######## block 1 ########
Block 1, floorplan with the power grid:
Scale bar: 100 um. Pins as bars on the die edge. Tap cells in gray.
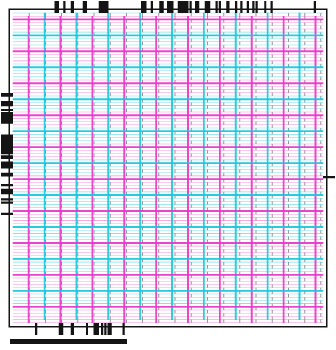

===== src/rtl/seq_alu_pkg.sv =====
// Shared types for the sequential execute-stage ALU: operation encoding,
// data word type and the operation-class decode used by the FSM and engine.
package seq_alu_pkg;

    localparam int DEFAULT_DATA_WIDTH = 32;
    typedef logic [DEFAULT_DATA_WIDTH-1:0] data_t;

    // Encodings 0-7 belong to the original single-cycle ALU; new ops are appended.
    typedef enum logic [4:0] {
        OP_ADD    = 5'd0,
        OP_SUB    = 5'd1,
        OP_AND    = 5'd2,
        OP_OR     = 5'd3,
        OP_XOR    = 5'd4,
        OP_SLL    = 5'd5,
        OP_SLT    = 5'd6,
        OP_SLTU   = 5'd7,
        OP_SRL    = 5'd8,
        OP_SRA    = 5'd9,
        OP_MUL    = 5'd10,
        OP_MULH   = 5'd11,
        OP_MULHSU = 5'd12,
        OP_MULHU  = 5'd13,
        OP_DIV    = 5'd14,
        OP_DIVU   = 5'd15,
        OP_REM    = 5'd16,
        OP_REMU   = 5'd17
    } alu_op_t;

    typedef enum logic [1:0] {
        CLASS_SINGLE,
        CLASS_MUL,
        CLASS_DIV
    } op_class_t;

    function automatic op_class_t op_class(alu_op_t op);
        case (op)
            OP_MUL, OP_MULH, OP_MULHSU, OP_MULHU: return CLASS_MUL;
            OP_DIV, OP_DIVU, OP_REM, OP_REMU:     return CLASS_DIV;
            default:                              return CLASS_SINGLE;
        endcase
    endfunction

endpackage


===== src/rtl/seq_alu_muldiv_engine.sv =====
// Iterative multiply/divide engine: shift-add multiply and restoring divide on
// operand magnitudes, one bit per cycle, with the sign fix-up on the last step.
module seq_alu_muldiv_engine
    import seq_alu_pkg::*;
#(
    parameter int WIDTH = 32
) (
    input  logic             clk,
    input  logic             rst,
    input  logic             start,
    input  alu_op_t          op,
    input  logic [WIDTH-1:0] a,
    input  logic [WIDTH-1:0] b,
    output logic             done,
    output logic [WIDTH-1:0] result
);

    localparam int CW = $clog2(WIDTH);
    localparam logic [CW-1:0] LAST_COUNT = CW'(WIDTH - 1);

    logic               busy, is_div, neg, sel_alt;
    logic [CW-1:0]      count;
    logic [WIDTH-1:0]   mag;
    logic [2*WIDTH-1:0] acc;

    logic               start_div, rem_op, signed_a, signed_b, a_neg, b_neg;
    logic [WIDTH-1:0]   mag_a, mag_b;

    always_comb begin : start_decode
        start_div = (op_class(op) == CLASS_DIV);
        rem_op    = op inside {OP_REM, OP_REMU};
        signed_a  = op inside {OP_MUL, OP_MULH, OP_MULHSU, OP_DIV, OP_REM};
        signed_b  = op inside {OP_MUL, OP_MULH, OP_DIV, OP_REM};
        a_neg     = signed_a && a[WIDTH-1];
        b_neg     = signed_b && b[WIDTH-1];
        mag_a     = a_neg ? -a : a;
        mag_b     = b_neg ? -b : b;
    end

    // acc holds {partial product, multiplier} or {remainder, dividend/quotient}.
    logic [WIDTH:0]     mul_sum, div_shift, div_diff;
    logic [2*WIDTH-1:0] acc_next, product;
    logic [WIDTH-1:0]   div_pick;

    always_comb begin : iterate
        mul_sum   = {1'b0, acc[2*WIDTH-1:WIDTH]} + (acc[0] ? {1'b0, mag} : '0);
        div_shift = acc[2*WIDTH-1:WIDTH-1];
        div_diff  = div_shift - {1'b0, mag};
        if (!is_div)
            acc_next = {mul_sum, acc[WIDTH-1:1]};
        else if (div_diff[WIDTH])
            acc_next = {acc[2*WIDTH-2:0], 1'b0};
        else
            acc_next = {div_diff[WIDTH-1:0], acc[WIDTH-2:0], 1'b1};

        product  = neg ? -acc_next : acc_next;
        div_pick = sel_alt ? acc_next[2*WIDTH-1:WIDTH] : acc_next[WIDTH-1:0];
        if (is_div)
            result = neg ? -div_pick : div_pick;
        else
            result = sel_alt ? product[2*WIDTH-1:WIDTH] : product[WIDTH-1:0];
        done = busy && (count == '0);
    end

    // NOTE: state registers use non-blocking assignments so every flop samples pre-edge values.
    always_ff @(posedge clk) begin
        if (rst) begin
            busy    <= 1'b0;
            is_div  <= 1'b0;
            neg     <= 1'b0;
            sel_alt <= 1'b0;
            count   <= '0;
            mag     <= '0;
            acc     <= '0;
        end else if (start) begin
            busy    <= 1'b1;
            is_div  <= start_div;
            neg     <= rem_op ? a_neg : (a_neg ^ b_neg);
            sel_alt <= op inside {OP_MULH, OP_MULHSU, OP_MULHU, OP_REM, OP_REMU};
            count   <= LAST_COUNT;
            mag     <= start_div ? mag_b : mag_a;
            acc     <= {{WIDTH{1'b0}}, (start_div ? mag_a : mag_b)};
        end else if (busy) begin
            acc <= acc_next;
            if (count == '0)
                busy <= 1'b0;
            else
                count <= count - 1'b1;
        end
    end

endmodule


===== src/rtl/seq_alu.sv =====
// Handshaked execute-stage ALU: single-cycle datapath and control FSM, with
// multiply/divide delegated to the iterative engine.
module seq_alu
    import seq_alu_pkg::*;
#(
    parameter int DATA_WIDTH = 32
) (
    input  logic                  i_clock,
    input  logic                  i_reset,
    input  logic                  i_valid,
    output logic                  o_ready,
    input  alu_op_t               i_op,
    input  logic [DATA_WIDTH-1:0] i_operandA,
    input  logic [DATA_WIDTH-1:0] i_operandB,
    output logic                  o_valid,
    input  logic                  i_ready,
    output logic [DATA_WIDTH-1:0] o_result
);

    localparam int SHW = $clog2(DATA_WIDTH);

    typedef enum logic [1:0] {ST_IDLE, ST_MUL, ST_DIV, ST_DONE} state_t;

    state_t                state, state_next;
    op_class_t             op_cls;
    logic                  accept, start, load_result, eng_done;
    logic                  div_by_zero, div_overflow, special_div;
    logic [SHW-1:0]        shamt;
    logic [DATA_WIDTH-1:0] single_result, result_next, eng_result;

    // NOTE: every always_comb output gets a default first so no path can infer a latch.
    always_comb begin : single_cycle
        shamt         = i_operandB[SHW-1:0];
        div_by_zero   = (i_operandB == '0);
        div_overflow  = (i_op inside {OP_DIV, OP_REM}) && (&i_operandB) &&
                        (i_operandA == {1'b1, {(DATA_WIDTH-1){1'b0}}});
        single_result = '0;
        case (i_op)
            OP_ADD:  single_result = i_operandA + i_operandB;
            OP_SUB:  single_result = i_operandA - i_operandB;
            OP_AND:  single_result = i_operandA & i_operandB;
            OP_OR:   single_result = i_operandA | i_operandB;
            OP_XOR:  single_result = i_operandA ^ i_operandB;
            OP_SLL:  single_result = i_operandA << shamt;
            OP_SRL:  single_result = i_operandA >> shamt;
            OP_SRA:  single_result = $signed(i_operandA) >>> shamt;
            OP_SLT:  single_result = {{(DATA_WIDTH-1){1'b0}}, $signed(i_operandA) < $signed(i_operandB)};
            OP_SLTU: single_result = {{(DATA_WIDTH-1){1'b0}}, i_operandA < i_operandB};
            // Divide special cases resolve here without iterating.
            OP_DIV, OP_DIVU: single_result = div_by_zero ? '1 : i_operandA;
            OP_REM, OP_REMU: single_result = div_by_zero ? i_operandA : '0;
            default: single_result = '0;
        endcase
    end

    always_comb begin : fsm_next
        op_cls      = op_class(i_op);
        special_div = div_by_zero || div_overflow;
        o_valid     = (state == ST_DONE);
        o_ready     = (state == ST_IDLE) || ((state == ST_DONE) && i_ready);
        accept      = i_valid && o_ready;
        state_next  = state;
        start       = 1'b0;
        load_result = 1'b0;
        result_next = single_result;
        case (state)
            ST_MUL, ST_DIV: begin
                if (eng_done) begin
                    state_next  = ST_DONE;
                    load_result = 1'b1;
                    result_next = eng_result;
                end
            end
            default: begin
                if ((state == ST_DONE) && i_ready)
                    state_next = ST_IDLE;
                if (accept) begin
                    if (op_cls == CLASS_MUL) begin
                        state_next = ST_MUL;
                        start      = 1'b1;
                    end else if ((op_cls == CLASS_DIV) && !special_div) begin
                        state_next = ST_DIV;
                        start      = 1'b1;
                    end else begin
                        state_next  = ST_DONE;
                        load_result = 1'b1;
                    end
                end
            end
        endcase
    end

    always_ff @(posedge i_clock) begin
        if (i_reset) begin
            state    <= ST_IDLE;
            o_result <= '0;
        end else begin
            state <= state_next;
            if (load_result)
                o_result <= result_next;
        end
    end

    seq_alu_muldiv_engine #(
        .WIDTH (DATA_WIDTH)
    ) muldiv_engine (
        .clk    (i_clock),
        .rst    (i_reset),
        .start  (start),
        .op     (i_op),
        .a      (i_operandA),
        .b      (i_operandB),
        .done   (eng_done),
        .result (eng_result)
    );

endmodule


===== config.mk =====
export PLATFORM = sky130hd
export DESIGN_NAME = seq_alu
export DESIGN_NICKNAME = d
export VERILOG_FILES = /design/src/rtl/seq_alu_pkg.sv /design/src/rtl/seq_alu_muldiv_engine.sv /design/src/rtl/seq_alu.sv
export SDC_FILE = /design/constraint.sdc
export NUM_CORES = 1
export LEC_CHECK = 0
export ABC_AREA = 1
export CAP_MARGIN = 20
export CORE_MARGIN = 2
export CORE_UTILIZATION = 37
export CTS_BUF_LIST = sky130_fd_sc_hd__clkbuf_8
export CTS_CLUSTER_SIZE = 40
export DETAILED_ROUTE_END_ITERATION = 16
export GPL_ROUTABILITY_DRIVEN = 0
export PLACE_DENSITY = 0.51
export SLEW_MARGIN = 20
export SYNTH_ARGS = -nofsm -noshare
export SYNTH_HDL_FRONTEND = slang
export SYNTH_SLANG_ARGS = --single-unit

===== constraint.sdc =====
create_clock -name i_clock -period 5.9 [get_ports i_clock]
set_clock_uncertainty 0.2 [all_clocks]
set_input_delay 0.59 -clock i_clock [delete_from_list [all_inputs] [get_ports i_clock]]
set_output_delay 0.59 -clock i_clock [all_outputs]
set_load 0.05 [all_outputs]

######## block 2 ########
**config.mk**
```make
export PLATFORM = sky130hd
export DESIGN_NAME = trainer_adc_scheduler_flat
export DESIGN_NICKNAME = d
export VERILOG_FILES = /design/src/rtl/trainer_adc_scheduler_if.sv /design/src/rtl/trainer_adc_scheduler.sv /design/src/flat_wrapper.sv
export SDC_FILE = /design/constraint.sdc
export NUM_CORES = 1
export LEC_CHECK = 0
export ABC_AREA = 1
export CAP_MARGIN = 5
export CORE_MARGIN = 8
export CORE_UTILIZATION = 46
export CTS_CLUSTER_SIZE = 10
export DETAILED_ROUTE_END_ITERATION = 6
export PLACE_DENSITY = 0.73
export REMOVE_ABC_BUFFERS = 1
export SLEW_MARGIN = 20
export SYNTH_ARGS = -nofsm -noshare
export SYNTH_HDL_FRONTEND = slang
export SYNTH_SLANG_ARGS = --single-unit
```
**constraint.sdc**
```tcl
create_clock -name clock -period 1.2 [get_ports clock]
set_input_delay 0.3 -clock clock [delete_from_list [all_inputs] [get_ports clock]]
set_output_delay 0.3 -clock clock [all_outputs]
set_load 0.02 [all_outputs]
```
**src/rtl/trainer_adc_scheduler_if.sv**
```systemverilog
// trainer_adc_scheduler_if: start/done handshake to the shared 12-bit ADC
interface trainer_adc_scheduler_if;
    logic        adc_start;
    logic        adc_channel;
    logic        adc_done;
    logic [11:0] adc_data;
    modport master(output adc_start, adc_channel, input adc_data, adc_done);
    modport slave(input adc_start, adc_channel, output adc_data, adc_done);
endinterface

```
**src/rtl/trainer_adc_scheduler.sv**
```systemverilog
// trainer_adc_scheduler: round-robin sharing of one ADC between temperature and pulse channels
module trainer_adc_scheduler #(
    parameter int SAMPLE_DIV  = 1000,
    parameter int ADC_TIMEOUT = 255,
    parameter int TEMP_LIMIT  = 200,
    parameter int TEMP_HYST   = 8
) (
    input  logic                           clock,
    input  logic                           reset_n,
    input  logic                           status,
    input  logic                           pulse_button,
    trainer_adc_scheduler_if.master        adc,
    output logic [7:0]                     temperature,
    output logic [11:0]                    pulse_sample,
    output logic                           pulse_valid,
    output logic                           led,
    output logic                           timeout_err
);
    localparam int CW = $clog2(SAMPLE_DIV);
    localparam int TW = $clog2(ADC_TIMEOUT + 1);
    typedef enum logic [1:0] {IDLE, START, CONVERT} state_t;
    state_t state, state_nx;
    logic [CW-1:0] cnt;
    logic [TW-1:0] tcnt;
    logic temp_pend, pulse_pend, last, btn_prev;
    logic tick, btn_edge, sel, done, expired, finish, clr_temp, clr_pulse;
    logic [7:0] t_new;

    assign tick      = status && cnt == CW'(SAMPLE_DIV - 1);
    assign btn_edge  = status && pulse_button && !btn_prev;
    assign sel       = (temp_pend && pulse_pend) ? !last : pulse_pend;
    assign done      = status && state == CONVERT && adc.adc_done;
    assign expired   = status && state == CONVERT && !adc.adc_done && tcnt == TW'(ADC_TIMEOUT - 1);
    assign finish    = done || expired;
    assign clr_temp  = finish && !adc.adc_channel;
    assign clr_pulse = finish && adc.adc_channel;
    assign t_new     = adc.adc_data[11:4];

    always_ff @(posedge clock or negedge reset_n)
        if (!reset_n) state <= IDLE;
        else state <= state_nx;

    always_comb
        state_nx = !status ? IDLE
                 : state == IDLE ? ((temp_pend || pulse_pend) ? START : IDLE)
                 : state == START ? CONVERT
                 : state == CONVERT ? (finish ? IDLE : CONVERT)
                 : IDLE;

    always_comb adc.adc_start = state == START;

    // a new request in the same cycle as its completion keeps the flag set
    always_ff @(posedge clock or negedge reset_n)
        if (!reset_n) begin
            cnt             <= '0;
            tcnt            <= '0;
            btn_prev        <= 1'b0;
            temp_pend       <= 1'b0;
            pulse_pend      <= 1'b0;
            last            <= 1'b1;
            adc.adc_channel <= 1'b0;
            temperature     <= '0;
            pulse_sample    <= '0;
            pulse_valid     <= 1'b0;
            led             <= 1'b0;
            timeout_err     <= 1'b0;
        end else begin
            cnt         <= (!status || tick) ? '0 : cnt + 1'b1;
            tcnt        <= state == CONVERT ? tcnt + 1'b1 : '0;
            btn_prev    <= pulse_button;
            temp_pend   <= status && (tick || (temp_pend && !clr_temp));
            pulse_pend  <= status && (tick || btn_edge || (pulse_pend && !clr_pulse));
            pulse_valid <= done && adc.adc_channel;
            if (status && state == IDLE && (temp_pend || pulse_pend)) adc.adc_channel <= sel;
            if (finish) last <= adc.adc_channel;
            if (expired) timeout_err <= 1'b1;
            if (done && adc.adc_channel) pulse_sample <= adc.adc_data;
            if (done && !adc.adc_channel) begin
                temperature <= t_new;
                led <= t_new >= 8'(TEMP_LIMIT) ? 1'b1 : t_new < 8'(TEMP_LIMIT - TEMP_HYST) ? 1'b0 : led;
            end
        end
endmodule

```
**src/flat_wrapper.sv**
```systemverilog
// flat-port wrapper written by rule: the top's interface ports become plain ports
module trainer_adc_scheduler_flat 
#(
    parameter int SAMPLE_DIV  = 1000,
    parameter int ADC_TIMEOUT = 255,
    parameter int TEMP_LIMIT  = 200,
    parameter int TEMP_HYST   = 8
)
  (clock, reset_n, status, pulse_button, temperature, pulse_sample, pulse_valid, led, timeout_err, adc_adc_start, adc_adc_channel, adc_adc_data, adc_adc_done);
  trainer_adc_scheduler_if adc_i ();
  input  logic clock;
  input  logic reset_n;
  input  logic status;
  input  logic pulse_button;
  output logic [7:0] temperature;
  output logic [11:0] pulse_sample;
  output logic pulse_valid;
  output logic led;
  output logic timeout_err;
  output wire logic [$bits(adc_i.adc_start)-1:0] adc_adc_start;
  output wire logic [$bits(adc_i.adc_channel)-1:0] adc_adc_channel;
  input wire logic [$bits(adc_i.adc_data)-1:0] adc_adc_data;
  input wire logic [$bits(adc_i.adc_done)-1:0] adc_adc_done;
  assign adc_adc_start = adc_i.adc_start;
  assign adc_adc_channel = adc_i.adc_channel;
  assign adc_i.adc_data = adc_adc_data;
  assign adc_i.adc_done = adc_adc_done;
  trainer_adc_scheduler #(.SAMPLE_DIV(SAMPLE_DIV), .ADC_TIMEOUT(ADC_TIMEOUT), .TEMP_LIMIT(TEMP_LIMIT), .TEMP_HYST(TEMP_HYST)) u_core (.clock(clock), .reset_n(reset_n), .status(status), .pulse_button(pulse_button), .adc(adc_i), .temperature(temperature), .pulse_sample(pulse_sample), .pulse_valid(pulse_valid), .led(led), .timeout_err(timeout_err));
endmodule
```
Block 2, floorplan with the power grid:
Scale bar: 20 um. Pins as bars on the die edge. Tap cells in gray.
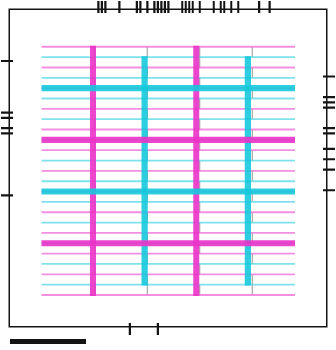
legend:
  magenta:
    net: VSS
  cyan:
    net: VDD
met1 rails: 25
rows: 24
met5 straps: 4
met4 straps: 4

==> run_results.csv, block 2 <==
group,metric,value,unit
final_layout,top_register,"u_core.pulse_sample",
die,die_width,83.1,um
final_layout,nets,339,
final_layout,fin_cells,372,
logic_synthesis,synth_cells,221,
setup_path,crit_path_top_delay_cell,"dfrtp_1",
power,p_seq_share,46.7,%
placement,dpl_cell_area,2840,um^2
final_layout,nNonClkBuffers,91,
final_layout,flop_area,1200,um^2
setup_path,rrSetupSlack,-140,ps
final_timing,max_freq,745,MHz
global_routing,grt_max_degree,19,
clock_tree,numClockSinks,48,
global_routing,antenna_found_initial,0,
final_timing,finalSetupTns,-2270,ps
power,clock_power_share,26.8,%
run_status,violations,"setup timing",
final_timing,fin_ws,-143,ps
final_timing,finalMaxSlewViolations,0,
placement,place_ws,-439,ps
run_status,status,"finished, violations left",
logic_synthesis,synth.most_common_cell,"nand2_1",
route,drtAntennaViolNets,0,
logic_synthesis,synth_area_leader_cell,"dfrtp_1",
final_timing,post-route-period-util,112,%
final_timing,finalSetupViolCount,35,
power,p_seq,0.00198,W
power,comb-power,0.00113,W
final_layout,largest_reg_flops,12,
## block 2: layer usage
metal	vias up	routed length [um]	share of wire [%]	global-route usage, %
met2	34	3040	56	27.7
met1	892	2120	39	17.1
met5	-	0	0	0
met3	7	198	3.6	4.10
met4	0	84	1.5	5.43
li1	894	-	-	-
## block 2: cells by family (layout without fill, tap and decap cells)
group                      count (synthesis)  after routing  share of synthesized area, %
AOI/OAI and AO/OA                         28             28                          8.64
DFF                                       48             48                          58.0
and+or+nand+nor                          112            113                          24.3
buffers and inverters                     26            124                          5.56
xor gates and xnor gates                   4              4                          1.69
adders and majority gates                  3              3                          1.81
Block 1, routed clock nets over the placement:
Scale bar: 100 um.
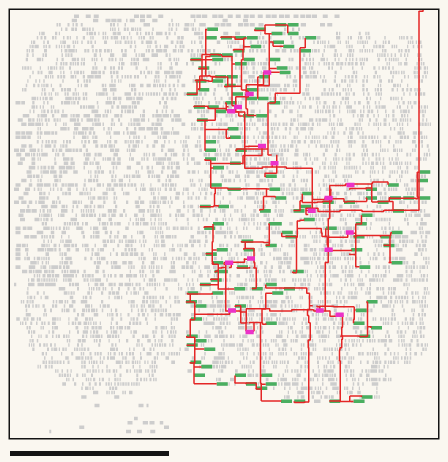
legend:
  red:
    item: clock wires
    length: 2610 um
  magenta:
    item: clock-net drivers
    count: 17
  green:
    item: flip-flops
    count: 139
routed clock nets: 18

Block 1, clock nets:
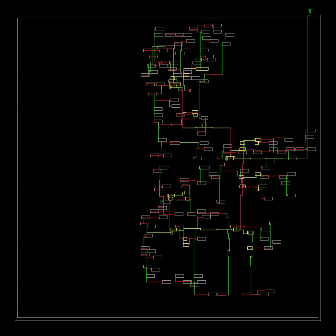
clk latency late pin: 510 ps
registers: 139

Notes on 'floorplan with the power grid' of block 1 above:
legend:
  magenta:
    net: VSS
  cyan:
    net: VDD
met5 straps: 19
signal pins: 107

==> run_results.csv, block 1 <==
group,metric,value,unit
setup_path,timing.rr.end,"o_result[28]",
die,ioPinCount,107,
die,die_h,269,um
logic_synthesis,top_cells_by_count,"nand2_1 (1222), inv_1 (635), nor2_1 (481), o21ai_0 (423), a21oi_1 (375)",
clock_tree,post_cts_resized,0,
final_layout,buf_share,6.41,%
setup_path,rrSetupSlack,410,ps
power,p_sw,0.00560,W
global_routing,grt_overflow,0,
run_status,status,"complete, no violations",
logic_synthesis,synth.net_count,5044,
setup_path,cp_common_cell,"nand2_1",
final_layout,layout_top_cells,"nand2_1 (1222), inv_1 (633), nor2_1 (479)",
final_layout,drive_above_1_share,6.12,%
placement,dp_cells,5723,
worst_hold_path,hp-class,"reg2reg",
placement,io_buffers,106,
run,drv_cap,0,
setup_path,cp_slowest_stage_delay,440,ps
clock_tree,htreeDepth,4,
logic_synthesis,synth-edff-count,0,
setup_path,cp-end-kind,"flop",
final_timing,finalSetupViolCount,0,
clock_tree,clockRootBuffer,"clkbuf_8",
global_routing,grt_max_degree,95,
## block 1: metrics by stage
| step | total power [W] | setup WS (ps) | hold WS [ps] | utilization [%] |
|---|---|---|---|---|
| 6_report | 0.00899 | 408 | 279 | 40.9 |
| 5_1_grt | 0.00961 | 19.2 | 300 | 40.9 |
| 4_1_cts | 0.00877 | 338 | 279 | 40.9 |
| 3_5_place_dp | 0.00788 | 358 | 263 | 40.3 |
| 3_3_place_gp | 0.00789 | 467 | 253 | 40.3 |
| 2_1_floorplan | 0.00581 | 1570 | 240 | - |

==> gallery <==
Placed cells, one color a class.
shot_01.png
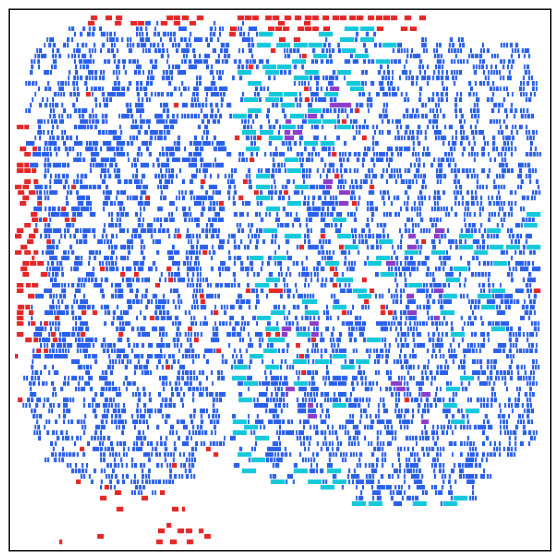
shot_02.png
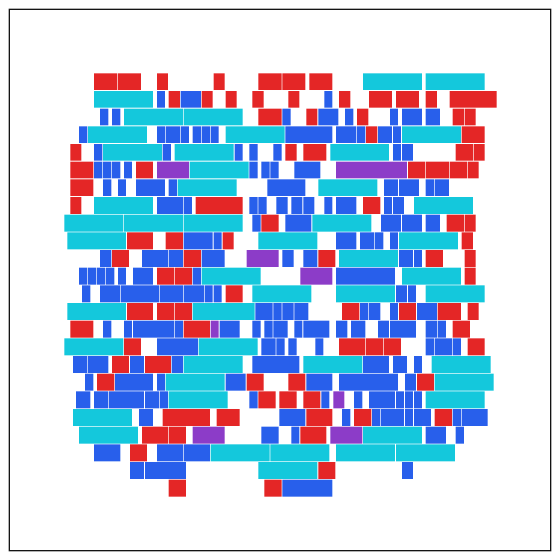
For block 1, see shot_01.png.
For block 2, see shot_02.png.


######## block 3 ########
Block 3, routed clock nets over the placement:
Scale bar: 10 um.
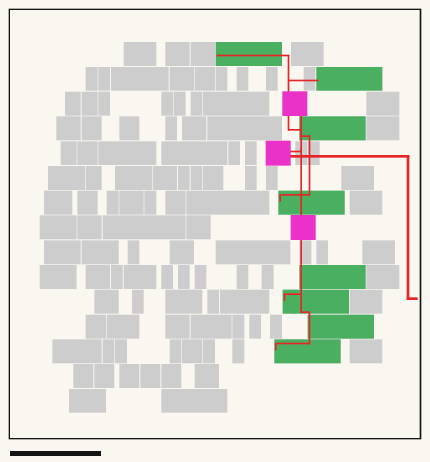

### src/rtl/hybrid_compressor_multiplier_4x4_pkg.sv
// rtl/hybrid_compressor_multiplier_4x4_pkg.sv - widths and bit-level adder helpers for the 4x4 multiplier
package hybrid_compressor_multiplier_4x4_pkg;

  localparam int MUL_IN_W  = 4;
  localparam int MUL_OUT_W = 8;

  typedef struct packed {
    logic carry;
    logic sum;
  } add_bits_t;

  function automatic add_bits_t half_add(input logic x, input logic y);
    add_bits_t r;
    r.sum   = x ^ y;
    r.carry = x & y;
    return r;
  endfunction

  function automatic add_bits_t full_add(input logic x, input logic y, input logic z);
    add_bits_t r;
    r.sum   = x ^ y ^ z;
    r.carry = (x & y) | (z & (x ^ y));
    return r;
  endfunction

endpackage

### src/rtl/compressor_4to2.sv
// rtl/compressor_4to2.sv - exact 4:2 compressor, x1+x2+x3+x4+cin = sum + 2*(carry+cout)
module compressor_4to2 (
  input  logic x1,
  input  logic x2,
  input  logic x3,
  input  logic x4,
  input  logic cin,
  output logic sum,
  output logic carry,
  output logic cout
);

  logic x12;
  logic x1234;

  // cout depends only on x1..x3, so it never ripples through cin
  always_comb begin
    x12   = x1 ^ x2;
    x1234 = x12 ^ x3 ^ x4;
    sum   = x1234 ^ cin;
    cout  = x12 ? x3 : x1;
    carry = x1234 ? cin : x4;
  end

endmodule

### src/rtl/hybrid_compressor_multiplier_4x4.sv
// rtl/hybrid_compressor_multiplier_4x4.sv - unsigned 4x4 multiplier, HA/FA/4:2 reduction tree, registered product
module hybrid_compressor_multiplier_4x4
  import hybrid_compressor_multiplier_4x4_pkg::*;
(
  input  logic                 clk,
  input  logic                 rst,
  input  logic [MUL_IN_W-1:0]  a,
  input  logic [MUL_IN_W-1:0]  b,
  output logic [MUL_OUT_W-1:0] f
);

  logic [MUL_IN_W-1:0][MUL_IN_W-1:0] pp;

  add_bits_t col1_ha;
  add_bits_t col2_fa;
  add_bits_t col2_ha;
  add_bits_t col3_fa;
  add_bits_t col5_fa;

  logic col3_sum, col3_carry, col3_cout;
  logic col4_sum, col4_carry, col4_cout;

  logic [MUL_OUT_W-1:0] row_a;
  logic [MUL_OUT_W-1:0] row_b;

  logic [MUL_OUT_W-1:0] f_d;
  logic [MUL_OUT_W-1:0] f_q;

  // pp[i][j] has weight 2^(i+j)
  always_comb begin
    pp = '0;
    for (int i = 0; i < MUL_IN_W; i++) begin
      for (int j = 0; j < MUL_IN_W; j++) begin
        pp[i][j] = a[j] & b[i];
      end
    end
  end

  compressor_4to2 u_col3 (
    .x1    (pp[0][3]),
    .x2    (pp[1][2]),
    .x3    (pp[2][1]),
    .x4    (pp[3][0]),
    .cin   (1'b0),
    .sum   (col3_sum),
    .carry (col3_carry),
    .cout  (col3_cout)
  );

  compressor_4to2 u_col4 (
    .x1    (pp[1][3]),
    .x2    (pp[2][2]),
    .x3    (pp[3][1]),
    .x4    (col3_carry),
    .cin   (col3_cout),
    .sum   (col4_sum),
    .carry (col4_carry),
    .cout  (col4_cout)
  );

  // Columns 0..3 collapse to one bit each; columns 4..6 leave two rows for the ripple adder
  always_comb begin
    col1_ha = half_add(pp[0][1], pp[1][0]);
    col2_fa = full_add(pp[0][2], pp[1][1], pp[2][0]);
    col2_ha = half_add(col2_fa.sum, col1_ha.carry);
    col3_fa = full_add(col3_sum, col2_fa.carry, col2_ha.carry);
    col5_fa = full_add(pp[2][3], pp[3][2], col4_carry);

    row_a = {1'b0, pp[3][3], col5_fa.sum, col4_sum,
             col3_fa.sum, col2_ha.sum, col1_ha.sum, pp[0][0]};
    row_b = {1'b0, col5_fa.carry, col4_cout, col3_fa.carry, 4'b0000};
  end

  // Carry out of bit 7 is always zero since 15*15 fits in 8 bits
  always_comb begin
    add_bits_t rca_bit;
    logic      rca_c;
    f_d     = '0;
    rca_c   = 1'b0;
    rca_bit = '0;
    for (int k = 0; k < MUL_OUT_W; k++) begin
      rca_bit = full_add(row_a[k], row_b[k], rca_c);
      f_d[k]  = rca_bit.sum;
      rca_c   = rca_bit.carry;
    end
  end

  always_ff @(posedge clk) begin
    if (rst) begin
      f_q <= '0;
    end else begin
      f_q <= f_d;
    end
  end

  assign f = f_q;

endmodule

### config.mk
export PLATFORM = sky130hd
export DESIGN_NAME = hybrid_compressor_multiplier_4x4
export DESIGN_NICKNAME = d
export VERILOG_FILES = /design/src/rtl/hybrid_compressor_multiplier_4x4_pkg.sv /design/src/rtl/compressor_4to2.sv /design/src/rtl/hybrid_compressor_multiplier_4x4.sv
export SDC_FILE = /design/constraint.sdc
export NUM_CORES = 1
export LEC_CHECK = 0
export ABC_AREA = 1
export CAP_MARGIN = 5
export CORE_AREA = 2 2 43 45
export CTS_CLUSTER_DIAMETER = 50
export DETAILED_ROUTE_END_ITERATION = 8
export DIE_AREA = 0 0 45 47
export PLACE_DENSITY_LB_ADDON = 0.08
export SLEW_MARGIN = 20
export SYNTH_ARGS = -nofsm -noshare
export SYNTH_HDL_FRONTEND = slang
export SYNTH_SLANG_ARGS = --single-unit
### constraint.sdc
create_clock -name clk -period 2.5 [get_ports clk]
set_input_delay 0.25 -clock clk [delete_from_list [all_inputs] [get_ports clk]]
set_output_delay 0.25 -clock clk [all_outputs]
set_load 0.01 [all_outputs]
######## block 4 ########
File: config.mk
export PLATFORM = sky130hd
export DESIGN_NAME = dma_priority_arbiter_flat
export DESIGN_NICKNAME = d
export VERILOG_FILES = /design/src/rtl/dma_priority_arbiter_if.sv /design/src/rtl/dma_priority_arbiter.sv /design/src/flat_wrapper.sv
export SDC_FILE = /design/constraint.sdc
export NUM_CORES = 1
export LEC_CHECK = 0
export ABC_AREA = 1
export CAP_MARGIN = 20
export CORE_ASPECT_RATIO = 0.7
export CORE_UTILIZATION = 47
export DETAILED_ROUTE_END_ITERATION = 12
export HOLD_SLACK_MARGIN = 0.06
export PLACE_DENSITY = 0.81
export SETUP_SLACK_MARGIN = 0.3
export SLEW_MARGIN = 5
export SYNTH_ARGS = -nofsm -noshare
export SYNTH_HDL_FRONTEND = slang
export SYNTH_SLANG_ARGS = --single-unit
File: constraint.sdc
create_clock -name clk -period 1.7 [get_ports clk]
set_clock_uncertainty 0.05 [all_clocks]
set_input_delay 0.255 -clock clk [delete_from_list [all_inputs] [get_ports clk]]
set_output_delay 0.255 -clock clk [all_outputs]
set_load 0.02 [all_outputs]
File: src/rtl/dma_priority_arbiter_if.sv
`default_nettype none
// ============================================================================
//  Module      : dma_priority_arbiter_if
//  Description : Bus bundle for the DMA priority arbiter. It carries the
//                command word, the channel request and mask vectors, the
//                HRQ/HLDA hold handshake, EOP, DACK, and the grant status and
//                strobes.
//                master : arbiter side (drives HRQ, DACK, status, strobes)
//                slave  : CPU / channel / datapath side (drives the inputs)
//  Revision    : 1.0  initial release
// ============================================================================
interface dma_priority_arbiter_if #(
  parameter int NUM_CH = 4,
  parameter int CH_W   = 2
);
  logic [7:0]        command;
  logic [NUM_CH-1:0] DREQ;
  logic [NUM_CH-1:0] mask;
  logic              HLDA;
  logic              EOP;
  logic              HRQ;
  logic [NUM_CH-1:0] DACK;
  logic [CH_W-1:0]   active_ch;
  logic              busy;
  logic              service_start;
  logic              service_end;

  modport master (
    input  command, DREQ, mask, HLDA, EOP,
    output HRQ, DACK, active_ch, busy, service_start, service_end
  );

  modport slave (
    output command, DREQ, mask, HLDA, EOP,
    input  HRQ, DACK, active_ch, busy, service_start, service_end
  );
endinterface
`default_nettype wire

File: src/rtl/dma_priority_arbiter.sv
`default_nettype none
// ============================================================================
//  Module      : dma_priority_arbiter
//  Description : Selects the DMA channel that owns the system bus (fixed or
//                rotating priority) and runs the HRQ/HLDA hold handshake.
//                Ports:
//                  clk   - system clock, all state changes on posedge
//                  RESET - asynchronous active-high reset
//                  bus   - dma_priority_arbiter_if.master: command, DREQ,
//                          mask, HLDA, EOP in; HRQ, DACK, active_ch, busy,
//                          service_start, service_end out
//  Revision    : 1.0  initial release
// ============================================================================
module dma_priority_arbiter #(
  parameter int NUM_CH = 4,
  parameter int CH_W   = 2
) (
  input  logic                   clk,
  input  logic                   RESET,
  dma_priority_arbiter_if.master bus
);

  typedef enum logic [1:0] {
    ST_IDLE    = 2'd0,
    ST_REQUEST = 2'd1,
    ST_SERVICE = 2'd2,
    ST_RELEASE = 2'd3
  } state_t;

  state_t            state_q, state_d;
  logic [CH_W-1:0]   active_ch_q, active_ch_d;
  logic [CH_W-1:0]   last_ch_q, last_ch_d;
  logic [NUM_CH-1:0] grant_q, grant_d;
  logic              service_start_q, service_start_d;
  logic              service_end_q, service_end_d;

  logic [NUM_CH-1:0] qreq;
  logic              win_found;
  logic [CH_W-1:0]   win_idx;
  int                search_idx;
  logic              active_req;

  // Command bits that have no meaning for arbitration.
  logic unused_cmd_bits;
  assign unused_cmd_bits = &{bus.command[5], bus.command[3], bus.command[1:0]};

  // Requests normalised to active-high and filtered by the mask register.
  assign qreq       = (bus.command[6] ? bus.DREQ : ~bus.DREQ) & ~bus.mask;
  assign active_req = qreq[active_ch_q];

  // Winner search. Rotating mode starts one past the last serviced channel;
  // fixed mode starts at channel 0. The first hit in search order wins.
  always_comb begin
    win_found  = 1'b0;
    win_idx    = '0;
    search_idx = 0;
    for (int k = 0; k < NUM_CH; k++) begin
      if (bus.command[4]) begin
        search_idx = (int'(last_ch_q) + 1 + k) % NUM_CH;
      end else begin
        search_idx = k;
      end
      if (!win_found && qreq[search_idx]) begin
        win_found = 1'b1;
        win_idx   = CH_W'(search_idx);
      end
    end
  end

  always_comb begin
    state_d         = state_q;
    active_ch_d     = active_ch_q;
    last_ch_d       = last_ch_q;
    grant_d         = grant_q;
    service_start_d = 1'b0;
    service_end_d   = 1'b0;
    case (state_q)
      ST_IDLE: begin
        if (!bus.command[2] && win_found) begin
          state_d     = ST_REQUEST;
          active_ch_d = win_idx;
        end
      end
      ST_REQUEST: begin
        // HLDA takes precedence over a simultaneous request drop.
        if (bus.HLDA) begin
          state_d         = ST_SERVICE;
          service_start_d = 1'b1;
          grant_d         = NUM_CH'(1) << active_ch_q;
        end else if (!active_req) begin
          state_d = ST_IDLE;
        end
      end
      ST_SERVICE: begin
        if (!bus.HLDA || !bus.EOP || !active_req) begin
          // A revoked bus skips RELEASE since HLDA is already low.
          state_d       = bus.HLDA ? ST_RELEASE : ST_IDLE;
          service_end_d = 1'b1;
          last_ch_d     = active_ch_q;
          grant_d       = '0;
        end
      end
      ST_RELEASE: begin
        if (!bus.HLDA) begin
          state_d = ST_IDLE;
        end
      end
      default: begin
        state_d = ST_IDLE;
        grant_d = '0;
      end
    endcase
  end

  always_ff @(posedge clk or posedge RESET) begin
    if (RESET) begin
      state_q         <= ST_IDLE;
      active_ch_q     <= '0;
      last_ch_q       <= CH_W'(NUM_CH - 1);
      grant_q         <= '0;
      service_start_q <= 1'b0;
      service_end_q   <= 1'b0;
    end else begin
      state_q         <= state_d;
      active_ch_q     <= active_ch_d;
      last_ch_q       <= last_ch_d;
      grant_q         <= grant_d;
      service_start_q <= service_start_d;
      service_end_q   <= service_end_d;
    end
  end

  // HRQ and busy decode straight from the state so reset clears them at once.
  assign bus.HRQ           = (state_q == ST_REQUEST) || (state_q == ST_SERVICE);
  assign bus.busy          = (state_q != ST_IDLE);
  assign bus.DACK          = bus.command[7] ? grant_q : ~grant_q;
  assign bus.active_ch     = active_ch_q;
  assign bus.service_start = service_start_q;
  assign bus.service_end   = service_end_q;

endmodule
`default_nettype wire

File: src/flat_wrapper.sv
// flat-port wrapper written by rule: the top's interface ports become plain ports
module dma_priority_arbiter_flat 
#(
  parameter int NUM_CH = 4,
  parameter int CH_W   = 2
)
  (clk, RESET, bus_command, bus_DREQ, bus_mask, bus_HLDA, bus_EOP, bus_HRQ, bus_DACK, bus_active_ch, bus_busy, bus_service_start, bus_service_end);
  dma_priority_arbiter_if #(.NUM_CH(NUM_CH), .CH_W(CH_W)) bus_i ();
  input  logic clk;
  input  logic RESET;
  input wire logic [$bits(bus_i.command)-1:0] bus_command;
  input wire logic [$bits(bus_i.DREQ)-1:0] bus_DREQ;
  input wire logic [$bits(bus_i.mask)-1:0] bus_mask;
  input wire logic [$bits(bus_i.HLDA)-1:0] bus_HLDA;
  input wire logic [$bits(bus_i.EOP)-1:0] bus_EOP;
  output wire logic [$bits(bus_i.HRQ)-1:0] bus_HRQ;
  output wire logic [$bits(bus_i.DACK)-1:0] bus_DACK;
  output wire logic [$bits(bus_i.active_ch)-1:0] bus_active_ch;
  output wire logic [$bits(bus_i.busy)-1:0] bus_busy;
  output wire logic [$bits(bus_i.service_start)-1:0] bus_service_start;
  output wire logic [$bits(bus_i.service_end)-1:0] bus_service_end;
  assign bus_i.command = bus_command;
  assign bus_i.DREQ = bus_DREQ;
  assign bus_i.mask = bus_mask;
  assign bus_i.HLDA = bus_HLDA;
  assign bus_i.EOP = bus_EOP;
  assign bus_HRQ = bus_i.HRQ;
  assign bus_DACK = bus_i.DACK;
  assign bus_active_ch = bus_i.active_ch;
  assign bus_busy = bus_i.busy;
  assign bus_service_start = bus_i.service_start;
  assign bus_service_end = bus_i.service_end;
  dma_priority_arbiter #(.NUM_CH(NUM_CH), .CH_W(CH_W)) u_core (.clk(clk), .RESET(RESET), .bus(bus_i));
endmodule
######## block 5 ########
**config.mk**
```make
export PLATFORM = sky130hd
export DESIGN_NAME = fetch_unit_flat
export DESIGN_NICKNAME = d
export VERILOG_FILES = /design/src/rtl/fetch_unit_if.sv /design/src/rtl/fetch_unit.sv /design/src/flat_wrapper.sv
export SDC_FILE = /design/constraint.sdc
export NUM_CORES = 1
export LEC_CHECK = 0
export CAP_MARGIN = 5
export CORE_MARGIN = 2
export CORE_UTILIZATION = 40
export CTS_CLUSTER_DIAMETER = 100
export DETAILED_ROUTE_END_ITERATION = 10
export GPL_TIMING_DRIVEN = 0
export HOLD_SLACK_MARGIN = 0.1
export PLACE_DENSITY = 0.79
export SETUP_SLACK_MARGIN = 0.05
export SLEW_MARGIN = 10
export SYNTH_ARGS = -nofsm -noshare
export SYNTH_HDL_FRONTEND = slang
export SYNTH_SLANG_ARGS = --single-unit
```
**constraint.sdc**
```tcl
create_clock -name clk -period 1.85 [get_ports clk]
set_clock_uncertainty 0.05 [all_clocks]
set_input_delay 0.37 -clock clk [delete_from_list [all_inputs] [get_ports clk]]
set_output_delay 0.37 -clock clk [all_outputs]
set_load 0.01 [all_outputs]
```
**src/rtl/fetch_unit_if.sv**
```systemverilog
// fetch_unit_if: hazard, branch, imem and IF/ID bundle for fetch_unit.
// FETCH_PERF_EN adds the perfFetched/perfBubbles counter outputs.
interface fetch_unit_if #(
  parameter int unsigned ADDR_W  = 32,
  parameter int unsigned INSTR_W = 32
);
  logic               stopSignal;
  logic               selectPCMux;
  logic [ADDR_W-1:0]  branchTarget;
  logic               stallIn;
  logic [INSTR_W-1:0] instrData;
  logic [ADDR_W-1:0]  instrAddr;
  logic [INSTR_W-1:0] ifidInstr;
  logic [ADDR_W-1:0]  ifidPc;
  logic               ifidValid;
  logic               flushOut;
  logic               halted;
`ifdef FETCH_PERF_EN
  logic [31:0]        perfFetched;
  logic [31:0]        perfBubbles;
`endif

  modport master (
    input  stopSignal,
    input  selectPCMux,
    input  branchTarget,
    input  stallIn,
    input  instrData,
    output instrAddr,
    output ifidInstr,
    output ifidPc,
    output ifidValid,
    output flushOut,
`ifdef FETCH_PERF_EN
    output perfFetched,
    output perfBubbles,
`endif
    output halted
  );

  modport slave (
    output stopSignal,
    output selectPCMux,
    output branchTarget,
    output stallIn,
    output instrData,
    input  instrAddr,
    input  ifidInstr,
    input  ifidPc,
    input  ifidValid,
    input  flushOut,
`ifdef FETCH_PERF_EN
    input  perfFetched,
    input  perfBubbles,
`endif
    input  halted
  );
endinterface

```
**src/rtl/fetch_unit.sv**
```systemverilog
// fetch_unit: PC, imem address and IF/ID register with redirect/stall/HALT.
// FETCH_PERF_EN adds fetched-instruction and bubble counters.
module fetch_unit #(
  parameter int unsigned  ADDR_W      = 32,
  parameter int unsigned  INSTR_W     = 32,
  parameter int unsigned  PC_STEP     = 4,
  parameter logic [ADDR_W-1:0]  RESET_PC  = '0,
  parameter logic [3:0]         HALT_OPCODE = 4'b1111,
  parameter logic [INSTR_W-1:0] NOP_INSTR = '0
) (
  input logic          clk,
  input logic          rst,
  fetch_unit_if.master bus
);

  typedef enum logic {
    RUN  = 1'b0,
    HALT = 1'b1
  } state_t;

  state_t state_q, state_d;

  logic [ADDR_W-1:0]  pc_q, pc_d;
  logic [ADDR_W-1:0]  ifid_pc_q, ifid_pc_d;
  logic [INSTR_W-1:0] ifid_instr_q, ifid_instr_d;
  logic               ifid_valid_q, ifid_valid_d;
  logic               flush_q, flush_d;

  logic       redir;
  logic       hold;
  logic       idle;
  logic       fetch;
  logic [3:0] opcode;
  logic       is_halt;

  // One-hot rule select: redirect beats hold beats halt-idle beats fetch.
  assign redir   = bus.selectPCMux;
  assign hold    = !redir && (bus.stopSignal || bus.stallIn);
  assign idle    = !redir && !hold && (state_q == HALT);
  assign fetch   = !redir && !hold && (state_q == RUN);
  assign opcode  = bus.instrData[INSTR_W-1 -: 4];
  assign is_halt = (opcode == HALT_OPCODE);

  // Next PC, IF/ID contents, flush and FSM state.
  always_comb begin
    state_d      = state_q;
    pc_d         = pc_q;
    ifid_pc_d    = ifid_pc_q;
    ifid_instr_d = ifid_instr_q;
    ifid_valid_d = ifid_valid_q;
    flush_d      = 1'b0;
    unique case (1'b1)
      redir: begin
        pc_d         = bus.branchTarget;
        ifid_instr_d = NOP_INSTR;
        ifid_valid_d = 1'b0;
        flush_d      = 1'b1;
        state_d      = RUN;
      end
      hold: begin
        flush_d = 1'b0;
      end
      idle: begin
        ifid_instr_d = NOP_INSTR;
        ifid_valid_d = 1'b0;
      end
      fetch: begin
        ifid_instr_d = bus.instrData;
        ifid_pc_d    = pc_q;
        ifid_valid_d = 1'b1;
        if (is_halt) begin
          state_d = HALT;
        end else begin
          pc_d = pc_q + ADDR_W'(PC_STEP);
        end
      end
      default: begin
        flush_d = 1'b0;
      end
    endcase
  end

  // State and IF/ID registers.
  always_ff @(posedge clk or negedge rst) begin
    if (!rst) begin
      state_q      <= RUN;
      pc_q         <= RESET_PC;
      ifid_pc_q    <= '0;
      ifid_instr_q <= NOP_INSTR;
      ifid_valid_q <= 1'b0;
      flush_q      <= 1'b0;
    end else begin
      state_q      <= state_d;
      pc_q         <= pc_d;
      ifid_pc_q    <= ifid_pc_d;
      ifid_instr_q <= ifid_instr_d;
      ifid_valid_q <= ifid_valid_d;
      flush_q      <= flush_d;
    end
  end

  assign bus.instrAddr = pc_q;
  assign bus.ifidInstr = ifid_instr_q;
  assign bus.ifidPc    = ifid_pc_q;
  assign bus.ifidValid = ifid_valid_q;
  assign bus.flushOut  = flush_q;
  assign bus.halted    = (state_q == HALT);

`ifdef FETCH_PERF_EN
  logic [31:0] fetched_q, fetched_d;
  logic [31:0] bubbles_q, bubbles_d;

  // Count real fetches and bubble loads; both freeze while held.
  always_comb begin
    fetched_d = fetched_q + 32'(fetch);
    bubbles_d = bubbles_q + 32'(redir || idle);
  end

  // Counter registers.
  always_ff @(posedge clk or negedge rst) begin
    if (!rst) begin
      fetched_q <= '0;
      bubbles_q <= '0;
    end else begin
      fetched_q <= fetched_d;
      bubbles_q <= bubbles_d;
    end
  end

  assign bus.perfFetched = fetched_q;
  assign bus.perfBubbles = bubbles_q;
`endif

endmodule

```
**src/flat_wrapper.sv**
```systemverilog
// flat-port wrapper written by rule: the top's interface ports become plain ports
module fetch_unit_flat 
#(
  parameter int unsigned  ADDR_W      = 32,
  parameter int unsigned  INSTR_W     = 32,
  parameter int unsigned  PC_STEP     = 4,
  parameter logic [ADDR_W-1:0]  RESET_PC  = '0,
  parameter logic [3:0]         HALT_OPCODE = 4'b1111,
  parameter logic [INSTR_W-1:0] NOP_INSTR = '0
)
  (clk, rst, bus_stopSignal, bus_selectPCMux, bus_branchTarget, bus_stallIn, bus_instrData, bus_instrAddr, bus_ifidInstr, bus_ifidPc, bus_ifidValid, bus_flushOut, bus_halted);
  fetch_unit_if #(.ADDR_W(ADDR_W), .INSTR_W(INSTR_W)) bus_i ();
  input logic clk;
  input logic rst;
  input wire logic [$bits(bus_i.stopSignal)-1:0] bus_stopSignal;
  input wire logic [$bits(bus_i.selectPCMux)-1:0] bus_selectPCMux;
  input wire logic [$bits(bus_i.branchTarget)-1:0] bus_branchTarget;
  input wire logic [$bits(bus_i.stallIn)-1:0] bus_stallIn;
  input wire logic [$bits(bus_i.instrData)-1:0] bus_instrData;
  output wire logic [$bits(bus_i.instrAddr)-1:0] bus_instrAddr;
  output wire logic [$bits(bus_i.ifidInstr)-1:0] bus_ifidInstr;
  output wire logic [$bits(bus_i.ifidPc)-1:0] bus_ifidPc;
  output wire logic [$bits(bus_i.ifidValid)-1:0] bus_ifidValid;
  output wire logic [$bits(bus_i.flushOut)-1:0] bus_flushOut;
  output wire logic [$bits(bus_i.halted)-1:0] bus_halted;
  assign bus_i.stopSignal = bus_stopSignal;
  assign bus_i.selectPCMux = bus_selectPCMux;
  assign bus_i.branchTarget = bus_branchTarget;
  assign bus_i.stallIn = bus_stallIn;
  assign bus_i.instrData = bus_instrData;
  assign bus_instrAddr = bus_i.instrAddr;
  assign bus_ifidInstr = bus_i.ifidInstr;
  assign bus_ifidPc = bus_i.ifidPc;
  assign bus_ifidValid = bus_i.ifidValid;
  assign bus_flushOut = bus_i.flushOut;
  assign bus_halted = bus_i.halted;
  fetch_unit #(.ADDR_W(ADDR_W), .INSTR_W(INSTR_W), .PC_STEP(PC_STEP), .RESET_PC(RESET_PC), .HALT_OPCODE(HALT_OPCODE), .NOP_INSTR(NOP_INSTR)) u_core (.clk(clk), .rst(rst), .bus(bus_i));
endmodule
```

## Gallery

Placed cells, one color a class.
image #1
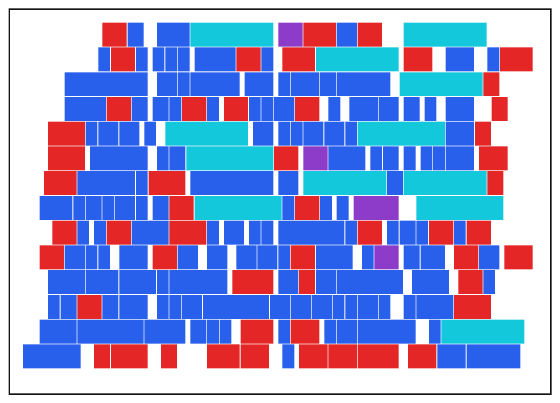
image #2
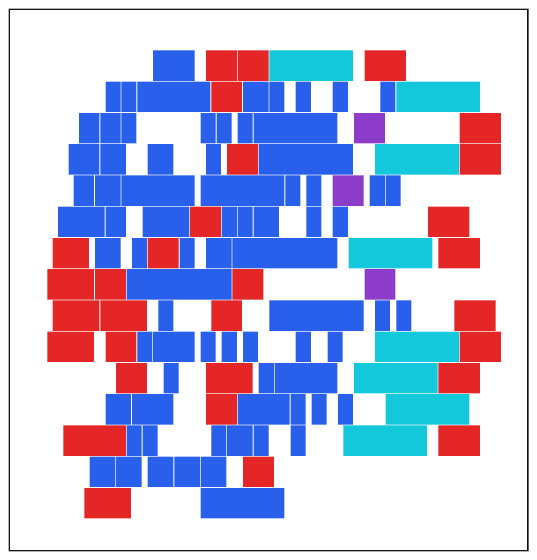
image #3
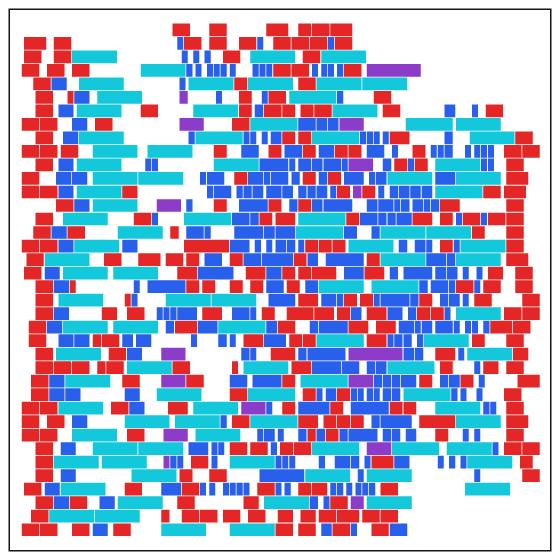
Image #1 is block 4.
Image #2 is block 3.
Image #3 is block 5.

Block 3, signal wires by layer:
Scale bar: 10 um. Two of the layers only.
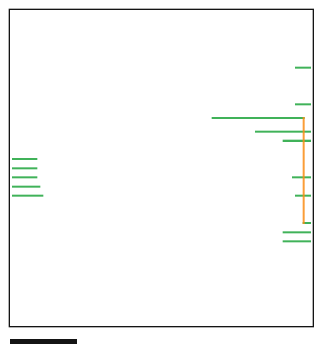
legend:
  green:
    layer: M3
    wire_length: 61.6 um
  orange:
    layer: M4
    wire_length: 15.6 um

About 'routed clock nets over the placement' of block 3:
legend:
  red:
    item: clock wires
    length: 101 um
  green:
    item: flip-flops
    count: 8
  magenta:
    item: clock-net drivers
    count: 3
routed clock nets: 4
Clk pwr share: 21.7%
clk pwr: 0.0000921 W

==> run_results.csv, block 3 <==
group,metric,value,unit
run_status,status,"complete, no violations",
logic_synthesis,synth_top_area_share,26.1,%
clock_tree,clockRootBuffer,"clkbuf_4",
global_routing,track_usage,13.0,%
logic_synthesis,avgSynthCellArea,7.31,um^2
final_timing,finalSetupTns,0,ps
logic_synthesis,ys_ff,8,
route,wl_met2,591,um
die,die_h,47,um
placement,gp_congestion,0.765,
setup_path,worst-path-buf-inv,4,
global_routing,grt_max_degree,9,
run,drv_cap,0,
route,wire_per_inst,8.71,um
logic_synthesis,ys_sh_adder,24.4,%
logic_synthesis,synth.distinct_cells,14,
placement,dp_cells,127,
setup_path,critPathRequiredTime,2680,ps
global_routing,busiest_layer,"met2",
route,wl_met1,489,um
logic_synthesis,synth-edff-count,0,
logic_synthesis,synth_area_leader_cell,"dfxtp_1",
block 3: final cells by class:
type	count	share of cell area, %
clock buffer	3	2.21
inverter	20	7.86
multi-input combinational	55	44.7
sequential	8	15.7
tap	17	2.09
timing repair buffer	30	27.4
block 3: layout by cell type (no fill, tap or decap), drive strengths merged:
cell type      count
a21boi             1
buf               20
clkbuf             3
clkdlybuf4s50      9
clkinv             2
dfxtp              8
dlygate4sd2        1
fa                 5
ha                 4
inv               18
nand2             29
nand3              7
nand4              1
nor2               8
block 3: repair_timing:
action	4_1_cts	5_1_grt
pin swaps	10	10
resized	42	20
buffers inserted	2	1
setup endpoints to repair	3	2
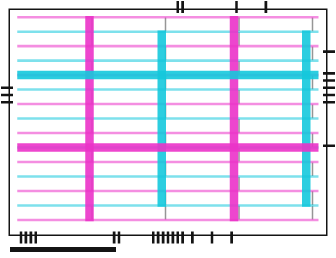
Block 4: floorplan with the power grid
Scale bar: 20 um. Pins as bars on the die edge. Tap cells in gray.
legend:
  cyan:
    net: VDD
  magenta:
    net: VSS
rows: 14
met1 rails: 15

Block 4, clock nets:
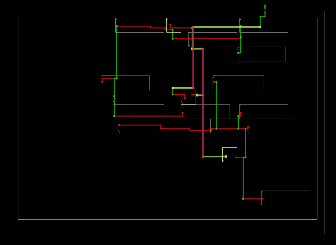
clk pwr: 0.000240 W
TritonCTS buffer count: 3
clock sinks: 12

==> run_results.csv, block 4 <==
group,metric,value,unit
run_status,status,"finished, violations left",
run_status,violations,"setup timing",
clock_tree,clk_latency,280,ps
die,die_width,59.4,um
final_layout,flops,12,
die,row_count,14,
setup_path,timing.rr.end,"u_core.state_q[0]",
final_layout,logic_gate_count,114,
power,p_int,0.00143,W
logic_synthesis,logic_family,"simple AND/OR/NAND/NOR gates",
final_layout,logic_area,883,um^2
final_layout,nets,233,
final_layout,inverters,26,
setup_path,crit_path_end,"u_core.state_q[0]",
setup_path,crit_type,"reg2reg",
logic_synthesis,ys_sh_adder,5.78,%
logic_synthesis,ys_ff,12,
final_timing,fin_ws,-110,ps
final_layout,nNonClkBuffers,51,
logic_synthesis,ys_sh_aoi,9.83,%
final_layout,final_area,1790,um^2
final_timing,finalSetupViolCount,4,
placement,hpwl,1.99,mm
final_layout,flop_area,305,um^2
logic_synthesis,synth_top_area_share,23.1,%
power,power-top-group,"combinational cells",
[block 4: critical path: stages, from the launching register on]
cell and delay, ps:
dfstp_2 550, buf_4 110, nor2_1 50, a21oi_2 220
nand3_2 170, nand2_4 130, nor2_8 60, nand3_4 70
nand2_2 50, nand2_2 80, nand2_2 50, nand2_1 60
nand2_1 40
[block 4: flip-flops by register name, indices dropped and copies added (netlist names)]
name and count:
u_core.state_q 2, u_core.bus.service_end 1, u_core.bus.service_start 1, u_core.bus.active_ch 2, u_core.grant_q 4, u_core.last_ch_q 2
Block 5, clock nets:
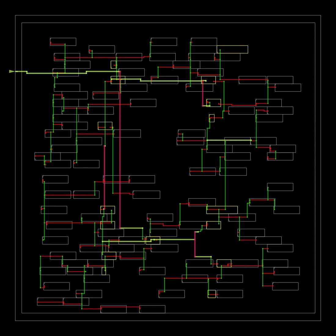
# clk buffers: 11
TritonCTS buffer count: 9
clk latency late pin: 360 ps
clock sinks: 99
clk pwr: 0.00156 W

Block 5, floorplan with the power grid:
Scale bar: 20 um. Pins as bars on the die edge. Tap cells in gray.
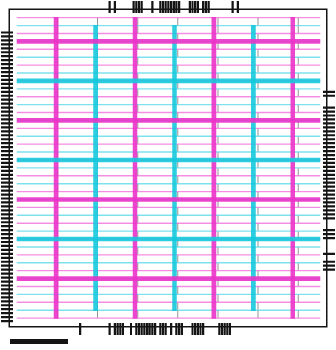
legend:
  magenta:
    net: VSS
  cyan:
    net: VDD
rows: 38
met4 straps: 7

==> run_results.csv, block 5 <==
group,metric,value,unit
run_status,status,"finished, violations left",
run_status,violations,"setup timing",
final_layout,nets,773,
final_timing,finalSetupViolCount,3,
final_layout,lay_top_count,"clkdlybuf4s50_1",
logic_synthesis,ys_sh_adder,0.285,%
logic_synthesis,top_cells_by_count,"nand2_1 (122), dfrtp_1 (99), a22o_1 (32), a21oi_1 (30), nor2_1 (25)",
final_layout,areaGrowthSynthToFinish,72.1,%
final_timing,hold_ws,417,ps
route,drt_first_pass_iters,5,
setup_path,r2r_cells,7,
run,tool_warnings,29,
setup_path,crit_type,"reg2reg",
route,drtAntennaViolNets,0,
final_timing,fin_ws,-51.3,ps
setup_path,critPathRequiredTime,2050,ps
placement,place_ws,-1060,ps
logic_synthesis,synth-xor-area-share,0,%
setup_path,path_delay_family,"simple AND/OR/NAND/NOR gates",
setup_path,crit_path_top_delay_cell,"or4_4",
placement,dpl_cell_area,6310,um^2
logic_synthesis,logic_family,"simple AND/OR/NAND/NOR gates",
global_routing,antenna_found_initial,0,
setup_path,crit_start,"u_core.bus.instrAddr[11]",
placement,hpwl,10.1,mm
final_layout,layout_top_cells,"clkdlybuf4s50_1 (143), nand2_1 (119), dfrtp_1 (80)",
final_layout,flop_area,2500,um^2
## block 5: where the power goes
part	switching [W]	internal, W	leakage (nW)	total [W]
registers	0.000214	0.00242	1.22	0.00264
logic	0.000772	0.000943	2.14	0.00171
clock network	0.000762	0.000796	0.109	0.00156
## block 5: per-layer routing
metal / part of all wire, % / global-route usage, % / vias to the layer above
met3: 9.8 / 7.35 / 46
met2: 50 / 44.6 / 314
li1: - / - / 2118
met5: 0 / 0 / -
met4: 2.6 / 8.79 / 0
met1: 38 / 32.3 / 2299

######## block 6 ########
Block 6, routed clock nets over the placement:
Scale bar: 20 um.
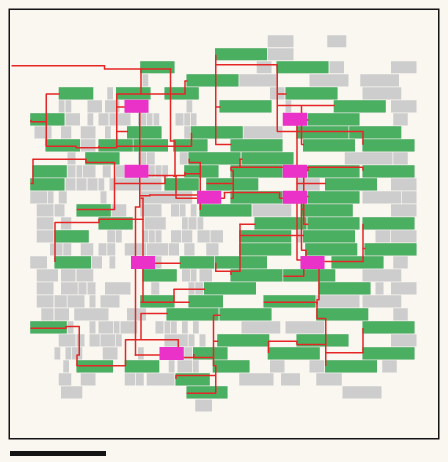

==> src/rtl/adc_serial_readout.sv <==
// Deserialising readout for the digital filter's serial port, with an output FIFO and sticky error flags.
// Optional: define ADC_READOUT_SEQ_EN to add a 4-bit sequence tag (seq_out) per captured word.
module adc_serial_readout #(
  parameter int DATA_W     = 12,
  parameter int FIFO_DEPTH = 4,
  parameter int SHIFT_DIV  = 1
) (
  input  logic                          clk,
  input  logic                          rst,
  input  logic                          new_data,
  input  logic                          serial_in,
  output logic                          shift,
  output logic [DATA_W-1:0]             word_out,
  output logic                          word_valid,
  input  logic                          word_ready,
  output logic [$clog2(FIFO_DEPTH):0]   fifo_level,
  output logic                          ovf,
  output logic                          miss,
  input  logic                          err_clr
`ifdef ADC_READOUT_SEQ_EN
  ,
  output logic [3:0]                    seq_out
`endif
);

  // state | meaning
  // IDLE  | waiting for new_data
  // SHIFT | strobing shift and capturing serial_in MSB-first
  // PUSH  | one cycle: write the captured word into the FIFO
  localparam logic [1:0] ST_IDLE  = 2'd0;
  localparam logic [1:0] ST_SHIFT = 2'd1;
  localparam logic [1:0] ST_PUSH  = 2'd2;

  localparam int AW = $clog2(FIFO_DEPTH);
  localparam int LW = AW + 1;
  localparam int DW = (SHIFT_DIV > 1) ? $clog2(SHIFT_DIV) : 1;
  localparam int BW = $clog2(DATA_W);

  localparam logic [DW-1:0] DIV_LAST = DW'(SHIFT_DIV - 1);
  localparam logic [BW-1:0] BIT_LAST = BW'(DATA_W - 1);
  localparam logic [LW-1:0] FULL_LVL = LW'(FIFO_DEPTH);

  logic [1:0]        state;
  logic [DW-1:0]     div;
  logic [DW-1:0]     div_nxt;
  logic [BW-1:0]     bit_cnt;
  logic [DATA_W-1:0] acc;

  logic [DATA_W-1:0] mem [FIFO_DEPTH];
  logic [AW-1:0]     wr_ptr;
  logic [AW-1:0]     rd_ptr;

  logic push;
  logic pop;
  logic push_ok;
  logic ovf_set;
  logic miss_set;

  assign div_nxt = (div == DIV_LAST) ? '0 : div + 1'b1;

  // shift is registered: it is raised for the cycle in which the divider reaches its last count.
  always_ff @(posedge clk) begin
    if (rst) begin
      state   <= ST_IDLE;
      div     <= '0;
      bit_cnt <= '0;
      acc     <= '0;
      shift   <= 1'b0;
    end else begin
      case (state)
        ST_IDLE, ST_PUSH: begin
          if (new_data) begin
            state   <= ST_SHIFT;
            div     <= '0;
            bit_cnt <= '0;
            shift   <= (SHIFT_DIV == 1);
          end else begin
            state <= ST_IDLE;
            shift <= 1'b0;
          end
        end
        ST_SHIFT: begin
          div   <= div_nxt;
          shift <= (div_nxt == DIV_LAST);
          if (shift) begin
            acc     <= {acc[DATA_W-2:0], serial_in};
            bit_cnt <= bit_cnt + 1'b1;
            if (bit_cnt == BIT_LAST) begin
              state <= ST_PUSH;
              shift <= 1'b0;
            end
          end
        end
        default: begin
          state <= ST_IDLE;
          shift <= 1'b0;
        end
      endcase
    end
  end

  assign word_valid = (fifo_level != '0);
  assign push       = (state == ST_PUSH);
  assign pop        = word_valid && word_ready;
  // A pop in the same cycle frees the slot, so a push at full is still accepted.
  assign push_ok    = push && ((fifo_level != FULL_LVL) || pop);
  assign ovf_set    = push && !push_ok;
  assign miss_set   = new_data && (state == ST_SHIFT);

  assign word_out   = word_valid ? mem[rd_ptr] : '0;

  always_ff @(posedge clk) begin
    if (!rst && push_ok) begin
      mem[wr_ptr] <= acc;
    end
  end

  always_ff @(posedge clk) begin
    if (rst) begin
      wr_ptr     <= '0;
      rd_ptr     <= '0;
      fifo_level <= '0;
    end else begin
      if (push_ok) begin
        wr_ptr <= wr_ptr + 1'b1;
      end
      if (pop) begin
        rd_ptr <= rd_ptr + 1'b1;
      end
      case ({push_ok, pop})
        2'b10:   fifo_level <= fifo_level + 1'b1;
        2'b01:   fifo_level <= fifo_level - 1'b1;
        default: fifo_level <= fifo_level;
      endcase
    end
  end

  always_ff @(posedge clk) begin
    if (rst) begin
      ovf  <= 1'b0;
      miss <= 1'b0;
    end else begin
      if (ovf_set) begin
        ovf <= 1'b1;
      end else if (err_clr) begin
        ovf <= 1'b0;
      end
      if (miss_set) begin
        miss <= 1'b1;
      end else if (err_clr) begin
        miss <= 1'b0;
      end
    end
  end

`ifdef ADC_READOUT_SEQ_EN
  logic [3:0] seq_cnt;
  logic [3:0] seq_mem [FIFO_DEPTH];

  // Tag advances on every completed capture, dropped ones included, so gaps expose drops.
  always_ff @(posedge clk) begin
    if (rst) begin
      seq_cnt <= '0;
    end else if (push) begin
      seq_cnt <= seq_cnt + 1'b1;
    end
  end

  always_ff @(posedge clk) begin
    if (!rst && push_ok) begin
      seq_mem[wr_ptr] <= seq_cnt;
    end
  end

  assign seq_out = word_valid ? seq_mem[rd_ptr] : '0;
`endif

endmodule

==> config.mk <==
export PLATFORM = sky130hd
export DESIGN_NAME = adc_serial_readout
export DESIGN_NICKNAME = d
export VERILOG_FILES = /design/src/rtl/adc_serial_readout.sv
export SDC_FILE = /design/constraint.sdc
export NUM_CORES = 1
export LEC_CHECK = 0
export CORE_MARGIN = 4
export CORE_UTILIZATION = 48
export CTS_CLUSTER_SIZE = 28
export DETAILED_ROUTE_END_ITERATION = 10
export HOLD_SLACK_MARGIN = 0.12
export PLACE_DENSITY = 0.7
export SETUP_SLACK_MARGIN = 0.5
export SLEW_MARGIN = 0
export SYNTH_ARGS = -nofsm -noshare
export SYNTH_HDL_FRONTEND = slang
export SYNTH_SLANG_ARGS = --single-unit
==> constraint.sdc <==
create_clock -name clk -period 2.65 [get_ports clk]
set_input_delay 0.53 -clock clk [delete_from_list [all_inputs] [get_ports clk]]
set_output_delay 0.53 -clock clk [all_outputs]
set_load 0.05 [all_outputs]
######## block 7 ########
## src/rtl/mips_lsu_pkg.sv

```systemverilog
// rtl/mips_lsu_pkg.sv - shared op/state encodings and helpers for the load/store unit
package mips_lsu_pkg;

    localparam logic [2:0] LSU_LB  = 3'd0;
    localparam logic [2:0] LSU_LH  = 3'd1;
    localparam logic [2:0] LSU_LW  = 3'd2;
    localparam logic [2:0] LSU_LBU = 3'd3;
    localparam logic [2:0] LSU_LHU = 3'd4;
    localparam logic [2:0] LSU_SB  = 3'd5;
    localparam logic [2:0] LSU_SH  = 3'd6;
    localparam logic [2:0] LSU_SW  = 3'd7;

    localparam logic [2:0] ST_IDLE   = 3'd0;
    localparam logic [2:0] ST_LOAD   = 3'd1;
    localparam logic [2:0] ST_STORE  = 3'd2;
    localparam logic [2:0] ST_RMW_RD = 3'd3;
    localparam logic [2:0] ST_RMW_WR = 3'd4;
    localparam logic [2:0] ST_RESP   = 3'd5;

    localparam int unsigned MEM_BYTES_DEFAULT = 1024;

    typedef struct packed {
        logic [2:0]  op;
        logic [31:0] addr;
        logic [31:0] wdata;
    } lsu_req_t;

    function automatic logic misaligned(input logic [2:0] op, input logic [1:0] offset);
        case (op)
            LSU_LW, LSU_SW:          misaligned = (offset != 2'b00);
            LSU_LH, LSU_LHU, LSU_SH: misaligned = offset[0];
            default:                 misaligned = 1'b0;
        endcase
    endfunction

endpackage

```

## src/rtl/mips_lsu_if.sv

```systemverilog
// rtl/mips_lsu_if.sv - core request/response and data memory signals of the load/store unit
interface mips_lsu_if;
    logic        req_valid;
    logic        req_ready;
    logic [2:0]  req_op;
    logic [31:0] req_addr;
    logic [31:0] req_wdata;
    logic        resp_valid;
    logic [31:0] resp_rdata;
    logic        resp_fault;
    logic [31:0] mem_a;
    logic        mem_we;
    logic [31:0] mem_wd;
    logic [31:0] mem_rd;

    // master: core plus data memory side; slave: the LSU itself
    modport master (
        output req_valid, req_op, req_addr, req_wdata, mem_rd,
        input  req_ready, resp_valid, resp_rdata, resp_fault, mem_a, mem_we, mem_wd
    );
    modport slave (
        input  req_valid, req_op, req_addr, req_wdata, mem_rd,
        output req_ready, resp_valid, resp_rdata, resp_fault, mem_a, mem_we, mem_wd
    );
endinterface

```

## src/rtl/mips_lsu_lane_align.sv

```systemverilog
// rtl/mips_lsu_lane_align.sv - big-endian lane extract/extend for loads and lane merge for stores
module mips_lsu_lane_align
    import mips_lsu_pkg::*;
(
    input  logic [31:0] word,
    input  logic [1:0]  offset,
    input  logic [2:0]  op,
    input  logic [15:0] wdata,
    output logic [31:0] load_data,
    output logic [31:0] store_word
);
    logic [7:0]  byte_sel;
    logic [15:0] half_sel;

    always_comb begin
        case (offset)
            2'd0:    byte_sel = word[31:24];
            2'd1:    byte_sel = word[23:16];
            2'd2:    byte_sel = word[15:8];
            default: byte_sel = word[7:0];
        endcase
        half_sel   = offset[1] ? word[15:0] : word[31:16];
        load_data  = word;
        store_word = word;
        case (op)
            LSU_LB:  load_data = {{24{byte_sel[7]}}, byte_sel};
            LSU_LBU: load_data = {24'h0, byte_sel};
            LSU_LH:  load_data = {{16{half_sel[15]}}, half_sel};
            LSU_LHU: load_data = {16'h0, half_sel};
            LSU_SB: begin
                case (offset)
                    2'd0:    store_word[31:24] = wdata[7:0];
                    2'd1:    store_word[23:16] = wdata[7:0];
                    2'd2:    store_word[15:8]  = wdata[7:0];
                    default: store_word[7:0]   = wdata[7:0];
                endcase
            end
            LSU_SH: begin
                if (offset[1]) store_word[15:0]  = wdata;
                else           store_word[31:16] = wdata;
            end
            default: ;
        endcase
    end

endmodule

```

## src/rtl/mips_lsu.sv

```systemverilog
// rtl/mips_lsu.sv - load/store unit FSM driving the word-wide data memory port
module mips_lsu
    import mips_lsu_pkg::*;
#(
    parameter int unsigned MEM_BYTES = MEM_BYTES_DEFAULT
) (
    input  logic      clk,
    input  logic      reset,
    mips_lsu_if.slave bus
);
    logic [2:0]  state;
    lsu_req_t    req_q;
    logic [31:0] merge_q;
    logic [31:0] rdata_q;
    logic        fault_q;
    logic        req_fault;
    logic [31:0] align_word;
    logic [31:0] load_data;
    logic [31:0] store_word;

    assign req_fault = misaligned(bus.req_op, bus.req_addr[1:0]) ||
                       (bus.req_addr >= 32'(MEM_BYTES));

    // The merge register feeds the aligner only while writing back a sub-word store
    assign align_word = (state == ST_RMW_WR) ? merge_q : bus.mem_rd;

    mips_lsu_lane_align u_align (
        .word       (align_word),
        .offset     (req_q.addr[1:0]),
        .op         (req_q.op),
        .wdata      (req_q.wdata[15:0]),
        .load_data  (load_data),
        .store_word (store_word)
    );

    assign bus.req_ready  = (state == ST_IDLE);
    assign bus.resp_valid = (state == ST_RESP);
    assign bus.resp_rdata = rdata_q;
    assign bus.resp_fault = fault_q;
    assign bus.mem_a      = {req_q.addr[31:2], 2'b00};
    assign bus.mem_we     = (state == ST_STORE) || (state == ST_RMW_WR);
    assign bus.mem_wd     = (state == ST_STORE)  ? req_q.wdata :
                            (state == ST_RMW_WR) ? store_word  : 32'h0;

    always_ff @(posedge clk or posedge reset) begin
        if (reset) begin
            state   <= ST_IDLE;
            req_q   <= '0;
            merge_q <= 32'h0;
            rdata_q <= 32'h0;
            fault_q <= 1'b0;
        end else begin
            case (state)
                ST_IDLE: begin
                    if (bus.req_valid) begin
                        req_q   <= '{op: bus.req_op, addr: bus.req_addr, wdata: bus.req_wdata};
                        rdata_q <= 32'h0;
                        fault_q <= req_fault;
                        if (req_fault)                                      state <= ST_RESP;
                        else if (bus.req_op == LSU_SW)                      state <= ST_STORE;
                        else if (bus.req_op == LSU_SB || bus.req_op == LSU_SH) state <= ST_RMW_RD;
                        else                                                state <= ST_LOAD;
                    end
                end
                ST_LOAD: begin
                    rdata_q <= load_data;
                    state   <= ST_RESP;
                end
                ST_STORE:  state <= ST_RESP;
                ST_RMW_RD: begin
                    merge_q <= bus.mem_rd;
                    state   <= ST_RMW_WR;
                end
                ST_RMW_WR: state <= ST_RESP;
                default:   state <= ST_IDLE;
            endcase
        end
    end

endmodule

```

## src/flat_wrapper.sv

```systemverilog
// flat-port wrapper written by rule: the top's interface ports become plain ports
module mips_lsu_flat import mips_lsu_pkg::*;
#(
    parameter int unsigned MEM_BYTES = MEM_BYTES_DEFAULT
)
  (clk, reset, bus_req_valid, bus_req_op, bus_req_addr, bus_req_wdata, bus_mem_rd, bus_req_ready, bus_resp_valid, bus_resp_rdata, bus_resp_fault, bus_mem_a, bus_mem_we, bus_mem_wd);
  mips_lsu_if bus_i ();
  input  logic clk;
  input  logic reset;
  input wire logic [$bits(bus_i.req_valid)-1:0] bus_req_valid;
  input wire logic [$bits(bus_i.req_op)-1:0] bus_req_op;
  input wire logic [$bits(bus_i.req_addr)-1:0] bus_req_addr;
  input wire logic [$bits(bus_i.req_wdata)-1:0] bus_req_wdata;
  input wire logic [$bits(bus_i.mem_rd)-1:0] bus_mem_rd;
  output wire logic [$bits(bus_i.req_ready)-1:0] bus_req_ready;
  output wire logic [$bits(bus_i.resp_valid)-1:0] bus_resp_valid;
  output wire logic [$bits(bus_i.resp_rdata)-1:0] bus_resp_rdata;
  output wire logic [$bits(bus_i.resp_fault)-1:0] bus_resp_fault;
  output wire logic [$bits(bus_i.mem_a)-1:0] bus_mem_a;
  output wire logic [$bits(bus_i.mem_we)-1:0] bus_mem_we;
  output wire logic [$bits(bus_i.mem_wd)-1:0] bus_mem_wd;
  assign bus_i.req_valid = bus_req_valid;
  assign bus_i.req_op = bus_req_op;
  assign bus_i.req_addr = bus_req_addr;
  assign bus_i.req_wdata = bus_req_wdata;
  assign bus_i.mem_rd = bus_mem_rd;
  assign bus_req_ready = bus_i.req_ready;
  assign bus_resp_valid = bus_i.resp_valid;
  assign bus_resp_rdata = bus_i.resp_rdata;
  assign bus_resp_fault = bus_i.resp_fault;
  assign bus_mem_a = bus_i.mem_a;
  assign bus_mem_we = bus_i.mem_we;
  assign bus_mem_wd = bus_i.mem_wd;
  mips_lsu #(.MEM_BYTES(MEM_BYTES)) u_core (.clk(clk), .reset(reset), .bus(bus_i));
endmodule
```

## config.mk

```make
export PLATFORM = sky130hd
export DESIGN_NAME = mips_lsu_flat
export DESIGN_NICKNAME = d
export VERILOG_FILES = /design/src/rtl/mips_lsu_pkg.sv /design/src/rtl/mips_lsu_if.sv /design/src/rtl/mips_lsu_lane_align.sv /design/src/rtl/mips_lsu.sv /design/src/flat_wrapper.sv
export SDC_FILE = /design/constraint.sdc
export NUM_CORES = 1
export LEC_CHECK = 0
export ABC_AREA = 1
export CAP_MARGIN = 20
export CORE_UTILIZATION = 35
export CTS_CLUSTER_DIAMETER = 100
export CTS_CLUSTER_SIZE = 16
export DETAILED_ROUTE_END_ITERATION = 8
export GPL_TIMING_DRIVEN = 0
export PLACE_DENSITY = 0.7
export SLEW_MARGIN = 20
export SYNTH_ARGS = -nofsm -noshare
export SYNTH_HDL_FRONTEND = slang
export SYNTH_SLANG_ARGS = --single-unit
```

## constraint.sdc

```tcl
create_clock -name clk -period 6.14 [get_ports clk]
set_clock_uncertainty 0.1 [all_clocks]
set_input_delay 0.921 -clock clk [delete_from_list [all_inputs] [get_ports clk]]
set_output_delay 0.921 -clock clk [all_outputs]
set_load 0.05 [all_outputs]
```

Block 7, routed clock nets over the placement:
Scale bar: 50 um.
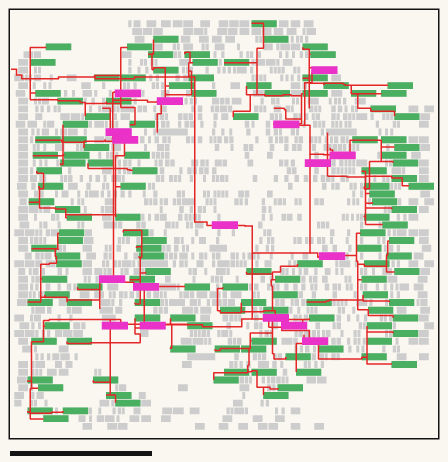
legend:
  green:
    item: flip-flops
    count: 135
  red:
    item: clock wires
    length: 1930 um
  magenta:
    item: clock-net drivers
    count: 17
routed clock nets: 18

==> run_results.csv, block 7 <==
group,metric,value,unit
logic_synthesis,topCellsByArea,"dfrtp_1 (44%), nand2_1 (22%), o21ai_0 (7.8%)",
final_layout,flops,135,
run_status,status,"complete, no violations",
global_routing,grt_overflow,0,
clock_tree,clk_pin_slew,60,ps
power,ir_drop,0.301,mV
die,row_count,53,
power,p_seq,0.00140,W
route,avgViaCountPerCell,4.84,
route,highest_layer,"met4",
final_timing,hold_ws,374,ps
logic_synthesis,synth_top_area_share,43.9,%
final_layout,clkCellAreaFrac,5.85,%
logic_synthesis,synth.most_common_cell,"nand2_1",
logic_synthesis,yosys-stat-area,7700,um^2
final_layout,logic_area,3450,um^2
setup_path,cp_slowest_stage_delay,740,ps
route,wl_met3,2.33,mm
placement,io_buffers,199,
## block 7: flip-flops by register name, indices dropped and copies added, names as in the netlist
| name | count |
|---|---|
| u_core.merge_q | 32 |
| u_core.req_q | 37 |
| u_core.bus.resp_rdata | 32 |
| u_core.bus.resp_fault | 1 |
| u_core.bus.mem_a | 30 |
| u_core.state | 3 |
## block 7: logic make-up after synthesis
family / Yosys count / share of synthesized area [%]
and+or+nand+nor: 594 / 31.8
buffers and inverters: 181 / 11.4
AOI/OAI and AO/OA: 163 / 11.0
DFF: 135 / 43.9
muxes: 12 / 1.75
xor gates and xnor gates: 1 / 0.114
other: 1 / 0.0487
Block 6, floorplan with the power grid:
Scale bar: 20 um. Pins as bars on the die edge. Tap cells in gray.
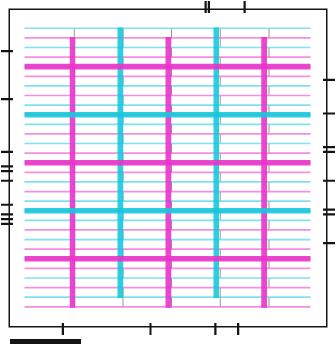
legend:
  cyan:
    net: VDD
  magenta:
    net: VSS
rows: 29
met4 straps: 5
met5 straps: 5
met1 rails: 30
tap cells: 77

Block 6, signal wires by layer:
Scale bar: 20 um. Two of the layers only.
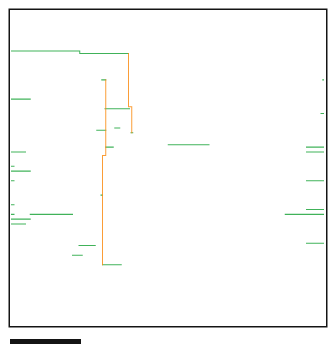
legend:
  orange:
    layer: M4
    wire_length: 76.6 um
  green:
    layer: M3
    wire_length: 147 um

About 'routed clock nets over the placement' of block 6:
legend:
  red:
    item: clock wires
    length: 849 um
  green:
    item: flip-flops
    count: 78
  magenta:
    item: clock-net drivers
    count: 9
routed clock nets: 10

==> run_results.csv, block 6 <==
group,metric,value,unit
run_status,status,"complete, no violations",
run,tool_warnings,31,
placement,dpl_cell_area,3470,um^2
power,power.leakage,1.36,nW
setup_path,critPathMaxFanout,6,
final_timing,worstMarginPinSlew,551,ps
worst_hold_path,hp-class,"reg2reg",
logic_synthesis,ys_cells,234,
final_layout,num-fill-cells,505,
logic_synthesis,top_cells_by_count,"edfxtp_1 (48), nand2_1 (31), dfxtp_1 (30), a21oi_1 (18), and2_1 (16)",
clock_tree,clk_latency,330,ps
setup_path,cp-end-kind,"primary output",
final_layout,n_antenna_cell,0,
clock_tree,htreeDepth,3,
route,drtIter0Drc,51,
final_layout,logic_gate_count,138,
run,drv_cap,0,
clock_tree,cts_setup_buffers,0,
route,drc,0,
global_routing,busiest_layer,"met2",
final_layout,final_area,3880,um^2
[block 6: repair_timing]
action / 4_1_cts / 5_1_grt
cloned: 1 / 0
pin swaps: 4 / 6
endpoints found under the setup margin: 13 / 15
gates resized: 37 / 11
[block 6: where the power goes]
part,switching [W],internal (W)
Sequential,0.00000412,0.00128
Clock,0.000395,0.000641
Combinational,0.0000311,0.0000197
Total,0.000430,0.00194
[block 6: worst min-delay path, delay by kind of cell (launching register included)]
kind / cells / cell delay [ps]
flip-flops: 1 / 320
AND-OR/OR-AND: 1 / 50
AND/OR/NAND/NOR: 1 / 60

######## block 8 ########
### src/rtl/fp32_division_pkg.sv
// Shared widths, encodings, FSM state codes and the unpacked-operand record for the fp32 divider.
package fp32_division_pkg;

  localparam int unsigned EXP_W  = 8;
  localparam int unsigned FRAC_W = 23;
  localparam int unsigned BIAS   = 127;
  localparam int unsigned ITER_N = 26;
  localparam int unsigned MANT_W = FRAC_W + 1;

  localparam logic [31:0] QNAN     = 32'h7FC0_0000;
  localparam logic [31:0] POS_INF  = 32'h7F80_0000;
  localparam logic [31:0] POS_ZERO = 32'h0000_0000;
  localparam logic [30:0] INF_MAG  = 31'h7F80_0000;
  localparam logic [30:0] ZERO_MAG = 31'h0000_0000;

  localparam logic [1:0] StIdle   = 2'd0;
  localparam logic [1:0] StUnpack = 2'd1;
  localparam logic [1:0] StIter   = 2'd2;
  localparam logic [1:0] StRound  = 2'd3;

  typedef struct packed {
    logic              sign;
    logic [EXP_W-1:0]  exp;
    logic [MANT_W-1:0] mant;
    logic              is_zero;
    logic              is_inf;
    logic              is_nan;
  } operand_t;

endpackage

### src/rtl/fp32_division_if.sv
// Start/operand/result bundle between the FP arithmetic block and the divider.
interface fp32_division_if;
  logic        start;
  logic [31:0] a;
  logic [31:0] b;
  logic [31:0] s;
  logic        busy;
  logic        done;
  logic        dz;
  logic        nv;
  logic        of;
  logic        uf;

  modport master (output start, a, b, input s, busy, done, dz, nv, of, uf);
  modport slave  (input start, a, b, output s, busy, done, dz, nv, of, uf);
endinterface

### src/rtl/fp32_unpack.sv
// Splits a binary32 word into fields and classifies it; subnormals classify as zero.
module fp32_unpack
  import fp32_division_pkg::*;
(
  input  logic [31:0] value_i,
  output operand_t    op_o
);
  logic [EXP_W-1:0]  exp;
  logic [FRAC_W-1:0] frac;

  assign exp  = value_i[30:23];
  assign frac = value_i[22:0];

  always_comb begin
    op_o.sign    = value_i[31];
    op_o.exp     = exp;
    op_o.mant    = {1'b1, frac};
    op_o.is_zero = (exp == '0);
    op_o.is_inf  = (exp == '1) && (frac == '0);
    op_o.is_nan  = (exp == '1) && (frac != '0);
  end
endmodule

### src/rtl/fp32_division.sv
// Iterative binary32 divider: restoring radix-2 mantissa loop, RNE rounding, fixed 28-cycle latency.
module fp32_division
  import fp32_division_pkg::*;
(
  input logic           clk,
  input logic           rst,
  fp32_division_if.slave bus
);
  logic [1:0]         state_q, state_d;
  logic [31:0]        a_q, b_q;
  operand_t           op_a, op_b;
  logic [4:0]         iter_cnt_q;
  logic [MANT_W:0]    rem_q;
  logic [ITER_N-1:0]  quo_q;
  logic [MANT_W-1:0]  mb_q;
  logic signed [9:0]  exp_q;
  logic               sign_q;
  logic               special_q, spec_nv_q, spec_dz_q;
  logic [31:0]        spec_res_q;
  logic [31:0]        s_q;
  logic               done_q, dz_q, nv_q, of_q, uf_q;
  logic               accept, sign_ab;

  fp32_unpack u_unpack_a (.value_i(a_q), .op_o(op_a));
  fp32_unpack u_unpack_b (.value_i(b_q), .op_o(op_b));

  // Start is honoured in the done cycle too, since the FSM is already back in idle.
  assign accept  = (state_q == StIdle) && bus.start;
  assign sign_ab = op_a.sign ^ op_b.sign;

  assign bus.s    = s_q;
  assign bus.busy = (state_q != StIdle) || done_q;
  assign bus.done = done_q;
  assign bus.dz   = dz_q;
  assign bus.nv   = nv_q;
  assign bus.of   = of_q;
  assign bus.uf   = uf_q;

  always_comb begin
    state_d = state_q;
    case (state_q)
      StIdle:   if (accept) state_d = StUnpack;
      StUnpack: state_d = StIter;
      StIter:   if (iter_cnt_q == 5'(ITER_N - 1)) state_d = StRound;
      StRound:  state_d = StIdle;
      default:  state_d = StIdle;
    endcase
  end

  logic            spec_d, spec_nv_d, spec_dz_d;
  logic [31:0]     spec_res_d;

  always_comb begin
    spec_d     = 1'b1;
    spec_nv_d  = 1'b0;
    spec_dz_d  = 1'b0;
    spec_res_d = POS_ZERO;
    if (op_a.is_nan || op_b.is_nan || (op_a.is_zero && op_b.is_zero) ||
        (op_a.is_inf && op_b.is_inf)) begin
      spec_res_d = QNAN;
      spec_nv_d  = 1'b1;
    end else if (op_a.is_inf) begin
      spec_res_d = {sign_ab, INF_MAG};
    end else if (op_b.is_inf) begin
      spec_res_d = {sign_ab, ZERO_MAG};
    end else if (op_b.is_zero) begin
      spec_res_d = {sign_ab, INF_MAG};
      spec_dz_d  = 1'b1;
    end else if (op_a.is_zero) begin
      spec_res_d = {sign_ab, ZERO_MAG};
    end else begin
      spec_d = 1'b0;
    end
  end

  logic            ge;
  logic [MANT_W:0] rem_step;

  assign ge       = rem_q >= {1'b0, mb_q};
  assign rem_step = ge ? rem_q - {1'b0, mb_q} : rem_q;

  logic              norm, guard, sticky, round_up, round_of, round_uf;
  logic [FRAC_W-1:0] frac;
  logic [FRAC_W:0]   frac_r;
  logic signed [9:0] exp_n, exp_r;
  logic [31:0]       round_res;

  // Quotient is in (0.5, 2): bit 25 set means integer part 1, otherwise bit 24 is the leading one.
  always_comb begin
    norm     = quo_q[ITER_N-1];
    frac     = norm ? quo_q[ITER_N-2 -: FRAC_W] : quo_q[ITER_N-3 -: FRAC_W];
    guard    = norm ? quo_q[1] : quo_q[0];
    sticky   = (norm & quo_q[0]) | (|rem_q);
    exp_n    = norm ? exp_q : exp_q - 10'sd1;
    round_up = guard & (sticky | frac[0]);
    frac_r   = {1'b0, frac} + {{FRAC_W{1'b0}}, round_up};
    exp_r    = frac_r[FRAC_W] ? exp_n + 10'sd1 : exp_n;
    round_of = exp_r >= 10'sd255;
    round_uf = exp_r <= 10'sd0;
    if (round_of) begin
      round_res = {sign_q, INF_MAG};
    end else if (round_uf) begin
      round_res = {sign_q, ZERO_MAG};
    end else begin
      round_res = {sign_q, exp_r[7:0], frac_r[FRAC_W-1:0]};
    end
  end

  always_ff @(posedge clk) begin
    if (rst) begin
      state_q    <= StIdle;
      a_q        <= '0;
      b_q        <= '0;
      iter_cnt_q <= '0;
      rem_q      <= '0;
      quo_q      <= '0;
      mb_q       <= '0;
      exp_q      <= '0;
      sign_q     <= 1'b0;
      special_q  <= 1'b0;
      spec_nv_q  <= 1'b0;
      spec_dz_q  <= 1'b0;
      spec_res_q <= '0;
      s_q        <= '0;
      done_q     <= 1'b0;
      dz_q       <= 1'b0;
      nv_q       <= 1'b0;
      of_q       <= 1'b0;
      uf_q       <= 1'b0;
    end else begin
      state_q <= state_d;
      done_q  <= 1'b0;
      case (state_q)
        StIdle: begin
          if (accept) begin
            a_q  <= bus.a;
            b_q  <= bus.b;
            dz_q <= 1'b0;
            nv_q <= 1'b0;
            of_q <= 1'b0;
            uf_q <= 1'b0;
          end
        end
        StUnpack: begin
          exp_q      <= $signed({2'b00, op_a.exp}) - $signed({2'b00, op_b.exp}) + 10'sd127;
          rem_q      <= {1'b0, op_a.mant};
          mb_q       <= op_b.mant;
          quo_q      <= '0;
          iter_cnt_q <= '0;
          sign_q     <= sign_ab;
          special_q  <= spec_d;
          spec_nv_q  <= spec_nv_d;
          spec_dz_q  <= spec_dz_d;
          spec_res_q <= spec_res_d;
        end
        StIter: begin
          rem_q      <= {rem_step[MANT_W-1:0], 1'b0};
          quo_q      <= {quo_q[ITER_N-2:0], ge};
          iter_cnt_q <= iter_cnt_q + 5'd1;
        end
        StRound: begin
          done_q <= 1'b1;
          if (special_q) begin
            s_q  <= spec_res_q;
            nv_q <= spec_nv_q;
            dz_q <= spec_dz_q;
          end else begin
            s_q  <= round_res;
            of_q <= round_of;
            uf_q <= round_uf;
          end
        end
        default: ;
      endcase
    end
  end
endmodule

### src/flat_wrapper.sv
// flat-port wrapper written by rule: the top's interface ports become plain ports
module fp32_division_flat import fp32_division_pkg::*;
  (clk, rst, bus_start, bus_a, bus_b, bus_s, bus_busy, bus_done, bus_dz, bus_nv, bus_of, bus_uf);
  fp32_division_if bus_i ();
  input logic clk;
  input logic rst;
  input wire logic [$bits(bus_i.start)-1:0] bus_start;
  input wire logic [$bits(bus_i.a)-1:0] bus_a;
  input wire logic [$bits(bus_i.b)-1:0] bus_b;
  output wire logic [$bits(bus_i.s)-1:0] bus_s;
  output wire logic [$bits(bus_i.busy)-1:0] bus_busy;
  output wire logic [$bits(bus_i.done)-1:0] bus_done;
  output wire logic [$bits(bus_i.dz)-1:0] bus_dz;
  output wire logic [$bits(bus_i.nv)-1:0] bus_nv;
  output wire logic [$bits(bus_i.of)-1:0] bus_of;
  output wire logic [$bits(bus_i.uf)-1:0] bus_uf;
  assign bus_i.start = bus_start;
  assign bus_i.a = bus_a;
  assign bus_i.b = bus_b;
  assign bus_s = bus_i.s;
  assign bus_busy = bus_i.busy;
  assign bus_done = bus_i.done;
  assign bus_dz = bus_i.dz;
  assign bus_nv = bus_i.nv;
  assign bus_of = bus_i.of;
  assign bus_uf = bus_i.uf;
  fp32_division u_core (.clk(clk), .rst(rst), .bus(bus_i));
endmodule
### config.mk
export PLATFORM = sky130hd
export DESIGN_NAME = fp32_division_flat
export DESIGN_NICKNAME = d
export VERILOG_FILES = /design/src/rtl/fp32_division_pkg.sv /design/src/rtl/fp32_division_if.sv /design/src/rtl/fp32_unpack.sv /design/src/rtl/fp32_division.sv /design/src/flat_wrapper.sv
export SDC_FILE = /design/constraint.sdc
export NUM_CORES = 1
export LEC_CHECK = 0
export CAP_MARGIN = 20
export CORE_MARGIN = 5
export CORE_UTILIZATION = 45
export CTS_BUF_LIST = sky130_fd_sc_hd__clkbuf_4 sky130_fd_sc_hd__clkbuf_8
export DETAILED_ROUTE_END_ITERATION = 6
export PLACE_DENSITY = 0.77
export SYNTH_ARGS = -nofsm -noshare
export SYNTH_HDL_FRONTEND = slang
export SYNTH_SLANG_ARGS = --single-unit
### constraint.sdc
create_clock -name clk -period 3.8 [get_ports clk]
set_clock_uncertainty 0.05 [all_clocks]
set_input_delay 0.76 -clock clk [delete_from_list [all_inputs] [get_ports clk]]
set_output_delay 0.76 -clock clk [all_outputs]
set_load 0.005 [all_outputs]
######## block 9 ########
--- config.mk ---
export PLATFORM = sky130hd
export DESIGN_NAME = frec_div_multi_flat
export DESIGN_NICKNAME = d
export VERILOG_FILES = /design/src/rtl/frec_div_multi_if.sv /design/src/rtl/frec_div_multi.sv /design/src/flat_wrapper.sv
export SDC_FILE = /design/constraint.sdc
export NUM_CORES = 2
export LEC_CHECK = 0
export ABC_AREA = 1
export CORE_ASPECT_RATIO = 2
export CORE_MARGIN = 5
export CORE_UTILIZATION = 61
export CTS_BUF_LIST = sky130_fd_sc_hd__clkbuf_4 sky130_fd_sc_hd__clkbuf_8 sky130_fd_sc_hd__clkbuf_16
export DETAILED_ROUTE_END_ITERATION = 10
export PLACE_DENSITY = 0.82
export SLEW_MARGIN = 5
export SYNTH_ARGS = -nofsm -noshare
export SYNTH_HDL_FRONTEND = slang
export SYNTH_SLANG_ARGS = --single-unit
--- constraint.sdc ---
create_clock -name clockIn -period 40.3 [get_ports clockIn]
set_input_delay 12.09 -clock clockIn [delete_from_list [all_inputs] [get_ports clockIn]]
set_output_delay 12.09 -clock clockIn [all_outputs]
set_load 0.05 [all_outputs]
--- src/rtl/frec_div_multi_if.sv ---
// Configuration write bus for frec_div_multi.
//   wr_en    master->slave  one-cycle write strobe
//   wr_ch    master->slave  target channel
//   wr_div   master->slave  new period, in clockIn cycles
//   wr_high  master->slave  new high time, in clockIn cycles
//   wr_err   slave->master  one-cycle pulse: the previous write was rejected
// Handshake: wr_en is a valid strobe with no ready. The slave always consumes
// the strobe on the edge where it is high. The accept/reject verdict appears
// on wr_err one cycle later.
interface frec_div_multi_if #(
  parameter int NUM_CH = 4,
  parameter int DIV_W  = 24
);
  localparam int CH_W = (NUM_CH > 1) ? $clog2(NUM_CH) : 1;

  logic             wr_en;
  logic [CH_W-1:0]  wr_ch;
  logic [DIV_W-1:0] wr_div;
  logic [DIV_W-1:0] wr_high;
  logic             wr_err;

  modport master (output wr_en, wr_ch, wr_div, wr_high, input wr_err);
  modport slave  (input wr_en, wr_ch, wr_div, wr_high, output wr_err);
endinterface

--- src/rtl/frec_div_multi.sv ---
// Multi-channel programmable clock divider.
// Each channel has a run-time period (div) and high time (hi). A new
// configuration is held in a shadow copy and applied only at the period
// boundary, so the output never shows a runt or stretched pulse.
// Ports:
//   clockIn   system clock, all logic on posedge
//   reset     asynchronous, active-high
//   enable    per-channel run enable
//   cfg       configuration write bus (slave side)
//   pending   channel holds an accepted, not-yet-applied config
//   tick      one-cycle pulse on the first cycle of each period
//   clockOut  divided clocks, registered
module frec_div_multi #(
  parameter int NUM_CH   = 4,
  parameter int DIV_W    = 24,
  parameter int FrecIn   = 25000000,
  parameter int DEF_FREC = 1500
) (
  input  logic              clockIn,
  input  logic              reset,
  input  logic [NUM_CH-1:0] enable,
  frec_div_multi_if.slave   cfg,
  output logic [NUM_CH-1:0] pending,
  output logic [NUM_CH-1:0] tick,
  output logic [NUM_CH-1:0] clockOut
);
  localparam logic [DIV_W-1:0] DEF_DIV = DIV_W'(FrecIn / DEF_FREC);
  localparam logic [DIV_W-1:0] DEF_HI  = DIV_W'((FrecIn / DEF_FREC) / 2);

  // The channel index is widened before the range check. When NUM_CH is a
  // power of two, every encodable index is valid.
  logic [31:0] ch_ext;
  logic        wr_ok;

  always_comb begin
    ch_ext = 32'(cfg.wr_ch);
    wr_ok  = cfg.wr_en
             && (ch_ext < 32'(NUM_CH))
             && (cfg.wr_div >= DIV_W'(2))
             && (cfg.wr_high != '0)
             && (cfg.wr_high < cfg.wr_div);
  end

  always_ff @(posedge clockIn or posedge reset) begin
    if (reset) cfg.wr_err <= 1'b0;
    else       cfg.wr_err <= cfg.wr_en && !wr_ok;
  end

  for (genvar c = 0; c < NUM_CH; c++) begin : g_ch
    logic [DIV_W-1:0] act_div, act_hi, sh_div, sh_hi, cnt;
    logic [DIV_W-1:0] nxt_div, nxt_hi, cnt_inc;
    logic             hit, wrap, pend, co, tk;

    // nxt_* is the configuration in force if this edge is an apply point.
    // A same-cycle write beats an older shadow, so the last write wins.
    always_comb begin
      hit     = wr_ok && (ch_ext == 32'(c));
      nxt_div = act_div;
      nxt_hi  = act_hi;
      if (hit) begin
        nxt_div = cfg.wr_div;
        nxt_hi  = cfg.wr_high;
      end else if (pend) begin
        nxt_div = sh_div;
        nxt_hi  = sh_hi;
      end
      wrap    = (cnt == act_div - DIV_W'(1));
      cnt_inc = cnt + DIV_W'(1);
    end

    always_ff @(posedge clockIn or posedge reset) begin
      if (reset) begin
        act_div <= DEF_DIV;
        act_hi  <= DEF_HI;
        sh_div  <= DEF_DIV;
        sh_hi   <= DEF_HI;
        cnt     <= DEF_DIV - DIV_W'(1);
        pend    <= 1'b0;
        co      <= 1'b0;
        tk      <= 1'b0;
      end else begin
        if (hit) begin
          sh_div <= cfg.wr_div;
          sh_hi  <= cfg.wr_high;
        end
        if (!enable[c]) begin
          // Parked at the last count, so the first enabled edge wraps to 0.
          act_div <= nxt_div;
          act_hi  <= nxt_hi;
          cnt     <= nxt_div - DIV_W'(1);
          pend    <= 1'b0;
          co      <= 1'b0;
          tk      <= 1'b0;
        end else if (wrap) begin
          act_div <= nxt_div;
          act_hi  <= nxt_hi;
          cnt     <= '0;
          pend    <= 1'b0;
          co      <= (nxt_hi != '0);
          tk      <= 1'b1;
        end else begin
          cnt <= cnt_inc;
          co  <= (cnt_inc < act_hi);
          tk  <= 1'b0;
          if (hit) pend <= 1'b1;
        end
      end
    end

    assign pending[c]  = pend;
    assign tick[c]     = tk;
    assign clockOut[c] = co;
  end
endmodule
--- src/flat_wrapper.sv ---
// flat-port wrapper written by rule: the top's interface ports become plain ports
module frec_div_multi_flat 
#(
  parameter int NUM_CH   = 4,
  parameter int DIV_W    = 24,
  parameter int FrecIn   = 25000000,
  parameter int DEF_FREC = 1500
)
  (clockIn, reset, enable, pending, tick, clockOut, cfg_wr_en, cfg_wr_ch, cfg_wr_div, cfg_wr_high, cfg_wr_err);
  frec_div_multi_if #(.NUM_CH(NUM_CH), .DIV_W(DIV_W)) cfg_i ();
  input  logic clockIn;
  input  logic reset;
  input  logic [NUM_CH-1:0] enable;
  output logic [NUM_CH-1:0] pending;
  output logic [NUM_CH-1:0] tick;
  output logic [NUM_CH-1:0] clockOut;
  input wire logic [$bits(cfg_i.wr_en)-1:0] cfg_wr_en;
  input wire logic [$bits(cfg_i.wr_ch)-1:0] cfg_wr_ch;
  input wire logic [$bits(cfg_i.wr_div)-1:0] cfg_wr_div;
  input wire logic [$bits(cfg_i.wr_high)-1:0] cfg_wr_high;
  output wire logic [$bits(cfg_i.wr_err)-1:0] cfg_wr_err;
  assign cfg_i.wr_en = cfg_wr_en;
  assign cfg_i.wr_ch = cfg_wr_ch;
  assign cfg_i.wr_div = cfg_wr_div;
  assign cfg_i.wr_high = cfg_wr_high;
  assign cfg_wr_err = cfg_i.wr_err;
  frec_div_multi #(.NUM_CH(NUM_CH), .DIV_W(DIV_W), .FrecIn(FrecIn), .DEF_FREC(DEF_FREC)) u_core (.clockIn(clockIn), .reset(reset), .enable(enable), .cfg(cfg_i), .pending(pending), .tick(tick), .clockOut(clockOut));
endmodule
######## block 10 ########
[src/rtl/add_round_key_stage_if.sv]
// ----------------------------------------------------------------------------
// add_round_key_stage_if
//   Bundles the stream and key-load signals of the AddRoundKey stage.
//   Bytes within a state are indexed 0..15. Byte 0 is the most significant
//   byte, so a state can also be handled as one 128-bit vector.
//
//   Upstream stream   : in_valid, in_ready, in_round, data_in
//   Key store write   : key_we, key_addr, key_wdata
//   Downstream stream : out_valid, out_ready, out_round, out_err, data_out
//
//   Modports
//     slave  : the stage's view (consumes upstream, drives downstream)
//     master : the environment's view
// ----------------------------------------------------------------------------
interface add_round_key_stage_if #(
    parameter int RIDX_W = 4
);
    logic                    in_valid;
    logic                    in_ready;
    logic [RIDX_W-1:0]       in_round;
    logic [0:15][7:0]        data_in;

    logic                    key_we;
    logic [RIDX_W-1:0]       key_addr;
    logic [127:0]            key_wdata;

    logic                    out_valid;
    logic                    out_ready;
    logic [RIDX_W-1:0]       out_round;
    logic                    out_err;
    logic [0:15][7:0]        data_out;

    modport slave (
        input  in_valid, in_round, data_in,
        input  key_we, key_addr, key_wdata,
        input  out_ready,
        output in_ready,
        output out_valid, out_round, out_err, data_out
    );

    modport master (
        output in_valid, in_round, data_in,
        output key_we, key_addr, key_wdata,
        output out_ready,
        input  in_ready,
        input  out_valid, out_round, out_err, data_out
    );
endinterface

[src/rtl/add_round_key_stage.sv]
// ----------------------------------------------------------------------------
// add_round_key_stage
//   Registered AddRoundKey stage of the iterative AES-128 datapath. It sits
//   after MixColumns. Each accepted state is XORed with the round key that
//   its round index selects. Keys live in an internal (NR+1)-entry store that
//   the key-expansion engine loads. A one-entry skid buffer keeps the stage
//   at one state per cycle under backpressure. in_ready is a register, so
//   there is no combinational path from out_ready to in_ready.
//
//   Ports
//     clk      : clock
//     rst_n    : asynchronous active-low reset. Clears the pipeline and the
//                key store.
//     zeroize  : (ARK_ZEROIZE_EN only) clears the key store and drops any
//                pending beats
//     bus      : add_round_key_stage_if.slave carrying the upstream stream,
//                the key writes and the downstream stream
//
//   Build option
//     ARK_ZEROIZE_EN : when defined, adds the zeroize port and its logic.
//
//   Occupancy (out_valid, skid_valid)
//     state     | meaning
//     ----------+--------------------------------------------------------
//     EMPTY 0,0 | nothing held; in_ready=1
//     ONE   1,0 | output register holds a beat; in_ready=1
//     FULL  1,1 | output and skid both hold beats; in_ready=0
// ----------------------------------------------------------------------------
module add_round_key_stage #(
    parameter int NR     = 10,
    parameter int RIDX_W = 4
) (
    input  logic                 clk,
    input  logic                 rst_n,
`ifdef ARK_ZEROIZE_EN
    input  logic                 zeroize,
`endif
    add_round_key_stage_if.slave bus
);

    localparam logic [RIDX_W-1:0] LAST_IDX = RIDX_W'(NR);

    logic [127:0]      r_key [0:NR];

    logic              r_in_ready;
    logic              r_out_valid;
    logic              r_out_err;
    logic [RIDX_W-1:0] r_out_round;
    logic [127:0]      r_out_data;

    logic              r_skid_valid;
    logic              r_skid_err;
    logic [RIDX_W-1:0] r_skid_round;
    logic [127:0]      r_skid_data;

    logic              w_zeroize;
    logic              w_in_ready;
    logic              w_acc;
    logic              w_out_free;
    logic              w_skid_next;
    logic              w_in_range;
    logic              w_key_fwd;
    logic [127:0]      w_key_sel;
    logic [127:0]      w_result;

`ifdef ARK_ZEROIZE_EN
    assign w_zeroize = zeroize;
`else
    assign w_zeroize = 1'b0;
`endif

    // A zeroize cycle must not accept a beat, because that beat would
    // survive the flush.
    assign w_in_ready = r_in_ready && !w_zeroize;
    assign w_acc      = bus.in_valid && w_in_ready;

    // The output register can take a beat this cycle if it is empty or
    // if it is being drained.
    assign w_out_free = !r_out_valid || bus.out_ready;

    assign w_in_range = (bus.in_round <= LAST_IDX);
    assign w_key_fwd  = bus.key_we && (bus.key_addr == bus.in_round);

    // An out-of-range round uses a zero key, so the data passes through
    // unchanged. A key written in the same cycle as the accept is
    // forwarded, so the beat sees the new key.
    always_comb begin
        w_key_sel = '0;
        if (w_in_range) begin
            w_key_sel = w_key_fwd ? bus.key_wdata : r_key[bus.in_round];
        end
    end

    assign w_result = bus.data_in ^ w_key_sel;

    // An accept can only occur while the skid buffer is empty, so the skid
    // buffer is loaded only when an accepted beat meets a stalled output.
    assign w_skid_next = r_skid_valid ? !w_out_free : (w_acc && !w_out_free);

    always_ff @(posedge clk or negedge rst_n) begin
        if (!rst_n) begin
            for (int i = 0; i <= NR; i++) begin
                r_key[i] <= '0;
            end
        end else if (w_zeroize) begin
            for (int i = 0; i <= NR; i++) begin
                r_key[i] <= '0;
            end
        end else if (bus.key_we && (bus.key_addr <= LAST_IDX)) begin
            r_key[bus.key_addr] <= bus.key_wdata;
        end
    end

    always_ff @(posedge clk or negedge rst_n) begin
        if (!rst_n) begin
            r_in_ready   <= 1'b1;
            r_out_valid  <= 1'b0;
            r_out_err    <= 1'b0;
            r_out_round  <= '0;
            r_out_data   <= '0;
            r_skid_valid <= 1'b0;
            r_skid_err   <= 1'b0;
            r_skid_round <= '0;
            r_skid_data  <= '0;
        end else if (w_zeroize) begin
            r_in_ready   <= 1'b1;
            r_out_valid  <= 1'b0;
            r_skid_valid <= 1'b0;
        end else begin
            if (w_out_free) begin
                // The skid entry is older than any new beat, so it goes out first.
                if (r_skid_valid) begin
                    r_out_valid <= 1'b1;
                    r_out_err   <= r_skid_err;
                    r_out_round <= r_skid_round;
                    r_out_data  <= r_skid_data;
                end else if (w_acc) begin
                    r_out_valid <= 1'b1;
                    r_out_err   <= !w_in_range;
                    r_out_round <= bus.in_round;
                    r_out_data  <= w_result;
                end else begin
                    r_out_valid <= 1'b0;
                end
            end

            if (w_acc && !w_out_free) begin
                r_skid_err   <= !w_in_range;
                r_skid_round <= bus.in_round;
                r_skid_data  <= w_result;
            end

            r_skid_valid <= w_skid_next;
            r_in_ready   <= !w_skid_next;
        end
    end

    assign bus.in_ready  = w_in_ready;
    assign bus.out_valid = r_out_valid;
    assign bus.out_err   = r_out_err;
    assign bus.out_round = r_out_round;
    assign bus.data_out  = r_out_data;

endmodule

[src/flat_wrapper.sv]
// flat-port wrapper written by rule: the top's interface ports become plain ports
module add_round_key_stage_flat 
#(
    parameter int NR     = 10,
    parameter int RIDX_W = 4
)
  (clk, rst_n, bus_in_valid, bus_in_round, bus_data_in, bus_key_we, bus_key_addr, bus_key_wdata, bus_out_ready, bus_in_ready, bus_out_valid, bus_out_round, bus_out_err, bus_data_out);
  add_round_key_stage_if #(.RIDX_W(RIDX_W)) bus_i ();
  input  logic clk;
  input  logic rst_n;
  input wire logic [$bits(bus_i.in_valid)-1:0] bus_in_valid;
  input wire logic [$bits(bus_i.in_round)-1:0] bus_in_round;
  input wire logic [$bits(bus_i.data_in)-1:0] bus_data_in;
  input wire logic [$bits(bus_i.key_we)-1:0] bus_key_we;
  input wire logic [$bits(bus_i.key_addr)-1:0] bus_key_addr;
  input wire logic [$bits(bus_i.key_wdata)-1:0] bus_key_wdata;
  input wire logic [$bits(bus_i.out_ready)-1:0] bus_out_ready;
  output wire logic [$bits(bus_i.in_ready)-1:0] bus_in_ready;
  output wire logic [$bits(bus_i.out_valid)-1:0] bus_out_valid;
  output wire logic [$bits(bus_i.out_round)-1:0] bus_out_round;
  output wire logic [$bits(bus_i.out_err)-1:0] bus_out_err;
  output wire logic [$bits(bus_i.data_out)-1:0] bus_data_out;
  assign bus_i.in_valid = bus_in_valid;
  assign bus_i.in_round = bus_in_round;
  assign bus_i.data_in = bus_data_in;
  assign bus_i.key_we = bus_key_we;
  assign bus_i.key_addr = bus_key_addr;
  assign bus_i.key_wdata = bus_key_wdata;
  assign bus_i.out_ready = bus_out_ready;
  assign bus_in_ready = bus_i.in_ready;
  assign bus_out_valid = bus_i.out_valid;
  assign bus_out_round = bus_i.out_round;
  assign bus_out_err = bus_i.out_err;
  assign bus_data_out = bus_i.data_out;
  add_round_key_stage #(.NR(NR), .RIDX_W(RIDX_W)) u_core (.clk(clk), .rst_n(rst_n), .bus(bus_i));
endmodule
[config.mk]
export PLATFORM = sky130hd
export DESIGN_NAME = add_round_key_stage_flat
export DESIGN_NICKNAME = d
export VERILOG_FILES = /design/src/rtl/add_round_key_stage_if.sv /design/src/rtl/add_round_key_stage.sv /design/src/flat_wrapper.sv
export SDC_FILE = /design/constraint.sdc
export NUM_CORES = 2
export LEC_CHECK = 0
export CAP_MARGIN = 10
export CORE_MARGIN = 5
export CORE_UTILIZATION = 55
export DETAILED_ROUTE_END_ITERATION = 6
export PLACE_DENSITY = 0.85
export SLEW_MARGIN = 5
export SYNTH_ARGS = -nofsm -noshare
export SYNTH_HDL_FRONTEND = slang
export SYNTH_SLANG_ARGS = --single-unit
[constraint.sdc]
create_clock -name clk -period 2.6 [get_ports clk]
set_input_delay 0.52 -clock clk [delete_from_list [all_inputs] [get_ports clk]]
set_output_delay 0.52 -clock clk [all_outputs]
set_load 0.005 [all_outputs]
######## block 11 ########
## config.mk

```make
export PLATFORM = sky130hd
export DESIGN_NAME = cache_req_arbiter
export DESIGN_NICKNAME = d
export VERILOG_FILES = /design/src/rtl/cache_req_arbiter.sv
export SDC_FILE = /design/constraint.sdc
export NUM_CORES = 1
export LEC_CHECK = 0
export CORE_AREA = 5 5 154 156
export DETAILED_ROUTE_END_ITERATION = 7
export DIE_AREA = 0 0 159 161
export GPL_TIMING_DRIVEN = 0
export PLACE_DENSITY_LB_ADDON = 0.15
export SLEW_MARGIN = 10
export SYNTH_ARGS = -nofsm -noshare
export SYNTH_HDL_FRONTEND = slang
export SYNTH_SLANG_ARGS = --single-unit
```

## constraint.sdc

```tcl
create_clock -name clk -period 4.53 [get_ports clk]
set_input_delay 0.453 -clock clk [delete_from_list [all_inputs] [get_ports clk]]
set_output_delay 0.453 -clock clk [all_outputs]
set_load 0.01 [all_outputs]
```

## src/rtl/cache_req_arbiter.sv

```systemverilog
// cache_req_arbiter: round-robin arbiter sharing the cache CPU port
// among NUM_REQ requesters. One transaction is outstanding at a time.
// Ports: clk, rst (async, active-high); requester side req_valid/rw/
// addr/data in, req_ready/rsp_valid/rsp_data/rsp_hit/rsp_err out;
// cache side valid_in_c/rw/addr/data_in out, data_out/valid_out_c/
// hit_miss in.
// Optional macro CACHE_ARB_WATCHDOG_EN adds a timeout that aborts a
// stalled WAIT with rsp_err=1 after TIMEOUT_CYCLES cycles.
module cache_req_arbiter #(
  parameter int NUM_REQ        = 4,
  parameter int ADDR_SIZE      = 32,
  parameter int DATA_SIZE      = 32,
  parameter int TIMEOUT_CYCLES = 1024
) (
  input  logic                                clk,
  input  logic                                rst,
  input  logic [NUM_REQ-1:0]                  req_valid,
  input  logic [NUM_REQ-1:0]                  req_rw,
  input  logic [NUM_REQ-1:0][ADDR_SIZE-1:0]   req_addr,
  input  logic [NUM_REQ-1:0][DATA_SIZE-1:0]   req_data,
  output logic [NUM_REQ-1:0]                  req_ready,
  output logic [NUM_REQ-1:0]                  rsp_valid,
  output logic [DATA_SIZE-1:0]                rsp_data,
  output logic                                rsp_hit,
  output logic                                rsp_err,
  output logic                                valid_in_c,
  output logic                                rw,
  output logic [ADDR_SIZE-1:0]                addr,
  output logic [DATA_SIZE-1:0]                data_in,
  input  logic [DATA_SIZE-1:0]                data_out,
  input  logic                                valid_out_c,
  input  logic                                hit_miss
);

  localparam int PW = (NUM_REQ > 1) ? $clog2(NUM_REQ) : 1;

  typedef enum logic [1:0] {
    IDLE  = 2'd0,
    ISSUE = 2'd1,
    WAIT  = 2'd2
  } state_t;

  state_t                state_q, state_d;
  logic [PW-1:0]         rr_ptr_q, rr_ptr_d;
  logic [PW-1:0]         owner_q, owner_d;
  logic                  rw_q, rw_d;
  logic [ADDR_SIZE-1:0]  addr_q, addr_d;
  logic [DATA_SIZE-1:0]  wdata_q, wdata_d;
  logic [NUM_REQ-1:0]    rsp_valid_q, rsp_valid_d;
  logic [DATA_SIZE-1:0]  rsp_data_q, rsp_data_d;
  logic                  rsp_hit_q, rsp_hit_d;
  logic                  rsp_err_q, rsp_err_d;

  logic                  win_found;
  logic [PW-1:0]         win_idx;
  logic [PW-1:0]         win_next;
  logic                  done;
  logic                  abort;
  int                    j;

  // First requesting index at or after rr_ptr, wrapping explicitly so
  // non-power-of-2 NUM_REQ works.
  always_comb begin
    win_found = 1'b0;
    win_idx   = '0;
    j         = 0;
    for (int i = 0; i < NUM_REQ; i++) begin
      j = int'(rr_ptr_q) + i;
      if (j >= NUM_REQ) j = j - NUM_REQ;
      if (!win_found && req_valid[j]) begin
        win_found = 1'b1;
        win_idx   = PW'(j);
      end
    end
  end

  assign win_next = (win_idx == PW'(NUM_REQ - 1)) ? '0 : win_idx + PW'(1);

  // Completion is accepted in ISSUE as well as WAIT; in IDLE it is spurious.
  assign done = valid_out_c && (state_q == ISSUE || state_q == WAIT);

`ifdef CACHE_ARB_WATCHDOG_EN
  logic [15:0] wd_q, wd_d;

  always_comb begin
    wd_d = wd_q;
    if (state_d == ISSUE) wd_d = '0;
    else if (state_q == WAIT) wd_d = wd_q + 16'd1;
  end

  // Limit is reached during this WAIT cycle; valid_out_c still wins.
  assign abort = (state_q == WAIT) && !valid_out_c &&
                 (wd_q == 16'(TIMEOUT_CYCLES - 1));

  always_ff @(posedge clk or posedge rst) begin
    if (rst) wd_q <= '0;
    else     wd_q <= wd_d;
  end
`else
  localparam int unused_timeout = TIMEOUT_CYCLES;
  assign abort = 1'b0;
`endif

  // State and datapath registers
  always_ff @(posedge clk or posedge rst) begin
    if (rst) begin
      state_q     <= IDLE;
      rr_ptr_q    <= '0;
      owner_q     <= '0;
      rw_q        <= 1'b0;
      addr_q      <= '0;
      wdata_q     <= '0;
      rsp_valid_q <= '0;
      rsp_data_q  <= '0;
      rsp_hit_q   <= 1'b0;
      rsp_err_q   <= 1'b0;
    end else begin
      state_q     <= state_d;
      rr_ptr_q    <= rr_ptr_d;
      owner_q     <= owner_d;
      rw_q        <= rw_d;
      addr_q      <= addr_d;
      wdata_q     <= wdata_d;
      rsp_valid_q <= rsp_valid_d;
      rsp_data_q  <= rsp_data_d;
      rsp_hit_q   <= rsp_hit_d;
      rsp_err_q   <= rsp_err_d;
    end
  end

  // Next state and next datapath values
  always_comb begin
    state_d     = state_q;
    rr_ptr_d    = rr_ptr_q;
    owner_d     = owner_q;
    rw_d        = rw_q;
    addr_d      = addr_q;
    wdata_d     = wdata_q;
    rsp_valid_d = '0;
    rsp_data_d  = rsp_data_q;
    rsp_hit_d   = rsp_hit_q;
    rsp_err_d   = rsp_err_q;
    unique case (state_q)
      IDLE: begin
        if (win_found) begin
          state_d  = ISSUE;
          owner_d  = win_idx;
          rw_d     = req_rw[win_idx];
          addr_d   = req_addr[win_idx];
          wdata_d  = req_data[win_idx];
          rr_ptr_d = win_next;
        end
      end
      ISSUE, WAIT: begin
        if (done) begin
          state_d     = IDLE;
          rsp_valid_d = NUM_REQ'(1) << owner_q;
          rsp_data_d  = data_out;
          rsp_hit_d   = hit_miss;
          rsp_err_d   = 1'b0;
        end else if (abort) begin
          state_d     = IDLE;
          rsp_valid_d = NUM_REQ'(1) << owner_q;
          rsp_data_d  = '0;
          rsp_hit_d   = 1'b0;
          rsp_err_d   = 1'b1;
        end else begin
          state_d = WAIT;
        end
      end
      default: state_d = IDLE;
    endcase
  end

  // Outputs; req_ready is gated by rst so every output reads 0 in reset.
  always_comb begin
    req_ready = '0;
    if (state_q == IDLE && win_found && !rst)
      req_ready = NUM_REQ'(1) << win_idx;
    valid_in_c = (state_q == ISSUE);
  end

  assign rw        = rw_q;
  assign addr      = addr_q;
  assign data_in   = wdata_q;
  assign rsp_valid = rsp_valid_q;
  assign rsp_data  = rsp_data_q;
  assign rsp_hit   = rsp_hit_q;
  assign rsp_err   = rsp_err_q;

endmodule

```

Block 10, clock nets:
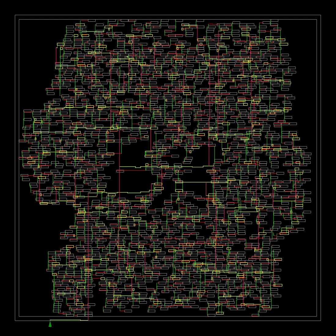
clk_skew: 30.4 ps
TritonCTS buffer count: 169
clock sinks: 1677
registers: 1677

Block 10, routed clock nets over the placement:
Scale bar: 100 um.
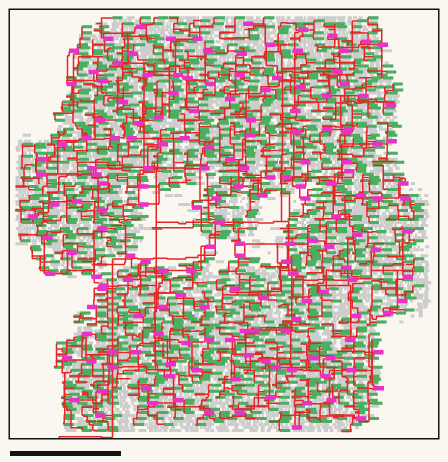
legend:
  green:
    item: flip-flops
    count: 1677
  red:
    item: clock wires
    length: 19700 um
  magenta:
    item: clock-net drivers
    count: 169
flops lie: widely spread
routed clock nets: 170

==> run_results.csv, block 10 <==
group,metric,value,unit
logic_synthesis,synth_top_flop_cell,"dfrtp_1",
logic_synthesis,avgSynthCellArea,13.8,um^2
setup_path,crit_path_top_delay_cell,"clkdlybuf4s50_1",
final_layout,fin_cells,8187,
setup_path,path_delay_family,"buffers and inverters",
setup_path,worst-path-buf-inv,1,
logic_synthesis,synth.distinct_cells,35,
route,wire_per_inst,26.3,um
placement,place_ws,-284,ps
clock_tree,cts_hold_buf,1,
logic_synthesis,synth.net_count,5917,
setup_path,r2r_cells,7,
route,drc,0,
setup_path,r2r-start,"u_core.r_key[513]",
setup_path,cp-end-kind,"primary output",
power,power.leakage,40.8,nW
clock_tree,clk_latency,820,ps
route,drtAntennaViolNets,0,
final_timing,post-route-period-util,95.4,%
logic_synthesis,synth-xor-area-share,1.48,%
clock_tree,cts_setup_buffers,0,
logic_synthesis,synth.most_common_cell,"dfrtp_1",
run_status,status,"complete, no violations",
logic_synthesis,ys_seq_share,53.9,%
logic_synthesis,ys_cells,5648,
final_timing,worstMarginPinSlew,873,ps
-- block 10: per-layer routing --
| layer | GRT usage (%) | wire length [um] | up-vias |
|---|---|---|---|
| met5 | 0 | 103 | - |
| met3 | 5.69 | 14200 | 528 |
| li1 | - | - | 21744 |
| met1 | 38.2 | 87600 | 27394 |
| met2 | 46.3 | 105000 | 2050 |
| met4 | 11.4 | 8310 | 14 |
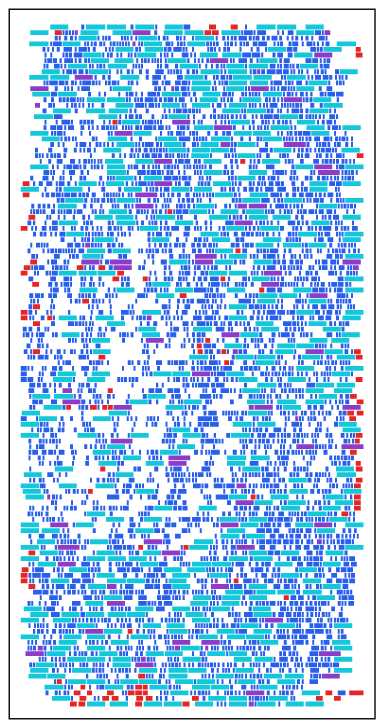
Block 9: placed cells, one color a class
legend:
  red:
    class: remaining buffers and delay cells
    cells: 103
    share_of_their_area: 2.7%
  cyan:
    class: registers
    cells: 493
    share_of_their_area: 35%
  blue:
    class: remaining logic cells
    cells: 4150
    share_of_their_area: 57%
  purple:
    class: clock drivers and dummy loads
    cells: 87
    share_of_their_area: 5.0%
Core Rows: 122
Final Util: 66.0%

Block 9, clock nets:
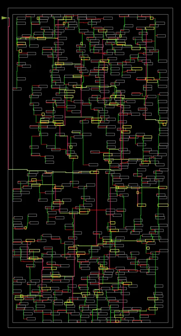
TritonCTS buffer count: 47
clk_skew: 18.0 ps

==> run_results.csv, block 9 <==
group,metric,value,unit
power,comb-power,0.000935,W
logic_synthesis,ys_sh_aoi,10.5,%
placement,io_buffers,69,
final_layout,nets,4979,
final_layout,logic_gate_count,3602,
setup_path,r2r_cells,19,
clock_tree,htreeDepth,2,
die,dieArea,61000,um^2
logic_synthesis,yosysWarnings,0,
power,power.density,60.2,nW/um^2
run_status,status,"complete, no violations",
setup_path,crit_type,"in2reg",
power,p_seq_share,33.9,%
worst_hold_path,hp-start,"u_core.g_ch[3].sh_div[4]",
placement,gp_congestion,1.12,
route,wl_met3,6.81,mm
worst_hold_path,hp-class,"reg2reg",
global_routing,busiest_layer,"met2",
[block 9: how the worst max path moves through the flow]
stage                         from                     end  slack (ps)  depth (start not counted)
finish              cfg_wr_div[23]  u_core.g_ch[2].cnt[18]       22650                         25
global route        cfg_wr_div[23]  u_core.g_ch[2].cnt[18]       22420                         25
CTS                 cfg_wr_div[23]  u_core.g_ch[2].cnt[18]       22890                         25
detailed placement  cfg_wr_div[23]  u_core.g_ch[2].cnt[18]       22280                         25
global placement    cfg_wr_div[23]  u_core.g_ch[2].cnt[18]       22340                         25
floorplan                    reset       u_core.cfg.wr_err       14610                          1
Block 8, placed cells, one color a class:
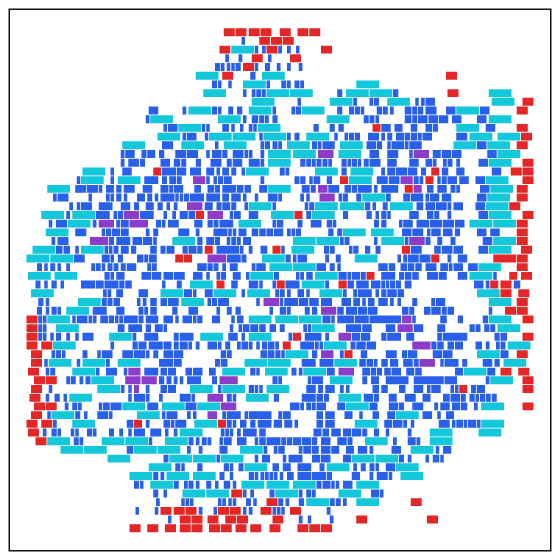
legend:
  blue:
    class: remaining logic cells
    cells: 1149
    share_of_their_area: 55%
  cyan:
    class: registers
    cells: 199
    share_of_their_area: 32%
  red:
    class: remaining buffers and delay cells
    cells: 130
    share_of_their_area: 9.9%
  purple:
    class: clock drivers and dummy loads
    cells: 32
    share_of_their_area: 3.3%

Block 8, routed clock nets over the placement:
Scale bar: 50 um.
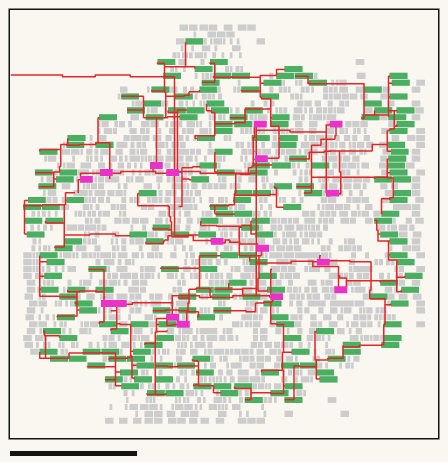
legend:
  magenta:
    item: clock-net drivers
    count: 17
  green:
    item: flip-flops
    count: 199
  red:
    item: clock wires
    length: 2410 um
flops lie: widely spread

==> run_results.csv, block 8 <==
group,metric,value,unit
run_status,status,"complete, no violations",
final_layout,logic_area,6700,um^2
final_layout,final_area,13000,um^2
setup_path,path_depth,10,
logic_synthesis,topCellsByArea,"dfxtp_1 (35%), nand2_1 (7.4%), a21oi_1 (6.2%)",
logic_synthesis,yosysWarnings,0,
final_layout,inverters,73,
logic_synthesis,synth_area,11300,um^2
logic_synthesis,synth_async_sr_flop_share,0,%
logic_synthesis,synth.most_common_cell,"nand2_1",
global_routing,grt_max_degree,168,
setup_path,cp_slowest_stage_delay,570,ps
final_layout,areaGrowthSynthToFinish,14.8,%
die,fp_util,45.3,%
logic_synthesis,synth-edff-count,0,
final_layout,num-fill-cells,2347,
die,die_width,169,um
clock_tree,cts_setup_buffers,0,
power,comb-power,0.00654,W
global_routing,track_usage,20.7,%
final_layout,lay_top_count,"nand2_1",
placement,gp_congestion,0.933,
global_routing,grt_pass1_wl,49.4,mm
setup_path,path_delay_family,"simple AND/OR/NAND/NOR gates",
route,wl,30.3,mm
route,num_vias,10594,
[block 8: metal layers]
layer	up-vias	track usage [%]	part of all wire (%)
li1	5271	-	-
met1	5020	28.0	46
met2	269	34.7	48
met3	34	3.95	4.8
met4	0	4.20	1.5
met5	-	0	0
[block 8: worst register-to-register path: stages (launching register included)]
cell      delay (ps)
dfxtp_1          400
ha_1             400
and4_1           230
nand2_1           90
or4_1            570
nor3_1           370
o31a_1           330
nor2_1            70
buf_4            210
a2111o_1         440
a311oi_1         260
Block 11, routed clock nets over the placement:
Scale bar: 50 um.
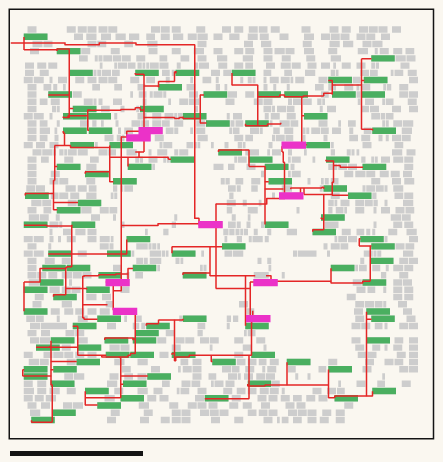
legend:
  red:
    item: clock wires
    length: 1720 um
  magenta:
    item: clock-net drivers
    count: 9
  green:
    item: flip-flops
    count: 108
routed clock nets: 10
flops lie: widely spread
clk latency late pin: 360 ps
clk pwr: 0.000827 W
clk_skew: 13.3 ps

==> run_results.csv, block 11 <==
group,metric,value,unit
run_status,status,"complete, no violations",
clock_tree,cts_hold_buf,0,
logic_synthesis,ys_seq_share,46.4,%
final_timing,finalSetupTns,0,ps
final_timing,finalSetupViolCount,0,
logic_synthesis,ys_sh_aoi,19.1,%
final_layout,n_antenna_cell,1,
final_layout,flops,108,
power,p_seq,0.00173,W
route,wl_met2,13.2,mm
logic_synthesis,ys_cells,558,
placement,hpwl,20.8,mm
final_layout,sh_seq_area,25.6,%
setup_path,worst-path-buf-inv,3,
route,avgViaCountPerCell,4.82,
final_timing,post-route-period-util,82.2,%
final_layout,final_area,10600,um^2
placement,dp_cells,1247,
final_timing,relSlewSlack,37.7,%
setup_path,critPathRequiredTime,4080,ps
route,drc,0,
clock_tree,clockRootBuffer,"clkbuf_16",
global_routing,grt_pass1_vias,6334,
## block 11: how the worst max path moves through the flow
| stage | start | end | slack (ps) | depth (start not counted) |
|---|---|---|---|---|
| after floorplan | rst | req_ready[0] | 870 | 2 |
| after global placement | rst | req_ready[1] | -1420 | 4 |
| after detailed placement | req_valid[3] | req_ready[0] | 720 | 6 |
| after CTS | req_valid[3] | req_ready[0] | 720 | 6 |
| after global routing | req_valid[3] | req_ready[0] | 560 | 6 |
| final | req_valid[3] | req_ready[0] | 810 | 6 |

==> notes/layouts.md <==
Pictures saved along the way, in no particular order.

Signal wires by layer.
panel A
Scale bar: 50 um. Two of the layers only.
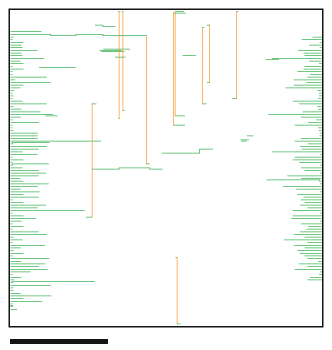
panel B
Scale bar: 50 um. Two of the layers only.
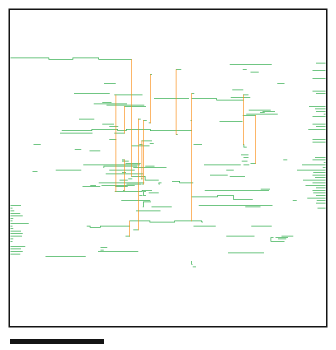
panel C
Scale bar: 50 um. Two of the layers only.
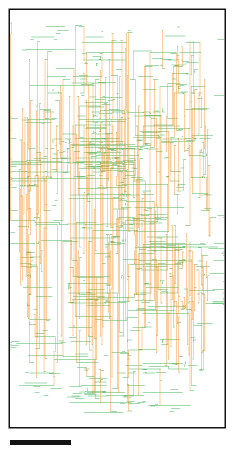
panel D
Scale bar: 100 um. Two of the layers only.
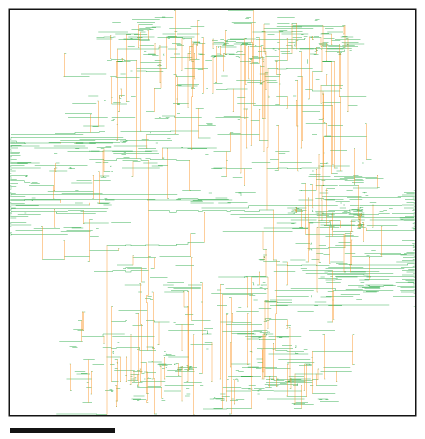
- largest die: panel D
- most wire: panel D
| from | picture |
|---|---|
| block 8 | panel B |
| block 11 | panel A |
| block 10 | panel D |
| block 9 | panel C |


######## block 12 ########
### config.mk
export PLATFORM = sky130hd
export DESIGN_NAME = mem_arb_2p
export DESIGN_NICKNAME = d
export VERILOG_FILES = /design/src/rtl/mem_arb_2p.sv
export SDC_FILE = /design/constraint.sdc
export NUM_CORES = 1
export LEC_CHECK = 0
export ABC_CLOCK_PERIOD_IN_PS = 900
export CAP_MARGIN = 20
export CORE_MARGIN = 2
export CORE_UTILIZATION = 19
export CTS_BUF_LIST = sky130_fd_sc_hd__clkbuf_16
export DETAILED_ROUTE_END_ITERATION = 12
export PLACE_DENSITY = 0.82
export SLEW_MARGIN = 25
export SYNTH_ARGS = -nofsm -noshare
export SYNTH_HDL_FRONTEND = slang
export SYNTH_SLANG_ARGS = --single-unit
export TNS_END_PERCENT = 30
### constraint.sdc
create_clock -name clk -period 0.9 [get_ports clk]
set_input_delay 0.09 -clock clk [delete_from_list [all_inputs] [get_ports clk]]
set_output_delay 0.09 -clock clk [all_outputs]
set_load 0.05 [all_outputs]
### src/rtl/mem_arb_2p.sv
// Two-port request/grant arbiter sharing one single-port synchronous memory between fetch (read) and load/store.
// Optional fetch starvation guard enabled by defining MEM_ARB_STARVE_GUARD_EN.
module mem_arb_2p #(
  parameter int AW       = 9,
  parameter int DW       = 16,
  parameter int MAX_WAIT = 4
) (
  input  logic          clk,
  input  logic          rst_b,
  input  logic          if_req,
  input  logic [AW-1:0] if_addr,
  output logic          if_gnt,
  output logic          if_rvalid,
  output logic [DW-1:0] if_rdata,
  input  logic          ls_req,
  input  logic          ls_we,
  input  logic [AW-1:0] ls_addr,
  input  logic [DW-1:0] ls_wdata,
  output logic          ls_gnt,
  output logic          ls_rvalid,
  output logic [DW-1:0] ls_rdata,
  output logic          mem_we,
  output logic [AW-1:0] mem_addr,
  output logic [DW-1:0] mem_din,
  input  logic [DW-1:0] mem_dout
);

  if (MAX_WAIT < 1 || MAX_WAIT > 15) begin : g_bad_max_wait
    $error("mem_arb_2p: MAX_WAIT must be in 1..15");
  end

  // Handshake: a requester holds req/addr/we/wdata stable until gnt=1; the
  // access is consumed at that rising edge, and req high afterwards is a new access.

  // {fetch read, load read} issued last cycle; qualifies mem_dout this cycle.
  logic [1:0] rd_tag;
  logic       force_if;

`ifdef MEM_ARB_STARVE_GUARD_EN
  logic [3:0] wait_cnt;

  assign force_if = if_req && (wait_cnt == 4'(MAX_WAIT));

  always_ff @(posedge clk or negedge rst_b) begin
    if (!rst_b) begin
      wait_cnt <= '0;
    end else if (if_req && !if_gnt) begin
      wait_cnt <= wait_cnt + 4'd1;
    end else begin
      wait_cnt <= '0;
    end
  end
`else
  assign force_if = 1'b0;
`endif

  always_comb begin
    ls_gnt = rst_b & ls_req & ~force_if;
    if_gnt = rst_b & if_req & ~ls_gnt;
  end

  always_comb begin
    mem_we   = ls_gnt & ls_we;
    mem_addr = '0;
    mem_din  = '0;
    if (ls_gnt) begin
      mem_addr = ls_addr;
      mem_din  = ls_wdata;
    end else if (if_gnt) begin
      mem_addr = if_addr;
      mem_din  = ls_wdata;
    end
  end

  always_ff @(posedge clk or negedge rst_b) begin
    if (!rst_b) begin
      rd_tag <= 2'b00;
    end else begin
      rd_tag <= {if_gnt, ls_gnt & ~ls_we};
    end
  end

  assign if_rvalid = rd_tag[1];
  assign ls_rvalid = rd_tag[0];
  assign if_rdata  = rd_tag[1] ? mem_dout : '0;
  assign ls_rdata  = rd_tag[0] ? mem_dout : '0;

endmodule

######## block 13 ########
$ cat config.mk
export PLATFORM = sky130hd
export DESIGN_NAME = riscv_uncached_ctrl
export DESIGN_NICKNAME = d
export VERILOG_FILES = /design/src/rtl/biu_constants_pkg.sv /design/src/rtl/riscv_uncached_ctrl.sv
export SDC_FILE = /design/constraint.sdc
export NUM_CORES = 1
export LEC_CHECK = 0
export ABC_AREA = 1
export CAP_MARGIN = 0
export CORE_ASPECT_RATIO = 1.25
export CORE_MARGIN = 8
export CORE_UTILIZATION = 31
export CTS_CLUSTER_SIZE = 40
export DETAILED_ROUTE_END_ITERATION = 6
export HOLD_SLACK_MARGIN = 0.02
export PLACE_DENSITY = 0.76
export SLEW_MARGIN = 15
export SYNTH_ARGS = -nofsm -noshare
export SYNTH_HDL_FRONTEND = slang
export SYNTH_SLANG_ARGS = --single-unit
$ cat constraint.sdc
create_clock -name clk_i -period 4.8 [get_ports clk_i]
set_input_delay 0.72 -clock clk_i [delete_from_list [all_inputs] [get_ports clk_i]]
set_output_delay 0.72 -clock clk_i [all_outputs]
set_load 0.05 [all_outputs]
$ cat src/rtl/biu_constants_pkg.sv
// Shared bus-interface constants: transfer size encoding used by every BIU master.
package biu_constants_pkg;
  typedef enum logic [2:0] {
    BYTE  = 3'd0,
    HWORD = 3'd1,
    WORD  = 3'd2,
    DWORD = 3'd3,
    QWORD = 3'd4
  } biu_size_t;
endpackage

$ cat src/rtl/riscv_uncached_ctrl.sv
// Uncached data-access sequencer: turns one PMA-checked request into either an
// immediate fault response or a single BIU transaction, with flush cancel/drain.
module riscv_uncached_ctrl
  import biu_constants_pkg::*;
#(
  parameter int XLEN = 32,
  parameter int PLEN = (XLEN == 32) ? 34 : 56
) (
  input  logic            clk_i,
  input  logic            rst_i,
  input  logic            flush_i,
  input  logic            req_i,
  output logic            ready_o,
  input  logic [PLEN-1:0] adr_i,
  input  biu_size_t       size_i,
  input  logic            we_i,
  input  logic            lock_i,
  input  logic [XLEN-1:0] d_i,
  input  logic            pma_exception_i,
  input  logic            pma_misaligned_i,
  input  logic            pma_cacheable_i,
  output logic            ack_o,
  output logic [XLEN-1:0] q_o,
  output logic            exception_o,
  output logic            misaligned_o,
  output logic            err_o,
  output logic            biu_stb_o,
  input  logic            biu_stb_ack_i,
  input  logic            biu_d_ack_i,
  input  logic            biu_err_i,
  output logic [PLEN-1:0] biu_adri_o,
  output biu_size_t       biu_size_o,
  output logic            biu_we_o,
  output logic            biu_lock_o,
  output logic [XLEN-1:0] biu_d_o,
  input  logic [XLEN-1:0] biu_q_i
);

  typedef enum logic [1:0] {IDLE, REQ, WAIT, DRAIN} state_t;

  state_t          r_state, w_state_next;
  logic            r_ack, r_exception, r_misaligned, r_err, r_stb;
  logic            r_we, r_lock;
  logic [XLEN-1:0] r_q, r_d;
  logic [PLEN-1:0] r_adr;
  biu_size_t       r_size;
  logic            w_accept, w_bus_done, w_launch, w_complete;

  assign ready_o    = (r_state == IDLE);
  assign w_accept   = req_i & ready_o & ~flush_i;
  // An error terminates the data phase just like a data ack does.
  assign w_bus_done = biu_d_ack_i | biu_err_i;

  always_comb begin
    w_state_next = r_state;
    w_launch     = 1'b0;
    w_complete   = 1'b0;
    case (r_state)
      IDLE: begin
        if (w_accept && !pma_exception_i && !pma_misaligned_i && !pma_cacheable_i) begin
          w_state_next = REQ;
          w_launch     = 1'b1;
        end
      end
      REQ: begin
        if (biu_stb_ack_i) begin
          if (w_bus_done) begin
            w_state_next = IDLE;
            w_complete   = ~flush_i;
          end else begin
            w_state_next = flush_i ? DRAIN : WAIT;
          end
        end else if (flush_i) begin
          w_state_next = IDLE;
        end
      end
      WAIT: begin
        if (w_bus_done) begin
          w_state_next = IDLE;
          w_complete   = ~flush_i;
        end else if (flush_i) begin
          w_state_next = DRAIN;
        end
      end
      DRAIN: begin
        if (w_bus_done) w_state_next = IDLE;
      end
      default: w_state_next = IDLE;
    endcase
  end

  always_ff @(posedge clk_i) begin
    if (rst_i) begin
      r_state      <= IDLE;
      r_ack        <= 1'b0;
      r_exception  <= 1'b0;
      r_misaligned <= 1'b0;
      r_err        <= 1'b0;
      r_stb        <= 1'b0;
      r_we         <= 1'b0;
      r_lock       <= 1'b0;
      r_q          <= '0;
      r_d          <= '0;
      r_adr        <= '0;
      r_size       <= BYTE;
    end else begin
      r_state      <= w_state_next;
      r_ack        <= w_complete | (w_accept & (pma_exception_i | pma_misaligned_i));
      r_exception  <= w_accept & pma_exception_i;
      r_misaligned <= w_accept & ~pma_exception_i & pma_misaligned_i;
      r_err        <= w_complete & biu_err_i;
      r_stb        <= (w_state_next == REQ);
      // Writes leave the last read value visible on q_o.
      if (w_complete && !r_we) r_q <= biu_q_i;
      if (w_launch) begin
        r_adr  <= adr_i;
        r_size <= size_i;
        r_we   <= we_i;
        r_lock <= lock_i;
        r_d    <= d_i;
      end
    end
  end

  assign ack_o        = r_ack;
  assign q_o          = r_q;
  assign exception_o  = r_exception;
  assign misaligned_o = r_misaligned;
  assign err_o        = r_err;
  assign biu_stb_o    = r_stb;
  assign biu_adri_o   = r_adr;
  assign biu_size_o   = r_size;
  assign biu_we_o     = r_we;
  assign biu_lock_o   = r_lock;
  assign biu_d_o      = r_d;

endmodule

######## block 14 ########
===== src/rtl/uart_rx_ram_writer_if.sv =====
// Bus between the UART receive-side RAM writer and its environment:
// serial input, oversample tick and enable toward the writer, and the
// RAM port-A write signals plus status pulses back out.
// The parity_err signal exists only when UART_RX_PARITY_EN is defined.
`timescale 1ns/1ps
interface uart_rx_ram_writer_if #(
    parameter int WIDTH_DATA  = 16,
    parameter int LENGTH_ADDR = 10
);
    logic                   en;
    logic                   rx_en;
    logic                   RxD;
    logic                   wen;
    logic [LENGTH_ADDR-1:0] addr;
    logic [WIDTH_DATA-1:0]  din;
    logic                   frame_err;
    logic                   wrap;
    logic                   busy;
`ifdef UART_RX_PARITY_EN
    logic                   parity_err;

    modport master (
        input  en, rx_en, RxD,
        output wen, addr, din, frame_err, wrap, busy, parity_err
    );
    modport slave (
        output en, rx_en, RxD,
        input  wen, addr, din, frame_err, wrap, busy, parity_err
    );
`else
    modport master (
        input  en, rx_en, RxD,
        output wen, addr, din, frame_err, wrap, busy
    );
    modport slave (
        output en, rx_en, RxD,
        input  wen, addr, din, frame_err, wrap, busy
    );
`endif
endinterface


===== src/rtl/uart_rx_ram_writer.sv =====
// UART receiver (8N1) that packs bytes LSB-first into WIDTH_DATA-bit words
// and writes each completed word to RAM port A at an auto-incrementing,
// wrapping address. Bit timing comes from an external oversample tick.
// Optional build macro UART_RX_PARITY_EN adds an even-parity bit after the
// data bits and a parity_err pulse output.
`timescale 1ns/1ps
module uart_rx_ram_writer #(
    parameter int WIDTH_DATA  = 16,
    parameter int LENGTH_ADDR = 10,
    parameter int OVERSAMPLE  = 16
) (
    input  logic                  clk,
    input  logic                  rst,
    uart_rx_ram_writer_if.master  bus
);
    localparam int BYTES  = WIDTH_DATA / 8;
    localparam int LANE_W = (BYTES > 1) ? $clog2(BYTES) : 1;
    localparam int CNT_W  = $clog2(OVERSAMPLE);

    localparam logic [CNT_W-1:0]       CNT_ZERO  = {CNT_W{1'b0}};
    localparam logic [CNT_W-1:0]       CNT_ONE   = CNT_W'(1);
    localparam logic [CNT_W-1:0]       HALF_M1   = CNT_W'(OVERSAMPLE / 2 - 1);
    localparam logic [CNT_W-1:0]       FULL_M1   = CNT_W'(OVERSAMPLE - 1);
    localparam logic [LANE_W-1:0]      LANE_ZERO = {LANE_W{1'b0}};
    localparam logic [LANE_W-1:0]      LANE_ONE  = LANE_W'(1);
    localparam logic [LANE_W-1:0]      LAST_LANE = LANE_W'(BYTES - 1);
    localparam logic [LENGTH_ADDR-1:0] ADDR_ZERO = {LENGTH_ADDR{1'b0}};
    localparam logic [LENGTH_ADDR-1:0] ADDR_ONE  = LENGTH_ADDR'(1);
    localparam logic [LENGTH_ADDR-1:0] LAST_ADDR = {LENGTH_ADDR{1'b1}};
    localparam logic [WIDTH_DATA-1:0]  DATA_ZERO = {WIDTH_DATA{1'b0}};

`ifdef UART_RX_PARITY_EN
    typedef enum logic [2:0] {
        IDLE   = 3'd0,
        START  = 3'd1,
        DATA   = 3'd2,
        PARITY = 3'd3,
        STOP   = 3'd4
    } state_t;

    // Even-parity bit for a byte: the value that makes the total count of ones even.
    function automatic logic calc_even_parity(input logic [7:0] data);
        return ^data;
    endfunction
`else
    typedef enum logic [1:0] {
        IDLE  = 2'd0,
        START = 2'd1,
        DATA  = 2'd2,
        STOP  = 2'd3
    } state_t;
`endif

    // Synchroniser and FSM state
    logic                   sync1_r;
    logic                   rxs_r;
    state_t                 state_r,     state_s;
    logic [CNT_W-1:0]       cnt_r,       cnt_s;
    logic [2:0]             bit_r,       bit_s;
    logic [7:0]             shift_r,     shift_s;
    logic [LANE_W-1:0]      lane_r,      lane_s;
    logic [WIDTH_DATA-1:0]  word_r,      word_s;
    logic                   need_high_r, need_high_s;
    logic [LENGTH_ADDR-1:0] ptr_r;
    logic [WIDTH_DATA-1:0]  packed_s;
    logic                   commit_s;
    logic                   ferr_s;

    // Registered outputs
    logic                   wen_r;
    logic [LENGTH_ADDR-1:0] addr_r;
    logic [WIDTH_DATA-1:0]  din_r;
    logic                   frame_err_r;
    logic                   wrap_r;
    logic                   busy_r;

`ifdef UART_RX_PARITY_EN
    logic                   par_bad_r, par_bad_s;
    logic                   perr_s;
    logic                   parity_err_r;
`endif

    // Two-flop synchroniser for the asynchronous serial line; idles high.
    always_ff @(posedge clk or posedge rst) begin
        if (rst) begin
            sync1_r <= 1'b1;
            rxs_r   <= 1'b1;
        end else begin
            sync1_r <= bus.RxD;
            rxs_r   <= sync1_r;
        end
    end

    // Next-state, datapath and pulse decode for the receive FSM.
    always_comb begin
        state_s     = state_r;
        cnt_s       = cnt_r;
        bit_s       = bit_r;
        shift_s     = shift_r;
        lane_s      = lane_r;
        word_s      = word_r;
        need_high_s = need_high_r;
        commit_s    = 1'b0;
        ferr_s      = 1'b0;
`ifdef UART_RX_PARITY_EN
        par_bad_s   = par_bad_r;
        perr_s      = 1'b0;
`endif

        // Current partial word with the just-received byte in its lane.
        packed_s = word_r;
        for (int i = 0; i < BYTES; i++) begin
            if (lane_r == LANE_W'(i)) begin
                packed_s[8*i +: 8] = shift_r;
            end else begin
                packed_s[8*i +: 8] = word_r[8*i +: 8];
            end
        end

        case (state_r)
            IDLE: begin
                // After a bad stop bit the line must return high before a
                // new falling level counts as a start.
                if (rxs_r) begin
                    need_high_s = 1'b0;
                end else begin
                    need_high_s = need_high_r;
                end
                if (bus.en && !rxs_r && !need_high_r) begin
                    state_s = START;
                    cnt_s   = CNT_ZERO;
                end else begin
                    state_s = IDLE;
                end
            end

            START: begin
                if (bus.rx_en) begin
                    if (cnt_r == HALF_M1) begin
                        cnt_s = CNT_ZERO;
                        if (rxs_r) begin
                            state_s = IDLE;          // false start, no error
                        end else begin
                            state_s = DATA;
                            bit_s   = 3'd0;
`ifdef UART_RX_PARITY_EN
                            par_bad_s = 1'b0;
`endif
                        end
                    end else begin
                        cnt_s = cnt_r + CNT_ONE;
                    end
                end else begin
                    cnt_s = cnt_r;
                end
            end

            DATA: begin
                if (bus.rx_en) begin
                    if (cnt_r == FULL_M1) begin
                        cnt_s   = CNT_ZERO;
                        shift_s = {rxs_r, shift_r[7:1]};
                        if (bit_r == 3'd7) begin
`ifdef UART_RX_PARITY_EN
                            state_s = PARITY;
`else
                            state_s = STOP;
`endif
                        end else begin
                            bit_s = bit_r + 3'd1;
                        end
                    end else begin
                        cnt_s = cnt_r + CNT_ONE;
                    end
                end else begin
                    cnt_s = cnt_r;
                end
            end

`ifdef UART_RX_PARITY_EN
            PARITY: begin
                if (bus.rx_en) begin
                    if (cnt_r == FULL_M1) begin
                        cnt_s     = CNT_ZERO;
                        state_s   = STOP;
                        par_bad_s = (rxs_r != calc_even_parity(shift_r));
                        perr_s    = par_bad_s;
                    end else begin
                        cnt_s = cnt_r + CNT_ONE;
                    end
                end else begin
                    cnt_s = cnt_r;
                end
            end
`endif

            STOP: begin
                if (bus.rx_en) begin
                    if (cnt_r == FULL_M1) begin
                        cnt_s   = CNT_ZERO;
                        state_s = IDLE;
                        if (!rxs_r) begin
                            // Bad stop bit: drop byte and any partial word.
                            ferr_s      = 1'b1;
                            lane_s      = LANE_ZERO;
                            need_high_s = 1'b1;
`ifdef UART_RX_PARITY_EN
                        end else if (par_bad_r) begin
                            lane_s = LANE_ZERO;
`endif
                        end else if (lane_r == LAST_LANE) begin
                            lane_s   = LANE_ZERO;
                            commit_s = 1'b1;
                        end else begin
                            word_s = packed_s;
                            lane_s = lane_r + LANE_ONE;
                        end
                    end else begin
                        cnt_s = cnt_r + CNT_ONE;
                    end
                end else begin
                    cnt_s = cnt_r;
                end
            end

            default: begin
                state_s = IDLE;
                cnt_s   = CNT_ZERO;
            end
        endcase
    end

    // State, datapath and registered-output update.
    always_ff @(posedge clk or posedge rst) begin
        if (rst) begin
            state_r      <= IDLE;
            cnt_r        <= CNT_ZERO;
            bit_r        <= 3'd0;
            shift_r      <= 8'h00;
            lane_r       <= LANE_ZERO;
            word_r       <= DATA_ZERO;
            need_high_r  <= 1'b0;
            ptr_r        <= ADDR_ZERO;
            wen_r        <= 1'b0;
            addr_r       <= ADDR_ZERO;
            din_r        <= DATA_ZERO;
            frame_err_r  <= 1'b0;
            wrap_r       <= 1'b0;
            busy_r       <= 1'b0;
`ifdef UART_RX_PARITY_EN
            par_bad_r    <= 1'b0;
            parity_err_r <= 1'b0;
`endif
        end else begin
            state_r     <= state_s;
            cnt_r       <= cnt_s;
            bit_r       <= bit_s;
            shift_r     <= shift_s;
            lane_r      <= lane_s;
            word_r      <= word_s;
            need_high_r <= need_high_s;
            // Pointer advances the clock after the write so addr shows
            // the written location during wen.
            if (wen_r) begin
                ptr_r <= ptr_r + ADDR_ONE;
            end
            wen_r       <= commit_s;
            wrap_r      <= commit_s && (ptr_r == LAST_ADDR);
            if (commit_s) begin
                addr_r <= ptr_r;
                din_r  <= packed_s;
            end
            frame_err_r <= ferr_s;
            busy_r      <= (state_s != IDLE);
`ifdef UART_RX_PARITY_EN
            par_bad_r    <= par_bad_s;
            parity_err_r <= perr_s;
`endif
        end
    end

    assign bus.wen       = wen_r;
    assign bus.addr      = addr_r;
    assign bus.din       = din_r;
    assign bus.frame_err = frame_err_r;
    assign bus.wrap      = wrap_r;
    assign bus.busy      = busy_r;
`ifdef UART_RX_PARITY_EN
    assign bus.parity_err = parity_err_r;
`endif

endmodule


===== src/flat_wrapper.sv =====
// flat-port wrapper written by rule: the top's interface ports become plain ports
module uart_rx_ram_writer_flat 
#(
    parameter int WIDTH_DATA  = 16,
    parameter int LENGTH_ADDR = 10,
    parameter int OVERSAMPLE  = 16
)
  (clk, rst, bus_en, bus_rx_en, bus_RxD, bus_wen, bus_addr, bus_din, bus_frame_err, bus_wrap, bus_busy);
  uart_rx_ram_writer_if #(.WIDTH_DATA(WIDTH_DATA), .LENGTH_ADDR(LENGTH_ADDR)) bus_i ();
  input  logic clk;
  input  logic rst;
  input wire logic [$bits(bus_i.en)-1:0] bus_en;
  input wire logic [$bits(bus_i.rx_en)-1:0] bus_rx_en;
  input wire logic [$bits(bus_i.RxD)-1:0] bus_RxD;
  output wire logic [$bits(bus_i.wen)-1:0] bus_wen;
  output wire logic [$bits(bus_i.addr)-1:0] bus_addr;
  output wire logic [$bits(bus_i.din)-1:0] bus_din;
  output wire logic [$bits(bus_i.frame_err)-1:0] bus_frame_err;
  output wire logic [$bits(bus_i.wrap)-1:0] bus_wrap;
  output wire logic [$bits(bus_i.busy)-1:0] bus_busy;
  assign bus_i.en = bus_en;
  assign bus_i.rx_en = bus_rx_en;
  assign bus_i.RxD = bus_RxD;
  assign bus_wen = bus_i.wen;
  assign bus_addr = bus_i.addr;
  assign bus_din = bus_i.din;
  assign bus_frame_err = bus_i.frame_err;
  assign bus_wrap = bus_i.wrap;
  assign bus_busy = bus_i.busy;
  uart_rx_ram_writer #(.WIDTH_DATA(WIDTH_DATA), .LENGTH_ADDR(LENGTH_ADDR), .OVERSAMPLE(OVERSAMPLE)) u_core (.clk(clk), .rst(rst), .bus(bus_i));
endmodule

===== config.mk =====
export PLATFORM = sky130hd
export DESIGN_NAME = uart_rx_ram_writer_flat
export DESIGN_NICKNAME = d
export VERILOG_FILES = /design/src/rtl/uart_rx_ram_writer_if.sv /design/src/rtl/uart_rx_ram_writer.sv /design/src/flat_wrapper.sv
export SDC_FILE = /design/constraint.sdc
export NUM_CORES = 1
export LEC_CHECK = 0
export CAP_MARGIN = 20
export CORE_ASPECT_RATIO = 0.8
export CORE_MARGIN = 2
export CORE_UTILIZATION = 49
export CTS_BUF_LIST = sky130_fd_sc_hd__clkbuf_16
export DETAILED_ROUTE_END_ITERATION = 6
export PLACE_DENSITY_LB_ADDON = 0.2
export SYNTH_ARGS = -nofsm -noshare
export SYNTH_HDL_FRONTEND = slang
export SYNTH_SLANG_ARGS = --single-unit

===== constraint.sdc =====
create_clock -name clk -period 2.32 [get_ports clk]
set_clock_uncertainty 0.05 [all_clocks]
set_input_delay 0.696 -clock clk [delete_from_list [all_inputs] [get_ports clk]]
set_output_delay 0.696 -clock clk [all_outputs]
set_load 0.01 [all_outputs]

######## block 15 ########
File: config.mk
export PLATFORM = sky130hd
export DESIGN_NAME = hidden_instr_feeder
export DESIGN_NICKNAME = d
export VERILOG_FILES = /design/src/rtl/hidden_instr_feeder.sv
export SDC_FILE = /design/constraint.sdc
export NUM_CORES = 1
export LEC_CHECK = 0
export CAP_MARGIN = 20
export CORE_MARGIN = 1
export CORE_UTILIZATION = 47
export DETAILED_ROUTE_END_ITERATION = 6
export HOLD_SLACK_MARGIN = 0.15
export PLACE_DENSITY = 0.74
export SETUP_SLACK_MARGIN = 0.15
export SLEW_MARGIN = 5
export SYNTH_ARGS = -nofsm -noshare
export SYNTH_HDL_FRONTEND = slang
export SYNTH_SLANG_ARGS = --single-unit
File: constraint.sdc
create_clock -name clk -period 6.7 [get_ports clk]
set_input_delay 0.67 -clock clk [delete_from_list [all_inputs] [get_ports clk]]
set_output_delay 0.67 -clock clk [all_outputs]
set_load 0.1 [all_outputs]
File: src/rtl/hidden_instr_feeder.sv
// rtl/hidden_instr_feeder.sv - program buffer and instruction sequencer feeding the HiddenCPU core
module hidden_instr_feeder #(
  parameter int DEPTH = 16,
  parameter int AW    = 4
) (
  input  logic          clk,
  input  logic          rst,
  input  logic          cmd_load,
  input  logic          cmd_run,
  input  logic          halt,
  input  logic          load_valid,
  input  logic [7:0]    load_data,
  output logic          load_ready,
  input  logic          load_done,
  output logic [7:0]    instr_out,
  output logic          instr_valid,
  input  logic          instr_ready,
  input  logic          redirect_valid,
  input  logic [7:0]    redirect_offset,
  output logic [AW:0]   prog_len,
  output logic [AW-1:0] fetch_ptr,
  output logic [7:0]    instr_count,
  output logic          wrapped,
  output logic [1:0]    state
);

  typedef enum logic [1:0] {sIdle = 2'd0, sLoad = 2'd1, sRun = 2'd2, sHalt = 2'd3} state_t;

  localparam logic [AW:0] DepthVal = (AW+1)'(DEPTH);
  localparam logic [AW:0] One      = (AW+1)'(1);

  state_t        curState, nextState;
  logic [7:0]    mem [DEPTH];
  logic [AW:0]   progLen;
  logic [AW-1:0] fetchPtr;
  logic [AW-1:0] redirTarget;
  logic [AW-1:0] nextPtr;
  logic [7:0]    instrCount;
  logic          wrappedQ;
  logic          accept;
  logic          wrEn;
  logic          lastEntry;
  logic          startRun;
  logic          clearProg;
  logic          unusedOffsetBits;

  assign unusedOffsetBits = ^redirect_offset[7:AW];

  always_ff @(posedge clk or posedge rst) begin
    if (rst) curState <= sIdle;
    else     curState <= nextState;
  end

  always_comb begin
    nextState = curState;
    case (curState)
      sIdle:   if (cmd_load) nextState = sLoad;
               else if (cmd_run && progLen != '0) nextState = sRun;
      sLoad:   if (load_done) nextState = sIdle;
      sRun:    if (halt) nextState = sHalt;
      sHalt:   if (cmd_load) nextState = sLoad;
               else if (cmd_run) nextState = sRun;
      default: nextState = sIdle;
    endcase
  end

  always_comb begin
    load_ready  = 1'b0;
    instr_valid = 1'b0;
    instr_out   = 8'h00;
    case (curState)
      sLoad: load_ready = (progLen < DepthVal);
      sRun: begin
        instr_valid = 1'b1;
        instr_out   = mem[fetchPtr];
      end
      default: ;
    endcase
  end

  assign accept    = instr_valid & instr_ready;
  assign wrEn      = load_valid & load_ready;
  assign clearProg = cmd_load & ((curState == sIdle) | (curState == sHalt));
  assign startRun  = (curState == sIdle) & ~cmd_load & cmd_run & (progLen != '0);

  // Redirect targets beyond the loaded program fall back to the first entry.
  assign redirTarget = fetchPtr + redirect_offset[AW-1:0];
  assign lastEntry   = ({1'b0, fetchPtr} == (progLen - One));

  always_comb begin
    nextPtr = fetchPtr + 1'b1;
    if (redirect_valid) nextPtr = ({1'b0, redirTarget} < progLen) ? redirTarget : '0;
    else if (lastEntry) nextPtr = '0;
  end

  always_ff @(posedge clk or posedge rst) begin
    if (rst) begin
      progLen    <= '0;
      fetchPtr   <= '0;
      instrCount <= 8'h00;
      wrappedQ   <= 1'b0;
    end else begin
      wrappedQ <= 1'b0;
      if (clearProg)  progLen <= '0;
      else if (wrEn)  progLen <= progLen + One;
      if (startRun) begin
        fetchPtr   <= '0;
        instrCount <= 8'h00;
      end else if (accept) begin
        fetchPtr   <= nextPtr;
        instrCount <= instrCount + 8'd1;
        wrappedQ   <= ~redirect_valid & lastEntry;
      end
    end
  end

  // Buffer contents survive reset; prog_len alone marks what is valid.
  always_ff @(posedge clk) begin
    if (wrEn) mem[progLen[AW-1:0]] <= load_data;
  end

  assign prog_len    = progLen;
  assign fetch_ptr   = fetchPtr;
  assign instr_count = instrCount;
  assign wrapped     = wrappedQ;
  assign state       = curState;

endmodule

Block 15, clock nets:
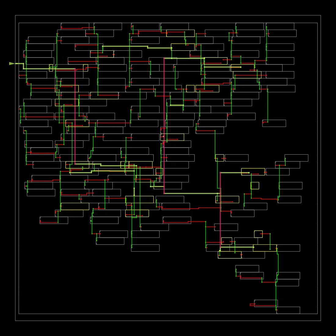
clk pwr: 0.00104 W
clock sinks: 148
# clk buffers: 17
clk_skew: 7.06 ps
clk latency late pin: 420 ps

==> run_results.csv, block 15 <==
group,metric,value,unit
power,swShare,36.7,%
final_timing,max_freq,222,MHz
route,drt_first_pass_iters,6,
logic_synthesis,synth.most_common_cell,"edfxtp_1",
final_layout,num-fill-cells,963,
final_layout,areaGrowthSynthToFinish,19.5,%
run_status,status,"complete, no violations",
clock_tree,clockRootBuffer,"clkbuf_16",
clock_tree,cts_hold_buf,0,
logic_synthesis,synthMuxAreaShare,15.3,%
final_timing,finalSetupTns,0,ps
die,row_count,42,
power,p_seq,0.00113,W
route,wl_met3,808,um
global_routing,busiest_layer,"met2",
route,wl_met2,6.61,mm
logic_synthesis,synth.net_count,414,
die,ioPinCount,55,
final_timing,post-route-period-util,67.2,%
clock_tree,clk_pin_slew,60,ps
power,power-top-group,"combinational cells",
logic_synthesis,synth_top_area_share,58.8,%
die,die_h,120,um
## block 15: worst paths after layout
path | start | slack, ps | endpoint | cells after the start
max in group asynchronous | rst | 5450 | fetch_ptr[0] | 2
max reg2reg | fetch_ptr[0] | 3170 | fetch_ptr[0] | 8
min | instr_count[7] | 540 | instr_count[7] | 2
min in group asynchronous | rst | 700 | fetch_ptr[2] | 2
min reg2reg | instr_count[7] | 540 | instr_count[7] | 2
max | fetch_ptr[0] | 2200 | instr_out[2] | 5
## block 15: registers in the layout, indices dropped and copies added, names as in the netlist
signal	flops
mem	128
instr_count	8
prog_len	5
fetch_ptr	4
state	2
wrapped	1
Block 12, floorplan with the power grid:
Scale bar: 20 um. Pins as bars on the die edge. Tap cells in gray.
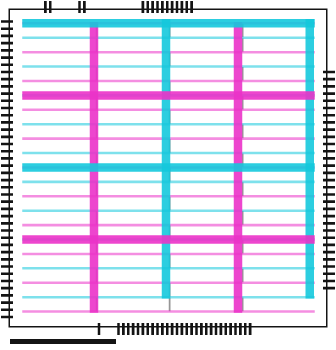
legend:
  magenta:
    net: VSS
  cyan:
    net: VDD
met5 straps: 4
met1 rails: 21
die height: 59.6 um
core area: 3000 um^2

==> run_results.csv, block 12 <==
group,metric,value,unit
run_status,status,"finished, violations left",
run_status,violations,"setup timing",
route,wl_met1,2.16,mm
final_timing,finalSetupViolCount,43,
final_timing,fin_ws,-349,ps
run,drv_cap,0,
run,tool_warnings,31,
logic_synthesis,ys_sh_adder,0,%
worst_hold_path,holdPathStages,2,
logic_synthesis,synth_cells,91,
final_layout,sh_seq_area,1.83,%
final_timing,finalSetupTns,-10850,ps
clock_tree,numClockSinks,2,
global_routing,met3_usage,11.4,%
final_layout,buf_share,67.1,%
final_layout,top_register,"rd_tag",
final_timing,max_freq,800,MHz
## block 12: cell usage after synthesis
master,number,area [um^2]
nand3_1,9,45.0
o21ai_1,9,45.0
and2_4,10,87.6
nor2b_1,1,6.26
and2_1,39,244
inv_1,1,3.75
o21a_4,1,15.0
dfrtp_1,2,50.1
nand2_1,9,33.8
nand2b_1,1,6.26
and3_1,1,6.26
buf_2,6,30.0
nor2_1,1,3.75
buf_6,1,11.3
## block 12: where the power goes
group          total, W  internal (W)  switching, W
Clock          0.000718      0.000569      0.000149
Sequential     0.000102     0.0000947    0.00000751
Combinational   0.00155      0.000773      0.000781
Total           0.00237       0.00144      0.000938
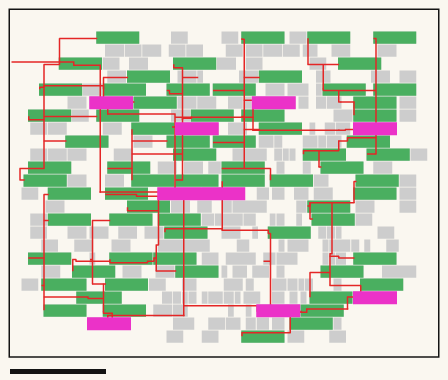
Block 14: routed clock nets over the placement
Scale bar: 20 um.
legend:
  red:
    item: clock wires
    length: 856 um
  magenta:
    item: clock-net drivers
    count: 9
  green:
    item: flip-flops
    count: 69
flops lie: widely spread
routed clock nets: 10
Clk pwr share: 44.1%
clk pwr: 0.00129 W
clk latency late pin: 330 ps

==> run_results.csv, block 14 <==
group,metric,value,unit
final_timing,finalCriticalPeriod,2140,ps
logic_synthesis,topCellsByArea,"dfrtp_1 (58%), mux2_2 (16%), xnor2_1 (2.4%)",
setup_path,cp_slowest_stage_delay,590,ps
die,die_width,89.6,um
final_layout,utilization,64.9,%
logic_synthesis,synth_cells,201,
run_status,status,"complete, no violations",
setup_path,cp_data_arrival_time,1400,ps
clock_tree,cts_tree,"built",
power,p_int,0.00221,W
placement,dpl_cell_area,3330,um^2
final_timing,finalSetupTns,0,ps
setup_path,crit_start,"u_core.bus.wen",
setup_path,crit_chain,"clkdlybuf4s50_1",
clock_tree,clockRootBuffer,"clkbuf_16",
power,comb-power,0.000257,W
setup_path,r2r_cells,6,
die,coreArea,5560,um^2
setup_path,r2r-start,"u_core.bit_r[0]",
logic_synthesis,logic_family,"multiplexers",
final_layout,final_area,3610,um^2
logic_synthesis,yosys-stat-area,2870,um^2
clock_tree,post_cts_resized,0,
setup_path,critPathLaunchType,"flop",
route,avgViaCountPerCell,5.08,
setup_path,path_depth,1,
logic_synthesis,avgSynthCellArea,14.3,um^2
clock_tree,htreeDepth,3,
[block 14: per-layer routing]
| metal | GRT usage, % | vias to the layer above | part of all wire [%] |
|---|---|---|---|
| met5 | 0 | - | 0 |
| met4 | 4.98 | 0 | 1.4 |
| met3 | 8.99 | 7 | 5.1 |
| met2 | 24.0 | 32 | 43 |
| met1 | 24.6 | 825 | 51 |
| li1 | - | 811 | - |
[block 14: area by class of cell]
cell class	instances	area, um^2
Inverter	5	22.5
Timing Repair Buffer	43	445
Sequential cell	69	1730
Clock buffer	9	225
Tap cell	78	97.6
Fill cell	437	1950
Clock inverter	6	55.1
Multi-Input combinational cell	120	1030
Block 13, floorplan with the power grid:
Scale bar: 20 um. Pins as bars on the die edge. Tap cells in gray.
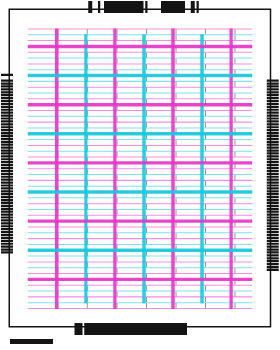
legend:
  magenta:
    net: VSS
  cyan:
    net: VDD
met5 straps: 9
tap cells: 175
signal pins: 222
met4 straps: 7

==> run_results.csv, block 13 <==
group,metric,value,unit
global_routing,grt_pass1_vias,4185,
power,p_seq_share,42.2,%
final_layout,clkCellAreaFrac,4.46,%
run_status,status,"complete, no violations",
setup_path,r2r-start,"r_state[1]",
die,dieArea,17900,um^2
final_timing,finalCriticalPeriod,2670,ps
route,highest_layer,"met4",
run,tool_warnings,30,
final_layout,buf_share,33.0,%
route,wl_met3,1.54,mm
route,drc,0,
die,die_width,121,um
final_timing,hold_ws,467,ps
final_timing,finalSetupTns,0,ps
logic_synthesis,ys_ff,110,
clock_tree,cts_setup_buffers,0,
global_routing,grt_max_degree,73,
setup_path,crit_path_end,"q_o[27]",
setup_path,crit_chain,"clkdlybuf4s50_1 > inv_2 > o21ai_4 > nand3_4 > nand2_1 > a21oi_1",
power,p_sw,0.000734,W
setup_path,crit_type,"in2reg",
final_layout,nNonClkBuffers,224,
final_layout,largest_reg_flops,34,
setup_path,path_depth,6,
power,swShare,31.5,%
placement,dpl_cell_area,6470,um^2
final_layout,flop_area,2200,um^2
block 13: placed cells by master (no fill, tap or decap), drive strengths merged:
master and count:
clkbuf 11, nor3 1, a21oi 35, inv 9, dfxtp 110, nor2 151, nand3 9, nand4 32
bufinv 1, ha 5, clkinvlp 2, o21ai 74, clkdlybuf4s50 221, clkinv 4, nand2 57, buf 3
block 13: worst register-to-register path, stage by stage (launching register included):
cell and delay (ps):
dfxtp_1 430, inv_1 140, ha_1 310, nand2_2 60
nor2_4 600, nand3_4 540, nand2_1 210, a21oi_1 90

==> screenshots <==
Signal wires by layer.
Scale bar: 20 um. Two of the layers only.
Plate I
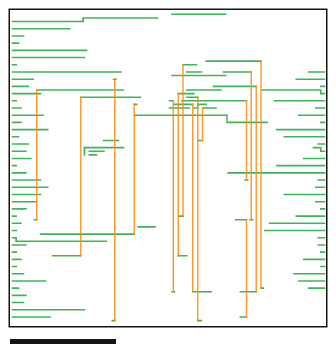
Plate II
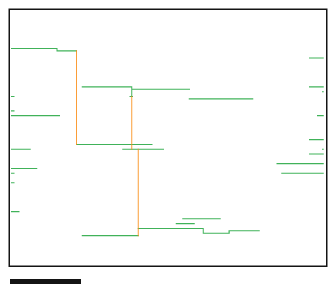
Plate III
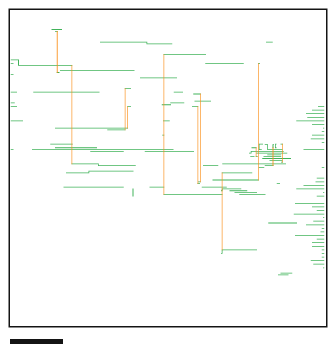
Plate IV
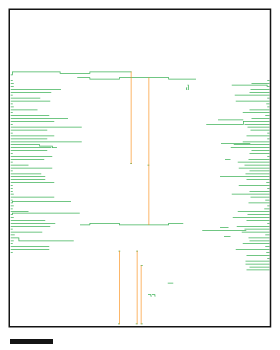
- smallest die: Plate I
- least wire: Plate II
block 15: Plate III
block 13: Plate IV
block 14: Plate II
block 12: Plate I

Key to Plate III:
legend:
  orange:
    layer: M4
    wire_length: 283 um
  green:
    layer: M3
    wire_length: 808 um


######## block 16 ########
Block 16, routed clock nets over the placement:
Scale bar: 20 um.
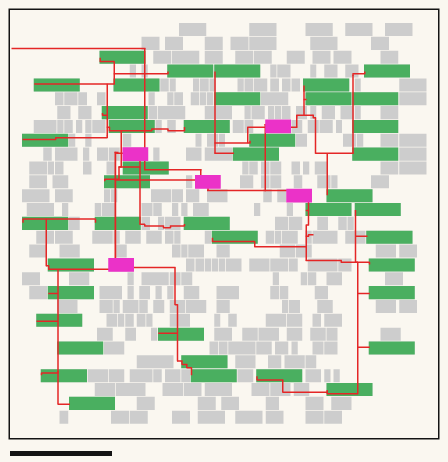

**src/rtl/mux_scan_pkg.sv**
```systemverilog
// Shared definitions for the mux scan controller.
//   NUM_CH       : number of channels behind the 16:1 mux tree
//   SEL_W        : width of the channel select
//   scan_state_t : scan FSM state encoding
package mux_scan_pkg;

  localparam int NUM_CH = 16;
  localparam int SEL_W  = 4;

  typedef enum logic [1:0] {
    IDLE   = 2'd0,
    SETTLE = 2'd1,
    SAMPLE = 2'd2,
    DONE   = 2'd3
  } scan_state_t;

endpackage

```
**src/rtl/mux_scan_next_ch.sv**
```systemverilog
// Combinational priority search for the next enabled channel.
// Ports:
//   i_mask  : channel-enable mask
//   i_idx   : reference channel index
//   i_incl  : 1 = i_idx itself is a candidate, 0 = search strictly above i_idx
//   o_ch    : lowest enabled channel satisfying the search (0 when none)
//   o_found : an enabled channel was found
// The search never wraps: nothing above channel NUM_CH-1 is ever returned.
module mux_scan_next_ch
  import mux_scan_pkg::*;
(
  input  logic [NUM_CH-1:0] i_mask,
  input  logic [SEL_W-1:0]  i_idx,
  input  logic              i_incl,
  output logic [SEL_W-1:0]  o_ch,
  output logic              o_found
);

  // Scan from the top down so the last hit (lowest index) wins.
  always_comb begin
    o_ch    = '0;
    o_found = 1'b0;
    for (int i = NUM_CH - 1; i >= 0; i--) begin
      if (i_mask[i] && ((i > int'(i_idx)) || (i_incl && (i == int'(i_idx))))) begin
        o_found = 1'b1;
        o_ch    = SEL_W'(i);
      end
    end
  end

endmodule

```
**src/rtl/mux_scan_ctrl.sv**
```systemverilog
// Scan controller for a downstream 16:1 mux tree. On start it walks the
// enabled channels in ascending order, holds sel for SETTLE_CYCLES cycles,
// then captures mux_out into sample_vec[sel].
// Optional feature: define MUX_SCAN_CONT_EN for continuous mode, where DONE
// re-latches chan_mask and begins a new pass instead of returning to IDLE.
// Ports:
//   clk        : clock, rising edge
//   rst_n      : asynchronous active-low reset
//   start      : scan request, honoured only in IDLE
//   chan_mask  : channel-enable mask, latched when a scan begins
//   mux_out    : output of the mux tree
//   sel        : channel select to the mux tree
//   sample_vec : captured channel values, bit i = channel i
//   busy       : controller is not in IDLE
//   done       : one-cycle pulse at scan completion
//   valid      : sample_vec holds a complete scan result
module mux_scan_ctrl
  import mux_scan_pkg::*;
#(
  parameter int SETTLE_CYCLES = 2
) (
  input  logic              clk,
  input  logic              rst_n,
  input  logic              start,
  input  logic [NUM_CH-1:0] chan_mask,
  input  logic              mux_out,
  output logic [SEL_W-1:0]  sel,
  output logic [NUM_CH-1:0] sample_vec,
  output logic              busy,
  output logic              done,
  output logic              valid
);

  localparam int CNT_W = 4;

  scan_state_t       r_state;
  scan_state_t       w_next;
  logic [NUM_CH-1:0] r_mask;
  logic [SEL_W-1:0]  r_sel;
  logic [NUM_CH-1:0] r_vec;
  logic [CNT_W-1:0]  r_cnt;
  logic              r_valid;

  logic              w_accept;
  logic              w_settled;
  logic [NUM_CH-1:0] w_srch_mask;
  logic [SEL_W-1:0]  w_srch_idx;
  logic              w_srch_incl;
  logic [SEL_W-1:0]  w_ch;
  logic              w_found;

  // One search unit serves both cases: the first channel of a new scan
  // (live mask, index 0 inclusive) and the successor of the channel just
  // sampled (latched mask, strictly above sel).
  always_comb begin
    w_srch_mask = chan_mask;
    w_srch_idx  = '0;
    w_srch_incl = 1'b1;
    if (r_state == SAMPLE) begin
      w_srch_mask = r_mask;
      w_srch_idx  = r_sel;
      w_srch_incl = 1'b0;
    end
  end

  mux_scan_next_ch u_next_ch (
    .i_mask  (w_srch_mask),
    .i_idx   (w_srch_idx),
    .i_incl  (w_srch_incl),
    .o_ch    (w_ch),
    .o_found (w_found)
  );

  assign w_settled = (r_cnt == CNT_W'(SETTLE_CYCLES - 1));

  always_ff @(posedge clk or negedge rst_n) begin
    if (!rst_n) begin
      r_state <= IDLE;
    end else begin
      r_state <= w_next;
    end
  end

  always_comb begin
    w_next   = r_state;
    w_accept = 1'b0;
    case (r_state)
      IDLE: begin
        if (start) begin
          w_accept = 1'b1;
          w_next   = w_found ? SETTLE : DONE;
        end
      end
      SETTLE: begin
        if (w_settled) begin
          w_next = SAMPLE;
        end
      end
      SAMPLE: begin
        w_next = w_found ? SETTLE : DONE;
      end
      DONE: begin
`ifdef MUX_SCAN_CONT_EN
        w_accept = 1'b1;
        w_next   = w_found ? SETTLE : DONE;
`else
        w_next   = IDLE;
`endif
      end
      default: begin
        w_next = IDLE;
      end
    endcase
  end

  always_ff @(posedge clk or negedge rst_n) begin
    if (!rst_n) begin
      r_mask  <= '0;
      r_sel   <= '0;
      r_vec   <= '0;
      r_cnt   <= '0;
      r_valid <= 1'b0;
    end else begin
      if (w_accept) begin
        r_mask  <= chan_mask;
        r_vec   <= '0;
        r_valid <= 1'b0;
        r_cnt   <= '0;
        // With an empty mask sel keeps its previous value.
        if (w_found) begin
          r_sel <= w_ch;
        end
      end else if (r_state == SETTLE) begin
        r_cnt <= r_cnt + 1'b1;
      end else if (r_state == SAMPLE) begin
        r_vec[r_sel] <= mux_out;
        r_cnt        <= '0;
        if (w_found) begin
          r_sel <= w_ch;
        end
      end
      // valid must already be high during the DONE cycle itself.
      if (w_next == DONE) begin
        r_valid <= 1'b1;
      end
    end
  end

  assign sel        = r_sel;
  assign sample_vec = r_vec;
  assign valid      = r_valid;
  assign busy       = (r_state != IDLE);
  assign done       = (r_state == DONE);

endmodule

```
**config.mk**
```make
export PLATFORM = sky130hd
export DESIGN_NAME = mux_scan_ctrl
export DESIGN_NICKNAME = d
export VERILOG_FILES = /design/src/rtl/mux_scan_pkg.sv /design/src/rtl/mux_scan_next_ch.sv /design/src/rtl/mux_scan_ctrl.sv
export SDC_FILE = /design/constraint.sdc
export NUM_CORES = 1
export LEC_CHECK = 0
export CAP_MARGIN = 40
export CORE_MARGIN = 2
export CORE_UTILIZATION = 40
export DETAILED_ROUTE_END_ITERATION = 10
export GPL_TIMING_DRIVEN = 0
export PLACE_DENSITY = 0.59
export SYNTH_ARGS = -nofsm -noshare
export SYNTH_HDL_FRONTEND = slang
export SYNTH_SLANG_ARGS = --single-unit
export TNS_END_PERCENT = 1
```
**constraint.sdc**
```tcl
create_clock -name clk -period 4.9 [get_ports clk]
set_input_delay 0.735 -clock clk [delete_from_list [all_inputs] [get_ports clk]]
set_output_delay 0.735 -clock clk [all_outputs]
set_load 0.1 [all_outputs]
```
######## block 17 ########
**config.mk**
```make
export PLATFORM = sky130hd
export DESIGN_NAME = mem_port_arbiter
export DESIGN_NICKNAME = d
export VERILOG_FILES = /design/src/rtl/mem_arb_pkg.sv /design/src/rtl/mem_arb_pick.sv /design/src/rtl/mem_port_arbiter.sv
export SDC_FILE = /design/constraint.sdc
export NUM_CORES = 1
export LEC_CHECK = 0
export ABC_AREA = 1
export CAP_MARGIN = 20
export CORE_ASPECT_RATIO = 0.5
export CORE_MARGIN = 2
export CORE_UTILIZATION = 30
export CTS_CLUSTER_DIAMETER = 60
export DETAILED_ROUTE_END_ITERATION = 8
export MAX_ROUTING_LAYER = met4
export PLACE_DENSITY = 0.63
export SETUP_SLACK_MARGIN = 0.2
export SLEW_MARGIN = 0
export SYNTH_ARGS = -nofsm -noshare
export SYNTH_HDL_FRONTEND = slang
export SYNTH_HIERARCHICAL = 1
export SYNTH_SLANG_ARGS = --single-unit
```
**constraint.sdc**
```tcl
create_clock -name clk -period 10.4 [get_ports clk]
set_input_delay 1.56 -clock clk [delete_from_list [all_inputs] [get_ports clk]]
set_output_delay 1.56 -clock clk [all_outputs]
set_load 0.05 [all_outputs]
```
**src/rtl/mem_arb_pkg.sv**
```systemverilog
// rtl/mem_arb_pkg.sv - shared types and default widths for the memory port arbiter
package mem_arb_pkg;

   localparam int MEM_ARB_ADDR_W = 32;
   localparam int MEM_ARB_DATA_W = 32;

   typedef enum logic [1:0] {
      IDLE,
      BUSY_IF,
      BUSY_D
   } state_e;

   // Bit positions of the one-hot grant vector produced by the selector
   typedef enum logic {
      REQ_IF,
      REQ_D
   } req_e;

endpackage

```
**src/rtl/mem_arb_pick.sv**
```systemverilog
// rtl/mem_arb_pick.sv - combinational priority selector between fetch and data requesters
module mem_arb_pick
   import mem_arb_pkg::*;
(
   input  logic       if_req,
   input  logic       d_req,
   input  logic       starve,
   output logic [1:0] gnt
);

   // Data wins (older MEM stage) unless fetch has been starved long enough
   always_comb begin
      gnt = '0;
      if (if_req && (!d_req || starve)) begin
         gnt[REQ_IF] = 1'b1;
      end else if (d_req) begin
         gnt[REQ_D] = 1'b1;
      end
   end

endmodule

```
**src/rtl/mem_port_arbiter.sv**
```systemverilog
// rtl/mem_port_arbiter.sv - fetch/data arbiter for a single-ported memory; optional fairness via MEM_ARB_FAIR_EN
module mem_port_arbiter
   import mem_arb_pkg::*;
#(
   parameter int ADDR_W       = MEM_ARB_ADDR_W,
   parameter int DATA_W       = MEM_ARB_DATA_W,
   parameter int STARVE_LIMIT = 2
) (
   input  logic                clk,
   input  logic                reset,
   input  logic                if_req,
   input  logic [ADDR_W-1:0]   if_addr,
   output logic                if_gnt,
   output logic                if_rvalid,
   output logic [DATA_W-1:0]   if_rdata,
   input  logic                d_req,
   input  logic                d_we,
   input  logic [ADDR_W-1:0]   d_addr,
   input  logic [DATA_W-1:0]   d_wdata,
   input  logic [DATA_W/8-1:0] d_be,
   output logic                d_gnt,
   output logic                d_rvalid,
   output logic [DATA_W-1:0]   d_rdata,
   output logic                mem_req,
   output logic                mem_we,
   output logic [ADDR_W-1:0]   mem_addr,
   output logic [DATA_W-1:0]   mem_wdata,
   output logic [DATA_W/8-1:0] mem_be,
   input  logic                mem_ack,
   input  logic [DATA_W-1:0]   mem_rdata
);

   state_e     state_q;
   state_e     state_d;
   logic       idle;
   logic       starve;
   logic [1:0] pick_gnt;

   assign idle    = (state_q == IDLE);
   assign mem_req = !idle;

   // Grants are only offered while no transaction is in flight
   mem_arb_pick u_pick (
      .if_req (if_req & idle),
      .d_req  (d_req & idle),
      .starve (starve),
      .gnt    (pick_gnt)
   );

   assign if_gnt = pick_gnt[REQ_IF];
   assign d_gnt  = pick_gnt[REQ_D];

`ifdef MEM_ARB_FAIR_EN
   localparam int CNT_W = $clog2(STARVE_LIMIT + 1);

   logic [CNT_W-1:0] starve_cnt;

   assign starve = (starve_cnt == CNT_W'(STARVE_LIMIT));

   // Count data grants taken while fetch was waiting; any fetch grant or uncontended data grant clears it
   always_ff @(posedge clk or posedge reset) begin
      if (reset) begin
         starve_cnt <= '0;
      end else if (if_gnt) begin
         starve_cnt <= '0;
      end else if (d_gnt) begin
         starve_cnt <= if_req ? starve_cnt + 1'b1 : '0;
      end
   end
`else
   // Strict data priority: the starve flag can never assert for a legal (non-negative) limit
   assign starve = (STARVE_LIMIT < 0);
`endif

   // Next-state: leave IDLE on a grant, return on the memory acknowledge
   always_comb begin
      state_d = state_q;
      case (state_q)
         IDLE: begin
            if (d_gnt) begin
               state_d = BUSY_D;
            end else if (if_gnt) begin
               state_d = BUSY_IF;
            end
         end
         BUSY_IF, BUSY_D: begin
            if (mem_ack) begin
               state_d = IDLE;
            end
         end
         default: state_d = IDLE;
      endcase
   end

   // State register
   always_ff @(posedge clk or posedge reset) begin
      if (reset) begin
         state_q <= IDLE;
      end else begin
         state_q <= state_d;
      end
   end

   // Latch the granted payload; it stays stable on mem_* until the acknowledge
   always_ff @(posedge clk or posedge reset) begin
      if (reset) begin
         mem_we    <= 1'b0;
         mem_addr  <= '0;
         mem_wdata <= '0;
         mem_be    <= '0;
      end else if (d_gnt) begin
         mem_we    <= d_we;
         mem_addr  <= d_addr;
         mem_wdata <= d_wdata;
         mem_be    <= d_we ? d_be : '1;
      end else if (if_gnt) begin
         mem_we    <= 1'b0;
         mem_addr  <= if_addr;
         mem_wdata <= '0;
         mem_be    <= '1;
      end
   end

   // Return one-cycle completions; rdata holds until that requester's next completion
   always_ff @(posedge clk or posedge reset) begin
      if (reset) begin
         if_rvalid <= 1'b0;
         d_rvalid  <= 1'b0;
         if_rdata  <= '0;
         d_rdata   <= '0;
      end else begin
         if_rvalid <= 1'b0;
         d_rvalid  <= 1'b0;
         if (mem_ack && state_q == BUSY_IF) begin
            if_rvalid <= 1'b1;
            if_rdata  <= mem_rdata;
         end
         if (mem_ack && state_q == BUSY_D) begin
            d_rvalid <= 1'b1;
            d_rdata  <= mem_we ? '0 : mem_rdata;
         end
      end
   end

endmodule

```
######## block 18 ########
[src/rtl/s27_bist_pkg.sv]
// Shared types and constants for the s27 BIST sequencer: state encoding,
// LFSR/MISR widths and taps, and the LFSR step and seed fix-up helpers.
package s27_bist_pkg;

  localparam int LFSR_W = 4;
  localparam int MISR_W = 8;

  localparam logic [LFSR_W-1:0] LFSR_TAPS = 4'b1100;
  localparam logic [MISR_W-1:0] MISR_TAPS = 8'b1011_1000;
  localparam logic [LFSR_W-1:0] SEED_FIX  = 4'b0001;

  typedef enum logic [1:0] {
    ST_IDLE  = 2'd0,
    ST_FLUSH = 2'd1,
    ST_RUN   = 2'd2,
    ST_DONE  = 2'd3
  } bist_state_e;

  // x^4+x^3+1 Fibonacci step, period 15 from any non-zero state
  function automatic logic [LFSR_W-1:0] lfsr_step(input logic [LFSR_W-1:0] l);
    return {l[LFSR_W-2:0], ^(l & LFSR_TAPS)};
  endfunction

  // An all-zero seed would lock the LFSR, so it is replaced by SEED_FIX
  function automatic logic [LFSR_W-1:0] seed_fixup(input logic [LFSR_W-1:0] s);
    return (s == '0) ? SEED_FIX : s;
  endfunction

endpackage

[src/rtl/s27_misr.sv]
// Serial signature register that compacts one response bit per enabled edge.
// Clear has priority over enable.
module s27_misr
  import s27_bist_pkg::*;
(
  input  logic              clk,
  input  logic              rst,
  input  logic              clr,
  input  logic              en,
  input  logic              din,
  output logic [MISR_W-1:0] sig
);

  always_ff @(posedge clk or posedge rst) begin
    if (rst) begin
      sig <= '0;
    end else if (clr) begin
      sig <= '0;
    end else if (en) begin
      sig <= {sig[MISR_W-2:0], (^(sig & MISR_TAPS)) ^ din};
    end
  end

endmodule

[src/rtl/s27_bist_ctrl.sv]
// BIST sequencer for the s27 core: flush, LFSR pattern run, G17 compaction.
// Optional ABORT input is enabled by defining S27_BIST_ABORT_EN.
module s27_bist_ctrl
  import s27_bist_pkg::*;
#(
  parameter int                FLUSH_CYCLES = 2,
  parameter logic [LFSR_W-1:0] FLUSH_PAT    = 4'b1100,
  parameter int                N_PAT        = 15,
  parameter logic [MISR_W-1:0] GOLDEN_SIG   = 8'h00
) (
  input  logic              CK,
  input  logic              RST,
  input  logic              START,
  input  logic [LFSR_W-1:0] SEED,
`ifdef S27_BIST_ABORT_EN
  input  logic              ABORT,
`endif
  output logic [LFSR_W-1:0] DUT_G,
  input  logic              DUT_G17,
  output logic              BUSY,
  output logic              DONE,
  output logic              PASS,
  output logic [MISR_W-1:0] SIG,
  output bist_state_e       dbg_state
);

  localparam int                FC_W     = $clog2(FLUSH_CYCLES + 1);
  localparam logic [FC_W-1:0]   FC_LAST  = FC_W'(FLUSH_CYCLES - 1);
  localparam logic [7:0]        PAT_LAST = 8'(N_PAT);

  bist_state_e       state;
  logic [LFSR_W-1:0] lfsr;
  logic [FC_W-1:0]   flush_cnt;
  logic [7:0]        pat_cnt;
  logic              abort;
  logic              start_accept;
  logic              misr_en;

`ifdef S27_BIST_ABORT_EN
  assign abort = ABORT;
`else
  assign abort = 1'b0;
`endif

  // START is a level request without a ready: it is taken on any edge in
  // IDLE or DONE and ignored while BUSY is high.
  assign start_accept = ((state == ST_IDLE) || (state == ST_DONE)) && START;

  // One G17 sample per applied pattern; the final RUN edge only concludes.
  assign misr_en = (state == ST_RUN) && (pat_cnt != PAT_LAST) && !abort;

  assign dbg_state = state;

  s27_misr u_misr (
    .clk (CK),
    .rst (RST),
    .clr (start_accept),
    .en  (misr_en),
    .din (DUT_G17),
    .sig (SIG)
  );

  always_ff @(posedge CK or posedge RST) begin
    if (RST) begin
      state     <= ST_IDLE;
      DUT_G     <= '0;
      BUSY      <= 1'b0;
      DONE      <= 1'b0;
      PASS      <= 1'b0;
      lfsr      <= SEED_FIX;
      flush_cnt <= '0;
      pat_cnt   <= '0;
    end else begin
      case (state)
        ST_IDLE, ST_DONE: begin
          if (START) begin
            state     <= ST_FLUSH;
            DUT_G     <= FLUSH_PAT;
            BUSY      <= 1'b1;
            DONE      <= 1'b0;
            PASS      <= 1'b0;
            lfsr      <= seed_fixup(SEED);
            flush_cnt <= '0;
            pat_cnt   <= '0;
          end
        end
        ST_FLUSH: begin
          if (abort) begin
            state <= ST_IDLE;
            DUT_G <= '0;
            BUSY  <= 1'b0;
            DONE  <= 1'b0;
            PASS  <= 1'b0;
          end else if (flush_cnt == FC_LAST) begin
            state <= ST_RUN;
            DUT_G <= lfsr;
          end else begin
            flush_cnt <= flush_cnt + FC_W'(1);
          end
        end
        ST_RUN: begin
          if (abort) begin
            state <= ST_IDLE;
            DUT_G <= '0;
            BUSY  <= 1'b0;
            DONE  <= 1'b0;
            PASS  <= 1'b0;
          end else if (pat_cnt == PAT_LAST) begin
            state <= ST_DONE;
            DUT_G <= '0;
            BUSY  <= 1'b0;
            DONE  <= 1'b1;
            PASS  <= (SIG == GOLDEN_SIG);
          end else begin
            // lfsr always mirrors the pattern currently on DUT_G
            lfsr    <= lfsr_step(lfsr);
            DUT_G   <= lfsr_step(lfsr);
            pat_cnt <= pat_cnt + 8'd1;
          end
        end
        default: begin
          state <= ST_IDLE;
        end
      endcase
    end
  end

endmodule

[config.mk]
export PLATFORM = sky130hd
export DESIGN_NAME = s27_bist_ctrl
export DESIGN_NICKNAME = d
export VERILOG_FILES = /design/src/rtl/s27_bist_pkg.sv /design/src/rtl/s27_misr.sv /design/src/rtl/s27_bist_ctrl.sv
export SDC_FILE = /design/constraint.sdc
export NUM_CORES = 1
export LEC_CHECK = 0
export CAP_MARGIN = 15
export CORE_MARGIN = 3
export CORE_UTILIZATION = 57
export CTS_CLUSTER_DIAMETER = 200
export DETAILED_ROUTE_END_ITERATION = 7
export PLACE_DENSITY = 0.83
export REMOVE_ABC_BUFFERS = 1
export SLEW_MARGIN = 20
export SYNTH_ARGS = -nofsm -noshare
export SYNTH_HDL_FRONTEND = slang
export SYNTH_SLANG_ARGS = --single-unit
[constraint.sdc]
create_clock -name CK -period 3.9 [get_ports CK]
set_clock_uncertainty 0.15 [all_clocks]
set_input_delay 0.78 -clock CK [delete_from_list [all_inputs] [get_ports CK]]
set_output_delay 0.78 -clock CK [all_outputs]
set_load 0.005 [all_outputs]
Block 18, routed clock nets over the placement:
Scale bar: 20 um.
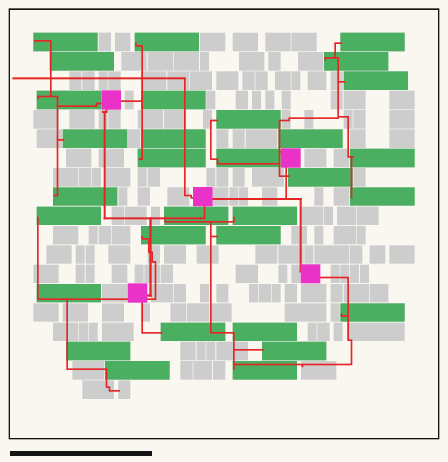
legend:
  green:
    item: flip-flops
    count: 31
  red:
    item: clock wires
    length: 389 um
  magenta:
    item: clock-net drivers
    count: 5
flops lie: widely spread
routed clock nets: 6
clk latency late pin: 330 ps
clk pwr: 0.000197 W
Clk pwr share: 14.2%

==> run_results.csv, block 18 <==
group,metric,value,unit
final_timing,finalSetupTns,0,ps
clock_tree,htreeDepth,2,
final_layout,layout_top_cells,"dfrtp_1 (30), clkdlybuf4s50_1 (24), nand2_1 (19)",
power,power-top-group,"combinational cells",
power,p_int,0.000806,W
logic_synthesis,synth_area,1680,um^2
placement,io_buffers,24,
final_timing,max_freq,378,MHz
power,power.density,707,nW/um^2
route,avgViaCountPerCell,5.94,
setup_path,path_depth,6,
setup_path,cp_data_arrival_time,2740,ps
die,ioPinCount,25,
logic_synthesis,ys_cells,174,
logic_synthesis,synth.distinct_cells,46,
logic_synthesis,logic_family,"simple AND/OR/NAND/NOR gates",
global_routing,track_usage,21.5,%
worst_hold_path,hp-class,"reg2reg",
setup_path,crit_chain,"inv_1 > ha_1 > mux2i_4 > a31oi_1 > o311ai_0 > o21ai_0",
placement,dpl_cell_area,1900,um^2
setup_path,cp_slowest_stage_delay,640,ps
power,p_sw,0.000582,W
run_status,status,"complete, no violations",
setup_path,crit_type,"reg2reg",
global_routing,grt_overflow,0,
route,wl,3.53,mm
final_timing,post-route-period-util,67.8,%
setup_path,timing.rr.end,"lfsr[0]",
logic_synthesis,simple_gate_area_share,18.4,%
power,p_seq,0.000501,W
## block 18: cell type report
cell class	count	area [um^2]	share of cell area (%)
clock buffer	7	55.1	2.80
clock inverter	1	5.00	0.255
inverter	10	37.5	1.91
multi-input combinational	126	811	41.3
sequential	31	777	39.6
tap	31	38.8	1.97
timing repair buffer	24	240	12.2
## block 18: stage by stage
| stage | util [%] | total power [W] |
|---|---|---|
| after global placement | 68.5 | 0.00116 |
| after global routing | 70.6 | 0.00150 |
| after CTS | 70.6 | 0.00139 |
| after floorplan | - | 0.000961 |
| after detailed placement | 68.5 | 0.00119 |
| final | 70.6 | 0.00139 |
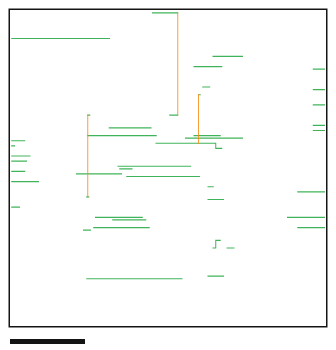
Block 16: signal wires by layer
Scale bar: 20 um. Two of the layers only.
legend:
  green:
    layer: M3
    wire_length: 319 um
  orange:
    layer: M4
    wire_length: 61.9 um

Block 16, floorplan with the power grid:
Scale bar: 20 um. Pins as bars on the die edge. Tap cells in gray.
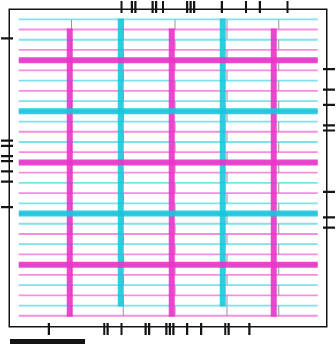
legend:
  magenta:
    net: VSS
  cyan:
    net: VDD
tap cells: 77
met5 straps: 5
die height: 84.1 um
core area: 6280 um^2

Notes on 'routed clock nets over the placement' of block 16 above:
legend:
  red:
    item: clock wires
    length: 592 um
  green:
    item: flip-flops
    count: 42
  magenta:
    item: clock-net drivers
    count: 5
routed clock nets: 6
Clk pwr share: 11.9%
clk pwr: 0.000228 W
clk latency late pin: 290 ps
clk_skew: 5.63 ps

==> run_results.csv, block 16 <==
group,metric,value,unit
final_layout,utilization,56.0,%
final_timing,rsz0062_at_grt,"no",
logic_synthesis,synth_cells,275,
route,drtAntennaViolNets,0,
final_layout,fin_cells,423,
logic_synthesis,yosys-stat-area,2560,um^2
final_timing,finalHoldViolations,0,
global_routing,grtUsageMet2,33.5,%
power,power-top-group,"combinational cells",
clock_tree,cts_tree,"built",
power,combPwrFrac,58.3,%
logic_synthesis,synth_top_flop_cell,"dfrtp_1",
clock_tree,post_cts_resized,0,
final_layout,layout_top_cells,"dfrtp_1 (42), clkdlybuf4s50_1 (40), nand2_1 (39)",
final_layout,logic_area,1370,um^2
final_layout,buf_share,25.3,%
run_status,status,"complete, no violations",
die,ioPinCount,43,
setup_path,worst-path-buf-inv,4,
route,wl_met1,3.44,mm
power,power.density,544,nW/um^2
clock_tree,numClockSinks,42,
power,swShare,47.6,%
setup_path,cp_data_arrival_time,2110,ps
die,dieArea,7070,um^2
logic_synthesis,ys_seq_share,41.0,%
setup_path,crit_type,"reg2out",
## block 16: cells by family after synthesis
kind of cell	share of synthesized area, %
and+or+nand+nor	23.5
DFF	41.0
adders and majority gates	0.975
muxes	8.24
buffers and inverters	5.66
xor gates and xnor gates	0.342
AOI/OAI and AO/OA	20.3
## block 16: state kept, by name (all words and copies together) (netlist names)
| register | flops |
|---|---|
| r_cnt | 4 |
| sel | 4 |
| r_mask | 15 |
| r_state | 2 |
| valid | 1 |
| sample_vec | 16 |
Block 17, signal wires by layer:
Scale bar: 50 um. Two of the layers only.
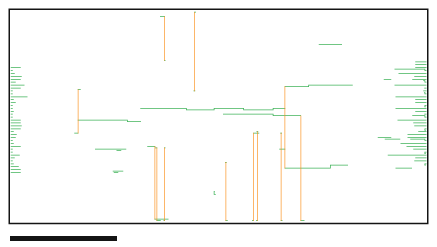
legend:
  orange:
    layer: M4
    wire_length: 417 um
  green:
    layer: M3
    wire_length: 620 um
total wire length: 17.0 mm
WL/cell: 14.8 um
Total Routing Usage GR: 18.4%
vias post-DR: 5010

==> run_results.csv, block 17 <==
group,metric,value,unit
setup_path,critPathRequiredTime,8840,ps
setup_path,critPathLaunchType,"input pin",
power,p_int,0.00187,W
power,clk-power,0.000690,W
logic_synthesis,synth_top_flop_cell,"dfrtp_1",
run_status,status,"complete, no violations",
global_routing,grt_max_degree,71,
route,wl_met3,620,um
logic_synthesis,synth_cells,631,
route,avgViaCountPerCell,4.37,
logic_synthesis,yosysWarnings,6,
logic_synthesis,yosys-stat-area,5450,um^2
logic_synthesis,synth_area,5450,um^2
clock_tree,post_cts_resized,0,
final_layout,n_antenna_cell,0,
setup_path,critPathMaxFanout,3,
-- block 17: area by class of cell --
cell class              count  area (um^2)  share of cell area [%]
clock buffers              21          460                    5.05
clock inverters            11          218                    2.39
inverters                  19         76.3                   0.837
multi-input cells         444         1820                    19.9
flip-flops and latches    137         3430                    37.6
well taps                 234          293                    3.21
repair buffers            281         2820                    31.0
-- block 17: worst max-delay path, stage by stage --
cell and delay (ps):
clkdlybuf4s50_1 470, nand2_1 50, inv_1 120, inv_1 60, a21oi_2 170, clkdlybuf4s50_1 830

######## block 19 ########
Block 19, routed clock nets over the placement:
Scale bar: 50 um.
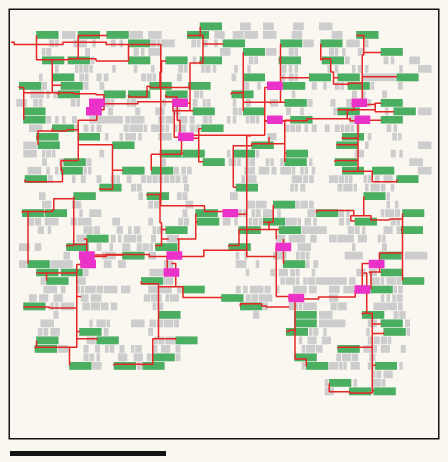

**src/rtl/cpu_core_pkg.sv**
```systemverilog
// rtl/cpu_core_pkg.sv - shared UART FSM state type and timing default for cpu_core
// Contents:
//   uart_state_t              common RX/TX frame state encoding
//   CLK_PER_HALF_BIT_DEFAULT  clocks per half UART bit (full bit = 2x)
//   CNT_W                     width of the bit-timing counters
package cpu_core_pkg;

    typedef enum logic [1:0] {
        ST_IDLE  = 2'd0,
        ST_START = 2'd1,
        ST_DATA  = 2'd2,
        ST_STOP  = 2'd3
    } uart_state_t;

    localparam int CLK_PER_HALF_BIT_DEFAULT = 217;
    localparam int CNT_W = 16;

endpackage

```
**src/rtl/cpu_core_uart_rx.sv**
```systemverilog
// rtl/cpu_core_uart_rx.sv - 8N1 UART receiver with 2-flop input synchroniser
// Ports:
//   clk       in   system clock, posedge
//   rstn      in   synchronous reset, active-high
//   rxd       in   asynchronous serial input, idle high
//   rx_data   out  last received byte
//   rx_valid  out  one-cycle pulse when rx_data holds a correctly framed byte
module uart_rx
    import cpu_core_pkg::*;
#(
    parameter int CLK_PER_HALF_BIT = CLK_PER_HALF_BIT_DEFAULT
) (
    input  logic       clk,
    input  logic       rstn,
    input  logic       rxd,
    output logic [7:0] rx_data,
    output logic       rx_valid
);

    localparam logic [CNT_W-1:0] HALF_M1 = CNT_W'(CLK_PER_HALF_BIT - 1);
    localparam logic [CNT_W-1:0] BIT_M1  = CNT_W'(2 * CLK_PER_HALF_BIT - 1);

    logic [1:0]       sync_q;
    logic             rxd_s;
    uart_state_t      state, state_next;
    logic [CNT_W-1:0] cnt, cnt_next;
    logic [2:0]       bit_idx, bit_next;
    logic [7:0]       shreg, shreg_next;
    logic             wait_high, wait_high_next;
    logic             valid_next;

    assign rxd_s   = sync_q[1];
    assign rx_data = shreg;

    always_ff @(posedge clk) begin
        if (rstn) begin
            sync_q    <= 2'b11;
            state     <= ST_IDLE;
            cnt       <= '0;
            bit_idx   <= '0;
            shreg     <= '0;
            wait_high <= 1'b0;
            rx_valid  <= 1'b0;
        end else begin
            sync_q    <= {sync_q[0], rxd};
            state     <= state_next;
            cnt       <= cnt_next;
            bit_idx   <= bit_next;
            shreg     <= shreg_next;
            wait_high <= wait_high_next;
            rx_valid  <= valid_next;
        end
    end

    always_comb begin
        state_next     = state;
        cnt_next       = cnt + CNT_W'(1);
        bit_next       = bit_idx;
        shreg_next     = shreg;
        wait_high_next = wait_high;
        valid_next     = 1'b0;
        case (state)
            ST_IDLE: begin
                cnt_next = '0;
                // After a framing error the line may still be low; a new
                // start bit is only accepted once it has returned high.
                if (wait_high) begin
                    if (rxd_s) wait_high_next = 1'b0;
                end else if (!rxd_s) begin
                    state_next = ST_START;
                end
            end
            ST_START: begin
                if (cnt == HALF_M1) begin
                    cnt_next   = '0;
                    bit_next   = '0;
                    state_next = rxd_s ? ST_IDLE : ST_DATA;
                end
            end
            ST_DATA: begin
                if (cnt == BIT_M1) begin
                    cnt_next   = '0;
                    shreg_next = {rxd_s, shreg[7:1]};
                    if (bit_idx == 3'd7) state_next = ST_STOP;
                    else                 bit_next   = bit_idx + 3'd1;
                end
            end
            ST_STOP: begin
                if (cnt == BIT_M1) begin
                    cnt_next   = '0;
                    state_next = ST_IDLE;
                    if (rxd_s) valid_next     = 1'b1;
                    else       wait_high_next = 1'b1;
                end
            end
            default: state_next = ST_IDLE;
        endcase
    end

endmodule

```
**src/rtl/cpu_core.sv**
```systemverilog
// rtl/cpu_core.sv - UART host-link front end: byte echo and little-endian word assembly
// Ports:
//   clk              in   system clock, posedge
//   rstn             in   synchronous reset, active-high
//   rxd              in   serial input from computer side, idle high
//   txd              out  serial echo to computer side, idle high
//   output_register  out  last complete word {byte3,byte2,byte1,byte0}
module cpu_core
    import cpu_core_pkg::*;
#(
    parameter int CLK_PER_HALF_BIT = CLK_PER_HALF_BIT_DEFAULT
) (
    input  logic        clk,
    input  logic        rstn,
    input  logic        rxd,
    output logic        txd,
    output logic [31:0] output_register
);

    localparam logic [CNT_W-1:0] BIT_M1 = CNT_W'(2 * CLK_PER_HALF_BIT - 1);

    logic [7:0]       rx_data;
    logic             rx_valid;

    uart_state_t      tx_state, tx_state_next;
    logic [CNT_W-1:0] tx_cnt, tx_cnt_next;
    logic [2:0]       tx_bit, tx_bit_next;
    logic [7:0]       tx_shreg, tx_shreg_next;
    logic             buf_valid, buf_valid_next;
    logic [7:0]       buf_data, buf_data_next;
    logic             tx_done, tx_free, load_buf, load_rx;

    logic [7:0]       slot0, slot1, slot2;
    logic [1:0]       idx;

    uart_rx #(
        .CLK_PER_HALF_BIT(CLK_PER_HALF_BIT)
    ) u_rx (
        .clk     (clk),
        .rstn    (rstn),
        .rxd     (rxd),
        .rx_data (rx_data),
        .rx_valid(rx_valid)
    );

    // All terms are flop outputs, so txd is a glitch-free decode.
    assign txd = (tx_state == ST_START) ? 1'b0 :
                 (tx_state == ST_DATA)  ? tx_shreg[0] : 1'b1;

    // The transmitter counts as free in the last stop-bit cycle so a queued
    // byte starts immediately after; this lets the buffer drain in the same
    // cycle that a new byte arrives, keeping echo order intact.
    assign tx_done  = (tx_state == ST_STOP) && (tx_cnt == BIT_M1);
    assign tx_free  = (tx_state == ST_IDLE) || tx_done;
    assign load_buf = tx_free && buf_valid;
    assign load_rx  = tx_free && !buf_valid && rx_valid;

    always_ff @(posedge clk) begin
        if (rstn) begin
            tx_state  <= ST_IDLE;
            tx_cnt    <= '0;
            tx_bit    <= '0;
            tx_shreg  <= '0;
            buf_valid <= 1'b0;
            buf_data  <= '0;
        end else begin
            tx_state  <= tx_state_next;
            tx_cnt    <= tx_cnt_next;
            tx_bit    <= tx_bit_next;
            tx_shreg  <= tx_shreg_next;
            buf_valid <= buf_valid_next;
            buf_data  <= buf_data_next;
        end
    end

    always_comb begin
        tx_state_next  = tx_state;
        tx_cnt_next    = tx_cnt + CNT_W'(1);
        tx_bit_next    = tx_bit;
        tx_shreg_next  = tx_shreg;
        buf_valid_next = buf_valid;
        buf_data_next  = buf_data;

        case (tx_state)
            ST_IDLE: tx_cnt_next = '0;
            ST_START: begin
                if (tx_cnt == BIT_M1) begin
                    tx_cnt_next   = '0;
                    tx_bit_next   = '0;
                    tx_state_next = ST_DATA;
                end
            end
            ST_DATA: begin
                if (tx_cnt == BIT_M1) begin
                    tx_cnt_next   = '0;
                    tx_shreg_next = {1'b1, tx_shreg[7:1]};
                    if (tx_bit == 3'd7) tx_state_next = ST_STOP;
                    else                tx_bit_next   = tx_bit + 3'd1;
                end
            end
            ST_STOP: begin
                if (tx_done) begin
                    tx_cnt_next   = '0;
                    tx_state_next = ST_IDLE;
                end
            end
            default: tx_state_next = ST_IDLE;
        endcase

        if (load_buf || load_rx) begin
            tx_state_next = ST_START;
            tx_cnt_next   = '0;
            tx_shreg_next = load_buf ? buf_data : rx_data;
        end

        // A byte not sent directly is parked if the buffer is empty or is
        // being emptied this cycle; otherwise it is dropped from the echo.
        if (rx_valid && !load_rx && (!buf_valid || load_buf)) begin
            buf_valid_next = 1'b1;
            buf_data_next  = rx_data;
        end else if (load_buf) begin
            buf_valid_next = 1'b0;
        end
    end

    always_ff @(posedge clk) begin
        if (rstn) begin
            slot0           <= '0;
            slot1           <= '0;
            slot2           <= '0;
            idx             <= '0;
            output_register <= '0;
        end else if (rx_valid) begin
            idx <= idx + 2'd1;
            case (idx)
                2'd0:    slot0 <= rx_data;
                2'd1:    slot1 <= rx_data;
                2'd2:    slot2 <= rx_data;
                default: output_register <= {rx_data, slot2, slot1, slot0};
            endcase
        end
    end

endmodule

```
**config.mk**
```make
export PLATFORM = sky130hd
export DESIGN_NAME = cpu_core
export DESIGN_NICKNAME = d
export VERILOG_FILES = /design/src/rtl/cpu_core_pkg.sv /design/src/rtl/cpu_core_uart_rx.sv /design/src/rtl/cpu_core.sv
export SDC_FILE = /design/constraint.sdc
export NUM_CORES = 1
export LEC_CHECK = 0
export CAP_MARGIN = 20
export CORE_MARGIN = 1.5
export CORE_UTILIZATION = 31
export CTS_BUF_LIST = sky130_fd_sc_hd__clkbuf_8
export DETAILED_ROUTE_END_ITERATION = 12
export HOLD_SLACK_MARGIN = 0.05
export MAX_ROUTING_LAYER = met4
export PLACE_DENSITY_LB_ADDON = 0.1
export SLEW_MARGIN = 15
export SYNTH_ARGS = -nofsm -noshare
export SYNTH_HDL_FRONTEND = slang
export SYNTH_HIERARCHICAL = 1
export SYNTH_SLANG_ARGS = --single-unit
```
**constraint.sdc**
```tcl
create_clock -name clk -period 2.2 [get_ports clk]
set_input_delay 0.55 -clock clk [delete_from_list [all_inputs] [get_ports clk]]
set_output_delay 0.55 -clock clk [all_outputs]
set_load 0.05 [all_outputs]
```
######## block 20 ########
$ cat config.mk
export PLATFORM = sky130hd
export DESIGN_NAME = multi_timer
export DESIGN_NICKNAME = d
export VERILOG_FILES = /design/src/rtl/multi_timer_pkg.sv /design/src/rtl/timer_channel.sv /design/src/rtl/multi_timer.sv
export SDC_FILE = /design/constraint.sdc
export NUM_CORES = 1
export LEC_CHECK = 0
export CORE_MARGIN = 3
export CORE_UTILIZATION = 45
export DETAILED_ROUTE_END_ITERATION = 10
export PLACE_DENSITY = 0.66
export SYNTH_ARGS = -nofsm -noshare
export SYNTH_HDL_FRONTEND = slang
export SYNTH_HIERARCHICAL = 1
export SYNTH_SLANG_ARGS = --single-unit
$ cat constraint.sdc
create_clock -name clk -period 4.1 [get_ports clk]
set_input_delay 1.025 -clock clk [delete_from_list [all_inputs] [get_ports clk]]
set_output_delay 1.025 -clock clk [all_outputs]
set_load 0.01 [all_outputs]
$ cat src/rtl/multi_timer_pkg.sv
// rtl/multi_timer_pkg.sv - shared register map, CTRL fields, MODE codes and FSM states for multi_timer
package multi_timer_pkg;

  // The channel field is decoded 3 bits wide, which covers up to 8 channels.
  // This lets an index at or above NUM_CH be detected and read as zero
  // instead of aliasing onto a real channel.
  localparam int CH_FIELD_W = 3;

  // Word offsets inside a channel window, taken from Addr[4:2]
  localparam logic [2:0] OFF_CTRL     = 3'd0;
  localparam logic [2:0] OFF_PRESET   = 3'd1;
  localparam logic [2:0] OFF_COUNT    = 3'd2;
  localparam logic [2:0] OFF_STATUS   = 3'd3;
  localparam logic [2:0] OFF_PRESCALE = 3'd4;

  // CTRL bit positions
  localparam int CTRL_EN       = 0;
  localparam int CTRL_MODE_LSB = 1;
  localparam int CTRL_IM       = 3;

  // MODE codes; 2'b10 and 2'b11 fall back to one-shot behaviour
  localparam logic [1:0] MODE_ONESHOT  = 2'b00;
  localparam logic [1:0] MODE_PERIODIC = 2'b01;

  typedef enum logic [1:0] {
    ST_IDLE = 2'd0,
    ST_LOAD = 2'd1,
    ST_CNT  = 2'd2,
    ST_INT  = 2'd3
  } timer_state_e;

  // CTRL is 4 bits wide and is presented zero-extended on the bus
  function automatic logic [31:0] ctrl_word(input logic [3:0] c);
    return {28'd0, c};
  endfunction

endpackage

$ cat src/rtl/timer_channel.sv
// rtl/timer_channel.sv - one timer channel: registers, FSM, sticky IRQ; prescaler under MULTI_TIMER_PRESCALE_EN
module timer_channel #(
  parameter int CNT_W = 32
) (
  input  logic        i_clk,
  input  logic        i_rst,
  input  logic        i_sel,
  input  logic        i_we,
  input  logic [2:0]  i_off,
  input  logic [31:0] i_din,
  output logic [31:0] o_rdata,
  output logic        o_irq
);
  import multi_timer_pkg::*;

  logic [3:0]       r_ctrl;
  logic [CNT_W-1:0] r_preset;
  logic [CNT_W-1:0] r_count;
  logic             r_pending;
  timer_state_e     r_state;
  timer_state_e     w_state_next;

  logic w_wr_ctrl;
  logic w_wr_preset;
  logic w_wr_status;
  logic w_en;
  logic w_periodic;
  logic w_tick;
  logic w_load;
  logic w_dec;
  logic w_expire;
  logic w_en_clr;
  logic w_unused_din;

  assign w_wr_ctrl   = i_sel & i_we & (i_off == OFF_CTRL);
  assign w_wr_preset = i_sel & i_we & (i_off == OFF_PRESET);
  assign w_wr_status = i_sel & i_we & (i_off == OFF_STATUS);
  assign w_en        = r_ctrl[CTRL_EN];
  assign w_periodic  = (r_ctrl[CTRL_MODE_LSB +: 2] == MODE_PERIODIC);
  assign w_unused_din = ^i_din;

`ifdef MULTI_TIMER_PRESCALE_EN
  logic [15:0] r_prescale;
  logic [15:0] r_psc_cnt;
  logic        w_wr_prescale;

  assign w_wr_prescale = i_sel & i_we & (i_off == OFF_PRESCALE);
  assign w_tick        = (r_psc_cnt == r_prescale);

  // PRESCALE register write
  always_ff @(posedge i_clk or posedge i_rst) begin
    if (i_rst) begin
      r_prescale <= '0;
    end else if (w_wr_prescale) begin
      r_prescale <= i_din[15:0];
    end
  end

  // Prescale counter runs only while staying in CNT; clears on tick, LOAD and on leaving CNT
  always_ff @(posedge i_clk or posedge i_rst) begin
    if (i_rst) begin
      r_psc_cnt <= '0;
    end else if ((r_state == ST_CNT) && (w_state_next == ST_CNT) && !w_tick) begin
      r_psc_cnt <= r_psc_cnt + 16'd1;
    end else begin
      r_psc_cnt <= '0;
    end
  end
`else
  assign w_tick = 1'b1;
`endif

  // FSM next state and datapath strobes
  always_comb begin
    w_state_next = r_state;
    w_load       = 1'b0;
    w_dec        = 1'b0;
    w_expire     = 1'b0;
    w_en_clr     = 1'b0;
    case (r_state)
      ST_IDLE: begin
        if (w_en) w_state_next = ST_LOAD;
      end
      ST_LOAD: begin
        w_load       = 1'b1;
        w_state_next = ST_CNT;
      end
      ST_CNT: begin
        if (!w_en) begin
          w_state_next = ST_IDLE;
        end else if (w_tick) begin
          // PRESET of 0 behaves like 1: anything not above 1 expires now
          if (r_count > CNT_W'(1)) begin
            w_dec = 1'b1;
          end else begin
            w_expire     = 1'b1;
            w_state_next = ST_INT;
          end
        end
      end
      ST_INT: begin
        w_en_clr     = !w_periodic;
        w_state_next = ST_IDLE;
      end
      default: w_state_next = ST_IDLE;
    endcase
  end

  // FSM state register
  always_ff @(posedge i_clk or posedge i_rst) begin
    if (i_rst) begin
      r_state <= ST_IDLE;
    end else begin
      r_state <= w_state_next;
    end
  end

  // CTRL: a CPU write beats the one-shot EN clear in the INT state
  always_ff @(posedge i_clk or posedge i_rst) begin
    if (i_rst) begin
      r_ctrl <= '0;
    end else if (w_wr_ctrl) begin
      r_ctrl <= i_din[3:0];
    end else if (w_en_clr) begin
      r_ctrl[CTRL_EN] <= 1'b0;
    end
  end

  // PRESET write; a write during CNT is picked up by the next LOAD
  always_ff @(posedge i_clk or posedge i_rst) begin
    if (i_rst) begin
      r_preset <= '0;
    end else if (w_wr_preset) begin
      r_preset <= i_din[CNT_W-1:0];
    end
  end

  // COUNT: load, decrement or settle at zero; frozen otherwise
  always_ff @(posedge i_clk or posedge i_rst) begin
    if (i_rst) begin
      r_count <= '0;
    end else if (w_load) begin
      r_count <= r_preset;
    end else if (w_dec) begin
      r_count <= r_count - CNT_W'(1);
    end else if (w_expire) begin
      r_count <= '0;
    end
  end

  // Sticky pending: a new expiry wins over a same-cycle clear
  always_ff @(posedge i_clk or posedge i_rst) begin
    if (i_rst) begin
      r_pending <= 1'b0;
    end else if (w_expire) begin
      r_pending <= 1'b1;
    end else if (w_wr_ctrl || (w_wr_status && i_din[0])) begin
      r_pending <= 1'b0;
    end
  end

  assign o_irq = r_pending & r_ctrl[CTRL_IM];

  // Read mux for this channel's window, no side effects
  always_comb begin
    o_rdata = '0;
    case (i_off)
      OFF_CTRL:     o_rdata = ctrl_word(r_ctrl);
      OFF_PRESET:   o_rdata = 32'(r_preset);
      OFF_COUNT:    o_rdata = 32'(r_count);
      OFF_STATUS:   o_rdata = {31'd0, r_pending};
`ifdef MULTI_TIMER_PRESCALE_EN
      OFF_PRESCALE: o_rdata = 32'(r_prescale);
`endif
      default:      o_rdata = '0;
    endcase
  end

endmodule

$ cat src/rtl/multi_timer.sv
// rtl/multi_timer.sv - NUM_CH-channel down-counter timer block; optional prescaler via MULTI_TIMER_PRESCALE_EN
module multi_timer #(
  parameter int NUM_CH = 2,
  parameter int CNT_W  = 32
) (
  input  logic              clk,
  input  logic              reset,
  input  logic [31:0]       Addr,
  input  logic              WE,
  input  logic [31:0]       Din,
  output logic [31:0]       Dout,
  output logic [NUM_CH-1:0] IRQ
);
  import multi_timer_pkg::*;

  logic [CH_FIELD_W-1:0] w_ch;
  logic [2:0]            w_off;
  logic [NUM_CH-1:0]     w_sel;
  logic [31:0]           w_rdata [NUM_CH];
  logic                  w_unused_addr;

  assign w_ch          = Addr[5 +: CH_FIELD_W];
  assign w_off         = Addr[4:2];
  assign w_unused_addr = ^{Addr[31:8], Addr[1:0]};

  for (genvar gi = 0; gi < NUM_CH; gi++) begin : g_ch
    assign w_sel[gi] = (w_ch == CH_FIELD_W'(gi));

    timer_channel #(
      .CNT_W (CNT_W)
    ) u_ch (
      .i_clk   (clk),
      .i_rst   (reset),
      .i_sel   (w_sel[gi]),
      .i_we    (WE),
      .i_off   (w_off),
      .i_din   (Din),
      .o_rdata (w_rdata[gi]),
      .o_irq   (IRQ[gi])
    );
  end

  // Read data from the selected channel; unmapped channel indices read zero
  always_comb begin
    Dout = '0;
    for (int i = 0; i < NUM_CH; i++) begin
      if (w_sel[i]) Dout = w_rdata[i];
    end
  end

endmodule

######## block 21 ########
$ cat config.mk
export PLATFORM = sky130hd
export DESIGN_NAME = chaos_key_quantizer
export DESIGN_NICKNAME = d
export VERILOG_FILES = /design/src/rtl/chaos_pkg.sv /design/src/rtl/chaos_key_fifo.sv /design/src/rtl/chaos_key_quantizer.sv
export SDC_FILE = /design/constraint.sdc
export NUM_CORES = 1
export LEC_CHECK = 0
export CAP_MARGIN = 20
export CORE_ASPECT_RATIO = 1.1
export CORE_UTILIZATION = 41
export DETAILED_ROUTE_END_ITERATION = 16
export GPL_TIMING_DRIVEN = 0
export REMOVE_ABC_BUFFERS = 1
export SLEW_MARGIN = 20
export SYNTH_ARGS = -nofsm -noshare
export SYNTH_HDL_FRONTEND = slang
export SYNTH_SLANG_ARGS = --single-unit
$ cat constraint.sdc
create_clock -name clk -period 6.5 [get_ports clk]
set_clock_uncertainty 0.15 [all_clocks]
set_input_delay 0.65 -clock clk [delete_from_list [all_inputs] [get_ports clk]]
set_output_delay 0.65 -clock clk [all_outputs]
set_load 0.02 [all_outputs]
$ cat src/rtl/chaos_pkg.sv
// Shared types and constants for the chaos key quantizer: FSM states,
// IEEE-754 double field positions and the mantissa-fold key function.
package chaos_pkg;

  typedef enum logic [2:0] {
    ST_IDLE,
    ST_DISCARD,
    ST_RUN,
    ST_FLUSH,
    ST_DONE
  } state_e;

  localparam int EXP_MSB = 62;
  localparam int EXP_LSB = 52;
  localparam logic [15:0] NAN_KEY = 16'h0000;

  function automatic logic is_nonfinite(input logic [10:0] exp_f);
    return &exp_f;
  endfunction

  // Fold mantissa bits [47:32] onto [15:0]; Inf/NaN collapse to a fixed key.
  function automatic logic [15:0] fold_key(input logic [10:0] exp_f,
                                           input logic [15:0] mant_hi,
                                           input logic [15:0] mant_lo);
    return is_nonfinite(exp_f) ? NAN_KEY : (mant_hi ^ mant_lo);
  endfunction

endpackage

$ cat src/rtl/chaos_key_fifo.sv
// Synchronous FIFO buffering quantized key words ahead of the block-RAM writer.
module chaos_key_fifo #(
  parameter int WIDTH = 64,
  parameter int DEPTH = 4,
  parameter int CW    = $clog2(DEPTH) + 1
) (
  input  logic             clk,
  input  logic             reset,
  input  logic             push,
  input  logic [WIDTH-1:0] wdata,
  input  logic             pop,
  output logic [WIDTH-1:0] rdata,
  output logic             full,
  output logic             empty,
  output logic [CW-1:0]    count
);

  localparam int AW = $clog2(DEPTH);

  logic [WIDTH-1:0] mem_q [DEPTH];
  logic [AW-1:0]    wr_ptr_q, wr_ptr_d;
  logic [AW-1:0]    rd_ptr_q, rd_ptr_d;
  logic [CW-1:0]    cnt_q, cnt_d;
  logic             do_push, do_pop;

  assign full    = (cnt_q == CW'(DEPTH));
  assign empty   = (cnt_q == '0);
  assign count   = cnt_q;
  assign rdata   = mem_q[rd_ptr_q];
  assign do_push = push && !full;
  assign do_pop  = pop && !empty;

  // NOTE: every signal gets a default first so no path leaves it unassigned (no latch).
  always_comb begin
    wr_ptr_d = wr_ptr_q;
    rd_ptr_d = rd_ptr_q;
    cnt_d    = cnt_q + CW'(do_push) - CW'(do_pop);
    if (do_push) wr_ptr_d = wr_ptr_q + AW'(1);
    if (do_pop)  rd_ptr_d = rd_ptr_q + AW'(1);
  end

  // NOTE: sequential state uses non-blocking assignments so all flops update together.
  always_ff @(posedge clk or negedge reset) begin
    if (!reset) begin
      wr_ptr_q <= '0;
      rd_ptr_q <= '0;
      cnt_q    <= '0;
    end else begin
      wr_ptr_q <= wr_ptr_d;
      rd_ptr_q <= rd_ptr_d;
      cnt_q    <= cnt_d;
    end
  end

  // NOTE: storage is deliberately not reset; consumers gate rdata with !empty.
  always_ff @(posedge clk) begin
    if (do_push) mem_q[wr_ptr_q] <= wdata;
  end

endmodule

$ cat src/rtl/chaos_key_quantizer.sv
// Turns a stream of attractor samples (three doubles) into 16-bit keys with RAM addresses.
// Optional build macro CHAOS_KEY_STATS_EN adds a saturating Inf/NaN component counter.
module chaos_key_quantizer
  import chaos_pkg::*;
#(
  parameter int DISCARD    = 1024,
  parameter int SAMPLES    = 65536,
  parameter int FIFO_DEPTH = 4
) (
  input  logic        clk,
  input  logic        reset,
  input  logic        start,
  input  logic        in_valid,
  output logic        in_ready,
  input  logic [63:0] in_x,
  input  logic [63:0] in_y,
  input  logic [63:0] in_z,
  output logic        key_valid,
  input  logic        key_ready,
  output logic [15:0] key_x,
  output logic [15:0] key_y,
  output logic [15:0] key_z,
  output logic [15:0] key_addr,
  output logic        done
`ifdef CHAOS_KEY_STATS_EN
  ,
  output logic [15:0] nonfinite_cnt
`endif
);

  localparam int          CW        = $clog2(FIFO_DEPTH) + 1;
  localparam logic [31:0] DISC_LAST = 32'(DISCARD - 1);
  localparam logic [16:0] SAMP_LAST = 17'(SAMPLES - 1);

  state_e      state_q, state_d;
  logic [31:0] disc_cnt_q, disc_cnt_d;
  logic [16:0] samp_cnt_q, samp_cnt_d;
  logic [15:0] addr_q, addr_d;
  logic        stage_v_q, stage_v_d;
  logic [63:0] stage_q, stage_d;

  logic          start_ok, room, run_accept, disc_accept;
  logic          fifo_full, fifo_empty;
  logic [CW-1:0] fifo_cnt;
  logic [63:0]   head;
  logic [15:0]   qx, qy, qz;
  logic          unused_bits;

  assign qx = fold_key(in_x[EXP_MSB:EXP_LSB], in_x[47:32], in_x[15:0]);
  assign qy = fold_key(in_y[EXP_MSB:EXP_LSB], in_y[47:32], in_y[15:0]);
  assign qz = fold_key(in_z[EXP_MSB:EXP_LSB], in_z[47:32], in_z[15:0]);
  assign unused_bits = ^{in_x[63], in_x[51:48], in_x[31:16],
                         in_y[63], in_y[51:48], in_y[31:16],
                         in_z[63], in_z[51:48], in_z[31:16]};

  // The staged key counts against FIFO space, so a push can never land on a full FIFO.
  assign room        = !fifo_full && ((32'(fifo_cnt) + 32'(stage_v_q)) < 32'(FIFO_DEPTH));
  assign start_ok    = start && (state_q == ST_IDLE || state_q == ST_DONE);
  assign disc_accept = (state_q == ST_DISCARD) && in_valid;
  assign run_accept  = (state_q == ST_RUN) && in_valid && room;
  assign in_ready    = (state_q == ST_DISCARD) || ((state_q == ST_RUN) && room);
  assign done        = (state_q == ST_DONE);

  always_comb begin
    state_d    = state_q;
    disc_cnt_d = disc_cnt_q;
    samp_cnt_d = samp_cnt_q;
    addr_d     = addr_q;
    stage_v_d  = run_accept;
    stage_d    = stage_q;
    unique case (state_q)
      ST_IDLE, ST_DONE: begin
        if (start_ok) begin
          state_d    = (DISCARD == 0) ? ST_RUN : ST_DISCARD;
          disc_cnt_d = '0;
          samp_cnt_d = '0;
          addr_d     = '0;
        end
      end
      ST_DISCARD: begin
        if (disc_accept) begin
          disc_cnt_d = disc_cnt_q + 32'd1;
          if (disc_cnt_q == DISC_LAST) state_d = ST_RUN;
        end
      end
      ST_RUN: begin
        if (run_accept) begin
          stage_d    = {qx, qy, qz, addr_q};
          addr_d     = addr_q + 16'd1;
          samp_cnt_d = samp_cnt_q + 17'd1;
          if (samp_cnt_q == SAMP_LAST) state_d = ST_FLUSH;
        end
      end
      ST_FLUSH: begin
        if (!stage_v_q && fifo_empty) state_d = ST_DONE;
      end
      default: state_d = ST_IDLE;
    endcase
  end

  always_ff @(posedge clk or negedge reset) begin
    if (!reset) begin
      state_q    <= ST_IDLE;
      disc_cnt_q <= '0;
      samp_cnt_q <= '0;
      addr_q     <= '0;
      stage_v_q  <= 1'b0;
      stage_q    <= '0;
    end else begin
      state_q    <= state_d;
      disc_cnt_q <= disc_cnt_d;
      samp_cnt_q <= samp_cnt_d;
      addr_q     <= addr_d;
      stage_v_q  <= stage_v_d;
      stage_q    <= stage_d;
    end
  end

  chaos_key_fifo #(
    .WIDTH(64),
    .DEPTH(FIFO_DEPTH),
    .CW   (CW)
  ) u_fifo (
    .clk  (clk),
    .reset(reset),
    .push (stage_v_q),
    .wdata(stage_q),
    .pop  (key_valid && key_ready),
    .rdata(head),
    .full (fifo_full),
    .empty(fifo_empty),
    .count(fifo_cnt)
  );

  assign key_valid = !fifo_empty;
  assign key_x     = key_valid ? head[63:48] : '0;
  assign key_y     = key_valid ? head[47:32] : '0;
  assign key_z     = key_valid ? head[31:16] : '0;
  assign key_addr  = key_valid ? head[15:0]  : '0;

`ifdef CHAOS_KEY_STATS_EN
  logic [15:0] nf_cnt_q, nf_cnt_d;
  logic [1:0]  nf_inc;
  logic [16:0] nf_sum;

  always_comb begin
    nf_inc   = 2'(is_nonfinite(in_x[EXP_MSB:EXP_LSB])) +
               2'(is_nonfinite(in_y[EXP_MSB:EXP_LSB])) +
               2'(is_nonfinite(in_z[EXP_MSB:EXP_LSB]));
    nf_sum   = {1'b0, nf_cnt_q} + 17'(nf_inc);
    nf_cnt_d = nf_cnt_q;
    if (start_ok)        nf_cnt_d = '0;
    else if (run_accept) nf_cnt_d = nf_sum[16] ? 16'hFFFF : nf_sum[15:0];
  end

  always_ff @(posedge clk or negedge reset) begin
    if (!reset) nf_cnt_q <= '0;
    else        nf_cnt_q <= nf_cnt_d;
  end

  assign nonfinite_cnt = nf_cnt_q;
`endif

endmodule

######## block 22 ########
## config.mk

```make
export PLATFORM = sky130hd
export DESIGN_NAME = sle_bank_loader
export DESIGN_NICKNAME = d
export VERILOG_FILES = /design/src/rtl/sle_bank_loader.sv
export SDC_FILE = /design/constraint.sdc
export NUM_CORES = 1
export LEC_CHECK = 0
export ABC_CLOCK_PERIOD_IN_PS = 3000
export CAP_MARGIN = 20
export CORE_MARGIN = 3
export CORE_UTILIZATION = 47
export CTS_CLUSTER_SIZE = 24
export DETAILED_ROUTE_END_ITERATION = 10
export GPL_ROUTABILITY_DRIVEN = 0
export PLACE_DENSITY = 0.85
export SLEW_MARGIN = 20
export SYNTH_ARGS = -nofsm -noshare
export SYNTH_HDL_FRONTEND = slang
export SYNTH_SLANG_ARGS = --single-unit
```

## constraint.sdc

```tcl
create_clock -name clk -period 3 [get_ports clk]
set_input_delay 0.9 -clock clk [delete_from_list [all_inputs] [get_ports clk]]
set_output_delay 0.9 -clock clk [all_outputs]
set_load 0.01 [all_outputs]
```

## src/rtl/sle_bank_loader.sv

```systemverilog
// Command-to-pulse control stage for a bank of SLE register cells, with settle-then-readback response.
// Optional verify/retry logic is enabled by defining SLE_LOADER_VERIFY_EN.
module sle_bank_loader #(
  parameter int WIDTH      = 8,
  parameter int SETTLE_CYC = 1,
  parameter int MAX_RETRY  = 2
) (
  input  logic             clk,
  input  logic             rst,
  input  logic             cmd_valid,
  output logic             cmd_ready,
  input  logic [1:0]       cmd_op,
  input  logic [WIDTH-1:0] cmd_mask,
  input  logic [WIDTH-1:0] cmd_data,
  output logic [WIDTH-1:0] sle_en,
  output logic             sle_sln,
  output logic             sle_sd,
  output logic [WIDTH-1:0] sle_d,
  input  logic [WIDTH-1:0] sle_q,
  output logic             rsp_valid,
  input  logic             rsp_ready,
  output logic [WIDTH-1:0] rsp_data,
  output logic             rsp_err,
  output logic             busy
);

  localparam logic [1:0] OP_LOAD  = 2'b00;
  localparam logic [1:0] OP_SET   = 2'b01;
  localparam logic [1:0] OP_CLEAR = 2'b10;
  localparam logic [1:0] OP_READ  = 2'b11;
  localparam int CW = (SETTLE_CYC > 1) ? $clog2(SETTLE_CYC) : 1;

  typedef enum logic [2:0] {
    S_IDLE,
    S_DRIVE,
    S_WAIT,
    S_CHECK,
    S_RESP
  } state_t;

  state_t state, state_nxt;

  logic [1:0]       op_r;
  logic [WIDTH-1:0] mask_r;
  logic [WIDTH-1:0] data_r;
  logic [CW-1:0]    wait_cnt;
  logic             retry_inc;

`ifdef SLE_LOADER_VERIFY_EN
  logic [3:0]       retry_cnt;
  logic [WIDTH-1:0] expected;
  logic             mismatch;
  logic             rsp_err_r;

  always_comb begin
    expected = '0;
    case (op_r)
      OP_LOAD:  expected = data_r;
      OP_SET:   expected = '1;
      OP_CLEAR: expected = '0;
      default:  expected = sle_q;
    endcase
  end

  // READ never drives the bank, so it can never fail verification.
  assign mismatch = (op_r != OP_READ) && (|((sle_q ^ expected) & mask_r));
  assign rsp_err  = rsp_err_r;

  always_ff @(posedge clk) begin
    if (rst) begin
      retry_cnt <= '0;
      rsp_err_r <= 1'b0;
    end else begin
      if (state == S_IDLE) begin
        retry_cnt <= '0;
      end else if (retry_inc) begin
        retry_cnt <= retry_cnt + 4'd1;
      end
      if (state == S_CHECK) begin
        rsp_err_r <= mismatch;
      end
    end
  end
`else
  localparam int unused_max_retry = MAX_RETRY;
  assign rsp_err = 1'b0;
`endif

  always_comb begin
    state_nxt = state;
    retry_inc = 1'b0;
    case (state)
      S_IDLE: begin
        if (cmd_valid) begin
          state_nxt = (cmd_op == OP_READ) ? S_CHECK : S_DRIVE;
        end
      end
      S_DRIVE: state_nxt = S_WAIT;
      S_WAIT: begin
        if (wait_cnt == CW'(SETTLE_CYC - 1)) begin
          state_nxt = S_CHECK;
        end
      end
      S_CHECK: begin
        state_nxt = S_RESP;
`ifdef SLE_LOADER_VERIFY_EN
        if (mismatch && (retry_cnt < 4'(MAX_RETRY))) begin
          state_nxt = S_DRIVE;
          retry_inc = 1'b1;
        end
`endif
      end
      S_RESP: begin
        if (rsp_ready) begin
          state_nxt = S_IDLE;
        end
      end
      default: state_nxt = S_IDLE;
    endcase
  end

  always_ff @(posedge clk) begin
    if (rst) begin
      state    <= S_IDLE;
      op_r     <= '0;
      mask_r   <= '0;
      data_r   <= '0;
      wait_cnt <= '0;
      rsp_data <= '0;
    end else begin
      state <= state_nxt;
      if ((state == S_IDLE) && cmd_valid) begin
        op_r   <= cmd_op;
        mask_r <= cmd_mask;
        data_r <= cmd_data;
      end
      wait_cnt <= (state == S_WAIT) ? CW'(wait_cnt + 1'b1) : '0;
      if (state == S_CHECK) begin
        rsp_data <= sle_q;
      end
    end
  end

  // Bank controls are only non-zero for the single DRIVE cycle.
  assign sle_en    = (state == S_DRIVE) ? mask_r : '0;
  assign sle_d     = (state == S_DRIVE) ? data_r : '0;
  assign sle_sln   = (state == S_DRIVE) && (op_r == OP_LOAD);
  assign sle_sd    = (state == S_DRIVE) && (op_r == OP_SET);
  assign cmd_ready = (state == S_IDLE);
  assign rsp_valid = (state == S_RESP);
  assign busy      = (state != S_IDLE);

endmodule
```

Block 21, routed clock nets over the placement:
Scale bar: 50 um.
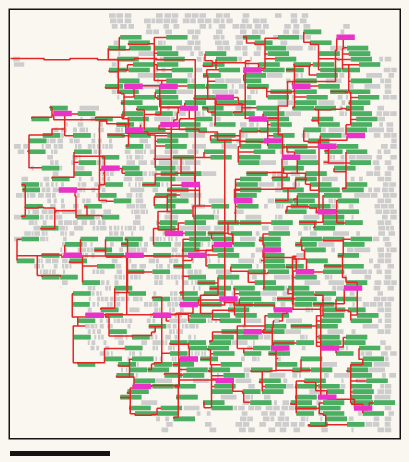
legend:
  green:
    item: flip-flops
    count: 396
  magenta:
    item: clock-net drivers
    count: 41
  red:
    item: clock wires
    length: 4530 um
flops lie: widely spread
routed clock nets: 42

==> run_results.csv, block 21 <==
group,metric,value,unit
logic_synthesis,yosysWarnings,0,
final_layout,flop_area,11200,um^2
setup_path,critPathLaunchType,"flop",
run_status,status,"complete, no violations",
final_timing,finalSetupViolCount,0,
final_layout,final_area,20800,um^2
final_timing,max_freq,267,MHz
final_layout,buf_share,11.2,%
logic_synthesis,ys_ff,396,
final_timing,hold_ws,357,ps
final_layout,nets,1553,
die,dieArea,41500,um^2
setup_path,critPathMaxFanout,15,
final_timing,finalHoldViolations,0,
final_layout,largest_class,"flip-flops and latches",
global_routing,busiest_layer,"met2",
die,coreArea,40200,um^2
placement,hpwl,21.2,mm
power,clk-power,0.00229,W
[block 21: cell families after synthesis]
family / synth area share [%]
AOI/OAI and AO/OA: 6.06
xor gates and xnor gates: 3.89
adders and majority gates: 0.945
buffers and inverters: 1.84
DFF: 67.1
muxes: 8.70
and+or+nand+nor: 11.5
[block 21: timing repair]
item | 4_1_cts | 5_1_grt
setup buffers | 0 | 0
endpoints found under the hold margin | 61 | 0
resized | 0 | 0
setup endpoints to repair | 0 | 0
hold buffers | 1 | 0
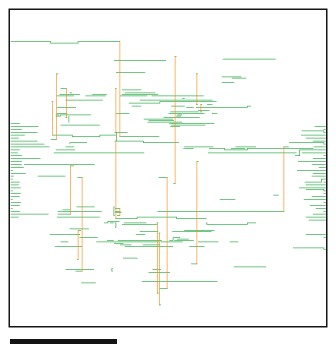
Block 20: signal wires by layer
Scale bar: 50 um. Two of the layers only.
legend:
  orange:
    layer: M4
    wire_length: 515 um
  green:
    layer: M3
    wire_length: 1950 um
WL/cell: 22.4 um
vias post-DR: 7803
total wire length: 27.4 mm

==> run_results.csv, block 20 <==
group,metric,value,unit
setup_path,cp_data_arrival_time,3030,ps
final_timing,relSlewSlack,44.9,%
setup_path,critPathLaunchType,"input pin",
run_status,status,"complete, no violations",
setup_path,rrSetupSlack,1330,ps
power,power-top-group,"combinational cells",
final_timing,hold_ws,520,ps
logic_synthesis,synth_cells,889,
setup_path,cp_common_cell,"clkdlybuf4s50_1",
die,row_count,50,
run,drv_cap,0,
power,p_seq_share,34.8,%
global_routing,use_met1,36.1,%
final_layout,drive_above_1_share,19.0,%
logic_synthesis,synth.distinct_cells,77,
global_routing,grt_max_degree,42,
logic_synthesis,topCellsByArea,"dfrtp_1 (40%), mux2_2 (8.7%), a22o_1 (6.1%)",
final_layout,lay_top_count,"dfrtp_1",
==> block 20: layout make-up <==
cell class | count | area (um^2) | share of cell area, %
flip-flops and latches | 142 | 3550 | 33.3
well taps | 260 | 325 | 3.05
repair buffers | 117 | 1230 | 11.5
clock buffers | 18 | 439 | 4.12
multi-input cells | 651 | 4870 | 45.7
clock inverters | 13 | 166 | 1.56
inverters | 21 | 78.8 | 0.739
==> block 20: registers in the layout (all words and copies together) (netlist names) <==
name                 flops
g_ch.u_ch/r_count       64
g_ch.u_ch/r_ctrl         8
g_ch.u_ch/r_state        4
g_ch.u_ch/r_preset      64
g_ch.u_ch/r_pending      2
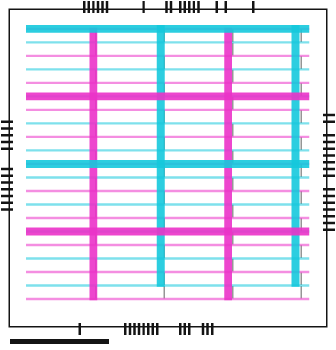
Block 22: floorplan with the power grid
Scale bar: 20 um. Pins as bars on the die edge. Tap cells in gray.
legend:
  cyan:
    net: VDD
  magenta:
    net: VSS
rows: 20
met5 straps: 4
met1 rails: 21
tap cells: 44
signal pins: 60

==> run_results.csv, block 22 <==
group,metric,value,unit
die,fp_util,50.3,%
final_timing,finalSetupTns,0,ps
setup_path,crit_path_top_delay_cell,"clkdlybuf4s50_1",
power,power.density,406,nW/um^2
run_status,status,"complete, no violations",
die,dieArea,4050,um^2
global_routing,antenna_found_initial,0,
setup_path,rrSetupSlack,1590,ps
final_timing,post-route-period-util,94.2,%
placement,hpwl,2.53,mm
clock_tree,htreeDepth,2,
route,drtAntennaViolNets,0,
global_routing,busiest_layer,"met2",
final_layout,fin_cells,259,
route,num_vias,1208,
placement,io_buffers,58,
logic_synthesis,yosysWarnings,0,
setup_path,timing.rr.end,"mask_r[0]",
setup_path,cp_data_arrival_time,1930,ps
setup_path,path_depth,4,
## block 22: power groups by stage
stage	Clock (W)	Sequential, W	Combinational (W)
finish	0.000248	0.000449	0.000193
global route	0.000279	0.000453	0.000210
CTS	0.000257	0.000449	0.000195
detailed placement	0	0.000458	0.000190
global placement	0	0.000455	0.000184
floorplan	0	0.000446	0.000128
## block 22: area by class of cell
class	count	area (um^2)	area share [%]
clock buffers	6	51.3	2.34
clock inverters	2	12.5	0.571
inverters	2	7.51	0.342
multi-input cells	113	853	38.9
flip-flops and latches	30	602	27.5
well taps	44	55.1	2.51
repair buffers	62	611	27.9
Block 19, signal wires by layer:
Scale bar: 50 um. Two of the layers only.
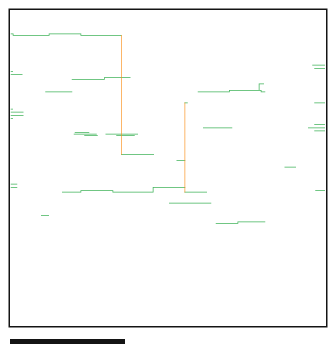
legend:
  green:
    layer: M3
    wire_length: 366 um
  orange:
    layer: M4
    wire_length: 90.4 um

Block 19, floorplan with the power grid:
Scale bar: 50 um. Pins as bars on the die edge. Tap cells in gray.
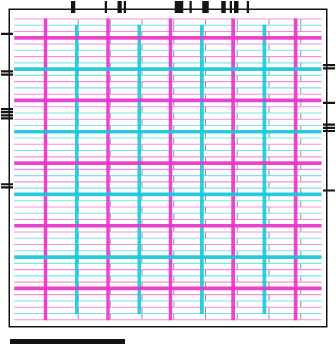
legend:
  magenta:
    net: VSS
  cyan:
    net: VDD
met1 rails: 49
met4 straps: 9
rows: 48
core area: 17400 um^2
die height: 137 um
die width: 137 um
Peak VDD IR: 0.469 mV

Notes on 'routed clock nets over the placement' of block 19 above:
legend:
  magenta:
    item: clock-net drivers
    count: 17
  red:
    item: clock wires
    length: 1640 um
  green:
    item: flip-flops
    count: 129
flops lie: widely spread

==> run_results.csv, block 19 <==
group,metric,value,unit
setup_path,timing.rr.end,"tx_shreg[6]",
logic_synthesis,ys_cells,665,
route,highest_layer,"met4",
final_layout,drive_above_1_share,9.80,%
final_layout,logic_gate_count,474,
final_layout,layout_top_cells,"dfxtp_1 (129), nand2_1 (113), a21oi_1 (83)",
final_layout,sh_seq_area,39.0,%
run,tool_warnings,37,
logic_synthesis,yosysWarnings,6,
setup_path,r2r_cells,7,
logic_synthesis,synth-xor-area-share,4.08,%
final_layout,top_register,"output_register",
die,row_count,48,
final_layout,nNonClkBuffers,49,
final_layout,lay_top_count,"dfxtp_1",
logic_synthesis,synthMuxAreaShare,2.20,%
final_timing,hold_ws,421,ps
worst_hold_path,min_to,"u_rx/sync_q[1]",
setup_path,path_depth,1,
die,nWellTaps,225,
route,num_vias,4531,
run_status,status,"complete, no violations",
logic_synthesis,synth_top_flop_cell,"dfxtp_1",
placement,io_buffers,35,
power,p_sw,0.00112,W
setup_path,path_delay_family,"buffers and inverters",
final_timing,fin_ws,70.9,ps
final_timing,finalSetupViolCount,0,
block 19: power by group through the flow:
stage          combinational [W]  clock, W  sequential [W]
2_1_floorplan          0.0000924         0         0.00240
3_3_place_gp            0.000133         0         0.00240
3_5_place_dp            0.000134         0         0.00240
4_1_cts                 0.000136   0.00214         0.00234
5_1_grt                 0.000149   0.00224         0.00234
6_report                0.000137   0.00206         0.00234

######## block 23 ########
Block 23, clock nets:
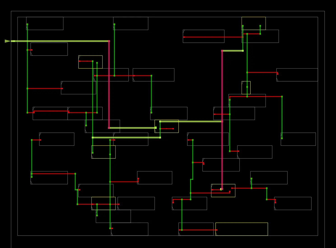

File: config.mk
export PLATFORM = sky130hd
export DESIGN_NAME = input_action_arbiter
export DESIGN_NICKNAME = d
export VERILOG_FILES = /design/src/rtl/input_action_arbiter.sv
export SDC_FILE = /design/constraint.sdc
export NUM_CORES = 1
export LEC_CHECK = 0
export ABC_AREA = 0
export CORE_ASPECT_RATIO = 0.75
export CORE_UTILIZATION = 40
export CTS_CLUSTER_DIAMETER = 200
export DETAILED_ROUTE_END_ITERATION = 6
export GPL_TIMING_DRIVEN = 0
export HOLD_SLACK_MARGIN = 0.1
export MAX_ROUTING_LAYER = met4
export PLACE_DENSITY = 0.62
export SETUP_SLACK_MARGIN = 0.5
export SLEW_MARGIN = 15
export SYNTH_ARGS = -nofsm -noshare
export SYNTH_HDL_FRONTEND = slang
export SYNTH_SLANG_ARGS = --single-unit
File: constraint.sdc
create_clock -name clk_slow -period 1.2 [get_ports clk_slow]
set_input_delay 0.18 -clock clk_slow [delete_from_list [all_inputs] [get_ports clk_slow]]
set_output_delay 0.18 -clock clk_slow [all_outputs]
set_load 0.03 [all_outputs]
File: src/rtl/input_action_arbiter.sv
// Input action arbiter: synchronizes and debounces the left/right/fire buttons,
// turns each debounced press into one pending event, and hands events one at a
// time to the game FSM in round-robin order over a valid/ready handshake.
// Fire presses are dropped while the fire cooldown timer is running.
module input_action_arbiter #(
  parameter int SYNC_STAGES     = 2,
  parameter int DEBOUNCE_CYCLES = 4,
  parameter int FIRE_COOLDOWN   = 8
) (
  input  logic       clk_slow,
  input  logic       reset,
  input  logic [2:0] btn,
  input  logic       act_ready,
  output logic       act_valid,
  output logic [1:0] act_code,
  output logic       fire_ready
);

  localparam int CNT_W  = $clog2(DEBOUNCE_CYCLES + 1);
  localparam int COOL_W = $clog2(FIRE_COOLDOWN + 1);

  typedef enum logic {
    IDLE,
    HOLD
  } arbState_e;

  logic [2:0]        syncChain_q [SYNC_STAGES];
  logic [2:0]        syncLevel;
  logic [2:0]        dbLevel_q, dbLevel_d;
  logic [CNT_W-1:0]  dbCnt_q [3];
  logic [CNT_W-1:0]  dbCnt_d [3];
  logic [2:0]        pressEvent;
  logic [2:0]        newPress;
  logic [2:0]        grantMask;
  logic [2:0]        pend_q, pend_d;
  logic [COOL_W-1:0] cooldown_q, cooldown_d;
  arbState_e         state_q;
  logic [1:0]        lastGrant_q;
  logic              actValid_q;
  logic [1:0]        actCode_q;
  logic [1:0]        cand0, cand1, cand2;
  logic              pickFound;
  logic [1:0]        pickIdx;
  logic              handshake;

  assign syncLevel  = syncChain_q[SYNC_STAGES-1];
  assign act_valid  = actValid_q;
  assign act_code   = actCode_q;
  assign fire_ready = (cooldown_q == '0);
  assign handshake  = (state_q == HOLD) && act_ready;

  // Shift each raw button through its synchronizer chain.
  always_ff @(posedge clk_slow) begin
    if (reset) begin
      for (int s = 0; s < SYNC_STAGES; s++) syncChain_q[s] <= '0;
    end else begin
      syncChain_q[0] <= btn;
      for (int s = 1; s < SYNC_STAGES; s++) syncChain_q[s] <= syncChain_q[s-1];
    end
  end

  // Accept a new level only after it has differed for DEBOUNCE_CYCLES cycles; flag 0->1 flips as presses.
  always_comb begin
    dbLevel_d  = dbLevel_q;
    pressEvent = '0;
    for (int i = 0; i < 3; i++) begin
      dbCnt_d[i] = dbCnt_q[i];
      if (syncLevel[i] == dbLevel_q[i]) begin
        dbCnt_d[i] = '0;
      end else if (dbCnt_q[i] == CNT_W'(DEBOUNCE_CYCLES - 1)) begin
        dbLevel_d[i]  = syncLevel[i];
        dbCnt_d[i]    = '0;
        pressEvent[i] = syncLevel[i];
      end else begin
        dbCnt_d[i] = dbCnt_q[i] + CNT_W'(1);
      end
    end
  end

  // Hold debounced levels and their counters.
  always_ff @(posedge clk_slow) begin
    if (reset) begin
      dbLevel_q <= '0;
      for (int i = 0; i < 3; i++) dbCnt_q[i] <= '0;
    end else begin
      dbLevel_q <= dbLevel_d;
      for (int i = 0; i < 3; i++) dbCnt_q[i] <= dbCnt_d[i];
    end
  end

  // Round-robin pick starting just after the last granted button, plus pending and cooldown next state.
  always_comb begin
    cand0 = (lastGrant_q == 2'd2) ? 2'd0 : lastGrant_q + 2'd1;
    cand1 = (cand0 == 2'd2) ? 2'd0 : cand0 + 2'd1;
    cand2 = (cand1 == 2'd2) ? 2'd0 : cand1 + 2'd1;
    pickFound = 1'b0;
    pickIdx   = 2'd0;
    if (pend_q[cand0]) begin
      pickFound = 1'b1;
      pickIdx   = cand0;
    end else if (pend_q[cand1]) begin
      pickFound = 1'b1;
      pickIdx   = cand1;
    end else if (pend_q[cand2]) begin
      pickFound = 1'b1;
      pickIdx   = cand2;
    end
    newPress  = pressEvent & {(cooldown_q == '0), 2'b11};
    grantMask = '0;
    if ((state_q == IDLE) && pickFound) grantMask[pickIdx] = 1'b1;
    pend_d = (pend_q & ~grantMask) | newPress;
    if (handshake && (actCode_q == 2'd2)) begin
      cooldown_d = COOL_W'(FIRE_COOLDOWN);
    end else if (cooldown_q != '0) begin
      cooldown_d = cooldown_q - COOL_W'(1);
    end else begin
      cooldown_d = cooldown_q;
    end
  end

  // Arbiter FSM with registered handshake outputs, pending events and fire cooldown.
  always_ff @(posedge clk_slow) begin
    if (reset) begin
      state_q     <= IDLE;
      actValid_q  <= 1'b0;
      actCode_q   <= 2'd0;
      lastGrant_q <= 2'd2;
      pend_q      <= '0;
      cooldown_q  <= '0;
    end else begin
      pend_q     <= pend_d;
      cooldown_q <= cooldown_d;
      case (state_q)
        IDLE: begin
          if (pickFound) begin
            actValid_q <= 1'b1;
            actCode_q  <= pickIdx;
            state_q    <= HOLD;
          end
        end
        HOLD: begin
          if (act_ready) begin
            actValid_q  <= 1'b0;
            lastGrant_q <= actCode_q;
            state_q     <= IDLE;
          end
        end
        default: begin
          actValid_q <= 1'b0;
          state_q    <= IDLE;
        end
      endcase
    end
  end

endmodule

######## block 24 ########
$ cat config.mk
export PLATFORM = sky130hd
export DESIGN_NAME = ins_fetch_flat
export DESIGN_NICKNAME = d
export VERILOG_FILES = /design/src/rtl/ins_fetch_if.sv /design/src/rtl/ins_fetch.sv /design/src/flat_wrapper.sv
export SDC_FILE = /design/constraint.sdc
export NUM_CORES = 1
export LEC_CHECK = 0
export ABC_AREA = 1
export CAP_MARGIN = 20
export CORE_MARGIN = 4
export CORE_UTILIZATION = 35
export CTS_CLUSTER_DIAMETER = 120
export DETAILED_ROUTE_END_ITERATION = 10
export PLACE_DENSITY = 0.7
export SYNTH_ARGS = -nofsm -noshare
export SYNTH_HDL_FRONTEND = slang
export SYNTH_SLANG_ARGS = --single-unit
export TNS_END_PERCENT = 20
$ cat constraint.sdc
create_clock -name clk -period 1.2 [get_ports clk]
set_input_delay 0.12 -clock clk [delete_from_list [all_inputs] [get_ports clk]]
set_output_delay 0.12 -clock clk [all_outputs]
set_load 0.05 [all_outputs]
$ cat src/rtl/ins_fetch_if.sv
// Program-memory read bus: the fetch unit is the master, synchronous program memory the slave.
// Read data appears on mem_data one cycle after a cycle with mem_rd high.
interface ins_fetch_if #(
  parameter int ADDR_W = 8,
  parameter int DATA_W = 8
) ();
  logic [ADDR_W-1:0] mem_addr;
  logic              mem_rd;
  logic [DATA_W-1:0] mem_data;

  modport master (output mem_addr, output mem_rd, input mem_data);
  modport slave  (input mem_addr, input mem_rd, output mem_data);
endinterface

$ cat src/rtl/ins_fetch.sv
// Instruction fetch and cycle sequencer: owns PC and IR, fetches one- and two-byte
// instructions from program memory and reacts to the decoder's jmp/jg/movi/halt strobes.
module ins_fetch #(
  parameter int ADDR_W = 8,
  parameter int DATA_W = 8
) (
  input  logic              clk,
  input  logic              rst,
  input  logic              start,
  ins_fetch_if.master       mem,
  output logic [3:0]        ir,
  output logic [3:0]        rf,
  output logic              en,
  input  logic              jmp,
  input  logic              jg,
  input  logic              movi,
  input  logic              halt,
  input  logic              flag_g,
  output logic [DATA_W-1:0] opr,
  output logic              opr_valid,
  output logic [ADDR_W-1:0] pc,
  output logic              busy,
  output logic              halted
);

  typedef enum logic [2:0] {
    S_IDLE, S_FETCH, S_LOAD, S_DECODE, S_OPFETCH, S_OPLOAD, S_HALT
  } state_e;

  typedef enum logic [1:0] {K_NONE, K_JMP, K_JG, K_MOVI} kind_e;

  localparam logic [ADDR_W-1:0] PC_ONE = ADDR_W'(1);

  state_e            state_q;
  kind_e             kind_q;
  logic [ADDR_W-1:0] pc_q;
  logic [ADDR_W-1:0] mem_addr_q;
  logic              mem_rd_q;
  logic [3:0]        ir_q;
  logic [3:0]        rf_q;
  logic              en_q;
  logic [DATA_W-1:0] opr_q;
  logic              opr_valid_q;
  logic              busy_q;
  logic              halted_q;

  logic [ADDR_W-1:0] jump_target;
  logic [ADDR_W-1:0] pc_opload_d;

  // Operand byte is truncated or zero-extended to the PC width.
  assign jump_target = ADDR_W'(mem.mem_data);

  always_comb begin
    pc_opload_d = pc_q + PC_ONE;
    if (kind_q == K_JMP || (kind_q == K_JG && flag_g)) begin
      pc_opload_d = jump_target;
    end
  end

  always_ff @(posedge clk) begin
    if (rst) begin
      state_q     <= S_IDLE;
      kind_q      <= K_NONE;
      pc_q        <= '0;
      mem_addr_q  <= '0;
      mem_rd_q    <= 1'b0;
      ir_q        <= '0;
      rf_q        <= '0;
      en_q        <= 1'b0;
      opr_q       <= '0;
      opr_valid_q <= 1'b0;
      busy_q      <= 1'b0;
      halted_q    <= 1'b0;
    end else begin
      // Pulsed outputs are asserted on the edge entering the state that shows them.
      en_q        <= 1'b0;
      mem_rd_q    <= 1'b0;
      opr_valid_q <= 1'b0;
      case (state_q)
        S_IDLE: begin
          if (start) begin
            state_q    <= S_FETCH;
            mem_addr_q <= pc_q;
            mem_rd_q   <= 1'b1;
            busy_q     <= 1'b1;
          end
        end
        S_FETCH: state_q <= S_LOAD;
        S_LOAD: begin
          ir_q    <= mem.mem_data[7:4];
          rf_q    <= mem.mem_data[3:0];
          pc_q    <= pc_q + PC_ONE;
          en_q    <= 1'b1;
          state_q <= S_DECODE;
        end
        S_DECODE: begin
          if (halt) begin
            state_q  <= S_HALT;
            busy_q   <= 1'b0;
            halted_q <= 1'b1;
          end else if (jmp || jg || movi) begin
            kind_q     <= jmp ? K_JMP : (jg ? K_JG : K_MOVI);
            state_q    <= S_OPFETCH;
            mem_addr_q <= pc_q;
            mem_rd_q   <= 1'b1;
          end else begin
            state_q    <= S_FETCH;
            mem_addr_q <= pc_q;
            mem_rd_q   <= 1'b1;
          end
        end
        S_OPFETCH: state_q <= S_OPLOAD;
        S_OPLOAD: begin
          opr_q       <= mem.mem_data;
          opr_valid_q <= (kind_q == K_MOVI);
          pc_q        <= pc_opload_d;
          mem_addr_q  <= pc_opload_d;
          mem_rd_q    <= 1'b1;
          state_q     <= S_FETCH;
        end
        S_HALT:  state_q <= S_HALT;
        default: state_q <= S_IDLE;
      endcase
    end
  end

  assign mem.mem_addr = mem_addr_q;
  assign mem.mem_rd   = mem_rd_q;
  assign ir           = ir_q;
  assign rf           = rf_q;
  assign en           = en_q;
  assign opr          = opr_q;
  assign opr_valid    = opr_valid_q;
  assign pc           = pc_q;
  assign busy         = busy_q;
  assign halted       = halted_q;

endmodule

$ cat src/flat_wrapper.sv
// flat-port wrapper written by rule: the top's interface ports become plain ports
module ins_fetch_flat 
#(
  parameter int ADDR_W = 8,
  parameter int DATA_W = 8
)
  (clk, rst, start, ir, rf, en, jmp, jg, movi, halt, flag_g, opr, opr_valid, pc, busy, halted, mem_mem_addr, mem_mem_rd, mem_mem_data);
  ins_fetch_if #(.ADDR_W(ADDR_W), .DATA_W(DATA_W)) mem_i ();
  input  logic clk;
  input  logic rst;
  input  logic start;
  output logic [3:0] ir;
  output logic [3:0] rf;
  output logic en;
  input  logic jmp;
  input  logic jg;
  input  logic movi;
  input  logic halt;
  input  logic flag_g;
  output logic [DATA_W-1:0] opr;
  output logic opr_valid;
  output logic [ADDR_W-1:0] pc;
  output logic busy;
  output logic halted;
  output wire logic [$bits(mem_i.mem_addr)-1:0] mem_mem_addr;
  output wire logic [$bits(mem_i.mem_rd)-1:0] mem_mem_rd;
  input wire logic [$bits(mem_i.mem_data)-1:0] mem_mem_data;
  assign mem_mem_addr = mem_i.mem_addr;
  assign mem_mem_rd = mem_i.mem_rd;
  assign mem_i.mem_data = mem_mem_data;
  ins_fetch #(.ADDR_W(ADDR_W), .DATA_W(DATA_W)) u_core (.clk(clk), .rst(rst), .start(start), .mem(mem_i), .ir(ir), .rf(rf), .en(en), .jmp(jmp), .jg(jg), .movi(movi), .halt(halt), .flag_g(flag_g), .opr(opr), .opr_valid(opr_valid), .pc(pc), .busy(busy), .halted(halted));
endmodule
######## block 25 ########
$ cat src/rtl/restador_serie_nbits.sv
// restador_serie_nbits: bit-serial N-bit subtractor D = A - B - Bi, LSB first, with a start/busy/done handshake
module restador_serie_nbits #(
  parameter int N = 4
) (
  input  logic         clk,
  input  logic         rst,
  input  logic         start,
  input  logic [N-1:0] A,
  input  logic [N-1:0] B,
  input  logic         Bi,
  output logic [N-1:0] D,
  output logic         Bo,
  output logic         busy,
  output logic         done
);
  localparam int CW = $clog2(N + 1);
  typedef enum logic [1:0] {REPOSO, RESTA, FIN} state_t;
  state_t state_q, state_d;
  logic [N-1:0] ra_q, ra_d, rb_q, rb_d, res_q, res_d, d_q, d_d;
  logic [CW-1:0] cnt_q, cnt_d;
  logic br_q, br_d, bo_q, bo_d, done_q, done_d;
  logic a, b;
  assign a = ra_q[0];
  assign b = rb_q[0];
  assign D = d_q;
  assign Bo = bo_q;
  assign done = done_q;
  assign busy = state_q != REPOSO;
  // next-state: capture operands, one full-subtractor step per RESTA cycle, publish in FIN
  always_comb begin
    state_d = state_q;
    ra_d = ra_q;
    rb_d = rb_q;
    res_d = res_q;
    br_d = br_q;
    cnt_d = cnt_q;
    d_d = d_q;
    bo_d = bo_q;
    done_d = 1'b0;
    case (state_q)
      REPOSO: if (start) begin
        state_d = RESTA;
        ra_d = A;
        rb_d = B;
        br_d = Bi;
        cnt_d = '0;
      end
      RESTA: begin
        ra_d = ra_q >> 1;
        rb_d = rb_q >> 1;
        res_d = {a ^ b ^ br_q, res_q[N-1:1]};
        br_d = (~a & b) | (~(a ^ b) & br_q);
        cnt_d = cnt_q + 1'b1;
        state_d = (cnt_q == CW'(N - 1)) ? FIN : RESTA;
      end
      FIN: begin
        d_d = res_q;
        bo_d = br_q;
        done_d = 1'b1;
        state_d = REPOSO;
      end
      default: state_d = REPOSO;
    endcase
  end
  // state register; reset discards any operation in flight
  always_ff @(posedge clk) begin
    if (rst) begin
      state_q <= REPOSO;
      ra_q <= '0;
      rb_q <= '0;
      res_q <= '0;
      br_q <= 1'b0;
      cnt_q <= '0;
      d_q <= '0;
      bo_q <= 1'b0;
      done_q <= 1'b0;
    end else begin
      state_q <= state_d;
      ra_q <= ra_d;
      rb_q <= rb_d;
      res_q <= res_d;
      br_q <= br_d;
      cnt_q <= cnt_d;
      d_q <= d_d;
      bo_q <= bo_d;
      done_q <= done_d;
    end
  end
endmodule
$ cat config.mk
export PLATFORM = sky130hd
export DESIGN_NAME = restador_serie_nbits
export DESIGN_NICKNAME = d
export VERILOG_FILES = /design/src/rtl/restador_serie_nbits.sv
export SDC_FILE = /design/constraint.sdc
export NUM_CORES = 1
export LEC_CHECK = 0
export CAP_MARGIN = 5
export CORE_UTILIZATION = 45
export DETAILED_ROUTE_END_ITERATION = 10
export GPL_ROUTABILITY_DRIVEN = 0
export PLACE_DENSITY = 0.73
export SYNTH_ARGS = -nofsm -noshare
export SYNTH_HDL_FRONTEND = slang
export SYNTH_SLANG_ARGS = --single-unit
$ cat constraint.sdc
create_clock -name clk -period 1.14 [get_ports clk]
set_input_delay 0.285 -clock clk [delete_from_list [all_inputs] [get_ports clk]]
set_output_delay 0.285 -clock clk [all_outputs]
set_load 0.02 [all_outputs]
Block 24, signal wires by layer:
Scale bar: 20 um. Two of the layers only.
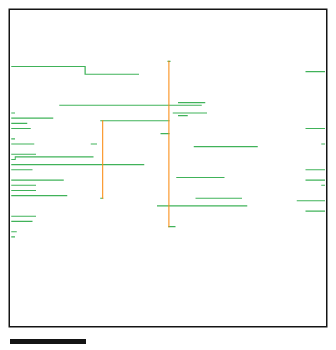
legend:
  green:
    layer: M3
    wire_length: 360 um
  orange:
    layer: M4
    wire_length: 63.9 um
WL/cell: 13.5 um
Total Routing Usage GR: 17.3%
total wire length: 5.88 mm
vias post-DR: 2132

==> run_results.csv, block 24 <==
group,metric,value,unit
setup_path,rrSetupSlack,-70,ps
setup_path,path_depth,8,
clock_tree,post_cts_resized,18,
run_status,violations,"setup timing",
worst_hold_path,min_to,"u_core.opr[0]",
logic_synthesis,synth.distinct_cells,26,
logic_synthesis,synth-xor-area-share,0,%
final_layout,num-fill-cells,458,
setup_path,cp-end-kind,"flop",
setup_path,crit_start,"u_core.state_q[2]",
setup_path,timing.rr.end,"u_core.mem.mem_addr[5]",
logic_synthesis,synth_async_sr_flop_share,0,%
die,fp_util,36.0,%
worst_hold_path,hp-class,"in2reg",
final_timing,finalSetupViolCount,13,
clock_tree,cts_tree,"built",
final_layout,areaGrowthSynthToFinish,72.6,%
run_status,status,"finished, violations left",
setup_path,critPathRequiredTime,1390,ps
final_timing,fin_ws,-65.2,ps
die,nWellTaps,72,
power,finalPower,0.00482,W
power,combPwrFrac,44.1,%
setup_path,cp_common_cell,"nand2_1",
-- block 24: synth_stat cells, types with 2 or more instances --
cell,number
nor2_4,2
inv_1,35
nand3_1,12
buf_6,2
nand2_2,3
nor2_1,24
buf_2,4
nor3_1,3
o21ai_0,29
nand2_1,67
clkbuf_1,6
o211ai_1,4
inv_2,3
nand4_1,2
dfxtp_1,42
o21ai_1,10
a21oi_1,31
-- block 24: per-layer routing --
metal	track usage (%)	wire, um
met4	6.54	63
met2	28.1	2860
met5	0	0
met1	22.5	2600
met3	3.77	359
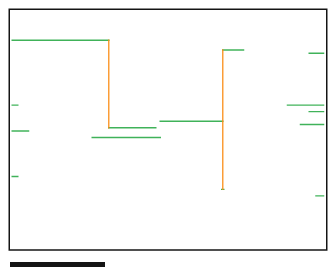
Block 23: signal wires by layer
Scale bar: 20 um. Two of the layers only.
legend:
  green:
    layer: M3
    wire_length: 87.9 um
  orange:
    layer: M4
    wire_length: 47.6 um
total wire length: 2.38 mm
vias post-DR: 936
WL/cell: 12.4 um

Block 23, routed clock nets over the placement:
Scale bar: 20 um.
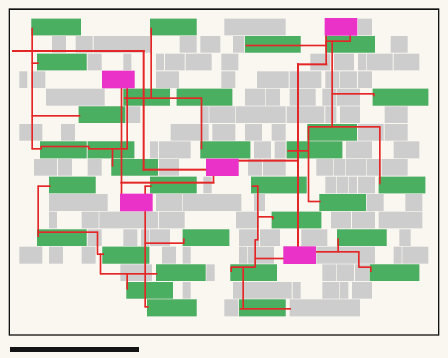
legend:
  magenta:
    item: clock-net drivers
    count: 5
  green:
    item: flip-flops
    count: 31
  red:
    item: clock wires
    length: 429 um
flops lie: widely spread
routed clock nets: 6

## Picture notes: 'clock nets' of block 23
# clk buffers: 6
registers: 31
clk latency late pin: 280 ps

==> run_results.csv, block 23 <==
group,metric,value,unit
run_status,status,"finished, violations left",
run_status,violations,"setup timing",
setup_path,timing.rr.end,"cooldown_q[0]",
die,coreArea,2940,um^2
logic_synthesis,synthMuxAreaShare,2.42,%
final_layout,final_area,1870,um^2
final_layout,top_regs,"dbCnt_q: 9 flops, syncChain_q: 6 flops, cooldown_q: 4 flops",
final_timing,skew,4.51,ps
setup_path,r2r_cells,6,
die,die_h,50.2,um
final_layout,drive_above_1_share,55.2,%
clock_tree,cts_tree,"built",
final_timing,finalCriticalPeriod,1340,ps
final_timing,post-route-period-util,111,%
final_layout,lay_top_count,"dfxtp_1",
final_timing,fin_ws,-136,ps
final_timing,finalSetupViolCount,1,
placement,gp_congestion,0.796,
final_timing,relSlewSlack,83.5,%
power,p_seq_share,40.0,%
route,drtIter0Drc,26,
logic_synthesis,synth_area_leader_cell,"dfxtp_1",
logic_synthesis,synth-edff-count,0,
final_timing,finalHoldViolations,0,
power,swShare,26.2,%
-- block 23: repair_timing --
action                     in CTS  in global routing
gates cloned                    1                  0
pin swaps                      12                  8
resized                        51                 13
buffers inserted                8                  4
setup endpoints to repair      35                 30
-- block 23: per-layer routing --
layer / vias up / GRT usage, % / wire length (um)
met4: 0 / 11.7 / 47
li1: 479 / - / -
met5: - / - / 0
met2: 14 / 28.9 / 1170
met1: 438 / 18.1 / 1080
met3: 5 / 6.14 / 87
-- block 23: cells by family after synthesis --
kind of cell	count (synthesis)
fa+ha+maj	7
simple gates	52
xor+xnor	5
compound gates	14
flops	31
mux	3
buf+inv	12
Block 25, placed cells, one color a class:
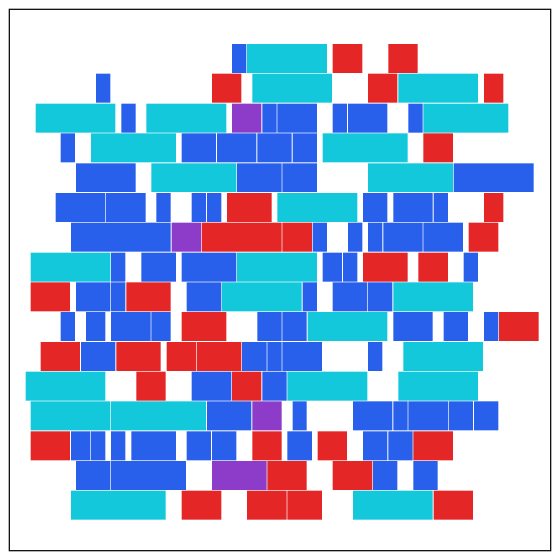
legend:
  blue:
    class: remaining logic cells
    cells: 79
    share_of_their_area: 41%
  cyan:
    class: registers
    cells: 24
    share_of_their_area: 35%
  red:
    class: remaining buffers and delay cells
    cells: 33
    share_of_their_area: 22%
  purple:
    class: clock drivers and dummy loads
    cells: 4
    share_of_their_area: 2.6%

Block 25, clock nets:
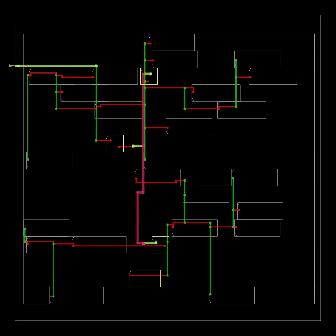
TritonCTS buffer count: 3
clock sinks: 24

==> run_results.csv, block 25 <==
group,metric,value,unit
power,comb-power,0.000270,W
power,ir_drop,0.913,mV
setup_path,critPathRequiredTime,1350,ps
run_status,status,"finished, violations left",
final_timing,fin_ws,-140,ps
global_routing,grt_overflow,0,
setup_path,cp-end-kind,"flop",
worst_hold_path,hp-class,"reg2reg",
run,drv_cap,0,
logic_synthesis,synth_area_leader_cell,"dfxtp_1",
route,avgViaCountPerCell,5.36,
logic_synthesis,synth_async_sr_flop_share,0,%
placement,io_buffers,18,
final_layout,layout_top_cells,"dfxtp_1 (17), nor2_1 (16), buf_4 (13)",
final_timing,finalSetupViolCount,13,
logic_synthesis,topCellsByArea,"dfxtp_1 (48%), mux2i_1 (7.0%), nor2_1 (6.3%)",
setup_path,cp_slowest_stage_delay,430,ps
power,finalPower,0.00163,W
logic_synthesis,avgSynthCellArea,9.16,um^2
logic_synthesis,simple_gate_area_share,22.6,%
run_status,violations,"setup timing",
final_layout,logic_area,557,um^2
final_layout,flop_area,494,um^2
## block 25: layout make-up
cell class,count,share of cell area (%)
inverters,5,1.30
repair buffers,33,21.1
flip-flops and latches,24,34.2
multi-input cells,74,38.6
clock buffers,4,2.51
well taps,27,2.34
## block 25: worst paths after layout
kind | to | slack [ps] | depth (start not counted)
worst max-delay path | ra_q[2] | -140 | 2
worst min-delay path | res_q[0] | 480 | 2
worst max register to register | ra_q[2] | -140 | 2
worst min register to register | res_q[0] | 480 | 2


==> screenshots <==
Floorplan with the power grid.
(a)
Scale bar: 20 um. Pins as bars on the die edge. Tap cells in gray.
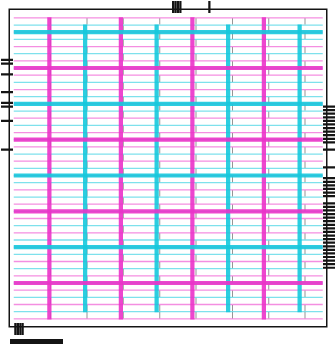
(b)
Scale bar: 50 um. Pins as bars on the die edge. Tap cells in gray.
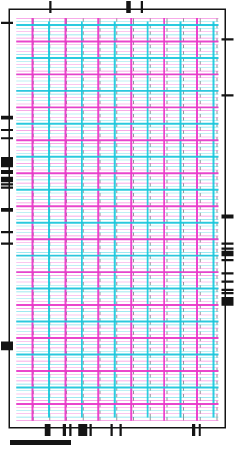
(c)
Scale bar: 20 um. Pins as bars on the die edge. Tap cells in gray.
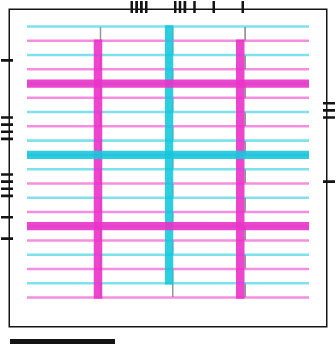
(d)
Scale bar: 20 um. Pins as bars on the die edge. Tap cells in gray.
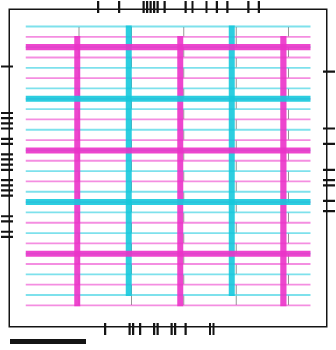
(e)
Scale bar: 50 um. Pins as bars on the die edge. Tap cells in gray.
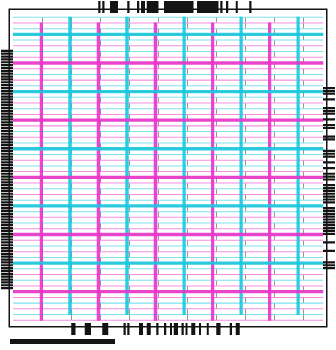
(f)
Scale bar: 50 um. Pins as bars on the die edge. Tap cells in gray.
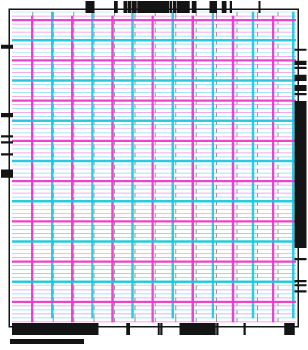
The one with the fewest pins is (c).
(b) is block 9.
(d) is block 24.
(c) is block 18.
(f) is block 21.
(a) is block 15.
(e) is block 7.

Key to (b):
legend:
  magenta:
    net: VSS
  cyan:
    net: VDD
met5 straps: 24
tap cells: 744
rows: 122
signal pins: 70


==> gallery <==
Clock nets.
picture 1
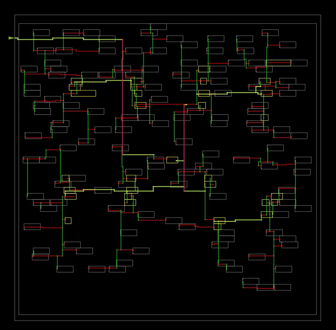
picture 2
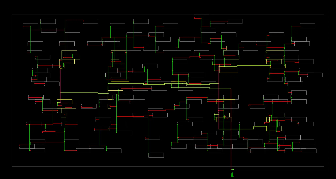
picture 3
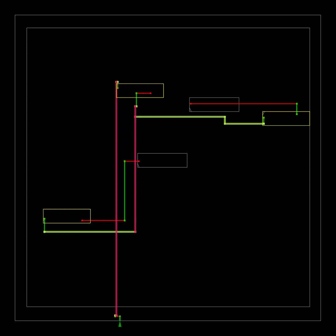
picture 4
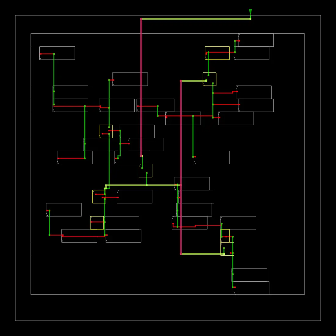
picture 5
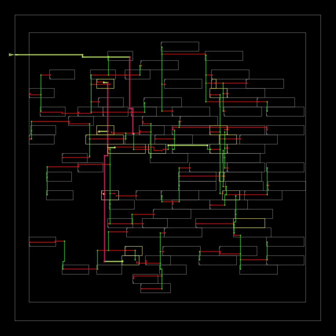
picture 6
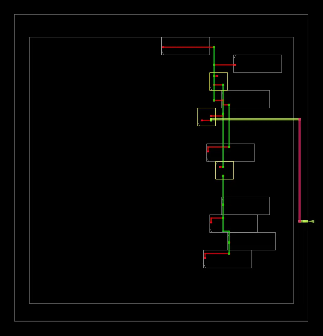
The one with the fewest sequential cells is picture 3.
For block 12, see picture 3.
For block 19, see picture 1.
For block 3, see picture 6.
For block 6, see picture 5.
For block 17, see picture 2.
For block 22, see picture 4.

Power figures rest on the tool's default switching activity, not on a simulated workload.
